# design 1

### Signal wires on met2, design 1

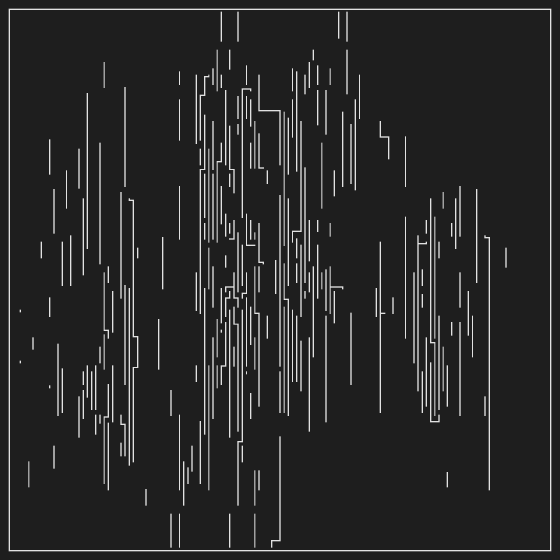

[src/rtl/sequence_generator.sv]
// Serial pattern transmitter: captures a PAT_W-bit pattern on start and shifts
// it out MSB-first, repeating it repeat_cnt+1 times with GAP_LEN idle cycles
// between repetitions. Every output is registered from the next-state values,
// so the first pattern bit appears in the cycle after start is sampled.
module sequence_generator #(
    parameter int PAT_W   = 4,
    parameter int GAP_LEN = 2,
    parameter int REP_W   = 4
) (
    input  logic             clock,
    input  logic             reset,
    input  logic             start,
    input  logic             abort,
    input  logic [PAT_W-1:0] pattern,
    input  logic [REP_W-1:0] repeat_cnt,
    input  logic             idle_bit,
    output logic             o,
    output logic             valid,
    output logic             busy,
    output logic             done
);

    localparam int IDX_W = (PAT_W > 1) ? $clog2(PAT_W) : 1;
    localparam logic [IDX_W-1:0] IDX_TOP = IDX_W'(PAT_W - 1);
    localparam logic [3:0] GAP_TOP = (GAP_LEN > 0) ? 4'(GAP_LEN - 1) : 4'd0;

    typedef enum logic [1:0] {
        IDLE,
        SHIFT,
        GAP,
        DONE
    } state_t;

    state_t             state_q, state_d;
    logic [PAT_W-1:0]   pat_q, pat_d;
    logic [REP_W-1:0]   rep_q, rep_d;
    logic [IDX_W-1:0]   bit_idx_q, bit_idx_d;
    logic [3:0]         gap_cnt_q, gap_cnt_d;
    logic               o_q, o_d;
    logic               valid_q, valid_d;
    logic               busy_q, busy_d;
    logic               done_q, done_d;

    // Next-state logic; outputs are derived from the state being entered so
    // they line up with that state once registered.
    always_comb begin
        state_d   = state_q;
        pat_d     = pat_q;
        rep_d     = rep_q;
        bit_idx_d = bit_idx_q;
        gap_cnt_d = gap_cnt_q;

        case (state_q)
            IDLE, DONE: begin
                if (start) begin
                    pat_d     = pattern;
                    rep_d     = repeat_cnt;
                    bit_idx_d = IDX_TOP;
                    state_d   = SHIFT;
                end else begin
                    state_d = IDLE;
                end
            end
            SHIFT: begin
                if (abort) begin
                    state_d = IDLE;
                end else if (bit_idx_q == '0) begin
                    if (rep_q != '0) begin
                        if (GAP_LEN > 0) begin
                            gap_cnt_d = GAP_TOP;
                            state_d   = GAP;
                        end else begin
                            rep_d     = rep_q - REP_W'(1);
                            bit_idx_d = IDX_TOP;
                        end
                    end else begin
                        state_d = DONE;
                    end
                end else begin
                    bit_idx_d = bit_idx_q - IDX_W'(1);
                end
            end
            GAP: begin
                if (abort) begin
                    state_d = IDLE;
                end else if (gap_cnt_q == 4'd0) begin
                    rep_d     = rep_q - REP_W'(1);
                    bit_idx_d = IDX_TOP;
                    state_d   = SHIFT;
                end else begin
                    gap_cnt_d = gap_cnt_q - 4'd1;
                end
            end
            default: begin
                state_d = IDLE;
            end
        endcase

        o_d     = (state_d == SHIFT) ? pat_d[bit_idx_d] : idle_bit;
        valid_d = (state_d == SHIFT);
        busy_d  = (state_d == SHIFT) || (state_d == GAP);
        done_d  = (state_d == DONE);
    end

    // State, counters, captured pattern and registered outputs.
    always_ff @(posedge clock or negedge reset) begin
        if (!reset) begin
            state_q   <= IDLE;
            pat_q     <= '0;
            rep_q     <= '0;
            bit_idx_q <= '0;
            gap_cnt_q <= '0;
            o_q       <= 1'b0;
            valid_q   <= 1'b0;
            busy_q    <= 1'b0;
            done_q    <= 1'b0;
        end else begin
            state_q   <= state_d;
            pat_q     <= pat_d;
            rep_q     <= rep_d;
            bit_idx_q <= bit_idx_d;
            gap_cnt_q <= gap_cnt_d;
            o_q       <= o_d;
            valid_q   <= valid_d;
            busy_q    <= busy_d;
            done_q    <= done_d;
        end
    end

    assign o     = o_q;
    assign valid = valid_q;
    assign busy  = busy_q;
    assign done  = done_q;

endmodule

[config.mk]
export PLATFORM = sky130hd
export DESIGN_NAME = sequence_generator
export DESIGN_NICKNAME = d
export VERILOG_FILES = /design/src/rtl/sequence_generator.sv
export SDC_FILE = /design/constraint.sdc
export NUM_CORES = 1
export LEC_CHECK = 0
export ABC_CLOCK_PERIOD_IN_PS = 2300
export CAP_MARGIN = 20
export CORE_MARGIN = 1
export CORE_UTILIZATION = 35
export DETAILED_ROUTE_END_ITERATION = 8
export REMOVE_ABC_BUFFERS = 1
export SYNTH_ARGS = -nofsm -noshare
export SYNTH_HDL_FRONTEND = slang
export SYNTH_SLANG_ARGS = --single-unit
[constraint.sdc]
create_clock -name clock -period 2.3 [get_ports clock]
set_input_delay 0.46 -clock clock [delete_from_list [all_inputs] [get_ports clock]]
set_output_delay 0.46 -clock clock [all_outputs]
set_load 0.03 [all_outputs]
# design 2

==> config.mk <==
export PLATFORM = sky130hd
export DESIGN_NAME = burst_period_timer
export DESIGN_NICKNAME = d
export VERILOG_FILES = /design/src/rtl/burst_period_timer.sv
export SDC_FILE = /design/constraint.sdc
export NUM_CORES = 1
export LEC_CHECK = 0
export CAP_MARGIN = 0
export CORE_UTILIZATION = 36
export DETAILED_ROUTE_END_ITERATION = 10
export DONT_BUFFER_PORTS = 1
export MAX_ROUTING_LAYER = met4
export PLACE_DENSITY = 0.54
export SYNTH_ARGS = -nofsm -noshare
export SYNTH_HDL_FRONTEND = slang
export SYNTH_SLANG_ARGS = --single-unit
==> constraint.sdc <==
create_clock -name Clock -period 5.7 [get_ports Clock]
set_input_delay 1.14 -clock Clock [delete_from_list [all_inputs] [get_ports Clock]]
set_output_delay 1.14 -clock Clock [all_outputs]
set_load 0.02 [all_outputs]
==> src/rtl/burst_period_timer.sv <==
// rtl/burst_period_timer.sv - shadow-buffered period timer producing N-period or continuous tick bursts
module burst_period_timer #(
   parameter int WIDTH = 48,
   parameter int CNT_W = 16
) (
   input  logic             Clock,
   input  logic             Reset,
   input  logic [WIDTH-1:0] Din,
   input  logic             EN,
   input  logic             Start,
   input  logic             Stop,
   input  logic             Mode,
   input  logic [CNT_W-1:0] BurstNum,
   output logic [WIDTH-1:0] Dout,
   output logic             Tick,
   output logic             Done,
   output logic             Busy,
   output logic [CNT_W-1:0] TickCnt
);

   typedef enum logic {
      IDLE = 1'b0,
      RUN  = 1'b1
   } state_t;

   state_t           state;
   state_t           state_nxt;

   logic [WIDTH-1:0] shadow;
   logic [WIDTH-1:0] shadow_nxt;
   logic [WIDTH-1:0] active;
   logic [WIDTH-1:0] active_nxt;
   logic [WIDTH-1:0] cnt;
   logic [WIDTH-1:0] cnt_nxt;
   logic [CNT_W-1:0] tick_cnt;
   logic [CNT_W-1:0] tick_cnt_nxt;
   logic [CNT_W-1:0] tick_cnt_inc;
   logic [CNT_W-1:0] burst;
   logic [CNT_W-1:0] burst_nxt;
   logic             mode;
   logic             mode_nxt;
   logic             tick;
   logic             tick_nxt;
   logic             done;
   logic             done_nxt;
   logic [WIDTH-1:0] eff_period;
   logic [WIDTH-1:0] reload;

   // A write on the Start edge counts immediately; at boundaries only the stored shadow is used.
   assign eff_period   = EN ? Din : shadow;
   assign reload       = (shadow != '0) ? shadow : active;
   assign tick_cnt_inc = tick_cnt + 1'b1;

   always_ff @(posedge Clock) begin
      if (!Reset) begin
         state    <= IDLE;
         shadow   <= '0;
         active   <= '0;
         cnt      <= '0;
         tick_cnt <= '0;
         burst    <= '0;
         mode     <= 1'b0;
         tick     <= 1'b0;
         done     <= 1'b0;
      end else begin
         state    <= state_nxt;
         shadow   <= shadow_nxt;
         active   <= active_nxt;
         cnt      <= cnt_nxt;
         tick_cnt <= tick_cnt_nxt;
         burst    <= burst_nxt;
         mode     <= mode_nxt;
         tick     <= tick_nxt;
         done     <= done_nxt;
      end
   end

   always_comb begin
      state_nxt    = state;
      shadow_nxt   = EN ? Din : shadow;
      active_nxt   = active;
      cnt_nxt      = cnt;
      tick_cnt_nxt = tick_cnt;
      burst_nxt    = burst;
      mode_nxt     = mode;
      tick_nxt     = 1'b0;
      done_nxt     = 1'b0;

      case (state)
         IDLE: begin
            if (Start && (eff_period != '0)) begin
               active_nxt   = eff_period;
               cnt_nxt      = eff_period - 1'b1;
               mode_nxt     = Mode;
               burst_nxt    = BurstNum;
               tick_cnt_nxt = '0;
               state_nxt    = RUN;
            end
         end
         RUN: begin
            // Stop wins over a coinciding period boundary: no pulse on abort.
            if (Stop) begin
               state_nxt = IDLE;
            end else if (cnt != '0) begin
               cnt_nxt = cnt - 1'b1;
            end else begin
               tick_nxt     = 1'b1;
               tick_cnt_nxt = tick_cnt_inc;
               active_nxt   = reload;
               cnt_nxt      = reload - 1'b1;
               if (!mode && (burst != '0) && (tick_cnt_inc == burst)) begin
                  done_nxt  = 1'b1;
                  state_nxt = IDLE;
               end
            end
         end
         default: state_nxt = IDLE;
      endcase
   end

   assign Dout    = shadow;
   assign Tick    = tick;
   assign Done    = done;
   assign Busy    = (state == RUN);
   assign TickCnt = tick_cnt;

endmodule

# design 3

`config.mk`:
```
export PLATFORM = sky130hd
export DESIGN_NAME = ej32_obuf_tap
export DESIGN_NICKNAME = d
export VERILOG_FILES = /design/src/rtl/ej32_obuf_tap.sv
export SDC_FILE = /design/constraint.sdc
export NUM_CORES = 1
export LEC_CHECK = 0
export ABC_AREA = 1
export ABC_CLOCK_PERIOD_IN_PS = 8600
export CAP_MARGIN = 30
export CELL_PAD_IN_SITES_DETAIL_PLACEMENT = 1
export CELL_PAD_IN_SITES_GLOBAL_PLACEMENT = 1
export CORE_MARGIN = 8
export CORE_UTILIZATION = 40
export CTS_CLUSTER_DIAMETER = 150
export DETAILED_ROUTE_END_ITERATION = 10
export PLACE_DENSITY_LB_ADDON = 0.3
export SLEW_MARGIN = 25
export SYNTH_ARGS = -nofsm -noshare
export SYNTH_HDL_FRONTEND = slang
export SYNTH_SLANG_ARGS = --single-unit
export TNS_END_PERCENT = 10
```
`constraint.sdc`:
```
create_clock -name clk -period 8.6 [get_ports clk]
set_clock_uncertainty 0.15 [all_clocks]
set_input_delay 1.72 -clock clk [delete_from_list [all_inputs] [get_ports clk]]
set_output_delay 1.72 -clock clk [all_outputs]
set_load 0.02 [all_outputs]
```
`src/rtl/ej32_obuf_tap.sv`:
```
// Snoops byte writes into the eJ32 output window, queues them and streams them out as valid/ready bytes.
// Optional OBUF_CRLF_EN: each 'h0A byte is emitted as 'h0D followed by 'h0A.
module ej32_obuf_tap #(
    parameter int unsigned OBUF  = 'h1400,
    parameter int unsigned OSZ   = 'h600,
    parameter int unsigned ASZ   = 17,
    parameter int unsigned DEPTH = 16
) (
    input  logic                       clk,
    input  logic                       rst,
    input  logic [ASZ-1:0]             addr,
    input  logic                       we,
    input  logic [7:0]                 data_o,
    output logic                       tx_valid,
    output logic [7:0]                 tx_data,
    input  logic                       tx_ready,
    output logic [$clog2(DEPTH):0]     count,
    output logic                       ovf,
    output logic [15:0]                nbytes
);
    localparam int unsigned PW = $clog2(DEPTH);
    localparam int unsigned CW = PW + 1;

    typedef enum logic [1:0] {
        IDLE = 2'd0,
        SEND = 2'd1
`ifdef OBUF_CRLF_EN
        , CR = 2'd2
`endif
    } state_t;

    state_t         state, state_nx;
    logic [7:0]     mem [DEPTH];
    logic [PW-1:0]  wr_ptr, rd_ptr;
    logic [7:0]     tx_data_nx;
    logic           match, push, pop, load;
    logic [7:0]     load_byte, next_head;

    // One extra address bit keeps the exclusive window end from wrapping.
    always_comb begin
        match = we
             && ({1'b0, addr} >= (ASZ+1)'(OBUF))
             && ({1'b0, addr} <  (ASZ+1)'(OBUF + OSZ));
    end

    // Next-state, pop decision and next presented byte.
    always_comb begin
        state_nx   = state;
        tx_data_nx = tx_data;
        load       = 1'b0;
        load_byte  = mem[rd_ptr];
        pop        = (state == SEND) && tx_ready;
        push       = match && ((count != CW'(DEPTH)) || pop);
        // After a pop the new head is either already queued or arriving right now.
        next_head  = (count > CW'(1)) ? mem[PW'(rd_ptr + 1'b1)] : data_o;
        case (state)
            IDLE: begin
                if (count != '0) begin
                    load      = 1'b1;
                    load_byte = mem[rd_ptr];
                end
            end
            SEND: begin
                if (tx_ready) begin
                    if ((count > CW'(1)) || push) begin
                        load      = 1'b1;
                        load_byte = next_head;
                    end else begin
                        state_nx = IDLE;
                    end
                end
            end
`ifdef OBUF_CRLF_EN
            CR: begin
                if (tx_ready) begin
                    state_nx   = SEND;
                    tx_data_nx = 8'h0A;
                end
            end
`endif
            default: state_nx = IDLE;
        endcase
        if (load) begin
`ifdef OBUF_CRLF_EN
            if (load_byte == 8'h0A) begin
                state_nx   = CR;
                tx_data_nx = 8'h0D;
            end else begin
                state_nx   = SEND;
                tx_data_nx = load_byte;
            end
`else
            state_nx   = SEND;
            tx_data_nx = load_byte;
`endif
        end
    end

    always_ff @(posedge clk or negedge rst) begin
        if (!rst) begin
            state    <= IDLE;
            tx_valid <= 1'b0;
            tx_data  <= 8'h00;
        end else begin
            state    <= state_nx;
            tx_valid <= (state_nx != IDLE);
            tx_data  <= tx_data_nx;
        end
    end

    // Storage needs no reset; pointers and occupancy define what is valid.
    always_ff @(posedge clk) begin
        if (push) begin
            mem[wr_ptr] <= data_o;
        end
    end

    always_ff @(posedge clk or negedge rst) begin
        if (!rst) begin
            wr_ptr <= '0;
            rd_ptr <= '0;
            count  <= '0;
            ovf    <= 1'b0;
            nbytes <= 16'h0000;
        end else begin
            if (push) begin
                wr_ptr <= PW'(wr_ptr + 1'b1);
                nbytes <= 16'(nbytes + 16'd1);
            end
            if (pop) begin
                rd_ptr <= PW'(rd_ptr + 1'b1);
            end
            count <= CW'(count + CW'(push) - CW'(pop));
            if (match && !push) begin
                ovf <= 1'b1;
            end
        end
    end
endmodule
```
# design 4

--- src/rtl/tt_um_carlosgs99_div_8by4.sv ---
// rtl/tt_um_carlosgs99_div_8by4.sv - 8-bit by 4-bit unsigned restoring divider, one quotient bit per clock
//
// Ports:
//   clk            rising-edge clock
//   rst            synchronous active-high reset
//   io_Dividend    8-bit unsigned dividend, sampled when a start is accepted
//   io_Divisor     4-bit unsigned divisor, sampled when a start is accepted
//   io_start       request; accepted on a clock edge while io_busy is low
//   io_Quotient    registered quotient (8'hFF on divide by zero)
//   io_Remainder   registered remainder (dividend[3:0] on divide by zero)
//   io_busy        high while the eight iterations are running
//   io_done        one-cycle pulse when the result registers update
//   io_div_by_zero set with done when the divisor was zero, held with the results
module tt_um_carlosgs99_div_8by4 (
  input  logic       clk,
  input  logic       rst,
  input  logic [7:0] io_Dividend,
  input  logic [3:0] io_Divisor,
  input  logic       io_start,
  output logic [7:0] io_Quotient,
  output logic [3:0] io_Remainder,
  output logic       io_busy,
  output logic       io_done,
  output logic       io_div_by_zero
);

  typedef enum logic [1:0] {
    IDLE = 2'd0,
    CALC = 2'd1,
    DONE = 2'd2
  } state_t;

  state_t     state;
  logic [7:0] d;      // dividend shifts out of the top, quotient shifts in at the bottom
  logic [3:0] v;      // latched divisor
  logic [3:0] pr;     // partial remainder, always < v
  logic [2:0] cnt;    // iteration index

  logic [4:0] t;
  logic       qbit;
  logic [3:0] pr_sub;
  logic [3:0] pr_next;
  logic [7:0] d_next;

  // One restoring step. Because pr < v, the true difference t - v is below v,
  // so the 4-bit subtraction of the low bits is exact whenever qbit is set.
  always_comb begin
    t       = {pr, d[7]};
    qbit    = (t >= {1'b0, v});
    pr_sub  = t[3:0] - v;
    pr_next = qbit ? pr_sub : t[3:0];
    d_next  = {d[6:0], qbit};
  end

  always_ff @(posedge clk) begin
    if (rst) begin
      state          <= IDLE;
      d              <= 8'h00;
      v              <= 4'h0;
      pr             <= 4'h0;
      cnt            <= 3'd0;
      io_Quotient    <= 8'h00;
      io_Remainder   <= 4'h0;
      io_busy        <= 1'b0;
      io_done        <= 1'b0;
      io_div_by_zero <= 1'b0;
    end else begin
      io_done <= 1'b0;
      case (state)
        IDLE, DONE: begin
          if (io_start) begin
            d   <= io_Dividend;
            v   <= io_Divisor;
            pr  <= 4'h0;
            cnt <= 3'd0;
            if (io_Divisor == 4'h0) begin
              // Divide by zero short-circuits straight to DONE without iterating.
              state          <= DONE;
              io_Quotient    <= 8'hFF;
              io_Remainder   <= io_Dividend[3:0];
              io_div_by_zero <= 1'b1;
              io_done        <= 1'b1;
            end else begin
              state   <= CALC;
              io_busy <= 1'b1;
            end
          end else begin
            state <= IDLE;
          end
        end
        CALC: begin
          d   <= d_next;
          pr  <= pr_next;
          cnt <= cnt + 3'd1;
          if (cnt == 3'd7) begin
            // Results are taken from the step being computed now, not the stale registers.
            state          <= DONE;
            io_busy        <= 1'b0;
            io_done        <= 1'b1;
            io_Quotient    <= d_next;
            io_Remainder   <= pr_next;
            io_div_by_zero <= 1'b0;
          end
        end
        default: begin
          state   <= IDLE;
          io_busy <= 1'b0;
        end
      endcase
    end
  end

endmodule

--- config.mk ---
export PLATFORM = sky130hd
export DESIGN_NAME = tt_um_carlosgs99_div_8by4
export DESIGN_NICKNAME = d
export VERILOG_FILES = /design/src/rtl/tt_um_carlosgs99_div_8by4.sv
export SDC_FILE = /design/constraint.sdc
export NUM_CORES = 1
export LEC_CHECK = 0
export CAP_MARGIN = 20
export CELL_PAD_IN_SITES_DETAIL_PLACEMENT = 0
export CELL_PAD_IN_SITES_GLOBAL_PLACEMENT = 1
export CORE_ASPECT_RATIO = 2
export CORE_MARGIN = 2
export CORE_UTILIZATION = 39
export DETAILED_ROUTE_END_ITERATION = 8
export PLACE_DENSITY_LB_ADDON = 0.08
export SLEW_MARGIN = 15
export SYNTH_ARGS = -nofsm -noshare
export SYNTH_HDL_FRONTEND = slang
export SYNTH_SLANG_ARGS = --single-unit
--- constraint.sdc ---
create_clock -name clk -period 2.6 [get_ports clk]
set_input_delay 0.52 -clock clk [delete_from_list [all_inputs] [get_ports clk]]
set_output_delay 0.52 -clock clk [all_outputs]
set_load 0.01 [all_outputs]
# design 5

### config.mk
export PLATFORM = sky130hd
export DESIGN_NAME = cmp_lgez_serial
export DESIGN_NICKNAME = d
export VERILOG_FILES = /design/src/rtl/cmp_lgez_serial.sv
export SDC_FILE = /design/constraint.sdc
export NUM_CORES = 1
export LEC_CHECK = 0
export ABC_AREA = 1
export CAP_MARGIN = 10
export CORE_UTILIZATION = 56
export DETAILED_ROUTE_END_ITERATION = 10
export GPL_TIMING_DRIVEN = 0
export PLACE_DENSITY = 0.93
export RECOVER_POWER = 50
export SLEW_MARGIN = 20
export SYNTH_ARGS = -nofsm -noshare
export SYNTH_HDL_FRONTEND = slang
export SYNTH_SLANG_ARGS = --single-unit
export TNS_END_PERCENT = 1
### constraint.sdc
create_clock -name i_clk -period 2.8 [get_ports i_clk]
set_clock_uncertainty 0.1 [all_clocks]
set_input_delay 0.56 -clock i_clk [delete_from_list [all_inputs] [get_ports i_clk]]
set_output_delay 0.56 -clock i_clk [all_outputs]
set_load 0.01 [all_outputs]
### src/rtl/cmp_lgez_serial.sv
// Bit-serial magnitude comparator: one LGEZ cell is stepped over the operands LSB first.
// The result is returned through a valid/ack handshake.
module cmp_lgez_serial #(
  parameter int p_WIDTH = 8
) (
  input  logic               i_clk,
  input  logic               i_rst_n,
  input  logic               i_start,
  input  logic [p_WIDTH-1:0] iv_x,
  input  logic [p_WIDTH-1:0] iv_y,
  input  logic               i_signed,
  input  logic               i_ack,
  output logic               o_ready,
  output logic               o_busy,
  output logic               o_valid,
  output logic               o_gt,
  output logic               o_lt,
  output logic               o_eq,
  output logic               o_zx,
  output logic               o_zy
);

  localparam int CW = (p_WIDTH > 1) ? $clog2(p_WIDTH) : 1;
  localparam logic [CW-1:0] LAST_BIT = CW'(p_WIDTH - 1);

  generate
    if (p_WIDTH < 2) begin : g_bad_width
      $error("cmp_lgez_serial: p_WIDTH must be >= 2");
    end
  endgenerate

  typedef enum logic [1:0] {IDLE, RUN, DONE} state_t;

  state_t             state, state_nxt;
  logic [p_WIDTH-1:0] x_q, y_q;
  logic               sgn_q;
  logic               rx, ry, zx, zy;
  logic [CW-1:0]      cnt;

  logic last_bit, swap, mx, my;
  logic rx_nxt, ry_nxt, zx_nxt, zy_nxt;

  // A differing bit at higher significance overrides whatever verdict was carried in.
  function automatic logic [1:0] lgez_cell(input logic lx, input logic ly,
                                           input logic bx, input logic by);
    return (bx ^ by) ? {bx, by} : {lx, ly};
  endfunction

  assign last_bit = (cnt == LAST_BIT);

  always_comb begin
    // Sign bits are swapped so a negative X (sign 1) reads as the smaller operand.
    swap             = sgn_q & last_bit;
    mx               = swap ? y_q[0] : x_q[0];
    my               = swap ? x_q[0] : y_q[0];
    {rx_nxt, ry_nxt} = lgez_cell(rx, ry, mx, my);
    zx_nxt           = zx & ~x_q[0];
    zy_nxt           = zy & ~y_q[0];
  end

  // NOTE: every path through a combinational block must assign each output, so the
  // default goes first; otherwise the tool infers a latch to hold the old value.
  always_comb begin
    state_nxt = state;
    case (state)
      IDLE:    if (i_start)  state_nxt = RUN;
      RUN:     if (last_bit) state_nxt = DONE;
      DONE:    if (i_ack)    state_nxt = IDLE;
      default:               state_nxt = IDLE;
    endcase
  end

  // NOTE: clocked state uses non-blocking assignments, so every register samples
  // pre-edge values no matter how the statements are ordered.
  always_ff @(posedge i_clk or negedge i_rst_n) begin
    if (!i_rst_n) state <= IDLE;
    else          state <= state_nxt;
  end

  always_ff @(posedge i_clk or negedge i_rst_n) begin
    if (!i_rst_n) begin
      x_q   <= '0;
      y_q   <= '0;
      sgn_q <= 1'b0;
      rx    <= 1'b0;
      ry    <= 1'b0;
      zx    <= 1'b0;
      zy    <= 1'b0;
      cnt   <= '0;
      o_gt  <= 1'b0;
      o_lt  <= 1'b0;
      o_eq  <= 1'b0;
      o_zx  <= 1'b0;
      o_zy  <= 1'b0;
    end else begin
      case (state)
        IDLE: begin
          if (i_start) begin
            x_q   <= iv_x;
            y_q   <= iv_y;
            sgn_q <= i_signed;
            rx    <= 1'b0;
            ry    <= 1'b0;
            zx    <= 1'b1;
            zy    <= 1'b1;
            cnt   <= '0;
          end
        end
        RUN: begin
          x_q <= x_q >> 1;
          y_q <= y_q >> 1;
          rx  <= rx_nxt;
          ry  <= ry_nxt;
          zx  <= zx_nxt;
          zy  <= zy_nxt;
          if (last_bit) begin
            o_gt <= rx_nxt & ~ry_nxt;
            o_lt <= ~rx_nxt & ry_nxt;
            o_eq <= ~(rx_nxt ^ ry_nxt);
            o_zx <= zx_nxt;
            o_zy <= zy_nxt;
          end else begin
            cnt <= cnt + 1'b1;
          end
        end
        default: ;
      endcase
    end
  end

  assign o_ready = (state == IDLE);
  assign o_busy  = (state == RUN);
  assign o_valid = (state == DONE);

endmodule


==> screenshots <==
Signal metal coverage by tile.
image #1
The bar under the picture is 20 um long. 11 x 11 tiles, from dark purple (low) to yellow (high), scaled to the fullest tile. Values are wire area over tile area, all layers added.
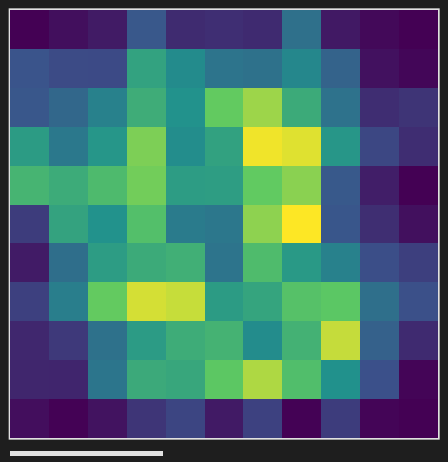
image #2
The bar under the picture is 20 um long. 12 x 12 tiles, from dark purple (low) to yellow (high), scaled to the fullest tile. Values are wire area over tile area, all layers added.
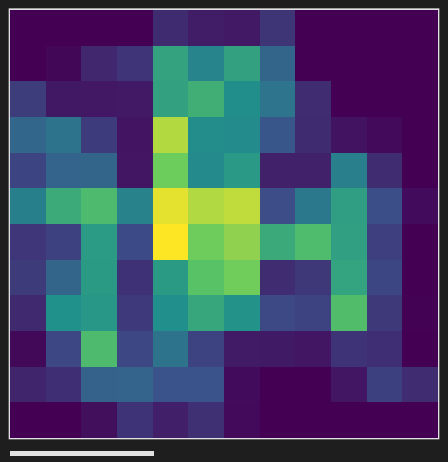
image #3
The bar under the picture is 20 um long. 10 x 19 tiles, from dark purple (low) to yellow (high), scaled to the fullest tile. Values are wire area over tile area, all layers added.
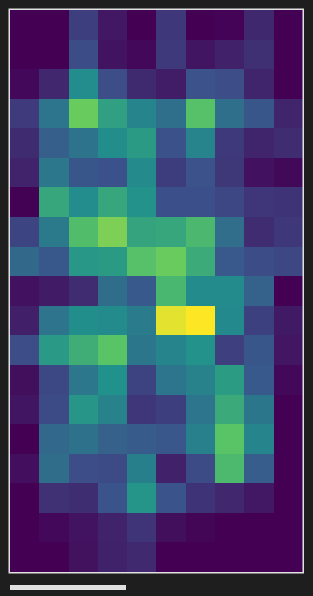
design 5 -> image #1
design 4 -> image #3
design 1 -> image #2

### The clock network, design 1

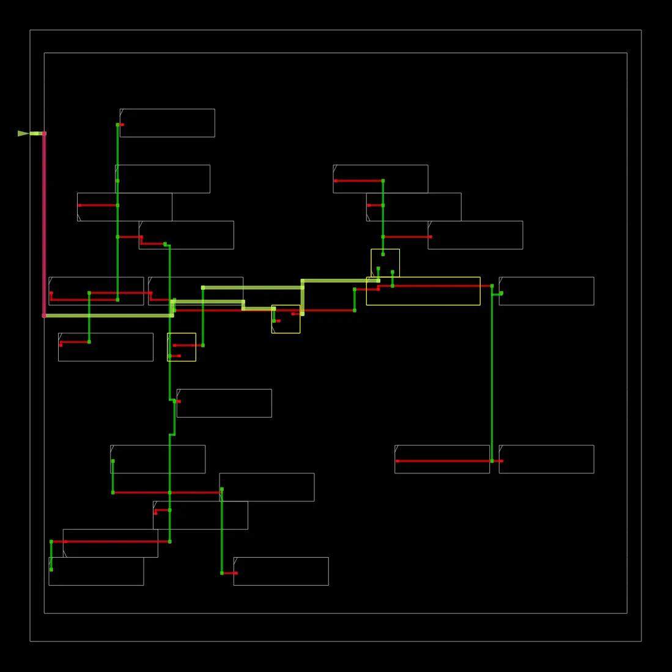
CLK BUF: 3
clk_skew: 0.002055 ns
Clk power: 0.293 mW
Latency at later pin: 0.31 ns
flop count: 20

Notes on 'Signal wires on met2' of design 1 above:
main direction: vertical
share of all routed wire: 50%
met2 usage: 26.81%
WL final: 2505 um
total number of vias: 999

==> ci_impl_report.md, design 1 <==
## PnR job results

| Metric | Value |
|---|---|
| Outcome | `finished clean` |
| Xor+xnor area frac | `0%` |
| Power per cell area | `755.2 nW/um2` |
| Total CTS buffers | `3` |
| Initial antenna violation count | `0` |
| Detailed placer's ending HPWL | `1814 um` |
| Largest net degree at the start of global routing | `21` |
| Cell count of the worst reg-to-reg path | `8` |
| Layout cells sized above 1 | `25.00%` |
| Inverters excl. clock | `14` |
| Most numerous logic cells after layout | `20 x dfrtp_1, 18 x buf_4, 16 x clkdlybuf4s50_1` |
| Synth area leader | `dfrtp_1` |
| Fmax | `441.0 MHz` |
| CP endpoint | `o$_DFF_PN0_` |
| CP Buf/Inv Count | `2` |
| Die width | `59.35 um` |
| Cell Area, Synth | `1151 um2` |
| Leading cell kind | `logic gates` |
| Sw Share | `32.48%` |
| Switching Power | `0.3916 mW` |
| Clock share of power | `24.3%` |
| Leak | `0.6991 nW` |
| CTS resizes | `1` |
| P_int | `0.8141 mW` |
| CTS tree | `done` |
| Crit path depth | `8` |
| Sequential Power Share | `39.7%` |
| Number of detailed-routing iterations run before antenna repair | `4` |
| Count of plain and timing-repair buffers | `34` |
| Setup CP Type | `register to register` |
| Largest cells by area | `dfrtp_1 43%, ha_1 8.7%, inv_1 4.6%, a21oi_1 3.9%, o21ai_0 3.5%` |
| Ys cells | `118` |
| Gp weighted congestion | `0.7467` |
| Fin crit share | `98.58%` |
| Dominant comb cell | `AND-OR/OR-AND gates` |
| Tapcell count | `44` |
| Vias in the first global route | `963` |
==> design 1: metrics by stage <==
stage               setup TNS, ns  instances  worst slack [ns]
global route             -0.06426        196          -0.06426
CTS                             0        196           0.03843
detailed placement        -0.1913        191           -0.1913
finish                          0        196           0.03263
floorplan                       0        114           0.06552
global placement          -0.1418        191           -0.1418
==> design 1: flip-flops by register name (all words and copies together), names as in the netlist <==
| signal | flops |
|---|---|
| gap_cnt_q | 4 |
| pat_q | 4 |
| rep_q | 4 |
| bit_idx_q | 2 |
| state_q | 2 |
| busy | 1 |
| done | 1 |
| o | 1 |
| valid | 1 |
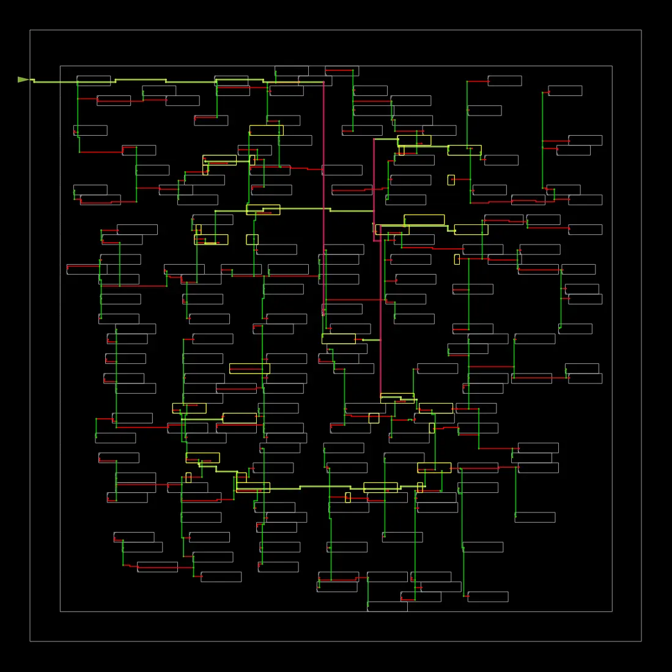
*The clock network, design 3*
Clk power: 0.738 mW
Latency at later pin: 0.43 ns
flop count: 169

### The metal 1 layer, design 3

Supply wires on this layer in gray.
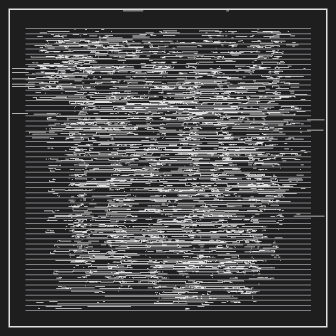
longest straight run: 73.6 um
wire length on this layer: 12000 um
main direction: horizontal
share of all routed wire: 45%
nets with wire on the layer: 1099
WL final: 26810 um
met1 Track Usage GR: 25.01%
total number of vias: 7561

==> ci_impl_report.md, design 3 <==
## PnR job results

| Metric | Value |
|---|---|
| Outcome | `finished clean` |
| Met3 Wirelength | `1156 um` |
| Final setup TNS | `0 ns` |
| Mean routed wirelength per cell | `18.53 um` |
| Share of flip-flops with an asynchronous set or reset | `24.26%` |
| RSZ-0062 raised after global routing | `no` |
| Max transition margin | `34.94%` |
| Reg clk slew, reported paths | `0.06 ns` |
| Number of detailed-routing iterations run before antenna repair | `5` |
| Area Overhead vs Synth | `13.76%` |
| Die Y | `167.6 um` |
| Sequential area share after synthesis | `52.95%` |
| Cell count of the worst reg-to-reg path | `11` |
| Iteration-0 DRC Markers | `363` |
| Met2 usage | `33.21%` |
| Ys cells | `1118` |
| Max stage delay cell, worst path | `nor2_1` |
| Synth area leader | `edfxtp_1` |
| CP arrival | `4.70 ns` |
| Largest cells by area | `edfxtp_1 42%, nand2_1 14%, nand3_1 11%, dfrtp_1 11%, inv_1 7.2%` |
| H-tree lvl count | `4` |
| HP Class | `register to register` |
| Worst-path fanout max | `22` |
## design 3: area by class of cell
type,count,area (um2)
Clock inverter,9,100.1
Sequential cell,169,4873
Clock buffer,23,447.9
Fill cell,2696,12180
Tap cell,285,356.6
Timing Repair Buffer,66,634.4
Inverter,182,683.2
Multi-Input combinational cell,713,3366
## design 3: cells by family after synthesis
logic type	count (synthesis)	synth area share, %
XOR/XNOR	19	1.973
other	1	0.04078
adder cells (fa/ha/maj)	16	2.259
buffers and inverters	236	10.48
AND/OR/NAND/NOR	627	28.80
AND-OR/OR-AND	50	3.497
flip-flops	169	52.95
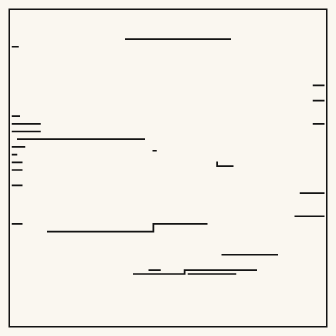
*Signal wires on met3, design 5*
longest straight run: 22.3 um
share of all routed wire: 5.0%
WL final: 3022 um
met3 Use GR: 7.442%
total number of vias: 1303

==> ci_impl_report.md, design 5 <==
## PnR job results

| Metric | Value |
|---|---|
| CP arrival | `1.69 ns` |
| Top Ports | `29` |
| Cell area after placement | `1934 um2` |
| Layer with the highest usage | `met2` |
| Vias in the first global route | `1289` |
| Startpoint types | `register` |
| Final worst slack | `0.4505 ns` |
| Total tool warning count | `28` |
| RSZ-0062 raised after global routing | `no` |
| Nets at Floorplan | `213` |
| Gr usage total | `23.38%` |
| Total CTS buffers | `5` |
| Wire length on met1 | `1399 um` |
| Number of detailed-routing iterations run before antenna repair | `4` |
| Failing checks | `capacitance limit, slew limit` |
| Met1 Track Usage GR | `29.26%` |
| Detailed placer's ending HPWL | `2136 um` |
| P_int | `1.288 mW` |
| Logic pwr share | `53.7%` |
| Comb gates | `125` |
| Crit path from | `state[1]$_DFFE_PN0P_` |
| Synth Instances | `187` |
| Worst Min Path Start | `o_eq$_DFFE_PN0P_` |
| Ant. Diodes | `0` |
| Logic area | `670.6 um2` |
| First-pass GRT wire length | `5540 um` |
| Gp weighted congestion | `0.8103` |
| Final Non-Filler Cells | `254` |
| Die ar. | `3113 um2` |
| Count of plain and timing-repair buffers | `35` |
| Outcome | `complete, but fails checks` |
| Core Area | `2758 um2` |
| DR top layer | `met4` |
| Buffering overhead | `17.57%` |
| Setup CP Type | `register to output pin` |
| Fin crit period | `2.350 ns` |
| Largest net degree at the start of global routing | `32` |
| Xor+xnor area frac | `0%` |
| Unique cell types | `17` |
| FP Rows | `19` |
| Vias/cell | `5.130` |
| Clock share of power | `13.2%` |
| Postcts setup bufs | `0` |
| Max-cap violations | `1` |
| Tapcell count | `31` |
| Pins Over Slew Limit | `32` |
| YS chip area | `1620 um2` |
## design 5: power by group through the flow
stage	registers, mW	logic, mW	clock network (mW)
final	0.738	1.20	0.294
after global routing	0.759	1.36	0.321
after CTS	0.738	1.21	0.301
after detailed placement	0.746	1.21	0
after global placement	0.739	1.16	0
after floorplan	0.743	0.887	0
## design 5: critical path, cell delays in order, from the launching register on
cell and delay, ns:
dfrtp_1 0.43, inv_2 0.11, nand2_4 0.09, inv_2 0.17
clkdlybuf4s50_1 0.57
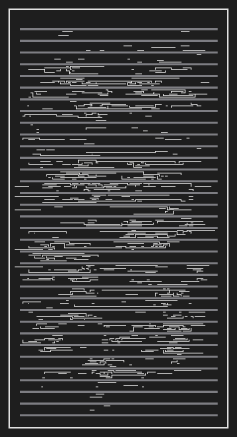
*The metal 1 layer, design 4*
Supply wires on this layer in gray.
nets with wire on the layer: 223
longest straight run: 21.6 um
wire length on this layer: 1680 um
main direction: horizontal
met1 Track Usage GR: 21.04%
WL final: 4126 um
total number of vias: 1494

==> ci_impl_report.md, design 4 <==
## PnR job results

| Metric | Value |
|---|---|
| H-tree lvl count | `2` |
| Cell count of the worst reg-to-reg path | `6` |
| Post-route cell area | `2153 um2` |
| CTS Sinks | `36` |
| Crit path from | `cnt[0]$_SDFFE_PP0P_` |
| Outcome | `finished clean` |
| Startpoint types | `register` |
| Buffers added on ports | `29` |
| Met2 usage | `30.47%` |
| Xor+xnor area frac | `0.5201%` |
| Post-Place Cells | `266` |
| Crit path depth | `6` |
| Hold EP | `v[3]$_SDFFE_PP0P_` |
| Initial antenna violation count | `0` |
| Largest net degree at the start of global routing | `37` |
| Final nets | `243` |
| Vias in the first global route | `1461` |
| Worst Min Path Start | `v[3]$_SDFFE_PP0P_` |
| Max stage delay cell, worst path | `a21boi_0` |
| Met3 Wirelength | `154 um` |
| FP Util | `40.79%` |
| Unique cell types | `39` |
| Worst path max stage delay | `0.68 ns` |
| Final setup TNS | `0 ns` |
| Final setup fails | `0` |
| Gr usage total | `18.24%` |
| AO/OA Area Share | `27.19%` |
| Commonest Layout Cell | `dfxtp_1` |
| Biggest consumer | `sequential cells` |
| HP Class | `register to register` |
| Max transition margin | `47.78%` |
| Top Ports | `30` |
design 4: sequential cells by signal, summed over array words and instances, names as in the netlist, 2 cells and up:
| register | count |
|---|---|
| io_Quotient | 8 |
| state | 2 |
| pr | 4 |
| io_Remainder | 4 |
| d | 8 |
| v | 4 |
| cnt | 3 |
design 4: final cells by class:
| class | instances | area [um2] |
|---|---|---|
| fill | 393 | 1976 |
| multi-input combinational | 137 | 894.6 |
| sequential | 36 | 720.7 |
| timing repair buffer | 36 | 342.8 |
| clock buffer | 5 | 68.82 |
| tap | 52 | 65.06 |
| clock inverter | 3 | 42.54 |
| inverter | 5 | 18.77 |
### The metal 4 layer, design 2

The bar under the picture is 50 um long. Supply wires on this layer in gray.
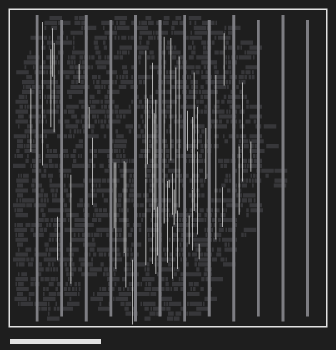
longest straight run: 111 um
main direction: vertical
total number of vias: 10670
WL final: 41630 um

==> ci_impl_report.md, design 2 <==
## PnR job results

| Metric | Value |
|---|---|
| Outcome | `finished clean` |
| AO/OA Area Share | `23.63%` |
| Max transition margin | `34.75%` |
| FP Rows | `62` |
| First-pass GRT wire length | `62910 um` |
| Logic pwr share | `19.4%` |
| CP arrival | `5.16 ns` |
| Switching Power | `1.122 mW` |
| Vias in the first global route | `9931` |
| Met1 Track Usage GR | `34.87%` |
| Die width | `174.4 um` |
| P_int | `2.350 mW` |
| Final setup fails | `0` |
| Post-Synthesis Mean Instance Area | `7.927 um2` |
| Count leader, synth | `nor2_1` |
| Cell area after placement | `11060 um2` |
| CP endpoint | `cnt[42]$_SDFFE_PN0P_` |
| Total CTS buffers | `17` |
| Die Y | `174.4 um` |
| Max-cap violations | `0` |
## design 2: layout make-up
type / instances / area (um2)
Clock inverter: 13 / 193.9
Clock buffer: 19 / 452.9
Inverter: 21 / 81.33
Antenna cell: 1 / 2.502
Timing Repair Buffer: 40 / 312.8
Sequential cell: 180 / 3607
Tap cell: 384 / 480.5
Fill cell: 3006 / 17230
Multi-Input combinational cell: 1047 / 6576

# design 6

### The metal 1 layer, design 6

Supply wires on this layer in gray.
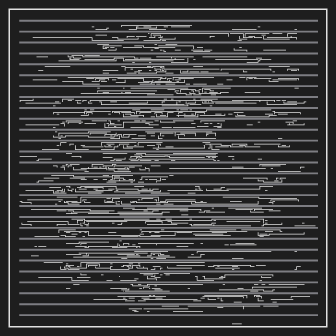

**src/rtl/tap_period.sv**
```systemverilog
// ---------------------------------------------------------------------------
// tap_period
//   Consumer end of the debounced button path in TapTempo. It measures the
//   time between successive rising edges of btn_i in tp_i ticks and emits
//   one period word per accepted tap. It raises a timeout strobe when the
//   user stops tapping.
//
// Ports
//   clk_i          system clock
//   rst_i          asynchronous, active-high reset
//   tp_i           time-pulse strobe, one clk_i cycle per tick
//   btn_i          debounced button level, synchronous to clk_i
//   period_o       last accepted period, or the 4-tap average (see below)
//   period_valid_o one-cycle strobe when period_o is updated
//   timeout_o      one-cycle strobe when the tapping sequence is abandoned
//   tapping_o      high while a reference tap is held (state s_count)
//
// Optional feature macro: TAP_AVERAGE_EN
//   When defined, period_o is the mean of the last four accepted periods.
//   The history is seeded with the first accepted period after idle or reset.
// ---------------------------------------------------------------------------
module tap_period #(
    parameter int CNT_WIDTH     = 20,
    parameter int MIN_TICKS     = 48_828,
    parameter int TIMEOUT_TICKS = 610_352
) (
    input  logic                 clk_i,
    input  logic                 rst_i,
    input  logic                 tp_i,
    input  logic                 btn_i,
    output logic [CNT_WIDTH-1:0] period_o,
    output logic                 period_valid_o,
    output logic                 timeout_o,
    output logic                 tapping_o
);

    localparam logic [CNT_WIDTH-1:0] MIN_C = CNT_WIDTH'(MIN_TICKS);
    localparam logic [CNT_WIDTH-1:0] TO_C  = CNT_WIDTH'(TIMEOUT_TICKS);

    typedef enum logic {s_idle, s_count} state_t;

    state_t                 state_q, state_d;
    logic                   btn_q;
    logic                   rise;
    logic [CNT_WIDTH-1:0]   cnt_q, cnt_d;
    logic                   accept;
    logic                   timeout_d;
    logic [CNT_WIDTH-1:0]   period_new;
    logic [CNT_WIDTH-1:0]   period_q;
    logic                   valid_q, timeout_q;

    // Rising-edge detector on the debounced level; release is ignored.
    always_ff @(posedge clk_i or posedge rst_i) begin
        if (rst_i) btn_q <= 1'b0;
        else       btn_q <= btn_i;
    end
    assign rise = btn_i & ~btn_q;

    // ---- FSM: state register ----
    always_ff @(posedge clk_i or posedge rst_i) begin
        if (rst_i) state_q <= s_idle;
        else       state_q <= state_d;
    end

    // ---- FSM: next state ----
    always_comb begin
        state_d = state_q;
        case (state_q)
            s_idle:  if (rise) state_d = s_count;
            // A rise that coincides with the timeout restarts the measurement.
            s_count: if (cnt_q == TO_C && !rise) state_d = s_idle;
            default: state_d = s_idle;
        endcase
    end

    // ---- FSM: outputs / datapath next values ----
    always_comb begin
        cnt_d     = cnt_q;
        accept    = 1'b0;
        timeout_d = 1'b0;
        case (state_q)
            s_idle: cnt_d = '0;
            s_count: begin
                if (cnt_q == TO_C) begin
                    timeout_d = 1'b1;
                    cnt_d     = '0;
                end else if (rise && cnt_q >= MIN_C) begin
                    // A coincident tp_i is dropped: the new interval starts at 0.
                    accept = 1'b1;
                    cnt_d  = '0;
                end else if (tp_i) begin
                    // Rejected double taps fall through here, so counting continues.
                    cnt_d = cnt_q + 1'b1;
                end
            end
            default: cnt_d = '0;
        endcase
    end

    always_ff @(posedge clk_i or posedge rst_i) begin
        if (rst_i) cnt_q <= '0;
        else       cnt_q <= cnt_d;
    end

`ifdef TAP_AVERAGE_EN
    // Newest entry is hist_q[0]. hist_full_q is low until the history is seeded.
    logic [3:0][CNT_WIDTH-1:0] hist_q;
    logic                      hist_full_q;
    logic [CNT_WIDTH+1:0]      sum;

    always_comb begin
        if (hist_full_q)
            sum = (CNT_WIDTH+2)'(cnt_q) + (CNT_WIDTH+2)'(hist_q[0])
                + (CNT_WIDTH+2)'(hist_q[1]) + (CNT_WIDTH+2)'(hist_q[2]);
        else
            sum = {cnt_q, 2'b00};
        period_new = sum[CNT_WIDTH+1:2];
    end

    always_ff @(posedge clk_i or posedge rst_i) begin
        if (rst_i) begin
            hist_q      <= '0;
            hist_full_q <= 1'b0;
        end else if (accept) begin
            if (hist_full_q) hist_q <= {hist_q[2:0], cnt_q};
            else             hist_q <= {4{cnt_q}};
            hist_full_q <= 1'b1;
        end else if (timeout_d) begin
            hist_full_q <= 1'b0;
        end
    end
`else
    assign period_new = cnt_q;
`endif

    always_ff @(posedge clk_i or posedge rst_i) begin
        if (rst_i) begin
            period_q  <= '0;
            valid_q   <= 1'b0;
            timeout_q <= 1'b0;
        end else begin
            if (accept) period_q <= period_new;
            valid_q   <= accept;
            timeout_q <= timeout_d;
        end
    end

    assign period_o       = period_q;
    assign period_valid_o = valid_q;
    assign timeout_o      = timeout_q;
    assign tapping_o      = (state_q == s_count);

endmodule

```
**config.mk**
```make
export PLATFORM = sky130hd
export DESIGN_NAME = tap_period
export DESIGN_NICKNAME = d
export VERILOG_FILES = /design/src/rtl/tap_period.sv
export SDC_FILE = /design/constraint.sdc
export NUM_CORES = 1
export LEC_CHECK = 0
export ABC_AREA = 1
export CAP_MARGIN = 30
export CORE_MARGIN = 2
export CORE_UTILIZATION = 45
export DETAILED_ROUTE_END_ITERATION = 16
export GPL_ROUTABILITY_DRIVEN = 0
export GPL_TIMING_DRIVEN = 0
export PLACE_DENSITY_LB_ADDON = 0.05
export SLEW_MARGIN = 20
export SYNTH_ARGS = -nofsm -noshare
export SYNTH_HDL_FRONTEND = slang
export SYNTH_SLANG_ARGS = --single-unit
```
**constraint.sdc**
```tcl
create_clock -name clk_i -period 1.9 [get_ports clk_i]
set_clock_uncertainty 0.1 [all_clocks]
set_input_delay 0.38 -clock clk_i [delete_from_list [all_inputs] [get_ports clk_i]]
set_output_delay 0.38 -clock clk_i [all_outputs]
set_load 0.02 [all_outputs]
```
# design 7

<file path="config.mk">
export PLATFORM = sky130hd
export DESIGN_NAME = sd_cmd_issuer_flat
export DESIGN_NICKNAME = d
export VERILOG_FILES = /design/src/rtl/sd_cmd_issuer_if.sv /design/src/rtl/sd_cmd_issuer.sv /design/src/flat_wrapper.sv
export SDC_FILE = /design/constraint.sdc
export NUM_CORES = 1
export LEC_CHECK = 0
export ABC_AREA = 1
export CORE_ASPECT_RATIO = 1.2
export CORE_UTILIZATION = 25
export CTS_BUF_LIST = sky130_fd_sc_hd__clkbuf_8
export CTS_CLUSTER_SIZE = 16
export DETAILED_ROUTE_END_ITERATION = 6
export PLACE_DENSITY_LB_ADDON = 0.2
export SLEW_MARGIN = 10
export SYNTH_ARGS = -nofsm -noshare
export SYNTH_HDL_FRONTEND = slang
export SYNTH_SLANG_ARGS = --single-unit
</file>
<file path="constraint.sdc">
create_clock -name CLK -period 1.8 [get_ports CLK]
set_input_delay 0.18 -clock CLK [delete_from_list [all_inputs] [get_ports CLK]]
set_output_delay 0.18 -clock CLK [all_outputs]
set_load 0.02 [all_outputs]
</file>
<file path="src/rtl/sd_cmd_issuer_if.sv">
// Purpose: request handshake plus register bus between the command issuer and
//          its neighbours (command source upstream, SD host register port downstream).
// Ports:   req_* request handshake, reg_* register bus, done/timeout/resp completion.
interface sd_cmd_issuer_if;
  logic        req_valid;
  logic        req_ready;
  logic [5:0]  req_cmd_index;
  logic [7:0]  req_cmd_flags;
  logic [31:0] req_arg;

  logic [11:0] reg_address;
  logic [31:0] reg_wr_data;
  logic        reg_wr_en;
  logic [31:0] reg_rd_data;

  logic        done;
  logic        timeout;
  logic [31:0] resp;

  // master: the issuer itself
  modport master (
    input  req_valid, req_cmd_index, req_cmd_flags, req_arg, reg_rd_data,
    output req_ready, reg_address, reg_wr_data, reg_wr_en, done, timeout, resp
  );

  // slave: request source and SD host register port seen from outside
  modport slave (
    output req_valid, req_cmd_index, req_cmd_flags, req_arg, reg_rd_data,
    input  req_ready, reg_address, reg_wr_data, reg_wr_en, done, timeout, resp
  );
endinterface

</file>
<file path="src/rtl/sd_cmd_issuer.sv">
// Purpose: runs the register sequence for one SD command (busy check, ARG0/ARG1/CMD
//          writes, settle, busy poll with timeout, 32-bit response read-back).
// Latency: 16 cycles accept-to-done with no busy; each extra busy sample adds 2 cycles.
// Backpressure: req_ready is high only in IDLE; requests are held off, never dropped.
// Ports: CLK/RESET (sync, active-high); bus = sd_cmd_issuer_if.master.
module sd_cmd_issuer #(
  parameter logic [11:0] ADDR_ARG0      = 12'h008,
  parameter logic [11:0] ADDR_ARG1      = 12'h00A,
  parameter logic [11:0] ADDR_CMD       = 12'h00E,
  parameter logic [11:0] ADDR_PSR       = 12'h024,
  parameter logic [11:0] ADDR_RESP0     = 12'h010,
  parameter logic [11:0] ADDR_RESP1     = 12'h012,
  parameter int unsigned SETTLE_CYCLES  = 4,     // must be >= 1
  parameter int unsigned TIMEOUT_CYCLES = 4096
) (
  input  logic             CLK,
  input  logic             RESET,
  sd_cmd_issuer_if.master  bus
);

  typedef enum logic [3:0] {
    S_IDLE, S_PRECHECK, S_WR_ARG0, S_WR_ARG1, S_WR_CMD,
    S_SETTLE, S_POLL, S_RD_RESP0, S_RD_RESP1, S_DONE
  } state_t;

  localparam logic [15:0] SETTLE_LAST = 16'(SETTLE_CYCLES - 1);
  localparam logic [15:0] TMO_LIMIT   = 16'(TIMEOUT_CYCLES);

  state_t      state_q, state_d;
  logic        phase_q, phase_d;     // 0 = read phase A, 1 = read phase B
  logic [15:0] cnt_q, cnt_d;         // cycles spent in current state (settle / poll)
  logic [15:0] cnt_inc;
  logic [5:0]  idx_q, idx_d;
  logic [7:0]  flags_q, flags_d;
  logic [31:0] arg_q, arg_d;
  logic [31:0] resp_q, resp_d;
  logic        timeout_q, timeout_d;
  logic        busy_expired;

  logic [11:0] addr_c;
  logic [31:0] wdata_c;
  logic        wr_en_c;
  logic        done_c;
  logic        ready_c;

  // Upper half of the read bus carries nothing for this block.
  logic unused_rd_hi;
  assign unused_rd_hi = ^bus.reg_rd_data[31:16];

  always_comb begin
    state_d   = state_q;
    phase_d   = 1'b0;
    idx_d     = idx_q;
    flags_d   = flags_q;
    arg_d     = arg_q;
    resp_d    = resp_q;
    timeout_d = timeout_q;
    addr_c    = 12'h000;
    wdata_c   = 32'h0;
    wr_en_c   = 1'b0;
    done_c    = 1'b0;
    ready_c   = 1'b0;

    // Saturating count; the value tested at a busy sample includes the current
    // cycle, so a poll phase spends at most TIMEOUT_CYCLES cycles.
    cnt_inc      = (cnt_q == 16'hFFFF) ? cnt_q : cnt_q + 16'd1;
    busy_expired = (cnt_inc >= TMO_LIMIT);

    case (state_q)
      S_IDLE: begin
        ready_c = 1'b1;
        if (bus.req_valid) begin
          idx_d     = bus.req_cmd_index;
          flags_d   = bus.req_cmd_flags;
          arg_d     = bus.req_arg;
          resp_d    = 32'h0;
          timeout_d = 1'b0;
          state_d   = S_PRECHECK;
        end
      end
      S_PRECHECK, S_POLL: begin
        addr_c = ADDR_PSR;
        if (!phase_q) begin
          phase_d = 1'b1;
        end else if (!bus.reg_rd_data[0]) begin
          state_d = (state_q == S_PRECHECK) ? S_WR_ARG0 : S_RD_RESP0;
        end else if (busy_expired) begin
          timeout_d = 1'b1;
          state_d   = S_DONE;
        end
        // still busy and within budget: phase_d=0 restarts the read
      end
      S_WR_ARG0: begin
        addr_c  = ADDR_ARG0;
        wdata_c = {16'h0, arg_q[15:0]};
        wr_en_c = 1'b1;
        state_d = S_WR_ARG1;
      end
      S_WR_ARG1: begin
        addr_c  = ADDR_ARG1;
        wdata_c = {16'h0, arg_q[31:16]};
        wr_en_c = 1'b1;
        state_d = S_WR_CMD;
      end
      S_WR_CMD: begin
        addr_c  = ADDR_CMD;
        wdata_c = {16'h0, 2'b00, idx_q, flags_q};
        wr_en_c = 1'b1;
        state_d = S_SETTLE;
      end
      S_SETTLE: begin
        if (cnt_q == SETTLE_LAST) state_d = S_POLL;
      end
      S_RD_RESP0: begin
        addr_c = ADDR_RESP0;
        if (!phase_q) begin
          phase_d = 1'b1;
        end else begin
          resp_d[15:0] = bus.reg_rd_data[15:0];
          state_d      = S_RD_RESP1;
        end
      end
      S_RD_RESP1: begin
        addr_c = ADDR_RESP1;
        if (!phase_q) begin
          phase_d = 1'b1;
        end else begin
          resp_d[31:16] = bus.reg_rd_data[15:0];
          state_d       = S_DONE;
        end
      end
      S_DONE: begin
        done_c  = 1'b1;
        state_d = S_IDLE;
      end
      default: state_d = S_IDLE;
    endcase

    // Counter restarts on every state change (fresh budget per poll phase).
    cnt_d = (state_d != state_q) ? 16'h0 : cnt_inc;
  end

  always_ff @(posedge CLK) begin
    if (RESET) begin
      state_q   <= S_IDLE;
      phase_q   <= 1'b0;
      cnt_q     <= 16'h0;
      idx_q     <= 6'h0;
      flags_q   <= 8'h0;
      arg_q     <= 32'h0;
      resp_q    <= 32'h0;
      timeout_q <= 1'b0;
    end else begin
      state_q   <= state_d;
      phase_q   <= phase_d;
      cnt_q     <= cnt_d;
      idx_q     <= idx_d;
      flags_q   <= flags_d;
      arg_q     <= arg_d;
      resp_q    <= resp_d;
      timeout_q <= timeout_d;
    end
  end

  // Strobes are masked during RESET so an aborted sequence never emits a
  // write or a completion in the reset cycle itself.
  assign bus.req_ready   = ready_c;
  assign bus.reg_address = addr_c;
  assign bus.reg_wr_data = wdata_c;
  assign bus.reg_wr_en   = wr_en_c & ~RESET;
  assign bus.done        = done_c & ~RESET;
  assign bus.timeout     = timeout_q;
  assign bus.resp        = resp_q;

endmodule

</file>
<file path="src/flat_wrapper.sv">
// flat-port wrapper written by rule: the top's interface ports become plain ports
module sd_cmd_issuer_flat 
#(
  parameter logic [11:0] ADDR_ARG0      = 12'h008,
  parameter logic [11:0] ADDR_ARG1      = 12'h00A,
  parameter logic [11:0] ADDR_CMD       = 12'h00E,
  parameter logic [11:0] ADDR_PSR       = 12'h024,
  parameter logic [11:0] ADDR_RESP0     = 12'h010,
  parameter logic [11:0] ADDR_RESP1     = 12'h012,
  parameter int unsigned SETTLE_CYCLES  = 4,                    
  parameter int unsigned TIMEOUT_CYCLES = 4096
)
  (CLK, RESET, bus_req_valid, bus_req_cmd_index, bus_req_cmd_flags, bus_req_arg, bus_reg_rd_data, bus_req_ready, bus_reg_address, bus_reg_wr_data, bus_reg_wr_en, bus_done, bus_timeout, bus_resp);
  sd_cmd_issuer_if bus_i ();
  input  logic CLK;
  input  logic RESET;
  input wire logic [$bits(bus_i.req_valid)-1:0] bus_req_valid;
  input wire logic [$bits(bus_i.req_cmd_index)-1:0] bus_req_cmd_index;
  input wire logic [$bits(bus_i.req_cmd_flags)-1:0] bus_req_cmd_flags;
  input wire logic [$bits(bus_i.req_arg)-1:0] bus_req_arg;
  input wire logic [$bits(bus_i.reg_rd_data)-1:0] bus_reg_rd_data;
  output wire logic [$bits(bus_i.req_ready)-1:0] bus_req_ready;
  output wire logic [$bits(bus_i.reg_address)-1:0] bus_reg_address;
  output wire logic [$bits(bus_i.reg_wr_data)-1:0] bus_reg_wr_data;
  output wire logic [$bits(bus_i.reg_wr_en)-1:0] bus_reg_wr_en;
  output wire logic [$bits(bus_i.done)-1:0] bus_done;
  output wire logic [$bits(bus_i.timeout)-1:0] bus_timeout;
  output wire logic [$bits(bus_i.resp)-1:0] bus_resp;
  assign bus_i.req_valid = bus_req_valid;
  assign bus_i.req_cmd_index = bus_req_cmd_index;
  assign bus_i.req_cmd_flags = bus_req_cmd_flags;
  assign bus_i.req_arg = bus_req_arg;
  assign bus_i.reg_rd_data = bus_reg_rd_data;
  assign bus_req_ready = bus_i.req_ready;
  assign bus_reg_address = bus_i.reg_address;
  assign bus_reg_wr_data = bus_i.reg_wr_data;
  assign bus_reg_wr_en = bus_i.reg_wr_en;
  assign bus_done = bus_i.done;
  assign bus_timeout = bus_i.timeout;
  assign bus_resp = bus_i.resp;
  sd_cmd_issuer #(.ADDR_ARG0(ADDR_ARG0), .ADDR_ARG1(ADDR_ARG1), .ADDR_CMD(ADDR_CMD), .ADDR_PSR(ADDR_PSR), .ADDR_RESP0(ADDR_RESP0), .ADDR_RESP1(ADDR_RESP1), .SETTLE_CYCLES(SETTLE_CYCLES), .TIMEOUT_CYCLES(TIMEOUT_CYCLES)) u_core (.CLK(CLK), .RESET(RESET), .bus(bus_i));
endmodule
</file>
# design 8

--- src/rtl/bitbakery_input_conditioner_if.sv ---
`default_nettype none
// ============================================================================
// Module      : bitbakery_input_conditioner_if
// Description : Pin-side and core-side signal bundle of the BitBakery input
//               conditioner.
//               master : board / stimulus side (drives the raw pins, observes
//                        the conditioned outputs)
//               slave  : conditioner side (reads the raw pins, drives the
//                        conditioned outputs)
//               Signals:
//                 botoes_in[6:0]    raw game buttons, active-low, asynchronous
//                 iniciar_in        raw start key, active-low, asynchronous
//                 botoes[6:0]       debounced button levels, active-high
//                 botoes_pulse[6:0] one-cycle pulse per accepted press
//                 iniciar           debounced start level, active-high
//                 iniciar_pulse     one-cycle pulse per accepted start press
//                 jogada_valid      one-cycle "button pressed" event
//                 jogada_idx[2:0]   lowest pressed button behind jogada_valid
// Revision    : 1.0 - initial release
// ============================================================================
interface bitbakery_input_conditioner_if;
  logic [6:0] botoes_in;
  logic       iniciar_in;
  logic [6:0] botoes;
  logic [6:0] botoes_pulse;
  logic       iniciar;
  logic       iniciar_pulse;
  logic       jogada_valid;
  logic [2:0] jogada_idx;

  modport master (
    output botoes_in,
    output iniciar_in,
    input  botoes,
    input  botoes_pulse,
    input  iniciar,
    input  iniciar_pulse,
    input  jogada_valid,
    input  jogada_idx
  );

  modport slave (
    input  botoes_in,
    input  iniciar_in,
    output botoes,
    output botoes_pulse,
    output iniciar,
    output iniciar_pulse,
    output jogada_valid,
    output jogada_idx
  );
endinterface
`default_nettype wire

--- src/rtl/bitbakery_input_conditioner.sv ---
`default_nettype none
// ============================================================================
// Module      : bitbakery_input_conditioner
// Description : Synchronizes, debounces and edge-detects the seven active-low
//               game buttons and the active-low start key of the BitBakery
//               board, and encodes the lowest freshly pressed game button.
//               Ports:
//                 clock_in  system clock, rising edge
//                 reset_in  synchronous reset, active-low
//                 bus       bitbakery_input_conditioner_if.slave
//                           (raw pins in, conditioned levels/pulses/event out)
//               Parameters:
//                 DEBOUNCE  stable cycles needed to accept a level change (>= 1)
//                 CW        debounce counter width, 2**CW > DEBOUNCE
// Revision    : 1.0 - initial release
// ============================================================================
module bitbakery_input_conditioner #(
  parameter int DEBOUNCE = 50000,
  parameter int CW       = 16
) (
  input  wire logic                      clock_in,
  input  wire logic                      reset_in,
  bitbakery_input_conditioner_if.slave   bus
);

  localparam logic [CW-1:0] CNT_MAX = CW'(DEBOUNCE - 1);

  // Channel state encoded as {st, counting}
  typedef enum logic [1:0] {
    RELEASED     = 2'b00,
    PRESS_WAIT   = 2'b01,
    PRESSED      = 2'b10,
    RELEASE_WAIT = 2'b11
  } chan_state_t;

  // Channel 7 is the start key; pins are inverted so 1 means pressed.
  logic [7:0] raw;
  logic [7:0] s1;
  logic [7:0] s2;
  logic [7:0] st;
  logic [7:0] pulse;

  assign raw = ~{bus.iniciar_in, bus.botoes_in};

  always_ff @(posedge clock_in) begin
    if (!reset_in) begin
      s1 <= '0;
      s2 <= '0;
    end else begin
      s1 <= raw;
      s2 <= s1;
    end
  end

  for (genvar i = 0; i < 8; i++) begin : g_chan
    chan_state_t   state;
    chan_state_t   state_nxt;
    logic [CW-1:0] cnt;
    logic [CW-1:0] cnt_nxt;
    logic          rise_nxt;
    logic          pulse_q;

    always_ff @(posedge clock_in) begin
      if (!reset_in) begin
        state   <= RELEASED;
        cnt     <= '0;
        pulse_q <= 1'b0;
      end else begin
        state   <= state_nxt;
        cnt     <= cnt_nxt;
        pulse_q <= rise_nxt;
      end
    end

    // Any cycle where the synchronized level agrees with the stable state
    // drops the count, so a bounce shorter than DEBOUNCE never completes.
    always_comb begin
      state_nxt = state;
      cnt_nxt   = '0;
      rise_nxt  = 1'b0;
      if (s2[i] == state[1]) begin
        state_nxt = state[1] ? PRESSED : RELEASED;
      end else if (cnt == CNT_MAX) begin
        state_nxt = s2[i] ? PRESSED : RELEASED;
        rise_nxt  = s2[i];
      end else begin
        state_nxt = s2[i] ? PRESS_WAIT : RELEASE_WAIT;
        cnt_nxt   = cnt + CW'(1);
      end
    end

    assign st[i]    = state[1];
    assign pulse[i] = pulse_q;
  end

  // Lowest-index game button among the current pulses; the start key is
  // deliberately excluded from the encoder.
  logic [2:0] lowest_idx;

  always_comb begin
    lowest_idx = 3'd0;
    for (int j = 6; j >= 0; j--) begin
      if (pulse[j]) begin
        lowest_idx = 3'(j);
      end
    end
  end

  logic       jogada_valid_q;
  logic [2:0] jogada_idx_q;

  always_ff @(posedge clock_in) begin
    if (!reset_in) begin
      jogada_valid_q <= 1'b0;
      jogada_idx_q   <= 3'd0;
    end else begin
      jogada_valid_q <= |pulse[6:0];
      if (|pulse[6:0]) begin
        jogada_idx_q <= lowest_idx;
      end
    end
  end

  assign bus.botoes        = st[6:0];
  assign bus.botoes_pulse  = pulse[6:0];
  assign bus.iniciar       = st[7];
  assign bus.iniciar_pulse = pulse[7];
  assign bus.jogada_valid  = jogada_valid_q;
  assign bus.jogada_idx    = jogada_idx_q;

endmodule
`default_nettype wire
--- src/flat_wrapper.sv ---
// flat-port wrapper written by rule: the top's interface ports become plain ports
module bitbakery_input_conditioner_flat 
#(
  parameter int DEBOUNCE = 50000,
  parameter int CW       = 16
)
  (clock_in, reset_in, bus_botoes_in, bus_iniciar_in, bus_botoes, bus_botoes_pulse, bus_iniciar, bus_iniciar_pulse, bus_jogada_valid, bus_jogada_idx);
  bitbakery_input_conditioner_if bus_i ();
  input  wire logic clock_in;
  input  wire logic reset_in;
  input wire logic [$bits(bus_i.botoes_in)-1:0] bus_botoes_in;
  input wire logic [$bits(bus_i.iniciar_in)-1:0] bus_iniciar_in;
  output wire logic [$bits(bus_i.botoes)-1:0] bus_botoes;
  output wire logic [$bits(bus_i.botoes_pulse)-1:0] bus_botoes_pulse;
  output wire logic [$bits(bus_i.iniciar)-1:0] bus_iniciar;
  output wire logic [$bits(bus_i.iniciar_pulse)-1:0] bus_iniciar_pulse;
  output wire logic [$bits(bus_i.jogada_valid)-1:0] bus_jogada_valid;
  output wire logic [$bits(bus_i.jogada_idx)-1:0] bus_jogada_idx;
  assign bus_i.botoes_in = bus_botoes_in;
  assign bus_i.iniciar_in = bus_iniciar_in;
  assign bus_botoes = bus_i.botoes;
  assign bus_botoes_pulse = bus_i.botoes_pulse;
  assign bus_iniciar = bus_i.iniciar;
  assign bus_iniciar_pulse = bus_i.iniciar_pulse;
  assign bus_jogada_valid = bus_i.jogada_valid;
  assign bus_jogada_idx = bus_i.jogada_idx;
  bitbakery_input_conditioner #(.DEBOUNCE(DEBOUNCE), .CW(CW)) u_core (.clock_in(clock_in), .reset_in(reset_in), .bus(bus_i));
endmodule
--- config.mk ---
export PLATFORM = sky130hd
export DESIGN_NAME = bitbakery_input_conditioner_flat
export DESIGN_NICKNAME = d
export VERILOG_FILES = /design/src/rtl/bitbakery_input_conditioner_if.sv /design/src/rtl/bitbakery_input_conditioner.sv /design/src/flat_wrapper.sv
export SDC_FILE = /design/constraint.sdc
export NUM_CORES = 1
export LEC_CHECK = 0
export CAP_MARGIN = 15
export CORE_MARGIN = 3
export CORE_UTILIZATION = 54
export CTS_CLUSTER_SIZE = 16
export DETAILED_ROUTE_END_ITERATION = 6
export GPL_TIMING_DRIVEN = 0
export PLACE_DENSITY = 0.78
export SLEW_MARGIN = 30
export SYNTH_ARGS = -nofsm -noshare
export SYNTH_HDL_FRONTEND = slang
export SYNTH_SLANG_ARGS = --single-unit
export TNS_END_PERCENT = 30
--- constraint.sdc ---
create_clock -name clock_in -period 1.7 [get_ports clock_in]
set_input_delay 0.34 -clock clock_in [delete_from_list [all_inputs] [get_ports clock_in]]
set_output_delay 0.34 -clock clock_in [all_outputs]
set_load 0.01 [all_outputs]

==> notes/layouts.md <==
Pictures saved along the way, in no particular order.

Signal wires on met3.
picture 1
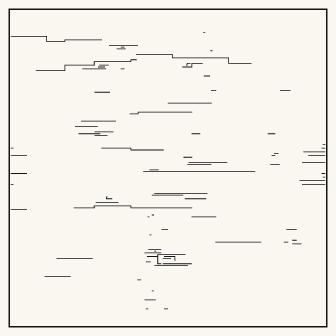
picture 2
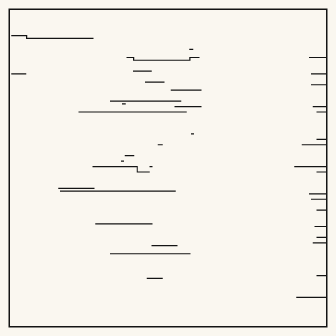
picture 3
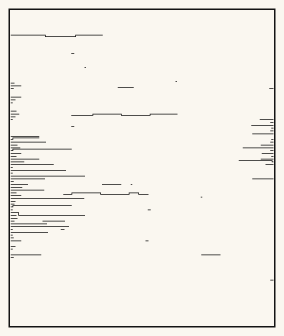
For design 7, see picture 3.
For design 8, see picture 1.
For design 6, see picture 2.

### The clock network, design 8

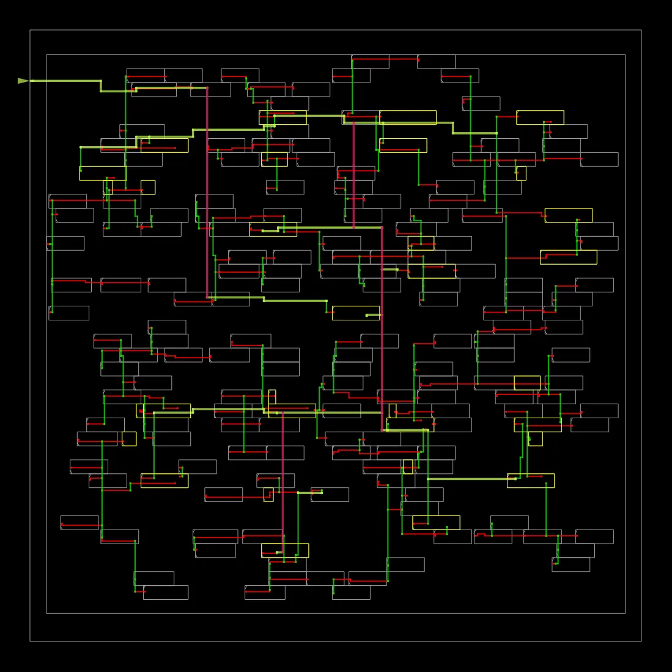
total CTS buffers: 17
clk_skew: 0.005519 ns
Latency at later pin: 0.42 ns
CTS Sinks: 164
Clk power: 3.72 mW

### The metal 4 layer, design 8

The bar under the picture is 20 um long. Supply wires on this layer in gray.
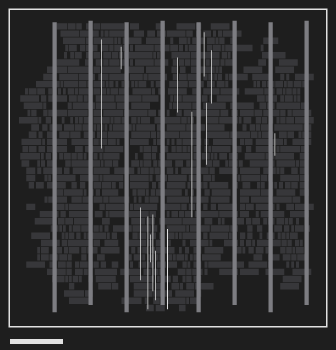
share of all routed wire: 2.2%
main direction: vertical
WL final: 15010 um
total number of vias: 5523

==> ci_impl_report.md, design 8 <==
## PnR job results

| Metric | Value |
|---|---|
| Yosys simple share | `29.97%` |
| Final worst slack | `-0.1511 ns` |
| Largest net degree at the start of global routing | `17` |
| Clock share of power | `48.1%` |
| Area Overhead vs Synth | `21.63%` |
| Adder-cell share of the synthesized area | `1.450%` |
| Power per cell area | `921.0 nW/um2` |
| Worst Min Path Start | `u_core.s1[2]$_SDFF_PN0_` |
| Failing checks | `setup timing` |
| Final setup fails | `49` |
| Critical path cell sequence | `or4b_1 -> or4_4 -> nand3_4 -> buf_6 -> nor2_1` |
| RSZ-0062 raised after global routing | `yes` |
| Fin crit share | `108.9%` |
| Worst-Margin Slew | `0.5306 ns` |
| Hold path depth | `1` |
| Crit path from | `u_core.g_chan[0].cnt[5]$_SDFF_PP0_` |
| Vias in the first global route | `5429` |
| CP arrival | `2.16 ns` |
| Dominant comb cell | `simple AND/OR/NAND/NOR gates` |
| WP data required | `2.01 ns` |
| Fmax | `540.2 MHz` |
| Inverters excl. clock | `37` |
| DR top layer | `met4` |
| Finished Core Util | `68.46%` |
| DP Worst Slack | `-0.7744 ns` |
| Logic pwr share | `1.7%` |
| Number of detailed-routing iterations run before antenna repair | `7` |
| Met2 usage | `36.31%` |
| Vias/cell | `5.436` |
| Max stage delay cell, worst path | `or4_4` |
| Leading cell kind | `logic gates` |
| CTS tree | `done` |
| Outcome | `complete, but fails checks` |
| Yosys warning count | `0` |
| AO/OA Area Share | `0.7614%` |
| FP Util | `56.29%` |
| Leak | `2.739 nW` |
| Max transition margin | `64.63%` |
| Detailed route wirelength on metal2 | `7684 um` |
| Startpoint types | `register` |
| Root Buffer Master | `clkbuf_16` |
| Global route overflow | `0` |
| Final setup TNS | `-5.780 ns` |
-- design 8: worst register-to-register path, cell delays in order, from the launching register on --
cell     delay, ns
dfxtp_2       0.32
or4b_1        0.52
or4_4         0.57
nand3_4       0.15
buf_6         0.14
nor2_1        0.04
-- design 8: power by group through the flow --
stage | Sequential, mW | Clock, mW | Combinational, mW
2_1_floorplan | 3.96 | 0 | 0.0619
3_3_place_gp | 3.96 | 0 | 0.106
3_5_place_dp | 3.97 | 0 | 0.110
4_1_cts | 3.88 | 3.79 | 0.123
5_1_grt | 3.88 | 3.95 | 0.148
6_report | 3.87 | 3.72 | 0.135
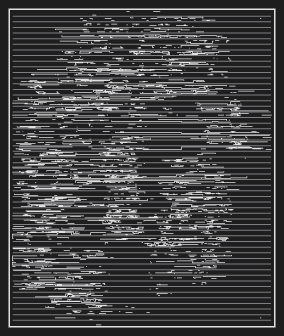
*The metal 1 layer, design 7*
Supply wires on this layer in gray.
wire length on this layer: 6430 um
main direction: horizontal
longest straight run: 44.6 um
nets with wire on the layer: 783
WL final: 14960 um
met1 Track Usage GR: 18.80%
total number of vias: 4643

### The clock network, design 7

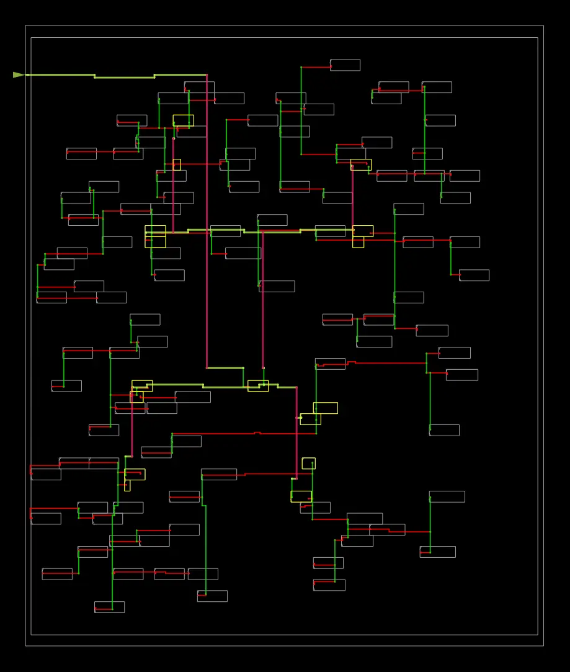
CTS Sinks: 100
flop count: 100

==> ci_impl_report.md, design 7 <==
## PnR job results

| Metric | Value |
|---|---|
| Commonest flop | `dfxtp_1` |
| Final worst slack | `-0.1330 ns` |
| Reg-to-Reg End | `u_core.cnt_q[8]$_SDFF_PP0_` |
| Post-route cell area | `7470 um2` |
| Top cell area share | `42.38%` |
| Cell Area, Synth | `4723 um2` |
| First-pass GRT wire length | `23680 um` |
| Latency at later pin | `0.38 ns` |
| Fin crit share | `107.4%` |
| Tot Pwr | `4.936 mW` |
| Buffering overhead | `26.92%` |
| Hold path depth | `3` |
| Yosys warning count | `0` |
| Count of plain and timing-repair buffers | `213` |
| Root Buffer Master | `clkbuf_8` |
| Total CTS buffers | `9` |
| Sw Share | `31.34%` |
| Top Ports | `161` |
| CTS Hold Bufs | `0` |
| Synth Instances | `628` |
| Outcome | `complete, but fails checks` |
| Largest cells by area | `dfxtp_1 42%, a21oi_1 8.6%, nand2_1 7.5%, inv_1 5.6%, o21ai_0 5.2%` |
| Gr usage total | `15.78%` |
| Adder-cell share of the synthesized area | `0.2649%` |
| Finished Core Util | `40.80%` |
| Die ar. | `19450 um2` |
| Clk power | `1.42 mW` |
| Initial antenna violation count | `0` |
| Layer with the highest usage | `met2` |
| Register area | `2042 um2` |
| Post-Synthesis Mean Instance Area | `7.521 um2` |
| DP Worst Slack | `-0.3819 ns` |
| P_int | `3.389 mW` |
| Wire length on met1 | `6429 um` |
| Clock Network Area Fraction | `2.513%` |
| Layout cells sized above 1 | `31.88%` |
| Xor+xnor area frac | `2.040%` |
| Power per cell area | `660.8 nW/um2` |
| Critical path endpoint category | `register` |
| Cell count of the worst reg-to-reg path | `16` |
| Total tool warning count | `45` |
| Post-synth regs | `100` |
| Failing checks | `setup timing` |
| Buffers added on ports | `121` |
| Critical path cell sequence | `ha_4 -> nand3_4 -> nor3_4 -> nand2_1 -> nand2_1 -> nand2_2 -> nor2_4 -> nand3_2 -> nand2_1 -> nand2_1 -> nand2_2 -> nand2_2 -> nand2_2 -> nand3_4 -> buf_12 -> nor2_4` |
| Post-synth top cells | `100 x dfxtp_1, 94 x nand2_1, 81 x a21oi_1, 71 x inv_1, 49 x o21ai_0` |
| Seq. pwr | `2.42 mW` |
| Fin crit period | `1.933 ns` |
| Detailed route wirelength on metal2 | `7525 um` |
| Final Non-Filler Cells | `1077` |
| Final setup fails | `17` |
| Global route overflow | `0` |
==> design 7: worst min-delay path by stage <==
stage                                      endpoint  slack (ns)
global placement       u_core.arg_q[6]$_SDFFE_PP0P_        0.44
global route          u_core.arg_q[25]$_SDFFE_PP0P_        0.36
floorplan           u_core.bus.resp[0]$_SDFFE_PP0P_        0.32
CTS                   u_core.arg_q[20]$_SDFFE_PP0P_        0.34
finish                u_core.arg_q[26]$_SDFFE_PP0P_        0.37
detailed placement     u_core.arg_q[8]$_SDFFE_PP0P_        0.45
### The clock network, design 6

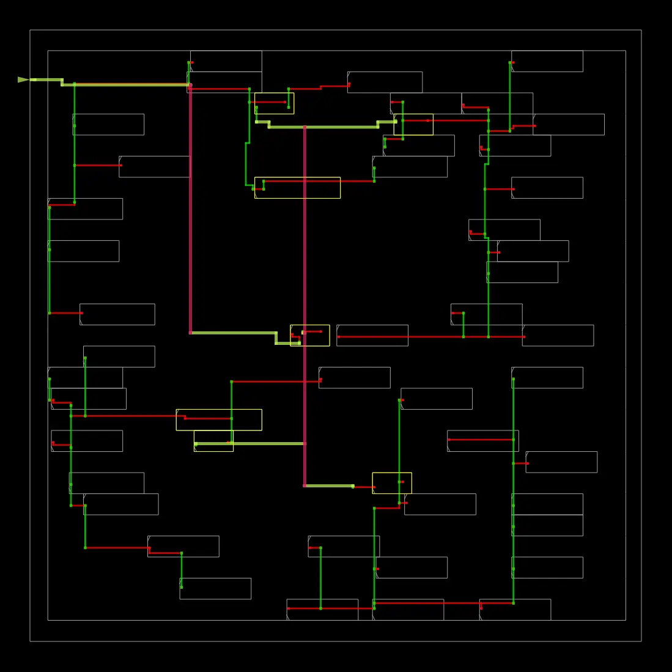
Clk power: 0.843 mW
CLK BUF: 5
total CTS buffers: 5

### Signal wires on met2, design 6

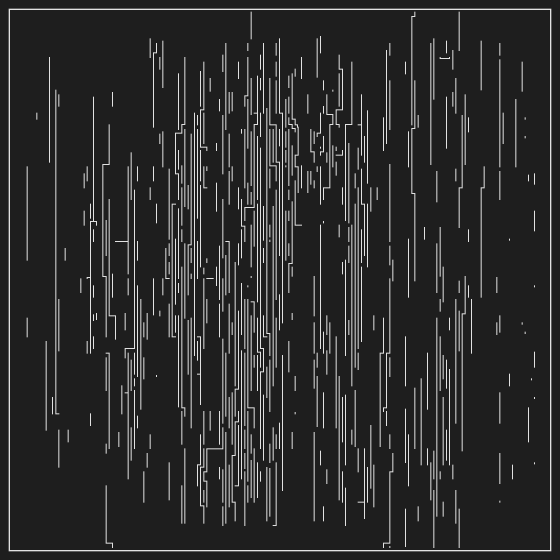
nets with wire on the layer: 283
share of all routed wire: 46%
main direction: vertical
total number of vias: 2198
met2 usage: 32.14%
WL final: 6274 um

Notes on 'The metal 1 layer' of design 6 above:
wire length on this layer: 2960 um
share of all routed wire: 47%
nets with wire on the layer: 333
longest straight run: 31.7 um
main direction: horizontal
met1 Track Usage GR: 30.10%

==> ci_impl_report.md, design 6 <==
## PnR job results

| Metric | Value |
|---|---|
| Outcome | `finished clean` |
| Fill cells | `492` |
| CTS resizes | `5` |
| Postcts setup bufs | `5` |
| HP Class | `primary input to async pin` |
| R2r setup slk | `0.1 ns` |
| Largest cells by area | `dfrtp_1 44%, nand2_1 13%, o21ai_2 6.6%, nand3_1 6.0%, nor2_1 6.0%` |
| Top Ports | `27` |
| Yosys warning count | `0` |
| Comb gates | `226` |
| Detailed route wirelength on metal2 | `2905 um` |
| Number of enable flip-flop cells | `0` |
| Tapcell count | `72` |
| Die Y | `78.83 um` |
| Core Area | `5473 um2` |
| H-tree lvl count | `2` |
| Reg clk slew, reported paths | `0.08 ns` |
| CTS Hold Bufs | `0` |
| Cell area after placement | `2888 um2` |
| Post-Place Cells | `415` |
| Worst vdd ir | `0.0006110 V` |
| Most numerous logic cells after layout | `81 x nand2_1, 35 x dfrtp_1, 33 x nor2_1` |
| CP endpoint | `cnt_q[5]$_DFFE_PP0P_` |
| Largest net degree at the start of global routing | `24` |
| Initial antenna violation count | `0` |
| Synth Instances | `317` |
| Post-route cell area | `3279 um2` |
| Die ar. | `6214 um2` |
| Worst-Margin Slew | `0.5275 ns` |
| CTS Sinks | `44` |
| Wire length on met1 | `2962 um` |
| Post-synth top cells | `84 x nand2_1, 44 x dfrtp_1, 40 x nor2_1, 30 x nand3_1, 28 x inv_1` |
| Unique cell types | `29` |
| Reg-to-Reg End | `cnt_q[5]$_DFFE_PP0P_` |
| Detailed placer's ending HPWL | `4487 um` |
| Max-cap violations | `0` |
| Die width | `78.83 um` |
| Mean routed wirelength per cell | `14.29 um` |
| Iteration-0 DRC Markers | `153` |
| Yosys simple share | `32.47%` |
| Vias/cell | `5.007` |
| Synth area leader | `dfrtp_1` |
| Crit path depth | `11` |
| Ant. Diodes | `0` |
| Cell Area, Synth | `2520 um2` |
| Power per cell area | `967.5 nW/um2` |
| Commonest flop | `dfrtp_1` |
| Crit path from | `cnt_q[0]$_DFFE_PP0P_` |
| Finished Core Util | `59.92%` |
| Top cell area share | `43.69%` |
| Leak | `1.500 nW` |
| Final Non-Filler Cells | `439` |
| FP Rows | `27` |
| WP data required | `2.03 ns` |
| Worst-path fanout max | `6` |
| First-pass GRT wire length | `10170 um` |
| Share of flip-flops with an asynchronous set or reset | `100.0%` |
| Buffers added on ports | `25` |
| Ys cells | `317` |
-- design 6: where the power goes --
part | switching (mW) | internal [mW] | total, mW
Combinational | 0.598 | 0.491 | 1.09
Sequential | 0.146 | 1.09 | 1.24
Clock | 0.325 | 0.517 | 0.843
Total | 1.07 | 2.10 | 3.17
-- design 6: registers in the layout, summed over array words and instances, names as in the netlist --
register and flops:
btn_q 1, period_o 20, period_valid_o 1, tapping_o 1, timeout_o 1, cnt_q 20
-- design 6: routing by layer --
layer,GRT usage (%),vias to the layer above
li1,-,1115
met1,30.10,1019
met2,32.14,52
met3,3.409,12
met4,9.310,0
met5,0,-

# design 9

### The metal 1 layer, design 9

Supply wires on this layer in gray.
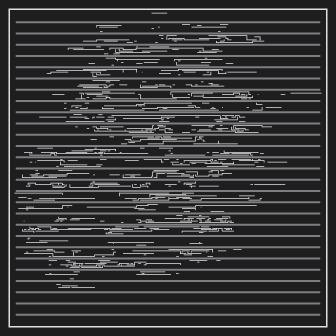

$ cat config.mk
export PLATFORM = sky130hd
export DESIGN_NAME = bcd_seq_converter_flat
export DESIGN_NICKNAME = d
export VERILOG_FILES = /design/src/rtl/bcd_seq_converter_if.sv /design/src/rtl/bcd_seq_converter.sv /design/src/flat_wrapper.sv
export SDC_FILE = /design/constraint.sdc
export NUM_CORES = 1
export LEC_CHECK = 0
export CORE_UTILIZATION = 35
export CTS_BUF_LIST = sky130_fd_sc_hd__clkbuf_8
export DETAILED_ROUTE_END_ITERATION = 16
export DONT_BUFFER_PORTS = 1
export GPL_TIMING_DRIVEN = 1
export SYNTH_ARGS = -nofsm -noshare
export SYNTH_HDL_FRONTEND = slang
export SYNTH_SLANG_ARGS = --single-unit
$ cat constraint.sdc
create_clock -name clk -period 1.7 [get_ports clk]
set_input_delay 0.34 -clock clk [delete_from_list [all_inputs] [get_ports clk]]
set_output_delay 0.34 -clock clk [all_outputs]
set_load 0.02 [all_outputs]
$ cat src/rtl/bcd_seq_converter_if.sv
// Handshake and result bundle between the processor-side mux and the
// sequential binary-to-BCD converter.
interface bcd_seq_converter_if #(
  parameter int N_BITS = 8,
  parameter int DIGITS = 3
);
  logic                  START;
  logic [N_BITS-1:0]     DATA;
  logic                  BUSY;
  logic                  DONE;
  logic [7:0]            DATA_BCD;
  logic [4*DIGITS-1:0]   BCD_FULL;
  logic                  OVF;

  // Processor / mux side: requests conversions and reads the results.
  modport master (
    output START, DATA,
    input  BUSY, DONE, DATA_BCD, BCD_FULL, OVF
  );

  // Converter side.
  modport slave (
    input  START, DATA,
    output BUSY, DONE, DATA_BCD, BCD_FULL, OVF
  );
endinterface

$ cat src/rtl/bcd_seq_converter.sv
// Sequential binary-to-BCD converter (shift-and-add-3), one input bit per
// clock. A conversion takes N_BITS clocks after START is accepted; results
// stay registered until the next completion or reset.
module bcd_seq_converter #(
  parameter int N_BITS = 8,
  parameter int DIGITS = 3
) (
  input  logic                 clk,
  input  logic                 reset,
  bcd_seq_converter_if.slave   bus
);

  localparam int BCD_W = 4 * DIGITS;
  localparam int CNT_W = $clog2(N_BITS + 1);

  typedef enum logic {
    IDLE,
    CONV
  } state_t;

  state_t             state;
  state_t             state_next;
  logic [CNT_W-1:0]   cnt;
  logic [N_BITS-1:0]  bin_sr;
  logic [BCD_W-1:0]   bcd_sr;
  logic [BCD_W-1:0]   bcd_adj;
  logic [BCD_W-1:0]   bcd_shift;
  logic               last;

  // Add 3 to every digit that is 5 or more, ahead of the shift.
  always_comb begin
    // NOTE: default first so every path assigns bcd_adj -- no latch inferred.
    bcd_adj = bcd_sr;
    for (int d = 0; d < DIGITS; d++) begin
      if (bcd_sr[4*d +: 4] >= 4'd5)
        bcd_adj[4*d +: 4] = bcd_sr[4*d +: 4] + 4'd3;
    end
  end

  // Shift the adjusted digits left, pulling in the binary MSB; the digit
  // MSB falls off (always zero when 10**DIGITS covers the input range).
  assign bcd_shift = BCD_W'({bcd_adj, bin_sr[N_BITS-1]});
  assign last      = (cnt == CNT_W'(1));

  // Next-state logic.
  always_comb begin
    state_next = state;
    unique case (state)
      IDLE: if (bus.START) state_next = CONV;
      CONV: if (last)      state_next = IDLE;
      default:             state_next = IDLE;
    endcase
  end

  // State register.
  always_ff @(posedge clk) begin
    // NOTE: non-blocking assignments for all sequential state, so every
    // register samples pre-edge values regardless of statement order.
    if (reset) state <= IDLE;
    else       state <= state_next;
  end

  // Datapath: capture, shift, and publish the result on completion.
  always_ff @(posedge clk) begin
    if (reset) begin
      cnt          <= '0;
      bin_sr       <= '0;
      bcd_sr       <= '0;
      bus.BUSY     <= 1'b0;
      bus.DONE     <= 1'b0;
      bus.DATA_BCD <= 8'h00;
      bus.BCD_FULL <= '0;
      bus.OVF      <= 1'b0;
    end else begin
      bus.DONE <= 1'b0;
      unique case (state)
        IDLE: begin
          if (bus.START) begin
            bin_sr   <= bus.DATA;
            bcd_sr   <= '0;
            cnt      <= CNT_W'(N_BITS);
            bus.BUSY <= 1'b1;
          end
        end
        CONV: begin
          bcd_sr <= bcd_shift;
          bin_sr <= bin_sr << 1;
          cnt    <= cnt - CNT_W'(1);
          if (last) begin
            bus.BCD_FULL <= bcd_shift;
            bus.DATA_BCD <= bcd_shift[7:0];
            bus.OVF      <= |bcd_shift[BCD_W-1:8];
            bus.DONE     <= 1'b1;
            bus.BUSY     <= 1'b0;
          end
        end
        default: ;
      endcase
    end
  end

endmodule

$ cat src/flat_wrapper.sv
// flat-port wrapper written by rule: the top's interface ports become plain ports
module bcd_seq_converter_flat 
#(
  parameter int N_BITS = 8,
  parameter int DIGITS = 3
)
  (clk, reset, bus_START, bus_DATA, bus_BUSY, bus_DONE, bus_DATA_BCD, bus_BCD_FULL, bus_OVF);
  bcd_seq_converter_if #(.N_BITS(N_BITS), .DIGITS(DIGITS)) bus_i ();
  input  logic clk;
  input  logic reset;
  input wire logic [$bits(bus_i.START)-1:0] bus_START;
  input wire logic [$bits(bus_i.DATA)-1:0] bus_DATA;
  output wire logic [$bits(bus_i.BUSY)-1:0] bus_BUSY;
  output wire logic [$bits(bus_i.DONE)-1:0] bus_DONE;
  output wire logic [$bits(bus_i.DATA_BCD)-1:0] bus_DATA_BCD;
  output wire logic [$bits(bus_i.BCD_FULL)-1:0] bus_BCD_FULL;
  output wire logic [$bits(bus_i.OVF)-1:0] bus_OVF;
  assign bus_i.START = bus_START;
  assign bus_i.DATA = bus_DATA;
  assign bus_BUSY = bus_i.BUSY;
  assign bus_DONE = bus_i.DONE;
  assign bus_DATA_BCD = bus_i.DATA_BCD;
  assign bus_BCD_FULL = bus_i.BCD_FULL;
  assign bus_OVF = bus_i.OVF;
  bcd_seq_converter #(.N_BITS(N_BITS), .DIGITS(DIGITS)) u_core (.clk(clk), .reset(reset), .bus(bus_i));
endmodule
# design 10

$ cat src/rtl/sram_pkg.sv
// Shared types and sizing helpers for the parametrised single-port SRAM.
// Optional output stage is controlled by SRAM_OUT_REG_EN in sram_param.
package sram_pkg;

  typedef enum logic {
    StClear = 1'b0,
    StIdle  = 1'b1
  } state_t;

  localparam int unsigned DefDataW = 32;
  localparam int unsigned DefAddrW = 4;

  function automatic int unsigned calc_depth(input int unsigned addr_w);
    return 32'd1 << addr_w;
  endfunction

  function automatic int unsigned calc_be_w(input int unsigned data_w);
    return data_w / 8;
  endfunction

  localparam int unsigned DefDepth = calc_depth(DefAddrW);
  localparam int unsigned DefBeW   = calc_be_w(DefDataW);

endpackage

$ cat src/rtl/sram_clear_seq.sv
// Clear sequencer: owns the CLEAR/IDLE state, the sweep counter and Busy.
// Drives a zeroing write port that the top muxes ahead of user writes.
module sram_clear_seq
  import sram_pkg::*;
#(
  parameter int unsigned ADDR_W = 4
) (
  input  logic              i_clk,
  input  logic              i_rst_n,
  input  logic              i_clr,
  output logic              o_busy,
  output logic              o_clr_we,
  output logic [ADDR_W-1:0] o_clr_addr
);

  localparam int unsigned Depth = calc_depth(ADDR_W);
  localparam logic [ADDR_W:0] LastCnt = (ADDR_W + 1)'(Depth - 1);

  state_t            r_state;
  logic [ADDR_W:0]   r_cnt;

  // Counter carries one extra bit so the terminal count never aliases to 0.
  always_ff @(posedge i_clk or negedge i_rst_n) begin
    if (!i_rst_n) begin
      r_state <= StClear;
      r_cnt   <= '0;
    end else if (i_clr) begin
      r_state <= StClear;
      r_cnt   <= '0;
    end else if (r_state == StClear) begin
      r_cnt <= r_cnt + 1'b1;
      if (r_cnt == LastCnt) begin
        r_state <= StIdle;
      end
    end
  end

  assign o_busy     = (r_state == StClear);
  assign o_clr_we   = o_busy;
  assign o_clr_addr = r_cnt[ADDR_W-1:0];

endmodule

$ cat src/rtl/sram_param.sv
// Parametrised single-port SRAM with byte enables, registered read and clear sweep.
// Define SRAM_OUT_REG_EN to add a second output register stage (2-cycle read).
module sram_param
  import sram_pkg::*;
#(
  parameter int unsigned DATA_W = 32,
  parameter int unsigned ADDR_W = 4,
  localparam int unsigned BE_W  = calc_be_w(DATA_W)
) (
  input  logic              i_clk,
  input  logic              i_rst_n,
  input  logic              i_en,
  input  logic              i_rw,
  input  logic [ADDR_W-1:0] i_addr,
  input  logic [DATA_W-1:0] i_data_in,
  input  logic [BE_W-1:0]   i_byte_en,
  input  logic              i_clr,
  output logic [DATA_W-1:0] o_data_out,
  output logic              o_rd_valid,
  output logic              o_busy
);

  localparam int unsigned Depth = calc_depth(ADDR_W);

  logic              w_busy;
  logic              w_clr_we;
  logic [ADDR_W-1:0] w_clr_addr;
  logic              w_user_ok;
  logic              w_user_wr;
  logic              w_user_rd;
  logic              w_we;
  logic [ADDR_W-1:0] w_waddr;
  logic [DATA_W-1:0] w_wdata;
  logic [BE_W-1:0]   w_wmask;

  logic [DATA_W-1:0] r_mem [Depth];
  logic [DATA_W-1:0] r_rd_data;
  logic              r_rd_valid;

  sram_clear_seq #(
    .ADDR_W (ADDR_W)
  ) u_clear_seq (
    .i_clk      (i_clk),
    .i_rst_n    (i_rst_n),
    .i_clr      (i_clr),
    .o_busy     (w_busy),
    .o_clr_we   (w_clr_we),
    .o_clr_addr (w_clr_addr)
  );

  // Clr in the same cycle drops the user access.
  assign w_user_ok = i_en && !w_busy && !i_clr;
  assign w_user_wr = w_user_ok && i_rw;
  assign w_user_rd = w_user_ok && !i_rw;

  assign w_we    = w_clr_we || w_user_wr;
  assign w_waddr = w_clr_we ? w_clr_addr : i_addr;
  assign w_wdata = w_clr_we ? '0 : i_data_in;
  assign w_wmask = w_clr_we ? '1 : i_byte_en;

  always_ff @(posedge i_clk) begin
    if (w_we) begin
      for (int i = 0; i < int'(BE_W); i++) begin
        if (w_wmask[i]) begin
          r_mem[w_waddr][8*i +: 8] <= w_wdata[8*i +: 8];
        end
      end
    end
  end

  always_ff @(posedge i_clk or negedge i_rst_n) begin
    if (!i_rst_n) begin
      r_rd_data  <= '0;
      r_rd_valid <= 1'b0;
    end else begin
      r_rd_valid <= w_user_rd;
      if (w_user_rd) begin
        r_rd_data <= r_mem[i_addr];
      end
    end
  end

`ifdef SRAM_OUT_REG_EN
  logic [DATA_W-1:0] r_out_data;
  logic              r_out_valid;

  // A Clr sampled while a read sits in the first stage flushes it.
  always_ff @(posedge i_clk or negedge i_rst_n) begin
    if (!i_rst_n) begin
      r_out_data  <= '0;
      r_out_valid <= 1'b0;
    end else begin
      r_out_valid <= r_rd_valid && !i_clr;
      if (r_rd_valid && !i_clr) begin
        r_out_data <= r_rd_data;
      end
    end
  end

  assign o_data_out = r_out_data;
  assign o_rd_valid = r_out_valid;
`else
  assign o_data_out = r_rd_data;
  assign o_rd_valid = r_rd_valid;
`endif

  assign o_busy = w_busy;

endmodule

$ cat config.mk
export PLATFORM = sky130hd
export DESIGN_NAME = sram_param
export DESIGN_NICKNAME = d
export VERILOG_FILES = /design/src/rtl/sram_pkg.sv /design/src/rtl/sram_clear_seq.sv /design/src/rtl/sram_param.sv
export SDC_FILE = /design/constraint.sdc
export NUM_CORES = 1
export LEC_CHECK = 0
export ABC_AREA = 1
export CORE_MARGIN = 1
export CORE_UTILIZATION = 50
export DETAILED_ROUTE_END_ITERATION = 8
export GPL_ROUTABILITY_DRIVEN = 0
export PLACE_DENSITY = 0.67
export SYNTH_ARGS = -nofsm -noshare
export SYNTH_HDL_FRONTEND = slang
export SYNTH_SLANG_ARGS = --single-unit
$ cat constraint.sdc
create_clock -name i_clk -period 2.7 [get_ports i_clk]
set_clock_uncertainty 0.1 [all_clocks]
set_input_delay 0.81 -clock i_clk [delete_from_list [all_inputs] [get_ports i_clk]]
set_output_delay 0.81 -clock i_clk [all_outputs]
set_load 0.02 [all_outputs]
### The clock network, design 9

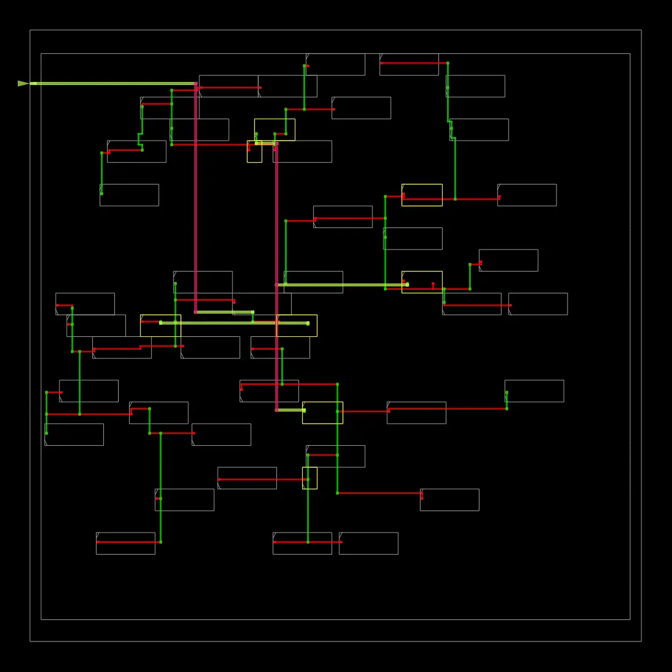
CLK BUF: 6
flop count: 40
total CTS buffers: 5

Notes on 'The metal 1 layer' of design 9 above:
nets with wire on the layer: 215
share of all routed wire: 48%
wire length on this layer: 1830 um
main direction: horizontal
longest straight run: 26.2 um
total number of vias: 1450
met1 Track Usage GR: 17.15%
WL final: 3780 um

==> ci_impl_report.md, design 9 <==
## PnR job results

| Metric | Value |
|---|---|
| Commonest flop | `dfxtp_1` |
| Count of plain and timing-repair buffers | `5` |
| Final setup fails | `0` |
| Nets at Floorplan | `241` |
| Die Y | `76.39 um` |
| Startpoint types | `register` |
| Worst vdd ir | `0.0007047 V` |
| Core Area | `5205 um2` |
| Number of detailed-routing iterations run before antenna repair | `4` |
| Post-Place Cells | `277` |
| Comb gates | `152` |
| Fmax | `644.5 MHz` |
| Hold EP | `u_core.bus.BCD_FULL[8]$_SDFFE_PP0P_` |
| WP data required | `1.92 ns` |
| Detailed route wirelength on metal2 | `1699 um` |
| Met3 Wirelength | `189 um` |
| Gr usage total | `13.95%` |
| Detailed placer's ending HPWL | `2578 um` |
| Xor+xnor area frac | `1.357%` |
| Area Overhead vs Synth | `4.199%` |
| Cell count of the worst reg-to-reg path | `6` |
| CP delay by family, top | `multiplexers` |
| RSZ-0062 raised after global routing | `no` |
| Biggest consumer | `sequential cells` |
| Logic pwr share | `7.3%` |
| Worst reg2reg startpoint | `u_core.bcd_sr[0]$_SDFFE_PP0P_` |
| Die width | `76.39 um` |
| Post-synth regs | `40` |
| Leak | `0.7495 nW` |
| Worst-Margin Slew | `0.4587 ns` |
| Clk_skew | `0.007470 ns` |
| DP Worst Slack | `0.1149 ns` |
| Wire length on met1 | `1830 um` |
| Layout cells sized above 1 | `12.09%` |
| CTS tree | `done` |
| Vias/cell | `5.088` |
| Outcome | `finished clean` |
| AO/OA Area Share | `14.53%` |
| Met3 Use GR | `3.832%` |
| Clk power | `0.653 mW` |
| Count leader, synth | `dfxtp_1` |
| Final hold vios | `0` |
| CP Buf/Inv Count | `1` |
| Tot Pwr | `1.782 mW` |
| Post-Synthesis Mean Instance Area | `8.725 um2` |
| Critical path endpoint category | `register` |
design 9: layout by cell type, fill, tap and decap left out, drive strengths merged:
cell type	instances
mux2i	11
inv	10
mux2	3
o21ba	1
nand3b	1
nand2	7
or3	2
dfxtp	40
a21oi	18
nand3	9
nor3b	3
ha	8
nor3	10
xnor2	3
o21ai	14
nor2	34
o31a	1
and2	2
clkbuf	6
buf	5
clkinv	2
a311oi	4
o22ai	6
a211oi	1
and3	1
or2b	1
nand2b	12
design 9: repair_timing:
action,4_1_cts,5_1_grt
setup endpoints to repair,0,1
setup buffers,0,0
gates resized,0,2
### The metal 4 layer, design 10

The bar under the picture is 50 um long. Supply wires on this layer in gray.
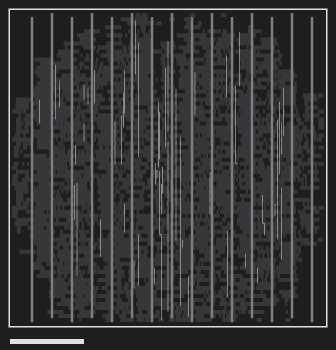
main direction: vertical
share of all routed wire: 3.1%
wire length on this layer: 1780 um
longest straight run: 115 um
nets with wire on the layer: 33
total number of vias: 15570
WL final: 57330 um

==> ci_impl_report.md, design 10 <==
## PnR job results

| Metric | Value |
|---|---|
| Outcome | `finished clean` |
| Yosys simple share | `23.69%` |
| Setup CP Type | `register to output pin` |
| Power per cell area | `688.7 nW/um2` |
| Clock share of power | `42.3%` |
| Global route overflow | `0` |
| CP Buf/Inv Count | `2` |
| Critical path endpoint category | `output pin` |
| Final hold vios | `0` |
| Leading cell kind | `sequential cells` |
| Die Y | `214.4 um` |
| Mux contribution to synthesized area | `0%` |
| Largest net degree at the start of global routing | `145` |
| Synth area leader | `edfxtp_1` |
| Unique cell types | `22` |
| Tapcell count | `592` |
| Sequential Power Share | `51.5%` |
| Min Hold Slack | `0.1421 ns` |
| DR top layer | `met4` |
| Fin crit period | `2.525 ns` |
| Met3 Use GR | `4.823%` |
| Worst vdd ir | `0.0004434 V` |
| Die width | `214.4 um` |
| Comb gates | `1305` |
| Crit path depth | `2` |
| Synth Instances | `2027` |
| Cell count of the worst reg-to-reg path | `9` |
| Leak | `10.95 nW` |
| DP Worst Slack | `-0.3219 ns` |
| Clock Network Area Fraction | `6.934%` |
| Worst-Margin Slew | `0.7041 ns` |
design 10: timing repair:
item                                    CTS  global route
endpoints found under the hold margin     0             0
endpoints found under the setup margin    1             6
resized                                   2             1
design 10: metrics by stage:
step / util, % / TNS, ns / cells / total power [mW] / cell area, um2
detailed placement: 56.15 / -82.31 / 2734 / 10.79 / 24880
finish: 60.34 / 0 / 2838 / 18.42 / 26740
global placement: 56.15 / -74.83 / 2734 / 10.77 / 24880
CTS: 60.34 / 0 / 2838 / 18.50 / 26740
global route: 60.34 / 0 / 2838 / 18.94 / 26740
floorplan: - / 0 / 2027 / 10.32 / 22560

# design 11

### The metal 1 layer, design 11

Supply wires on this layer in gray.
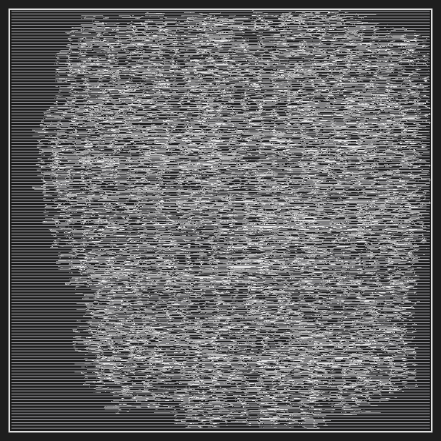

<file path="config.mk">
export PLATFORM = sky130hd
export DESIGN_NAME = controlador_memoria_datos
export DESIGN_NICKNAME = d
export VERILOG_FILES = /design/src/rtl/controlador_memoria_datos_pkg.sv /design/src/rtl/controlador_memoria_datos_ram.sv /design/src/rtl/controlador_memoria_datos.sv
export SDC_FILE = /design/constraint.sdc
export NUM_CORES = 2
export LEC_CHECK = 0
export ABC_AREA = 1
export CAP_MARGIN = 5
export CORE_UTILIZATION = 55
export CTS_CLUSTER_DIAMETER = 50
export DETAILED_ROUTE_END_ITERATION = 8
export PLACE_DENSITY = 0.71
export REMOVE_ABC_BUFFERS = 1
export SLEW_MARGIN = 20
export SYNTH_ARGS = -nofsm -noshare
export SYNTH_HDL_FRONTEND = slang
export SYNTH_SLANG_ARGS = --single-unit
export TNS_END_PERCENT = 100
</file>
<file path="constraint.sdc">
create_clock -name i_Clk -period 5.1 [get_ports i_Clk]
set_input_delay 1.53 -clock i_Clk [delete_from_list [all_inputs] [get_ports i_Clk]]
set_output_delay 1.53 -clock i_Clk [all_outputs]
set_load 0.02 [all_outputs]
</file>
<file path="src/rtl/controlador_memoria_datos_pkg.sv">
// -----------------------------------------------------------------------------
// controlador_memoria_datos_pkg
// Definitions shared by the data-memory controller and its RAM:
//   - estado_t : controller FSM state encoding
//   - RW_LEER / RW_ESCRIBIR : meaning of the read/write flag
//   - default data and address widths
// -----------------------------------------------------------------------------
package controlador_memoria_datos_pkg;

  typedef enum logic [2:0] {
    REPOSO   = 3'd0,  // idle, ready for a request
    ESPERA   = 3'd1,  // counting wait states
    ACCESO   = 3'd2,  // RAM access happens on the exit edge of this state
    FIN      = 3'd3,  // completion pulse
    LIMPIEZA = 3'd4   // post-reset zero sweep (only with MEM_LIMPIEZA_EN)
  } estado_t;

  localparam logic RW_LEER     = 1'b0;
  localparam logic RW_ESCRIBIR = 1'b1;

  localparam int ANCHO_DATOS_DEF = 8;
  localparam int ANCHO_DIREC_DEF = 8;

endpackage

</file>
<file path="src/rtl/controlador_memoria_datos_ram.sv">
// -----------------------------------------------------------------------------
// ram_datos_1p
// Synchronous single-port RAM with registered read data.
//   clk   : clock, rising edge
//   we    : write enable, writes wdata to mem[addr]
//   addr  : word address (must be below PROFUNDIDAD when used)
//   wdata : write data
//   rdata : mem[addr] as seen at the previous rising edge (read-before-write)
// -----------------------------------------------------------------------------
module ram_datos_1p #(
  parameter int ANCHO_DATOS = 8,
  parameter int ANCHO_DIREC = 8,
  parameter int PROFUNDIDAD = 256
) (
  input  logic                   clk,
  input  logic                   we,
  input  logic [ANCHO_DIREC-1:0] addr,
  input  logic [ANCHO_DATOS-1:0] wdata,
  output logic [ANCHO_DATOS-1:0] rdata
);

  logic [ANCHO_DATOS-1:0] mem [PROFUNDIDAD];

  // NOTE: the array and its read register carry no reset so the storage maps
  // onto block RAM; zeroing, when wanted, is done by the controller's sweep.
  always_ff @(posedge clk) begin
    if (we) begin
      mem[addr] <= wdata;
    end
    rdata <= mem[addr];
  end

endmodule

</file>
<file path="src/rtl/controlador_memoria_datos.sv">
// -----------------------------------------------------------------------------
// controlador_memoria_datos
// Data-memory stage: accepts one read/write request at a time through a
// valid/ready handshake, spends CICLOS_ESPERA wait states, accesses an
// internal single-port RAM and reports completion with a one-cycle pulse.
//
// Ports:
//   i_Clk             : clock, rising edge
//   i_Reset           : asynchronous, active-high reset
//   i_Valido          : request strobe, taken only while o_Listo=1
//   i_Direccion_Datos : data address
//   i_Salida_Datos    : byte to write
//   i_RW              : 1 = write, 0 = read
//   o_Listo           : ready to accept a request
//   o_Hecho           : one-cycle completion pulse
//   o_Dato_Leido      : registered read data, held until the next read
//   o_Error           : pulses with o_Hecho when the address is out of range
//
// Build option: MEM_LIMPIEZA_EN -- when defined, reset release runs a
// LIMPIEZA sweep that writes zero to every RAM word before becoming ready.
// -----------------------------------------------------------------------------
module controlador_memoria_datos
  import controlador_memoria_datos_pkg::*;
#(
  parameter int ANCHO_DATOS   = ANCHO_DATOS_DEF,
  parameter int ANCHO_DIREC   = ANCHO_DIREC_DEF,
  parameter int PROFUNDIDAD   = 256,
  parameter int CICLOS_ESPERA = 2
) (
  input  logic                   i_Clk,
  input  logic                   i_Reset,
  input  logic                   i_Valido,
  input  logic [ANCHO_DIREC-1:0] i_Direccion_Datos,
  input  logic [ANCHO_DATOS-1:0] i_Salida_Datos,
  input  logic                   i_RW,
  output logic                   o_Listo,
  output logic                   o_Hecho,
  output logic [ANCHO_DATOS-1:0] o_Dato_Leido,
  output logic                   o_Error
);

  // Range limit widened by one bit so PROFUNDIDAD = 2^ANCHO_DIREC is representable.
  localparam logic [ANCHO_DIREC:0]   LIMITE = (ANCHO_DIREC+1)'(PROFUNDIDAD);
  localparam logic [3:0]             ULTIMA_ESPERA = 4'(CICLOS_ESPERA - 1);

`ifdef MEM_LIMPIEZA_EN
  localparam estado_t                ESTADO_RST = LIMPIEZA;
  localparam logic                   LISTO_RST  = 1'b0;
  localparam logic [ANCHO_DIREC-1:0] ULTIMA_DIR = ANCHO_DIREC'(PROFUNDIDAD - 1);
  logic [ANCHO_DIREC-1:0]            barrido;
`else
  localparam estado_t                ESTADO_RST = REPOSO;
  localparam logic                   LISTO_RST  = 1'b1;
`endif

  estado_t                estado;
  logic [3:0]             cuenta;
  logic [ANCHO_DIREC-1:0] dir_q;
  logic [ANCHO_DATOS-1:0] dato_q;
  logic                   rw_q;
  logic                   en_rango;

  logic                   ram_we;
  logic [ANCHO_DIREC-1:0] ram_addr;
  logic [ANCHO_DATOS-1:0] ram_wdata;
  logic [ANCHO_DATOS-1:0] ram_rdata;

  assign en_rango = {1'b0, dir_q} < LIMITE;

  // While idle the RAM reads the incoming address, so the word is already in
  // the RAM's read register by ACCESO even with zero wait states. Afterwards
  // it keeps reading the latched address. The write strobe depends only on
  // the state, so a reset before the ACCESO exit edge can never write.
  // NOTE: every output of this block gets a default first so no path leaves
  // it unassigned, which is what keeps combinational logic free of latches.
  always_comb begin
    ram_we    = 1'b0;
    ram_addr  = dir_q;
    ram_wdata = dato_q;
    if (estado == REPOSO) begin
      ram_addr = i_Direccion_Datos;
    end
    if (estado == ACCESO && rw_q == RW_ESCRIBIR && en_rango) begin
      ram_we = 1'b1;
    end
`ifdef MEM_LIMPIEZA_EN
    if (estado == LIMPIEZA) begin
      ram_we    = 1'b1;
      ram_addr  = barrido;
      ram_wdata = '0;
    end
`endif
  end

  ram_datos_1p #(
    .ANCHO_DATOS (ANCHO_DATOS),
    .ANCHO_DIREC (ANCHO_DIREC),
    .PROFUNDIDAD (PROFUNDIDAD)
  ) u_ram (
    .clk   (i_Clk),
    .we    (ram_we),
    .addr  (ram_addr),
    .wdata (ram_wdata),
    .rdata (ram_rdata)
  );

  // NOTE: state is updated with non-blocking assignments only, so every
  // register samples pre-edge values regardless of statement order.
  always_ff @(posedge i_Clk or posedge i_Reset) begin
    if (i_Reset) begin
      estado       <= ESTADO_RST;
      cuenta       <= '0;
      dir_q        <= '0;
      dato_q       <= '0;
      rw_q         <= RW_LEER;
      o_Listo      <= LISTO_RST;
      o_Hecho      <= 1'b0;
      o_Dato_Leido <= '0;
      o_Error      <= 1'b0;
`ifdef MEM_LIMPIEZA_EN
      barrido      <= '0;
`endif
    end else begin
      o_Hecho <= 1'b0;
      o_Error <= 1'b0;
      case (estado)
        REPOSO: begin
          if (i_Valido) begin
            dir_q   <= i_Direccion_Datos;
            dato_q  <= i_Salida_Datos;
            rw_q    <= i_RW;
            cuenta  <= '0;
            o_Listo <= 1'b0;
            estado  <= (CICLOS_ESPERA > 0) ? ESPERA : ACCESO;
          end
        end
        ESPERA: begin
          cuenta <= cuenta + 4'd1;
          if (cuenta == ULTIMA_ESPERA) begin
            estado <= ACCESO;
          end
        end
        ACCESO: begin
          if (rw_q == RW_LEER) begin
            o_Dato_Leido <= en_rango ? ram_rdata : '0;
          end
          o_Hecho <= 1'b1;
          o_Error <= ~en_rango;
          estado  <= FIN;
        end
        FIN: begin
          o_Listo <= 1'b1;
          estado  <= REPOSO;
        end
`ifdef MEM_LIMPIEZA_EN
        LIMPIEZA: begin
          barrido <= barrido + 1'b1;
          if (barrido == ULTIMA_DIR) begin
            o_Listo <= 1'b1;
            estado  <= REPOSO;
          end
        end
`endif
        default: begin
          o_Listo <= 1'b1;
          estado  <= REPOSO;
        end
      endcase
    end
  end

endmodule
</file>
# design 12

### src/rtl/dmem_arb_pkg.sv
// dmem_arb_pkg: shared types and default limits for the data-RAM arbiter.
//   arb_state_t   : IDLE (CPU priority) / DMA_BURST (DMA holds the port)
//   owner_t       : which requester drives RAM port A this cycle
//   *_DEF         : default burst length and starvation limit
package dmem_arb_pkg;
   typedef enum logic {IDLE, DMA_BURST} arb_state_t;
   typedef enum logic [1:0] {OWN_NONE, OWN_CPU, OWN_DMA} owner_t;
   localparam int MAX_BURST_DEF  = 16;
   localparam int STARVE_LIM_DEF = 4;
   localparam int CPU_ADDR_W     = 16;
endpackage

### src/rtl/dmem_arbiter_if.sv
// dmem_arbiter_if: CPU, DMA and RAM port-A signals around the arbiter.
//   CPU side : halt, cpu_req/we/addr/wdata in; cpu_stall/rvalid/rdata out
//   DMA side : dma_req/addr/wdata/last in; dma_ack out
//   RAM side : mem_addr/wdata/ren/wren out; mem_q in
//   slave    : the arbiter's view; master : the surrounding system's view
interface dmem_arbiter_if
   import dmem_arb_pkg::*;
#(
   parameter int ADDR_W = 11,
   parameter int DATA_W = 16
);
   logic                  halt;
   logic                  cpu_req;
   logic                  cpu_we;
   logic [CPU_ADDR_W-1:0] cpu_addr;
   logic [DATA_W-1:0]     cpu_wdata;
   logic                  cpu_stall;
   logic                  cpu_rvalid;
   logic [DATA_W-1:0]     cpu_rdata;
   logic                  dma_req;
   logic [ADDR_W-1:0]     dma_addr;
   logic [DATA_W-1:0]     dma_wdata;
   logic                  dma_last;
   logic                  dma_ack;
   logic [ADDR_W-1:0]     mem_addr;
   logic [DATA_W-1:0]     mem_wdata;
   logic                  mem_ren;
   logic                  mem_wren;
   logic [DATA_W-1:0]     mem_q;

   modport slave (
      input  halt, cpu_req, cpu_we, cpu_addr, cpu_wdata,
      input  dma_req, dma_addr, dma_wdata, dma_last, mem_q,
      output cpu_stall, cpu_rvalid, cpu_rdata, dma_ack,
      output mem_addr, mem_wdata, mem_ren, mem_wren
   );

   modport master (
      output halt, cpu_req, cpu_we, cpu_addr, cpu_wdata,
      output dma_req, dma_addr, dma_wdata, dma_last, mem_q,
      input  cpu_stall, cpu_rvalid, cpu_rdata, dma_ack,
      input  mem_addr, mem_wdata, mem_ren, mem_wren
   );
endinterface

### src/rtl/arb_starve_ctr.sv
// arb_starve_ctr: saturating up-counter with synchronous clear and a limit flag.
//   clk, rst : clock, asynchronous active-high reset
//   inc      : count one event (ignored once the limit is reached)
//   clr      : return to zero; wins over inc
//   at_lim   : count equals LIM
module arb_starve_ctr #(
   parameter int LIM = 4
) (
   input  logic clk,
   input  logic rst,
   input  logic inc,
   input  logic clr,
   output logic at_lim
);
   localparam int W = (LIM < 1) ? 1 : $clog2(LIM + 1);

   logic [W-1:0] cnt;

   always_ff @(posedge clk or posedge rst) begin
      if (rst)
         cnt <= '0;
      else if (clr)
         cnt <= '0;
      else if (inc && !at_lim)
         cnt <= cnt + 1'b1;
   end

   assign at_lim = cnt == W'(LIM);
endmodule

### src/rtl/dmem_arbiter.sv
// dmem_arbiter: shares single-ported data RAM port A between the CPU and the CCD DMA writer.
//   clk, rst : clock, asynchronous active-high reset
//   bus      : CPU request/stall/read-return, DMA beat/ack, RAM port-A drive
// The CPU wins by default; a DMA denied STARVE_LIM consecutive cycles is promoted
// and then keeps the port for up to MAX_BURST beats.
module dmem_arbiter
   import dmem_arb_pkg::*;
#(
   parameter int ADDR_W     = 11,
   parameter int DATA_W     = 16,
   parameter int MAX_BURST  = MAX_BURST_DEF,
   parameter int STARVE_LIM = STARVE_LIM_DEF
) (
   input  logic           clk,
   input  logic           rst,
   dmem_arbiter_if.slave  bus
);
   arb_state_t state, state_nxt;
   owner_t     own;
   logic       starve_lim;
   logic       beat_lim;
   logic       cpu_gnt;
   logic       dma_gnt;
   logic       rel;
   logic       rd_pend;
   logic       unused_addr;

   // Upper CPU address bits alias onto the RAM.
   assign unused_addr = ^bus.cpu_addr[CPU_ADDR_W-1:ADDR_W];

   // Grant mux; reset forces no owner so an in-flight beat is never written.
   always_comb begin
      own = OWN_NONE;
      if (!rst) begin
         if (state == DMA_BURST)
            own = bus.dma_req ? OWN_DMA : OWN_NONE;
         else
            own = (starve_lim && bus.dma_req) ? OWN_DMA :
                  bus.cpu_req                 ? OWN_CPU :
                  bus.dma_req                 ? OWN_DMA : OWN_NONE;
      end
   end

   assign cpu_gnt = own == OWN_CPU;
   assign dma_gnt = own == OWN_DMA;
   // Burst ends on the marked last beat or on the beat that reaches MAX_BURST.
   assign rel     = dma_gnt && (bus.dma_last || beat_lim);

   arb_starve_ctr #(.LIM(STARVE_LIM)) u_starve (
      .clk    (clk),
      .rst    (rst),
      .inc    (cpu_gnt && bus.dma_req),
      .clr    (dma_gnt || !bus.dma_req),
      .at_lim (starve_lim)
   );

   // Limit is one below MAX_BURST: the flag marks that the next ack is the final one.
   arb_starve_ctr #(.LIM(MAX_BURST - 1)) u_beat (
      .clk    (clk),
      .rst    (rst),
      .inc    (dma_gnt),
      .clr    (rel),
      .at_lim (beat_lim)
   );

   always_ff @(posedge clk or posedge rst) begin
      if (rst)
         state <= IDLE;
      else
         state <= state_nxt;
   end

   always_comb begin
      state_nxt     = state;
      bus.cpu_stall = bus.cpu_req && !cpu_gnt;
      bus.dma_ack   = dma_gnt;
      bus.mem_ren   = cpu_gnt && !bus.cpu_we;
      bus.mem_wren  = !bus.halt && (dma_gnt || (cpu_gnt && bus.cpu_we));
      bus.mem_addr  = dma_gnt ? bus.dma_addr  : cpu_gnt ? bus.cpu_addr[ADDR_W-1:0] : '0;
      bus.mem_wdata = dma_gnt ? bus.dma_wdata : cpu_gnt ? bus.cpu_wdata : '0;
      if (dma_gnt)
         state_nxt = rel ? IDLE : DMA_BURST;
   end

   // Read return tracks the granted load only, independent of arbiter state.
   always_ff @(posedge clk or posedge rst) begin
      if (rst)
         rd_pend <= 1'b0;
      else
         rd_pend <= cpu_gnt && !bus.cpu_we;
   end

   assign bus.cpu_rvalid = rd_pend;
   assign bus.cpu_rdata  = bus.mem_q;
endmodule

### src/flat_wrapper.sv
// flat-port wrapper written by rule: the top's interface ports become plain ports
module dmem_arbiter_flat import dmem_arb_pkg::*;
#(
   parameter int ADDR_W     = 11,
   parameter int DATA_W     = 16,
   parameter int MAX_BURST  = MAX_BURST_DEF,
   parameter int STARVE_LIM = STARVE_LIM_DEF
)
  (clk, rst, bus_halt, bus_cpu_req, bus_cpu_we, bus_cpu_addr, bus_cpu_wdata, bus_dma_req, bus_dma_addr, bus_dma_wdata, bus_dma_last, bus_mem_q, bus_cpu_stall, bus_cpu_rvalid, bus_cpu_rdata, bus_dma_ack, bus_mem_addr, bus_mem_wdata, bus_mem_ren, bus_mem_wren);
  dmem_arbiter_if #(.ADDR_W(ADDR_W), .DATA_W(DATA_W)) bus_i ();
  input  logic clk;
  input  logic rst;
  input wire logic [$bits(bus_i.halt)-1:0] bus_halt;
  input wire logic [$bits(bus_i.cpu_req)-1:0] bus_cpu_req;
  input wire logic [$bits(bus_i.cpu_we)-1:0] bus_cpu_we;
  input wire logic [$bits(bus_i.cpu_addr)-1:0] bus_cpu_addr;
  input wire logic [$bits(bus_i.cpu_wdata)-1:0] bus_cpu_wdata;
  input wire logic [$bits(bus_i.dma_req)-1:0] bus_dma_req;
  input wire logic [$bits(bus_i.dma_addr)-1:0] bus_dma_addr;
  input wire logic [$bits(bus_i.dma_wdata)-1:0] bus_dma_wdata;
  input wire logic [$bits(bus_i.dma_last)-1:0] bus_dma_last;
  input wire logic [$bits(bus_i.mem_q)-1:0] bus_mem_q;
  output wire logic [$bits(bus_i.cpu_stall)-1:0] bus_cpu_stall;
  output wire logic [$bits(bus_i.cpu_rvalid)-1:0] bus_cpu_rvalid;
  output wire logic [$bits(bus_i.cpu_rdata)-1:0] bus_cpu_rdata;
  output wire logic [$bits(bus_i.dma_ack)-1:0] bus_dma_ack;
  output wire logic [$bits(bus_i.mem_addr)-1:0] bus_mem_addr;
  output wire logic [$bits(bus_i.mem_wdata)-1:0] bus_mem_wdata;
  output wire logic [$bits(bus_i.mem_ren)-1:0] bus_mem_ren;
  output wire logic [$bits(bus_i.mem_wren)-1:0] bus_mem_wren;
  assign bus_i.halt = bus_halt;
  assign bus_i.cpu_req = bus_cpu_req;
  assign bus_i.cpu_we = bus_cpu_we;
  assign bus_i.cpu_addr = bus_cpu_addr;
  assign bus_i.cpu_wdata = bus_cpu_wdata;
  assign bus_i.dma_req = bus_dma_req;
  assign bus_i.dma_addr = bus_dma_addr;
  assign bus_i.dma_wdata = bus_dma_wdata;
  assign bus_i.dma_last = bus_dma_last;
  assign bus_i.mem_q = bus_mem_q;
  assign bus_cpu_stall = bus_i.cpu_stall;
  assign bus_cpu_rvalid = bus_i.cpu_rvalid;
  assign bus_cpu_rdata = bus_i.cpu_rdata;
  assign bus_dma_ack = bus_i.dma_ack;
  assign bus_mem_addr = bus_i.mem_addr;
  assign bus_mem_wdata = bus_i.mem_wdata;
  assign bus_mem_ren = bus_i.mem_ren;
  assign bus_mem_wren = bus_i.mem_wren;
  dmem_arbiter #(.ADDR_W(ADDR_W), .DATA_W(DATA_W), .MAX_BURST(MAX_BURST), .STARVE_LIM(STARVE_LIM)) u_core (.clk(clk), .rst(rst), .bus(bus_i));
endmodule
### config.mk
export PLATFORM = sky130hd
export DESIGN_NAME = dmem_arbiter_flat
export DESIGN_NICKNAME = d
export VERILOG_FILES = /design/src/rtl/dmem_arb_pkg.sv /design/src/rtl/dmem_arbiter_if.sv /design/src/rtl/arb_starve_ctr.sv /design/src/rtl/dmem_arbiter.sv /design/src/flat_wrapper.sv
export SDC_FILE = /design/constraint.sdc
export NUM_CORES = 1
export LEC_CHECK = 0
export CORE_ASPECT_RATIO = 0.6
export CORE_MARGIN = 5
export CORE_UTILIZATION = 28
export CTS_BUF_LIST = sky130_fd_sc_hd__clkbuf_8
export CTS_CLUSTER_DIAMETER = 50
export CTS_CLUSTER_SIZE = 14
export DETAILED_ROUTE_END_ITERATION = 6
export GPL_TIMING_DRIVEN = 0
export MAX_ROUTING_LAYER = met4
export PLACE_DENSITY = 0.89
export SYNTH_ARGS = -nofsm -noshare
export SYNTH_HDL_FRONTEND = slang
export SYNTH_HIERARCHICAL = 1
export SYNTH_SLANG_ARGS = --single-unit
### constraint.sdc
create_clock -name clk -period 1.75 [get_ports clk]
set_input_delay 0.175 -clock clk [delete_from_list [all_inputs] [get_ports clk]]
set_output_delay 0.175 -clock clk [all_outputs]
set_load 0.05 [all_outputs]
# design 13

==> config.mk <==
export PLATFORM = sky130hd
export DESIGN_NAME = load_execution_flat
export DESIGN_NICKNAME = d
export VERILOG_FILES = /design/src/rtl/load_execution_if.sv /design/src/rtl/load_execution.sv /design/src/flat_wrapper.sv
export SDC_FILE = /design/constraint.sdc
export NUM_CORES = 1
export LEC_CHECK = 0
export CORE_MARGIN = 2
export CORE_UTILIZATION = 45
export DETAILED_ROUTE_END_ITERATION = 8
export HOLD_SLACK_MARGIN = 0.12
export PLACE_DENSITY = 0.76
export SETUP_SLACK_MARGIN = 0.15
export SYNTH_ARGS = -nofsm -noshare
export SYNTH_HDL_FRONTEND = slang
export SYNTH_SLANG_ARGS = --single-unit
==> constraint.sdc <==
create_clock -name clk -period 2.6 [get_ports clk]
set_input_delay 0.26 -clock clk [delete_from_list [all_inputs] [get_ports clk]]
set_output_delay 0.26 -clock clk [all_outputs]
set_load 0.05 [all_outputs]
==> src/rtl/load_execution_if.sv <==
// load_execution_if: launch, DRAM read and tile-write signals of the load path.
// Latency: none, wiring only.
// Backpressure: mem_req_ready and vec_write_ready stall the slave side.
interface load_execution_if #(
    parameter int DATA_WIDTH = 8,
    parameter int TILE_WIDTH = 256,
    parameter int TILE_ELEMS = TILE_WIDTH / DATA_WIDTH,
    parameter int ADDR_WIDTH = 24
);
    logic                                         start;
    logic [4:0]                                   dest_buffer_id;
    logic [9:0]                                   length;
    logic [ADDR_WIDTH-1:0]                        addr;
    logic                                         done;

    logic                                         mem_req_valid;
    logic [ADDR_WIDTH-1:0]                        mem_req_addr;
    logic                                         mem_req_ready;
    logic                                         mem_resp_valid;
    logic [DATA_WIDTH-1:0]                        mem_resp_data;

    logic                                         vec_write_enable;
    logic [4:0]                                   vec_write_buffer_id;
    logic [5:0]                                   vec_write_tile_idx;
    logic signed [TILE_ELEMS-1:0][DATA_WIDTH-1:0] vec_write_tile;
    logic                                         vec_write_ready;

    modport master (
        output start, dest_buffer_id, length, addr,
        input  done,
        input  mem_req_valid, mem_req_addr,
        output mem_req_ready, mem_resp_valid, mem_resp_data,
        input  vec_write_enable, vec_write_buffer_id, vec_write_tile_idx, vec_write_tile,
        output vec_write_ready
    );

    modport slave (
        input  start, dest_buffer_id, length, addr,
        output done,
        output mem_req_valid, mem_req_addr,
        input  mem_req_ready, mem_resp_valid, mem_resp_data,
        output vec_write_enable, vec_write_buffer_id, vec_write_tile_idx, vec_write_tile,
        input  vec_write_ready
    );
endinterface

==> src/rtl/load_execution.sv <==
// load_execution: reads a length-element int8 vector from DRAM and writes it as zero-padded tiles.
// Latency: first request 1 cycle after start; 2 cycles + memory latency per element; done 1 cycle after last tile write.
// Backpressure: request held stable until mem_req_ready, tile held stable until vec_write_ready; one byte outstanding.
module load_execution #(
    parameter int DATA_WIDTH = 8,
    parameter int TILE_WIDTH = 256,
    parameter int TILE_ELEMS = TILE_WIDTH / DATA_WIDTH,
    parameter int ADDR_WIDTH = 24
) (
    input  logic            clk,
    input  logic            rst_n,
    load_execution_if.slave bus
);
    localparam int EW = (TILE_ELEMS > 1) ? $clog2(TILE_ELEMS) : 1;

    typedef enum logic [2:0] {
        IDLE,
        REQ,
        WAIT_RESP,
        WRITE_TILE,
        COMPLETE
    } state_t;

    state_t                                       state;
    state_t                                       state_n;

    logic [9:0]                                   len_q;
    logic [ADDR_WIDTH-1:0]                        base_q;
    logic [4:0]                                   buf_q;
    logic [9:0]                                   count_q;
    logic [EW-1:0]                                elem_q;
    logic [5:0]                                   tile_idx_q;
    logic signed [TILE_ELEMS-1:0][DATA_WIDTH-1:0] tile_q;
    logic                                         tile_full;

    // The tile closes either when it is full or when the vector runs out; count_q < len_q here.
    assign tile_full = (elem_q == EW'(TILE_ELEMS - 1)) || ((count_q + 10'd1) == len_q);

    always_ff @(posedge clk) begin
        if (!rst_n) begin
            state <= IDLE;
        end else begin
            state <= state_n;
        end
    end

    always_comb begin
        state_n = state;
        case (state)
            IDLE: begin
                if (bus.start) begin
                    state_n = (bus.length == 10'd0) ? COMPLETE : REQ;
                end
            end
            REQ: begin
                if (bus.mem_req_ready) begin
                    state_n = WAIT_RESP;
                end
            end
            WAIT_RESP: begin
                if (bus.mem_resp_valid) begin
                    state_n = tile_full ? WRITE_TILE : REQ;
                end
            end
            WRITE_TILE: begin
                if (bus.vec_write_ready) begin
                    state_n = (count_q == len_q) ? COMPLETE : REQ;
                end
            end
            COMPLETE: begin
                state_n = IDLE;
            end
            default: begin
                state_n = IDLE;
            end
        endcase
    end

    always_ff @(posedge clk) begin
        if (!rst_n) begin
            len_q      <= '0;
            base_q     <= '0;
            buf_q      <= '0;
            count_q    <= '0;
            elem_q     <= '0;
            tile_idx_q <= '0;
            tile_q     <= '0;
        end else begin
            case (state)
                IDLE: begin
                    if (bus.start) begin
                        len_q      <= bus.length;
                        base_q     <= bus.addr;
                        buf_q      <= bus.dest_buffer_id;
                        count_q    <= '0;
                        elem_q     <= '0;
                        tile_idx_q <= '0;
                        tile_q     <= '0;
                    end
                end
                WAIT_RESP: begin
                    if (bus.mem_resp_valid) begin
                        tile_q[elem_q] <= bus.mem_resp_data;
                        count_q        <= count_q + 10'd1;
                        elem_q         <= elem_q + EW'(1);
                    end
                end
                WRITE_TILE: begin
                    // Clearing here is what zero-pads a short final tile.
                    if (bus.vec_write_ready) begin
                        tile_q     <= '0;
                        elem_q     <= '0;
                        tile_idx_q <= tile_idx_q + 6'd1;
                    end
                end
                default: begin
                end
            endcase
        end
    end

    assign bus.done                = (state == COMPLETE);
    assign bus.mem_req_valid       = (state == REQ);
    assign bus.mem_req_addr        = base_q + ADDR_WIDTH'(count_q);
    assign bus.vec_write_enable    = (state == WRITE_TILE);
    assign bus.vec_write_buffer_id = buf_q;
    assign bus.vec_write_tile_idx  = tile_idx_q;
    assign bus.vec_write_tile      = tile_q;
endmodule

==> src/flat_wrapper.sv <==
// flat-port wrapper written by rule: the top's interface ports become plain ports
module load_execution_flat 
#(
    parameter int DATA_WIDTH = 8,
    parameter int TILE_WIDTH = 256,
    parameter int TILE_ELEMS = TILE_WIDTH / DATA_WIDTH,
    parameter int ADDR_WIDTH = 24
)
  (clk, rst_n, bus_start, bus_dest_buffer_id, bus_length, bus_addr, bus_done, bus_mem_req_valid, bus_mem_req_addr, bus_mem_req_ready, bus_mem_resp_valid, bus_mem_resp_data, bus_vec_write_enable, bus_vec_write_buffer_id, bus_vec_write_tile_idx, bus_vec_write_tile, bus_vec_write_ready);
  load_execution_if #(.DATA_WIDTH(DATA_WIDTH), .TILE_WIDTH(TILE_WIDTH), .TILE_ELEMS(TILE_ELEMS), .ADDR_WIDTH(ADDR_WIDTH)) bus_i ();
  input  logic clk;
  input  logic rst_n;
  input wire logic [$bits(bus_i.start)-1:0] bus_start;
  input wire logic [$bits(bus_i.dest_buffer_id)-1:0] bus_dest_buffer_id;
  input wire logic [$bits(bus_i.length)-1:0] bus_length;
  input wire logic [$bits(bus_i.addr)-1:0] bus_addr;
  output wire logic [$bits(bus_i.done)-1:0] bus_done;
  output wire logic [$bits(bus_i.mem_req_valid)-1:0] bus_mem_req_valid;
  output wire logic [$bits(bus_i.mem_req_addr)-1:0] bus_mem_req_addr;
  input wire logic [$bits(bus_i.mem_req_ready)-1:0] bus_mem_req_ready;
  input wire logic [$bits(bus_i.mem_resp_valid)-1:0] bus_mem_resp_valid;
  input wire logic [$bits(bus_i.mem_resp_data)-1:0] bus_mem_resp_data;
  output wire logic [$bits(bus_i.vec_write_enable)-1:0] bus_vec_write_enable;
  output wire logic [$bits(bus_i.vec_write_buffer_id)-1:0] bus_vec_write_buffer_id;
  output wire logic [$bits(bus_i.vec_write_tile_idx)-1:0] bus_vec_write_tile_idx;
  output wire logic [$bits(bus_i.vec_write_tile)-1:0] bus_vec_write_tile;
  input wire logic [$bits(bus_i.vec_write_ready)-1:0] bus_vec_write_ready;
  assign bus_i.start = bus_start;
  assign bus_i.dest_buffer_id = bus_dest_buffer_id;
  assign bus_i.length = bus_length;
  assign bus_i.addr = bus_addr;
  assign bus_done = bus_i.done;
  assign bus_mem_req_valid = bus_i.mem_req_valid;
  assign bus_mem_req_addr = bus_i.mem_req_addr;
  assign bus_i.mem_req_ready = bus_mem_req_ready;
  assign bus_i.mem_resp_valid = bus_mem_resp_valid;
  assign bus_i.mem_resp_data = bus_mem_resp_data;
  assign bus_vec_write_enable = bus_i.vec_write_enable;
  assign bus_vec_write_buffer_id = bus_i.vec_write_buffer_id;
  assign bus_vec_write_tile_idx = bus_i.vec_write_tile_idx;
  assign bus_vec_write_tile = bus_i.vec_write_tile;
  assign bus_i.vec_write_ready = bus_vec_write_ready;
  load_execution #(.DATA_WIDTH(DATA_WIDTH), .TILE_WIDTH(TILE_WIDTH), .TILE_ELEMS(TILE_ELEMS), .ADDR_WIDTH(ADDR_WIDTH)) u_core (.clk(clk), .rst_n(rst_n), .bus(bus_i));
endmodule
# design 14

===== src/rtl/aes_result_checker_pkg.sv =====
// Shared definitions for the AES RAM result checker: FSM state encodings and
// default region layout of the dual-port RAM.
package aes_result_checker_pkg;

   localparam logic [1:0] ST_IDLE  = 2'd0;
   localparam logic [1:0] ST_READ  = 2'd1;
   localparam logic [1:0] ST_DRAIN = 2'd2;
   localparam logic [1:0] ST_DONE  = 2'd3;

   localparam int unsigned DEF_ADDR_WIDTH  = 8;
   localparam int unsigned DEF_DATA_WIDTH  = 32;
   localparam logic [7:0]  DEF_PLAIN_BASE  = 8'h00;
   localparam logic [7:0]  DEF_RESULT_BASE = 8'h80;
   localparam int unsigned DEF_NUM_WORDS   = 128;

endpackage


===== src/rtl/aes_result_checker_addr_sequencer.sv =====
// Offset counter for the result checker: produces both region addresses
// (base + offset, wrapping) and flags once the last offset has been issued.
module aes_result_checker_addr_sequencer
   import aes_result_checker_pkg::*;
#(
   parameter int unsigned                ADDR_WIDTH  = DEF_ADDR_WIDTH,
   parameter logic [ADDR_WIDTH-1:0]      PLAIN_BASE  = ADDR_WIDTH'(DEF_PLAIN_BASE),
   parameter logic [ADDR_WIDTH-1:0]      RESULT_BASE = ADDR_WIDTH'(DEF_RESULT_BASE),
   parameter int unsigned                NUM_WORDS   = DEF_NUM_WORDS
)(
   input  logic                  clk,
   input  logic                  rst,
   input  logic                  i_start,
   input  logic                  i_advance,
   output logic [ADDR_WIDTH-1:0] o_addr_a,
   output logic [ADDR_WIDTH-1:0] o_addr_b,
   output logic [ADDR_WIDTH-1:0] o_offset,
   output logic                  o_done
);

   localparam logic [ADDR_WIDTH-1:0] LAST_OFF = ADDR_WIDTH'(NUM_WORDS - 1);

   logic [ADDR_WIDTH-1:0] r_offset;
   logic                  r_done;

   // The offset parks on the last value instead of wrapping, so a full
   // 2^ADDR_WIDTH run never needs a wider counter.
   always_ff @(posedge clk or negedge rst) begin
      if (!rst) begin
         r_offset <= '0;
         r_done   <= 1'b0;
      end else if (i_start) begin
         r_offset <= '0;
         r_done   <= 1'b0;
      end else if (i_advance && !r_done) begin
         if (r_offset == LAST_OFF) begin
            r_done <= 1'b1;
         end else begin
            r_offset <= r_offset + 1'b1;
         end
      end
   end

   assign o_addr_a = PLAIN_BASE + r_offset;
   assign o_addr_b = RESULT_BASE + r_offset;
   assign o_offset = r_offset;
   assign o_done   = r_done;

endmodule


===== config.mk =====
export PLATFORM = sky130hd
export DESIGN_NAME = aes_result_checker_addr_sequencer
export DESIGN_NICKNAME = d
export VERILOG_FILES = /design/src/rtl/aes_result_checker_pkg.sv /design/src/rtl/aes_result_checker_addr_sequencer.sv
export SDC_FILE = /design/constraint.sdc
export NUM_CORES = 1
export LEC_CHECK = 0
export CAP_MARGIN = 25
export CORE_MARGIN = 2
export CORE_UTILIZATION = 39
export DETAILED_ROUTE_END_ITERATION = 6
export GPL_ROUTABILITY_DRIVEN = 1
export MAX_ROUTING_LAYER = met4
export PLACE_DENSITY_LB_ADDON = 0.08
export SLEW_MARGIN = 20
export SYNTH_ARGS = -nofsm -noshare
export SYNTH_HDL_FRONTEND = slang
export SYNTH_SLANG_ARGS = --single-unit

===== constraint.sdc =====
create_clock -name clk -period 1.77 [get_ports clk]
set_clock_uncertainty 0.05 [all_clocks]
set_input_delay 0.2655 -clock clk [delete_from_list [all_inputs] [get_ports clk]]
set_output_delay 0.2655 -clock clk [all_outputs]
set_load 0.02 [all_outputs]

### The metal 1 layer, design 12

Supply wires on this layer in gray.
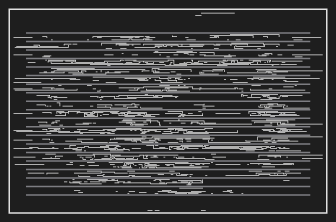
wire length on this layer: 2780 um
main direction: horizontal
met1 Track Usage GR: 23.73%
WL final: 6720 um
total number of vias: 1888

### Signal metal coverage by tile, design 12

The bar under the picture is 20 um long. 20 x 13 tiles, from dark purple (low) to yellow (high), scaled to the fullest tile. Values are wire area over tile area, all layers added.
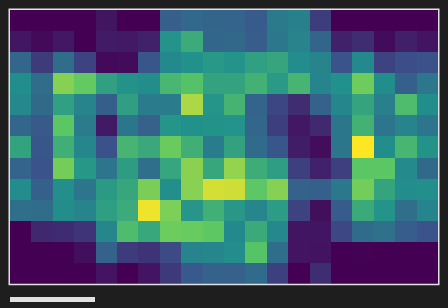
tiles over half the peak: 31%
nearly empty tiles: 12%
fullest tile: 0.45
mean routed wirelength per cell: 18.61 um
gr usage total: 19.71%

==> ci_impl_report.md, design 12 <==
## PnR job results

| Metric | Value |
|---|---|
| Postcts setup bufs | `10` |
| Post-route cell area | `3231 um2` |
| WP data required | `1.86 ns` |
| Yosys simple share | `43.35%` |
| Mux contribution to synthesized area | `3.620%` |
| Worst reg2reg startpoint | `u_core/u_starve/cnt[0]$_DFFE_PP0P_` |
| Synth area leader | `nand3b_1` |
| Critical path endpoint category | `register` |
| Xor+xnor area frac | `0%` |
| Buffers added on ports | `108` |
| HP Class | `primary input to async pin` |
| Wire length on met1 | `2778 um` |
| Ys cells | `172` |
| Top Ports | `130` |
| R2r setup slk | `-0.20 ns` |
| Clock share of power | `13.8%` |
| YS chip area | `1383 um2` |
| Final hold vios | `0` |
| Cell Area, Synth | `1383 um2` |
| Crit path depth | `8` |
| Number of detailed-routing iterations run before antenna repair | `4` |
| CP endpoint | `u_core/u_starve/cnt[0]$_DFFE_PP0P_` |
| Post-synth regs | `9` |
| Worst path max stage delay | `0.35 ns` |
| Fmax | `512.3 MHz` |
| Layer with the highest usage | `met2` |
| Final setup TNS | `-5.532 ns` |
| Final setup fails | `36` |
| Fin crit period | `1.952 ns` |
| Outcome | `complete, but fails checks` |
| Failing checks | `setup timing` |
| Logic area | `1301 um2` |
| Count leader, synth | `nand3b_1` |
| Root Buffer Master | `clkbuf_8` |
| Final nets | `384` |
| Clock buffer depth | `2` |
| Final Non-Filler Cells | `361` |
| CTS Sinks | `9` |
| Leak | `1.231 nW` |
| Startpoint types | `register` |
| Number of enable flip-flop cells | `0` |
| Final worst slack | `-0.2020 ns` |
| Unique cell types | `36` |
| P_int | `0.9808 mW` |
| Biggest consumer | `combinational cells` |
| H-tree lvl count | `1` |
| Seq. pwr | `0.298 mW` |
| Min Hold Slack | `0.1608 ns` |
| Synth Instances | `172` |
| Global route overflow | `0` |
| Largest cells by area | `nand3b_1 29%, dfrtp_1 16%, o22ai_1 12%, buf_4 11%, ha_1 2.7%` |
| DP Worst Slack | `-0.8347 ns` |
| Max transition margin | `65.02%` |
| DR top layer | `met4` |
| FP Rows | `19` |
| Most numerous logic cells after layout | `76 x clkdlybuf4s50_1, 54 x nand3b_1, 38 x buf_6` |
[design 12: final cells by class]
type,count,share of cell area (%)
Clock inverter,1,0.1549
Buffer,33,8.017
Timing Repair Buffer,123,40.28
Sequential cell,9,6.971
Clock buffer,3,1.278
Multi-Input combinational cell,124,40.28
Tap cell,63,2.440
Inverter,5,0.5809
[design 12: flip-flops by register name (all words and copies together) (netlist names)]
register	cells
u_core/bus.cpu_rvalid	1
u_core/u_starve/cnt	3
u_core/u_beat/cnt	4
u_core/state	1
### Signal wires on met2, design 14

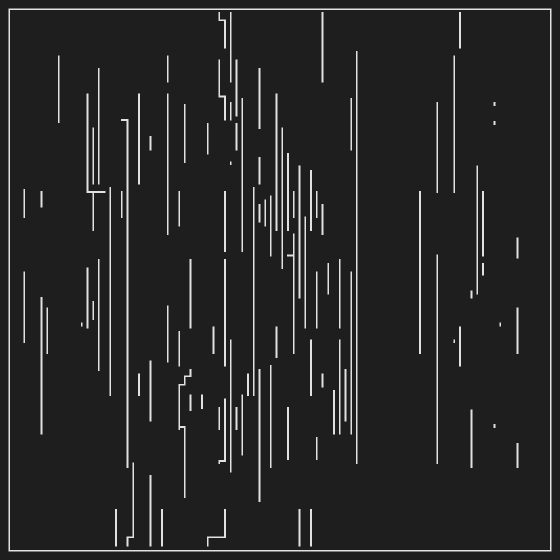
main direction: vertical
nets with wire on the layer: 80
WL final: 1214 um
total number of vias: 498
met2 usage: 26.27%

==> ci_impl_report.md, design 14 <==
## PnR job results

| Metric | Value |
|---|---|
| Nets at Floorplan | `67` |
| Fin crit period | `1.719 ns` |
| Number of enable flip-flop cells | `0` |
| Final Non-Filler Cells | `101` |
| CP Buf/Inv Count | `2` |
| Outcome | `finished clean` |
| Post-route ant nets | `0` |
| Post-route cell area | `872.1 um2` |
| Comb gates | `35` |
| Power per cell area | `540.8 nW/um2` |
| Flop share of the area | `25.97%` |
| Crit path depth | `2` |
| Fin crit share | `97.10%` |
| CP arrival | `1.40 ns` |
| Post-synth regs | `9` |
| Max transition margin | `72.01%` |
| Top Ports | `29` |
| Worst-path fanout max | `6` |
| Final setup TNS | `0 ns` |
| Ys cells | `62` |
| Switching Power | `0.1279 mW` |
| Register area | `226.5 um2` |
| Top cell area share | `37.34%` |
| Synth Instances | `62` |
| CTS resizes | `1` |
| Wire length on met1 | `533 um` |
| Layer with the highest usage | `met2` |
| Area Overhead vs Synth | `44.61%` |
| Worst-Margin Slew | `0.4185 ns` |
| Number of detailed-routing iterations run before antenna repair | `2` |
| Logic area | `254.0 um2` |
| Startpoint types | `register` |
| Share of flip-flops with an asynchronous set or reset | `100.0%` |
| Fmax | `581.9 MHz` |
| Synth area leader | `dfrtp_1` |
| CP delay by family, top | `buffers and inverters` |
| Count of plain and timing-repair buffers | `35` |
design 14: logic make-up (layout without fill, tap and decap cells):
kind of cell / count (synthesis) / count (layout) / synth area share, %
AND/OR/NAND/NOR: 19 / 19 / 20.54
flip-flops: 9 / 9 / 37.35
multiplexers: 2 / 2 / 3.320
adder cells (fa/ha/maj): 1 / 1 / 2.074
buffers and inverters: 18 / 41 / 20.54
AND-OR/OR-AND: 11 / 11 / 13.28
XOR/XNOR: 2 / 2 / 2.905
design 14: sequential cells by signal (all words and copies together), names as in the netlist:
register	flops
o_offset	8
o_done	1
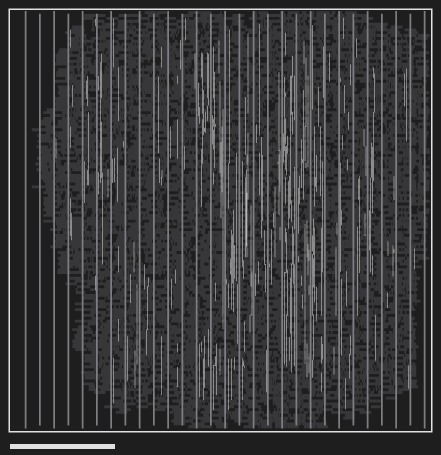
*The metal 4 layer, design 11*
The bar under the picture is 100 um long. Supply wires on this layer in gray.
share of all routed wire: 4.1%
wire length on this layer: 9690 um
longest straight run: 209 um
main direction: vertical
nets with wire on the layer: 152
WL final: 236000 um
total number of vias: 61480

## Picture notes: 'The metal 1 layer' of design 11
share of all routed wire: 39%
wire length on this layer: 92.2 mm
longest straight run: 110 um
nets with wire on the layer: 8011
main direction: horizontal
met1 Track Usage GR: 40.34%

==> ci_impl_report.md, design 11 <==
## PnR job results

| Metric | Value |
|---|---|
| Hold path depth | `1` |
| Vias in the first global route | `59150` |
| Wire length on met1 | `92190 um` |
| Area Overhead vs Synth | `13.54%` |
| Critical path endpoint category | `register` |
| Buffering overhead | `4.334%` |
| Top cell area share | `70.23%` |
| Postcts setup bufs | `0` |
| Leading cell kind | `sequential cells` |
| CP endpoint | `u_ram.rdata[4]$_DFF_P_` |
| Total CTS buffers | `209` |
| Leak | `40.34 nW` |
| Logic pwr share | `42.0%` |
| Sequential area share after synthesis | `71.35%` |
| Flop share of the area | `62.87%` |
| Layer with the highest usage | `met2` |
| Logic share of the area | `23.08%` |
| H-tree lvl count | `4` |
| Gr usage total | `29.21%` |
| Core Area | `158200 um2` |
| CTS resizes | `0` |
| Clk power | `15.6 mW` |
| Post-Synthesis Mean Instance Area | `10.45 um2` |
| Final nets | `8609` |
| Combinational Power | `27.6 mW` |
| Reg-to-Reg End | `u_ram.rdata[4]$_DFF_P_` |
| Crit path depth | `19` |
| AO/OA Area Share | `0.9116%` |
| Seq. pwr | `22.6 mW` |
| Outcome | `finished clean` |
| Layout cells sized above 1 | `9.124%` |
| Synth Instances | `8380` |
| Finished Core Util | `62.85%` |
| Inverters excl. clock | `31` |
| Yosys simple share | `24.86%` |
| Fin crit share | `86.41%` |
| Number of detailed-routing iterations run before antenna repair | `8` |
| Flop count | `2089` |
| Tapcell count | `2072` |
| Max transition margin | `25.45%` |
==> design 11: registers in the layout (all words and copies together) (netlist names) <==
register      cells
u_ram.mem      2048
dato_q            8
dir_q             8
o_Dato_Leido      8
u_ram.rdata       8
cuenta            4
estado            2
o_Hecho           1
o_Listo           1
rw_q              1
==> design 11: stage by stage <==
stage,cells,area (um2)
4_1_cts,10830,99430
3_5_place_dp,10440,92500
5_1_grt,10830,99430
2_1_floorplan,7911,85440
6_report,10830,99430
3_3_place_gp,10440,92500
### Signal wires on met2, design 13

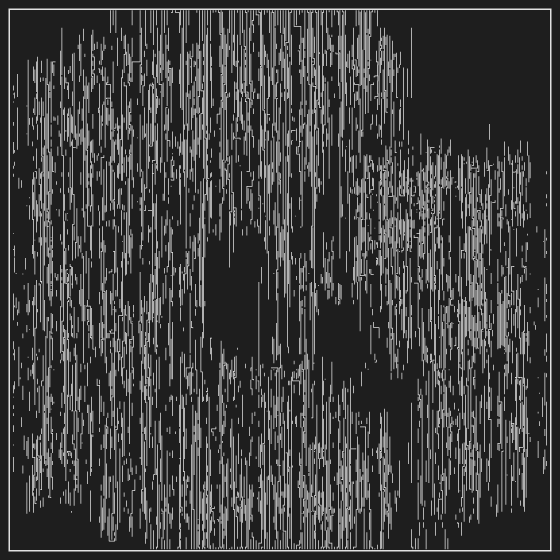
nets with wire on the layer: 1714
share of all routed wire: 46%
wire length on this layer: 22.0 mm
longest straight run: 78.2 um
main direction: vertical
total number of vias: 13390
met2 usage: 44.59%
WL final: 47610 um

### The clock network, design 13

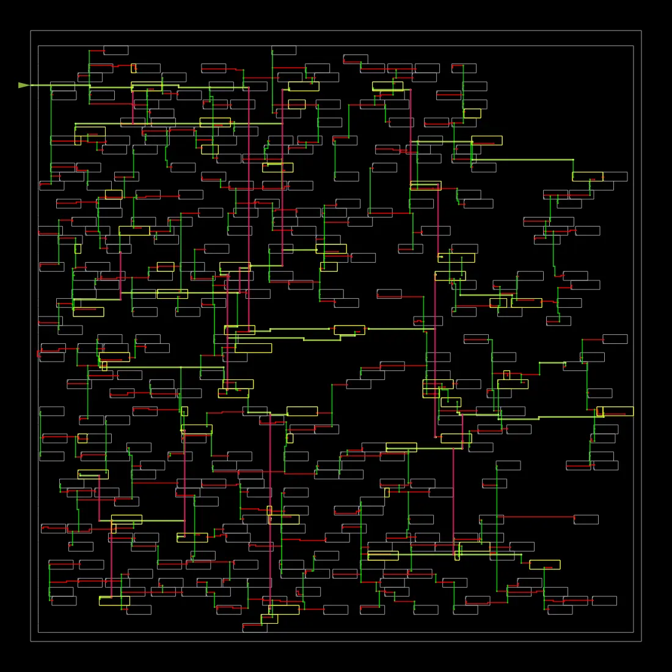
total CTS buffers: 36
Latency at later pin: 0.53 ns
CLK BUF: 52

==> ci_impl_report.md, design 13 <==
## PnR job results

| Metric | Value |
|---|---|
| Seq. pwr | `4.98 mW` |
| Final worst slack | `-0.2548 ns` |
| Clock buffer depth | `3` |
| Post-route cell area | `20760 um2` |
| Max-cap violations | `0` |
| AO/OA Area Share | `19.33%` |
| Sw Share | `24.37%` |
| Hold path depth | `2` |
| Worst-path fanout max | `7` |
| Total tool warning count | `34` |
| Die Y | `184.1 um` |
| Synth area leader | `dfxtp_1` |
| CP delay by family, top | `adder cells` |
| Final hold vios | `0` |
| Xor+xnor area frac | `2.280%` |
| Sequential Power Share | `45.6%` |
| Post-route ant nets | `0` |
| Max reg flops | `256` |
| Clk_skew | `0.02626 ns` |
| Postcts setup bufs | `15` |
| CTS tree | `done` |
| Iteration-0 DRC Markers | `938` |
| Combinational Power | `0.875 mW` |
| Post-Place Cells | `2334` |
| Clock share of power | `46.4%` |
| Count leader, synth | `dfxtp_1` |
| CP Buf/Inv Count | `2` |
| Outcome | `complete, but fails checks` |
| Gr usage total | `27.10%` |
| Max stage delay cell, worst path | `fa_2` |
| Finished Core Util | `65.46%` |
| Logic share of the area | `39.98%` |
| Dominant comb cell | `simple AND/OR/NAND/NOR gates` |
| Comb gates | `1219` |
| Mean routed wirelength per cell | `19.73 um` |
| Setup CP Type | `register to output pin` |
| Fill cells | `2479` |
| Clock Network Area Fraction | `5.713%` |
| Reg-to-Reg End | `u_core.bus.vec_write_tile[247]$_SDFFE_PN0P_` |
| Power per cell area | `525.7 nW/um2` |
| Worst-Margin Slew | `1.008 ns` |
| Number of enable flip-flop cells | `0` |
| Largest cells by area | `dfxtp_1 44%, o21a_1 13%, and3_1 11%, nor2_1 7.3%, nand2_1 3.0%` |
| Final setup fails | `19` |
| Min Hold Slack | `0.2258 ns` |
| R2r setup slk | `0.27 ns` |
| Root Buffer Master | `clkbuf_16` |
| Tot Pwr | `10.91 mW` |
| HP Class | `primary input to register` |
| Critical path endpoint category | `output pin` |
| Mux contribution to synthesized area | `0.06858%` |
| Ys cells | `1698` |
| Biggest consumer | `clock` |
| Unique cell types | `57` |
| Initial antenna violation count | `0` |
| Worst reg2reg startpoint | `u_core.state[2]$_SDFFE_PN0P_` |
| Cell area after placement | `18770 um2` |
| DP Worst Slack | `0.04956 ns` |
| Failing checks | `setup timing` |
| Switching Power | `2.660 mW` |
| Reg clk slew, reported paths | `0.06 ns` |
| Ant. Diodes | `0` |
| Logic area | `8300 um2` |
==> design 13: placed cells by master, fill, tap and decap left out, drive strengths merged, types with 17 or more instances in the layout <==
cell / n
dfxtp: 319
and3: 268
o21ai: 18
o21a: 258
nor2: 284
xnor2: 18
nand2: 116
a21oi: 18
clkbuf: 55
nand4: 37
buf: 79
xor2: 20
ha: 17
a21boi: 50
clkdlybuf4s50: 319
==> design 13: metal layers <==
metal	routed length, um	global-route usage, %
met4	1679	9.728
met1	20050	33.87
met3	3864	7.765
met5	0	0
met2	22020	44.59


==> screenshots <==
Signal wires on met2.
panel A
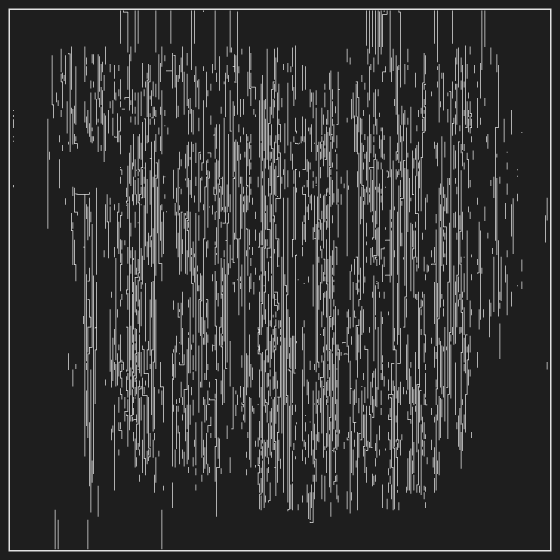
panel B
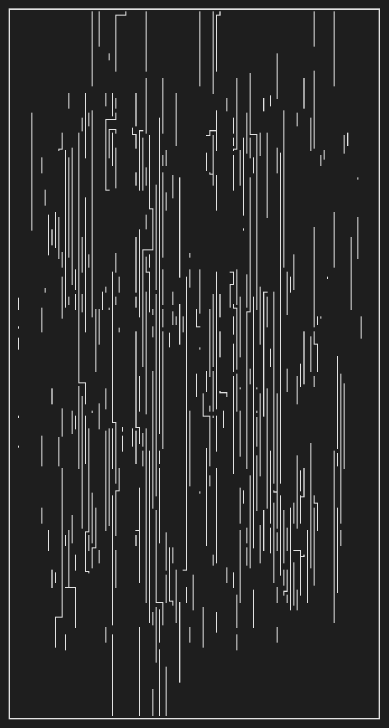
panel C
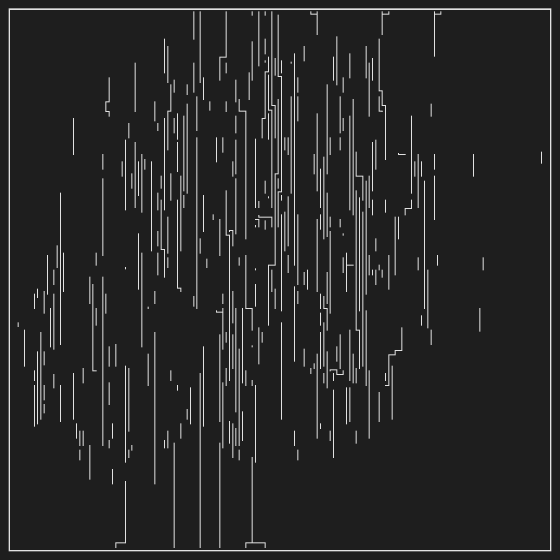
panel D
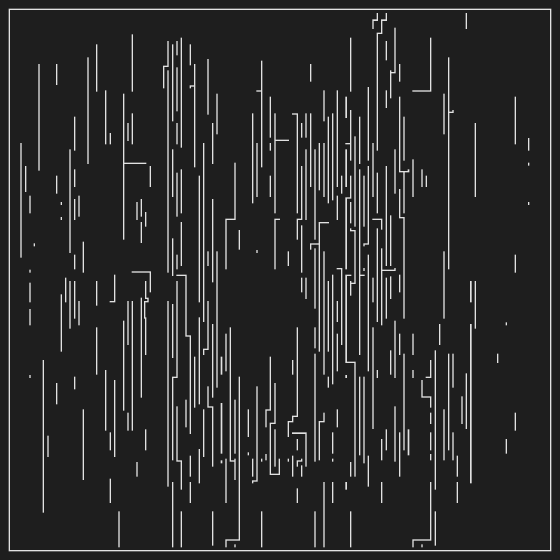
panel E
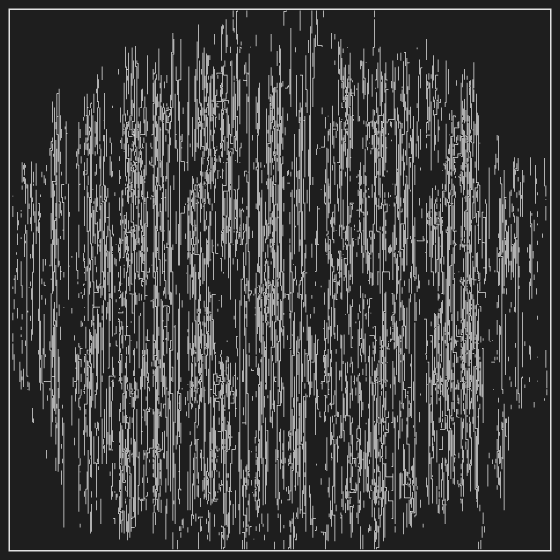
panel F
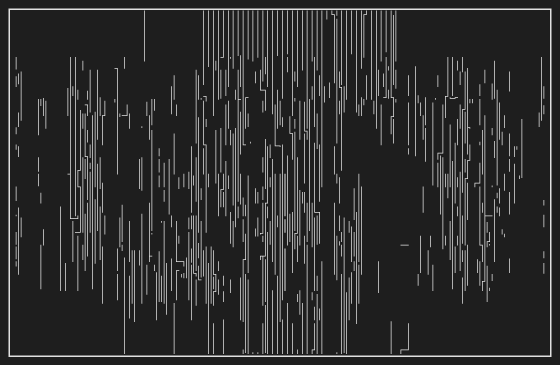
panel F -> design 12
panel E -> design 10
panel D -> design 5
panel B -> design 4
panel C -> design 9
panel A -> design 3


==> notes/layouts.md <==
Pictures saved along the way, in no particular order.

The clock network.
shot_01.png
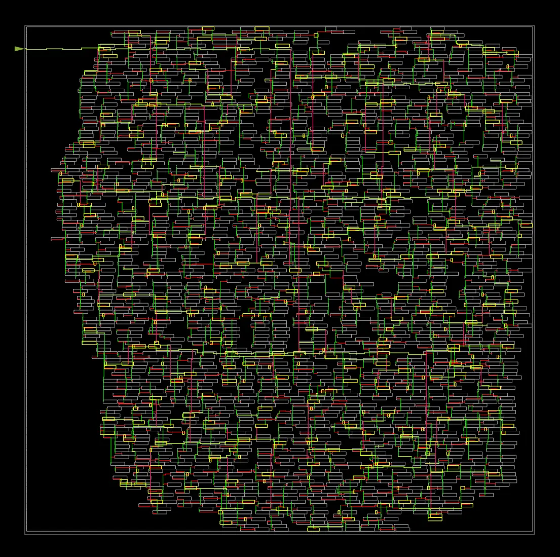
shot_02.png
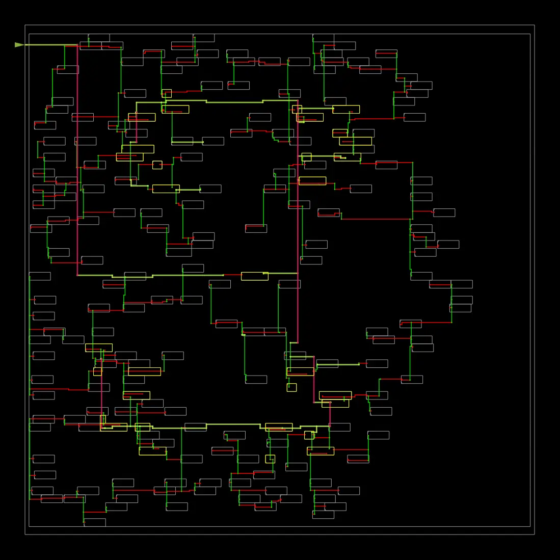
shot_03.png
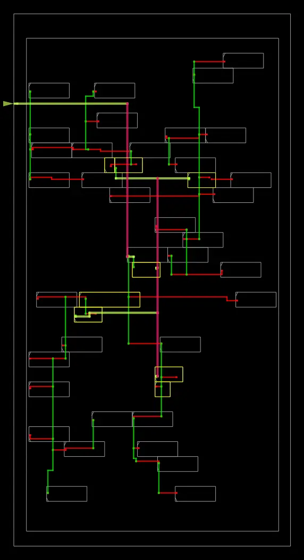
shot_04.png
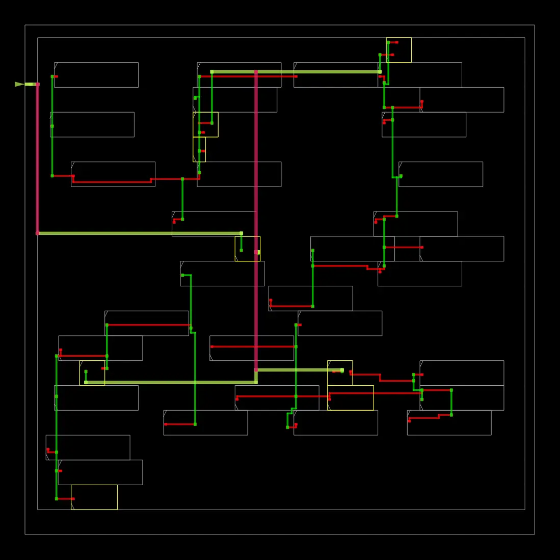
shot_05.png
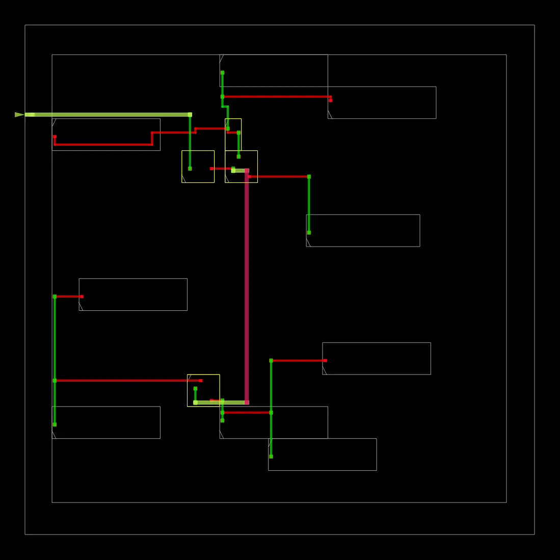
shot_06.png
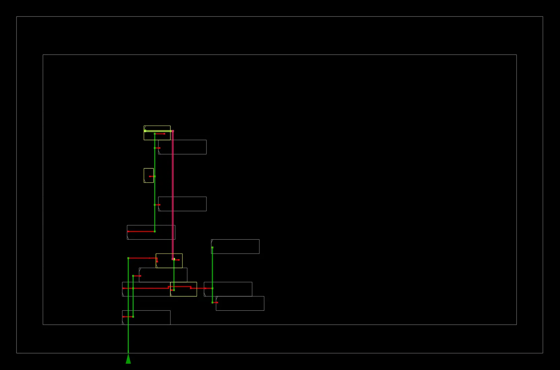
shot_03.png comes from design 4.
shot_02.png comes from design 2.
shot_05.png comes from design 14.
shot_01.png comes from design 11.
shot_06.png comes from design 12.
shot_04.png comes from design 5.
The one with the most sequential cells is shot_01.png.
The one with the most clock buffers is shot_01.png.

No activity file was given, so power comes from the tool's default toggle rates.
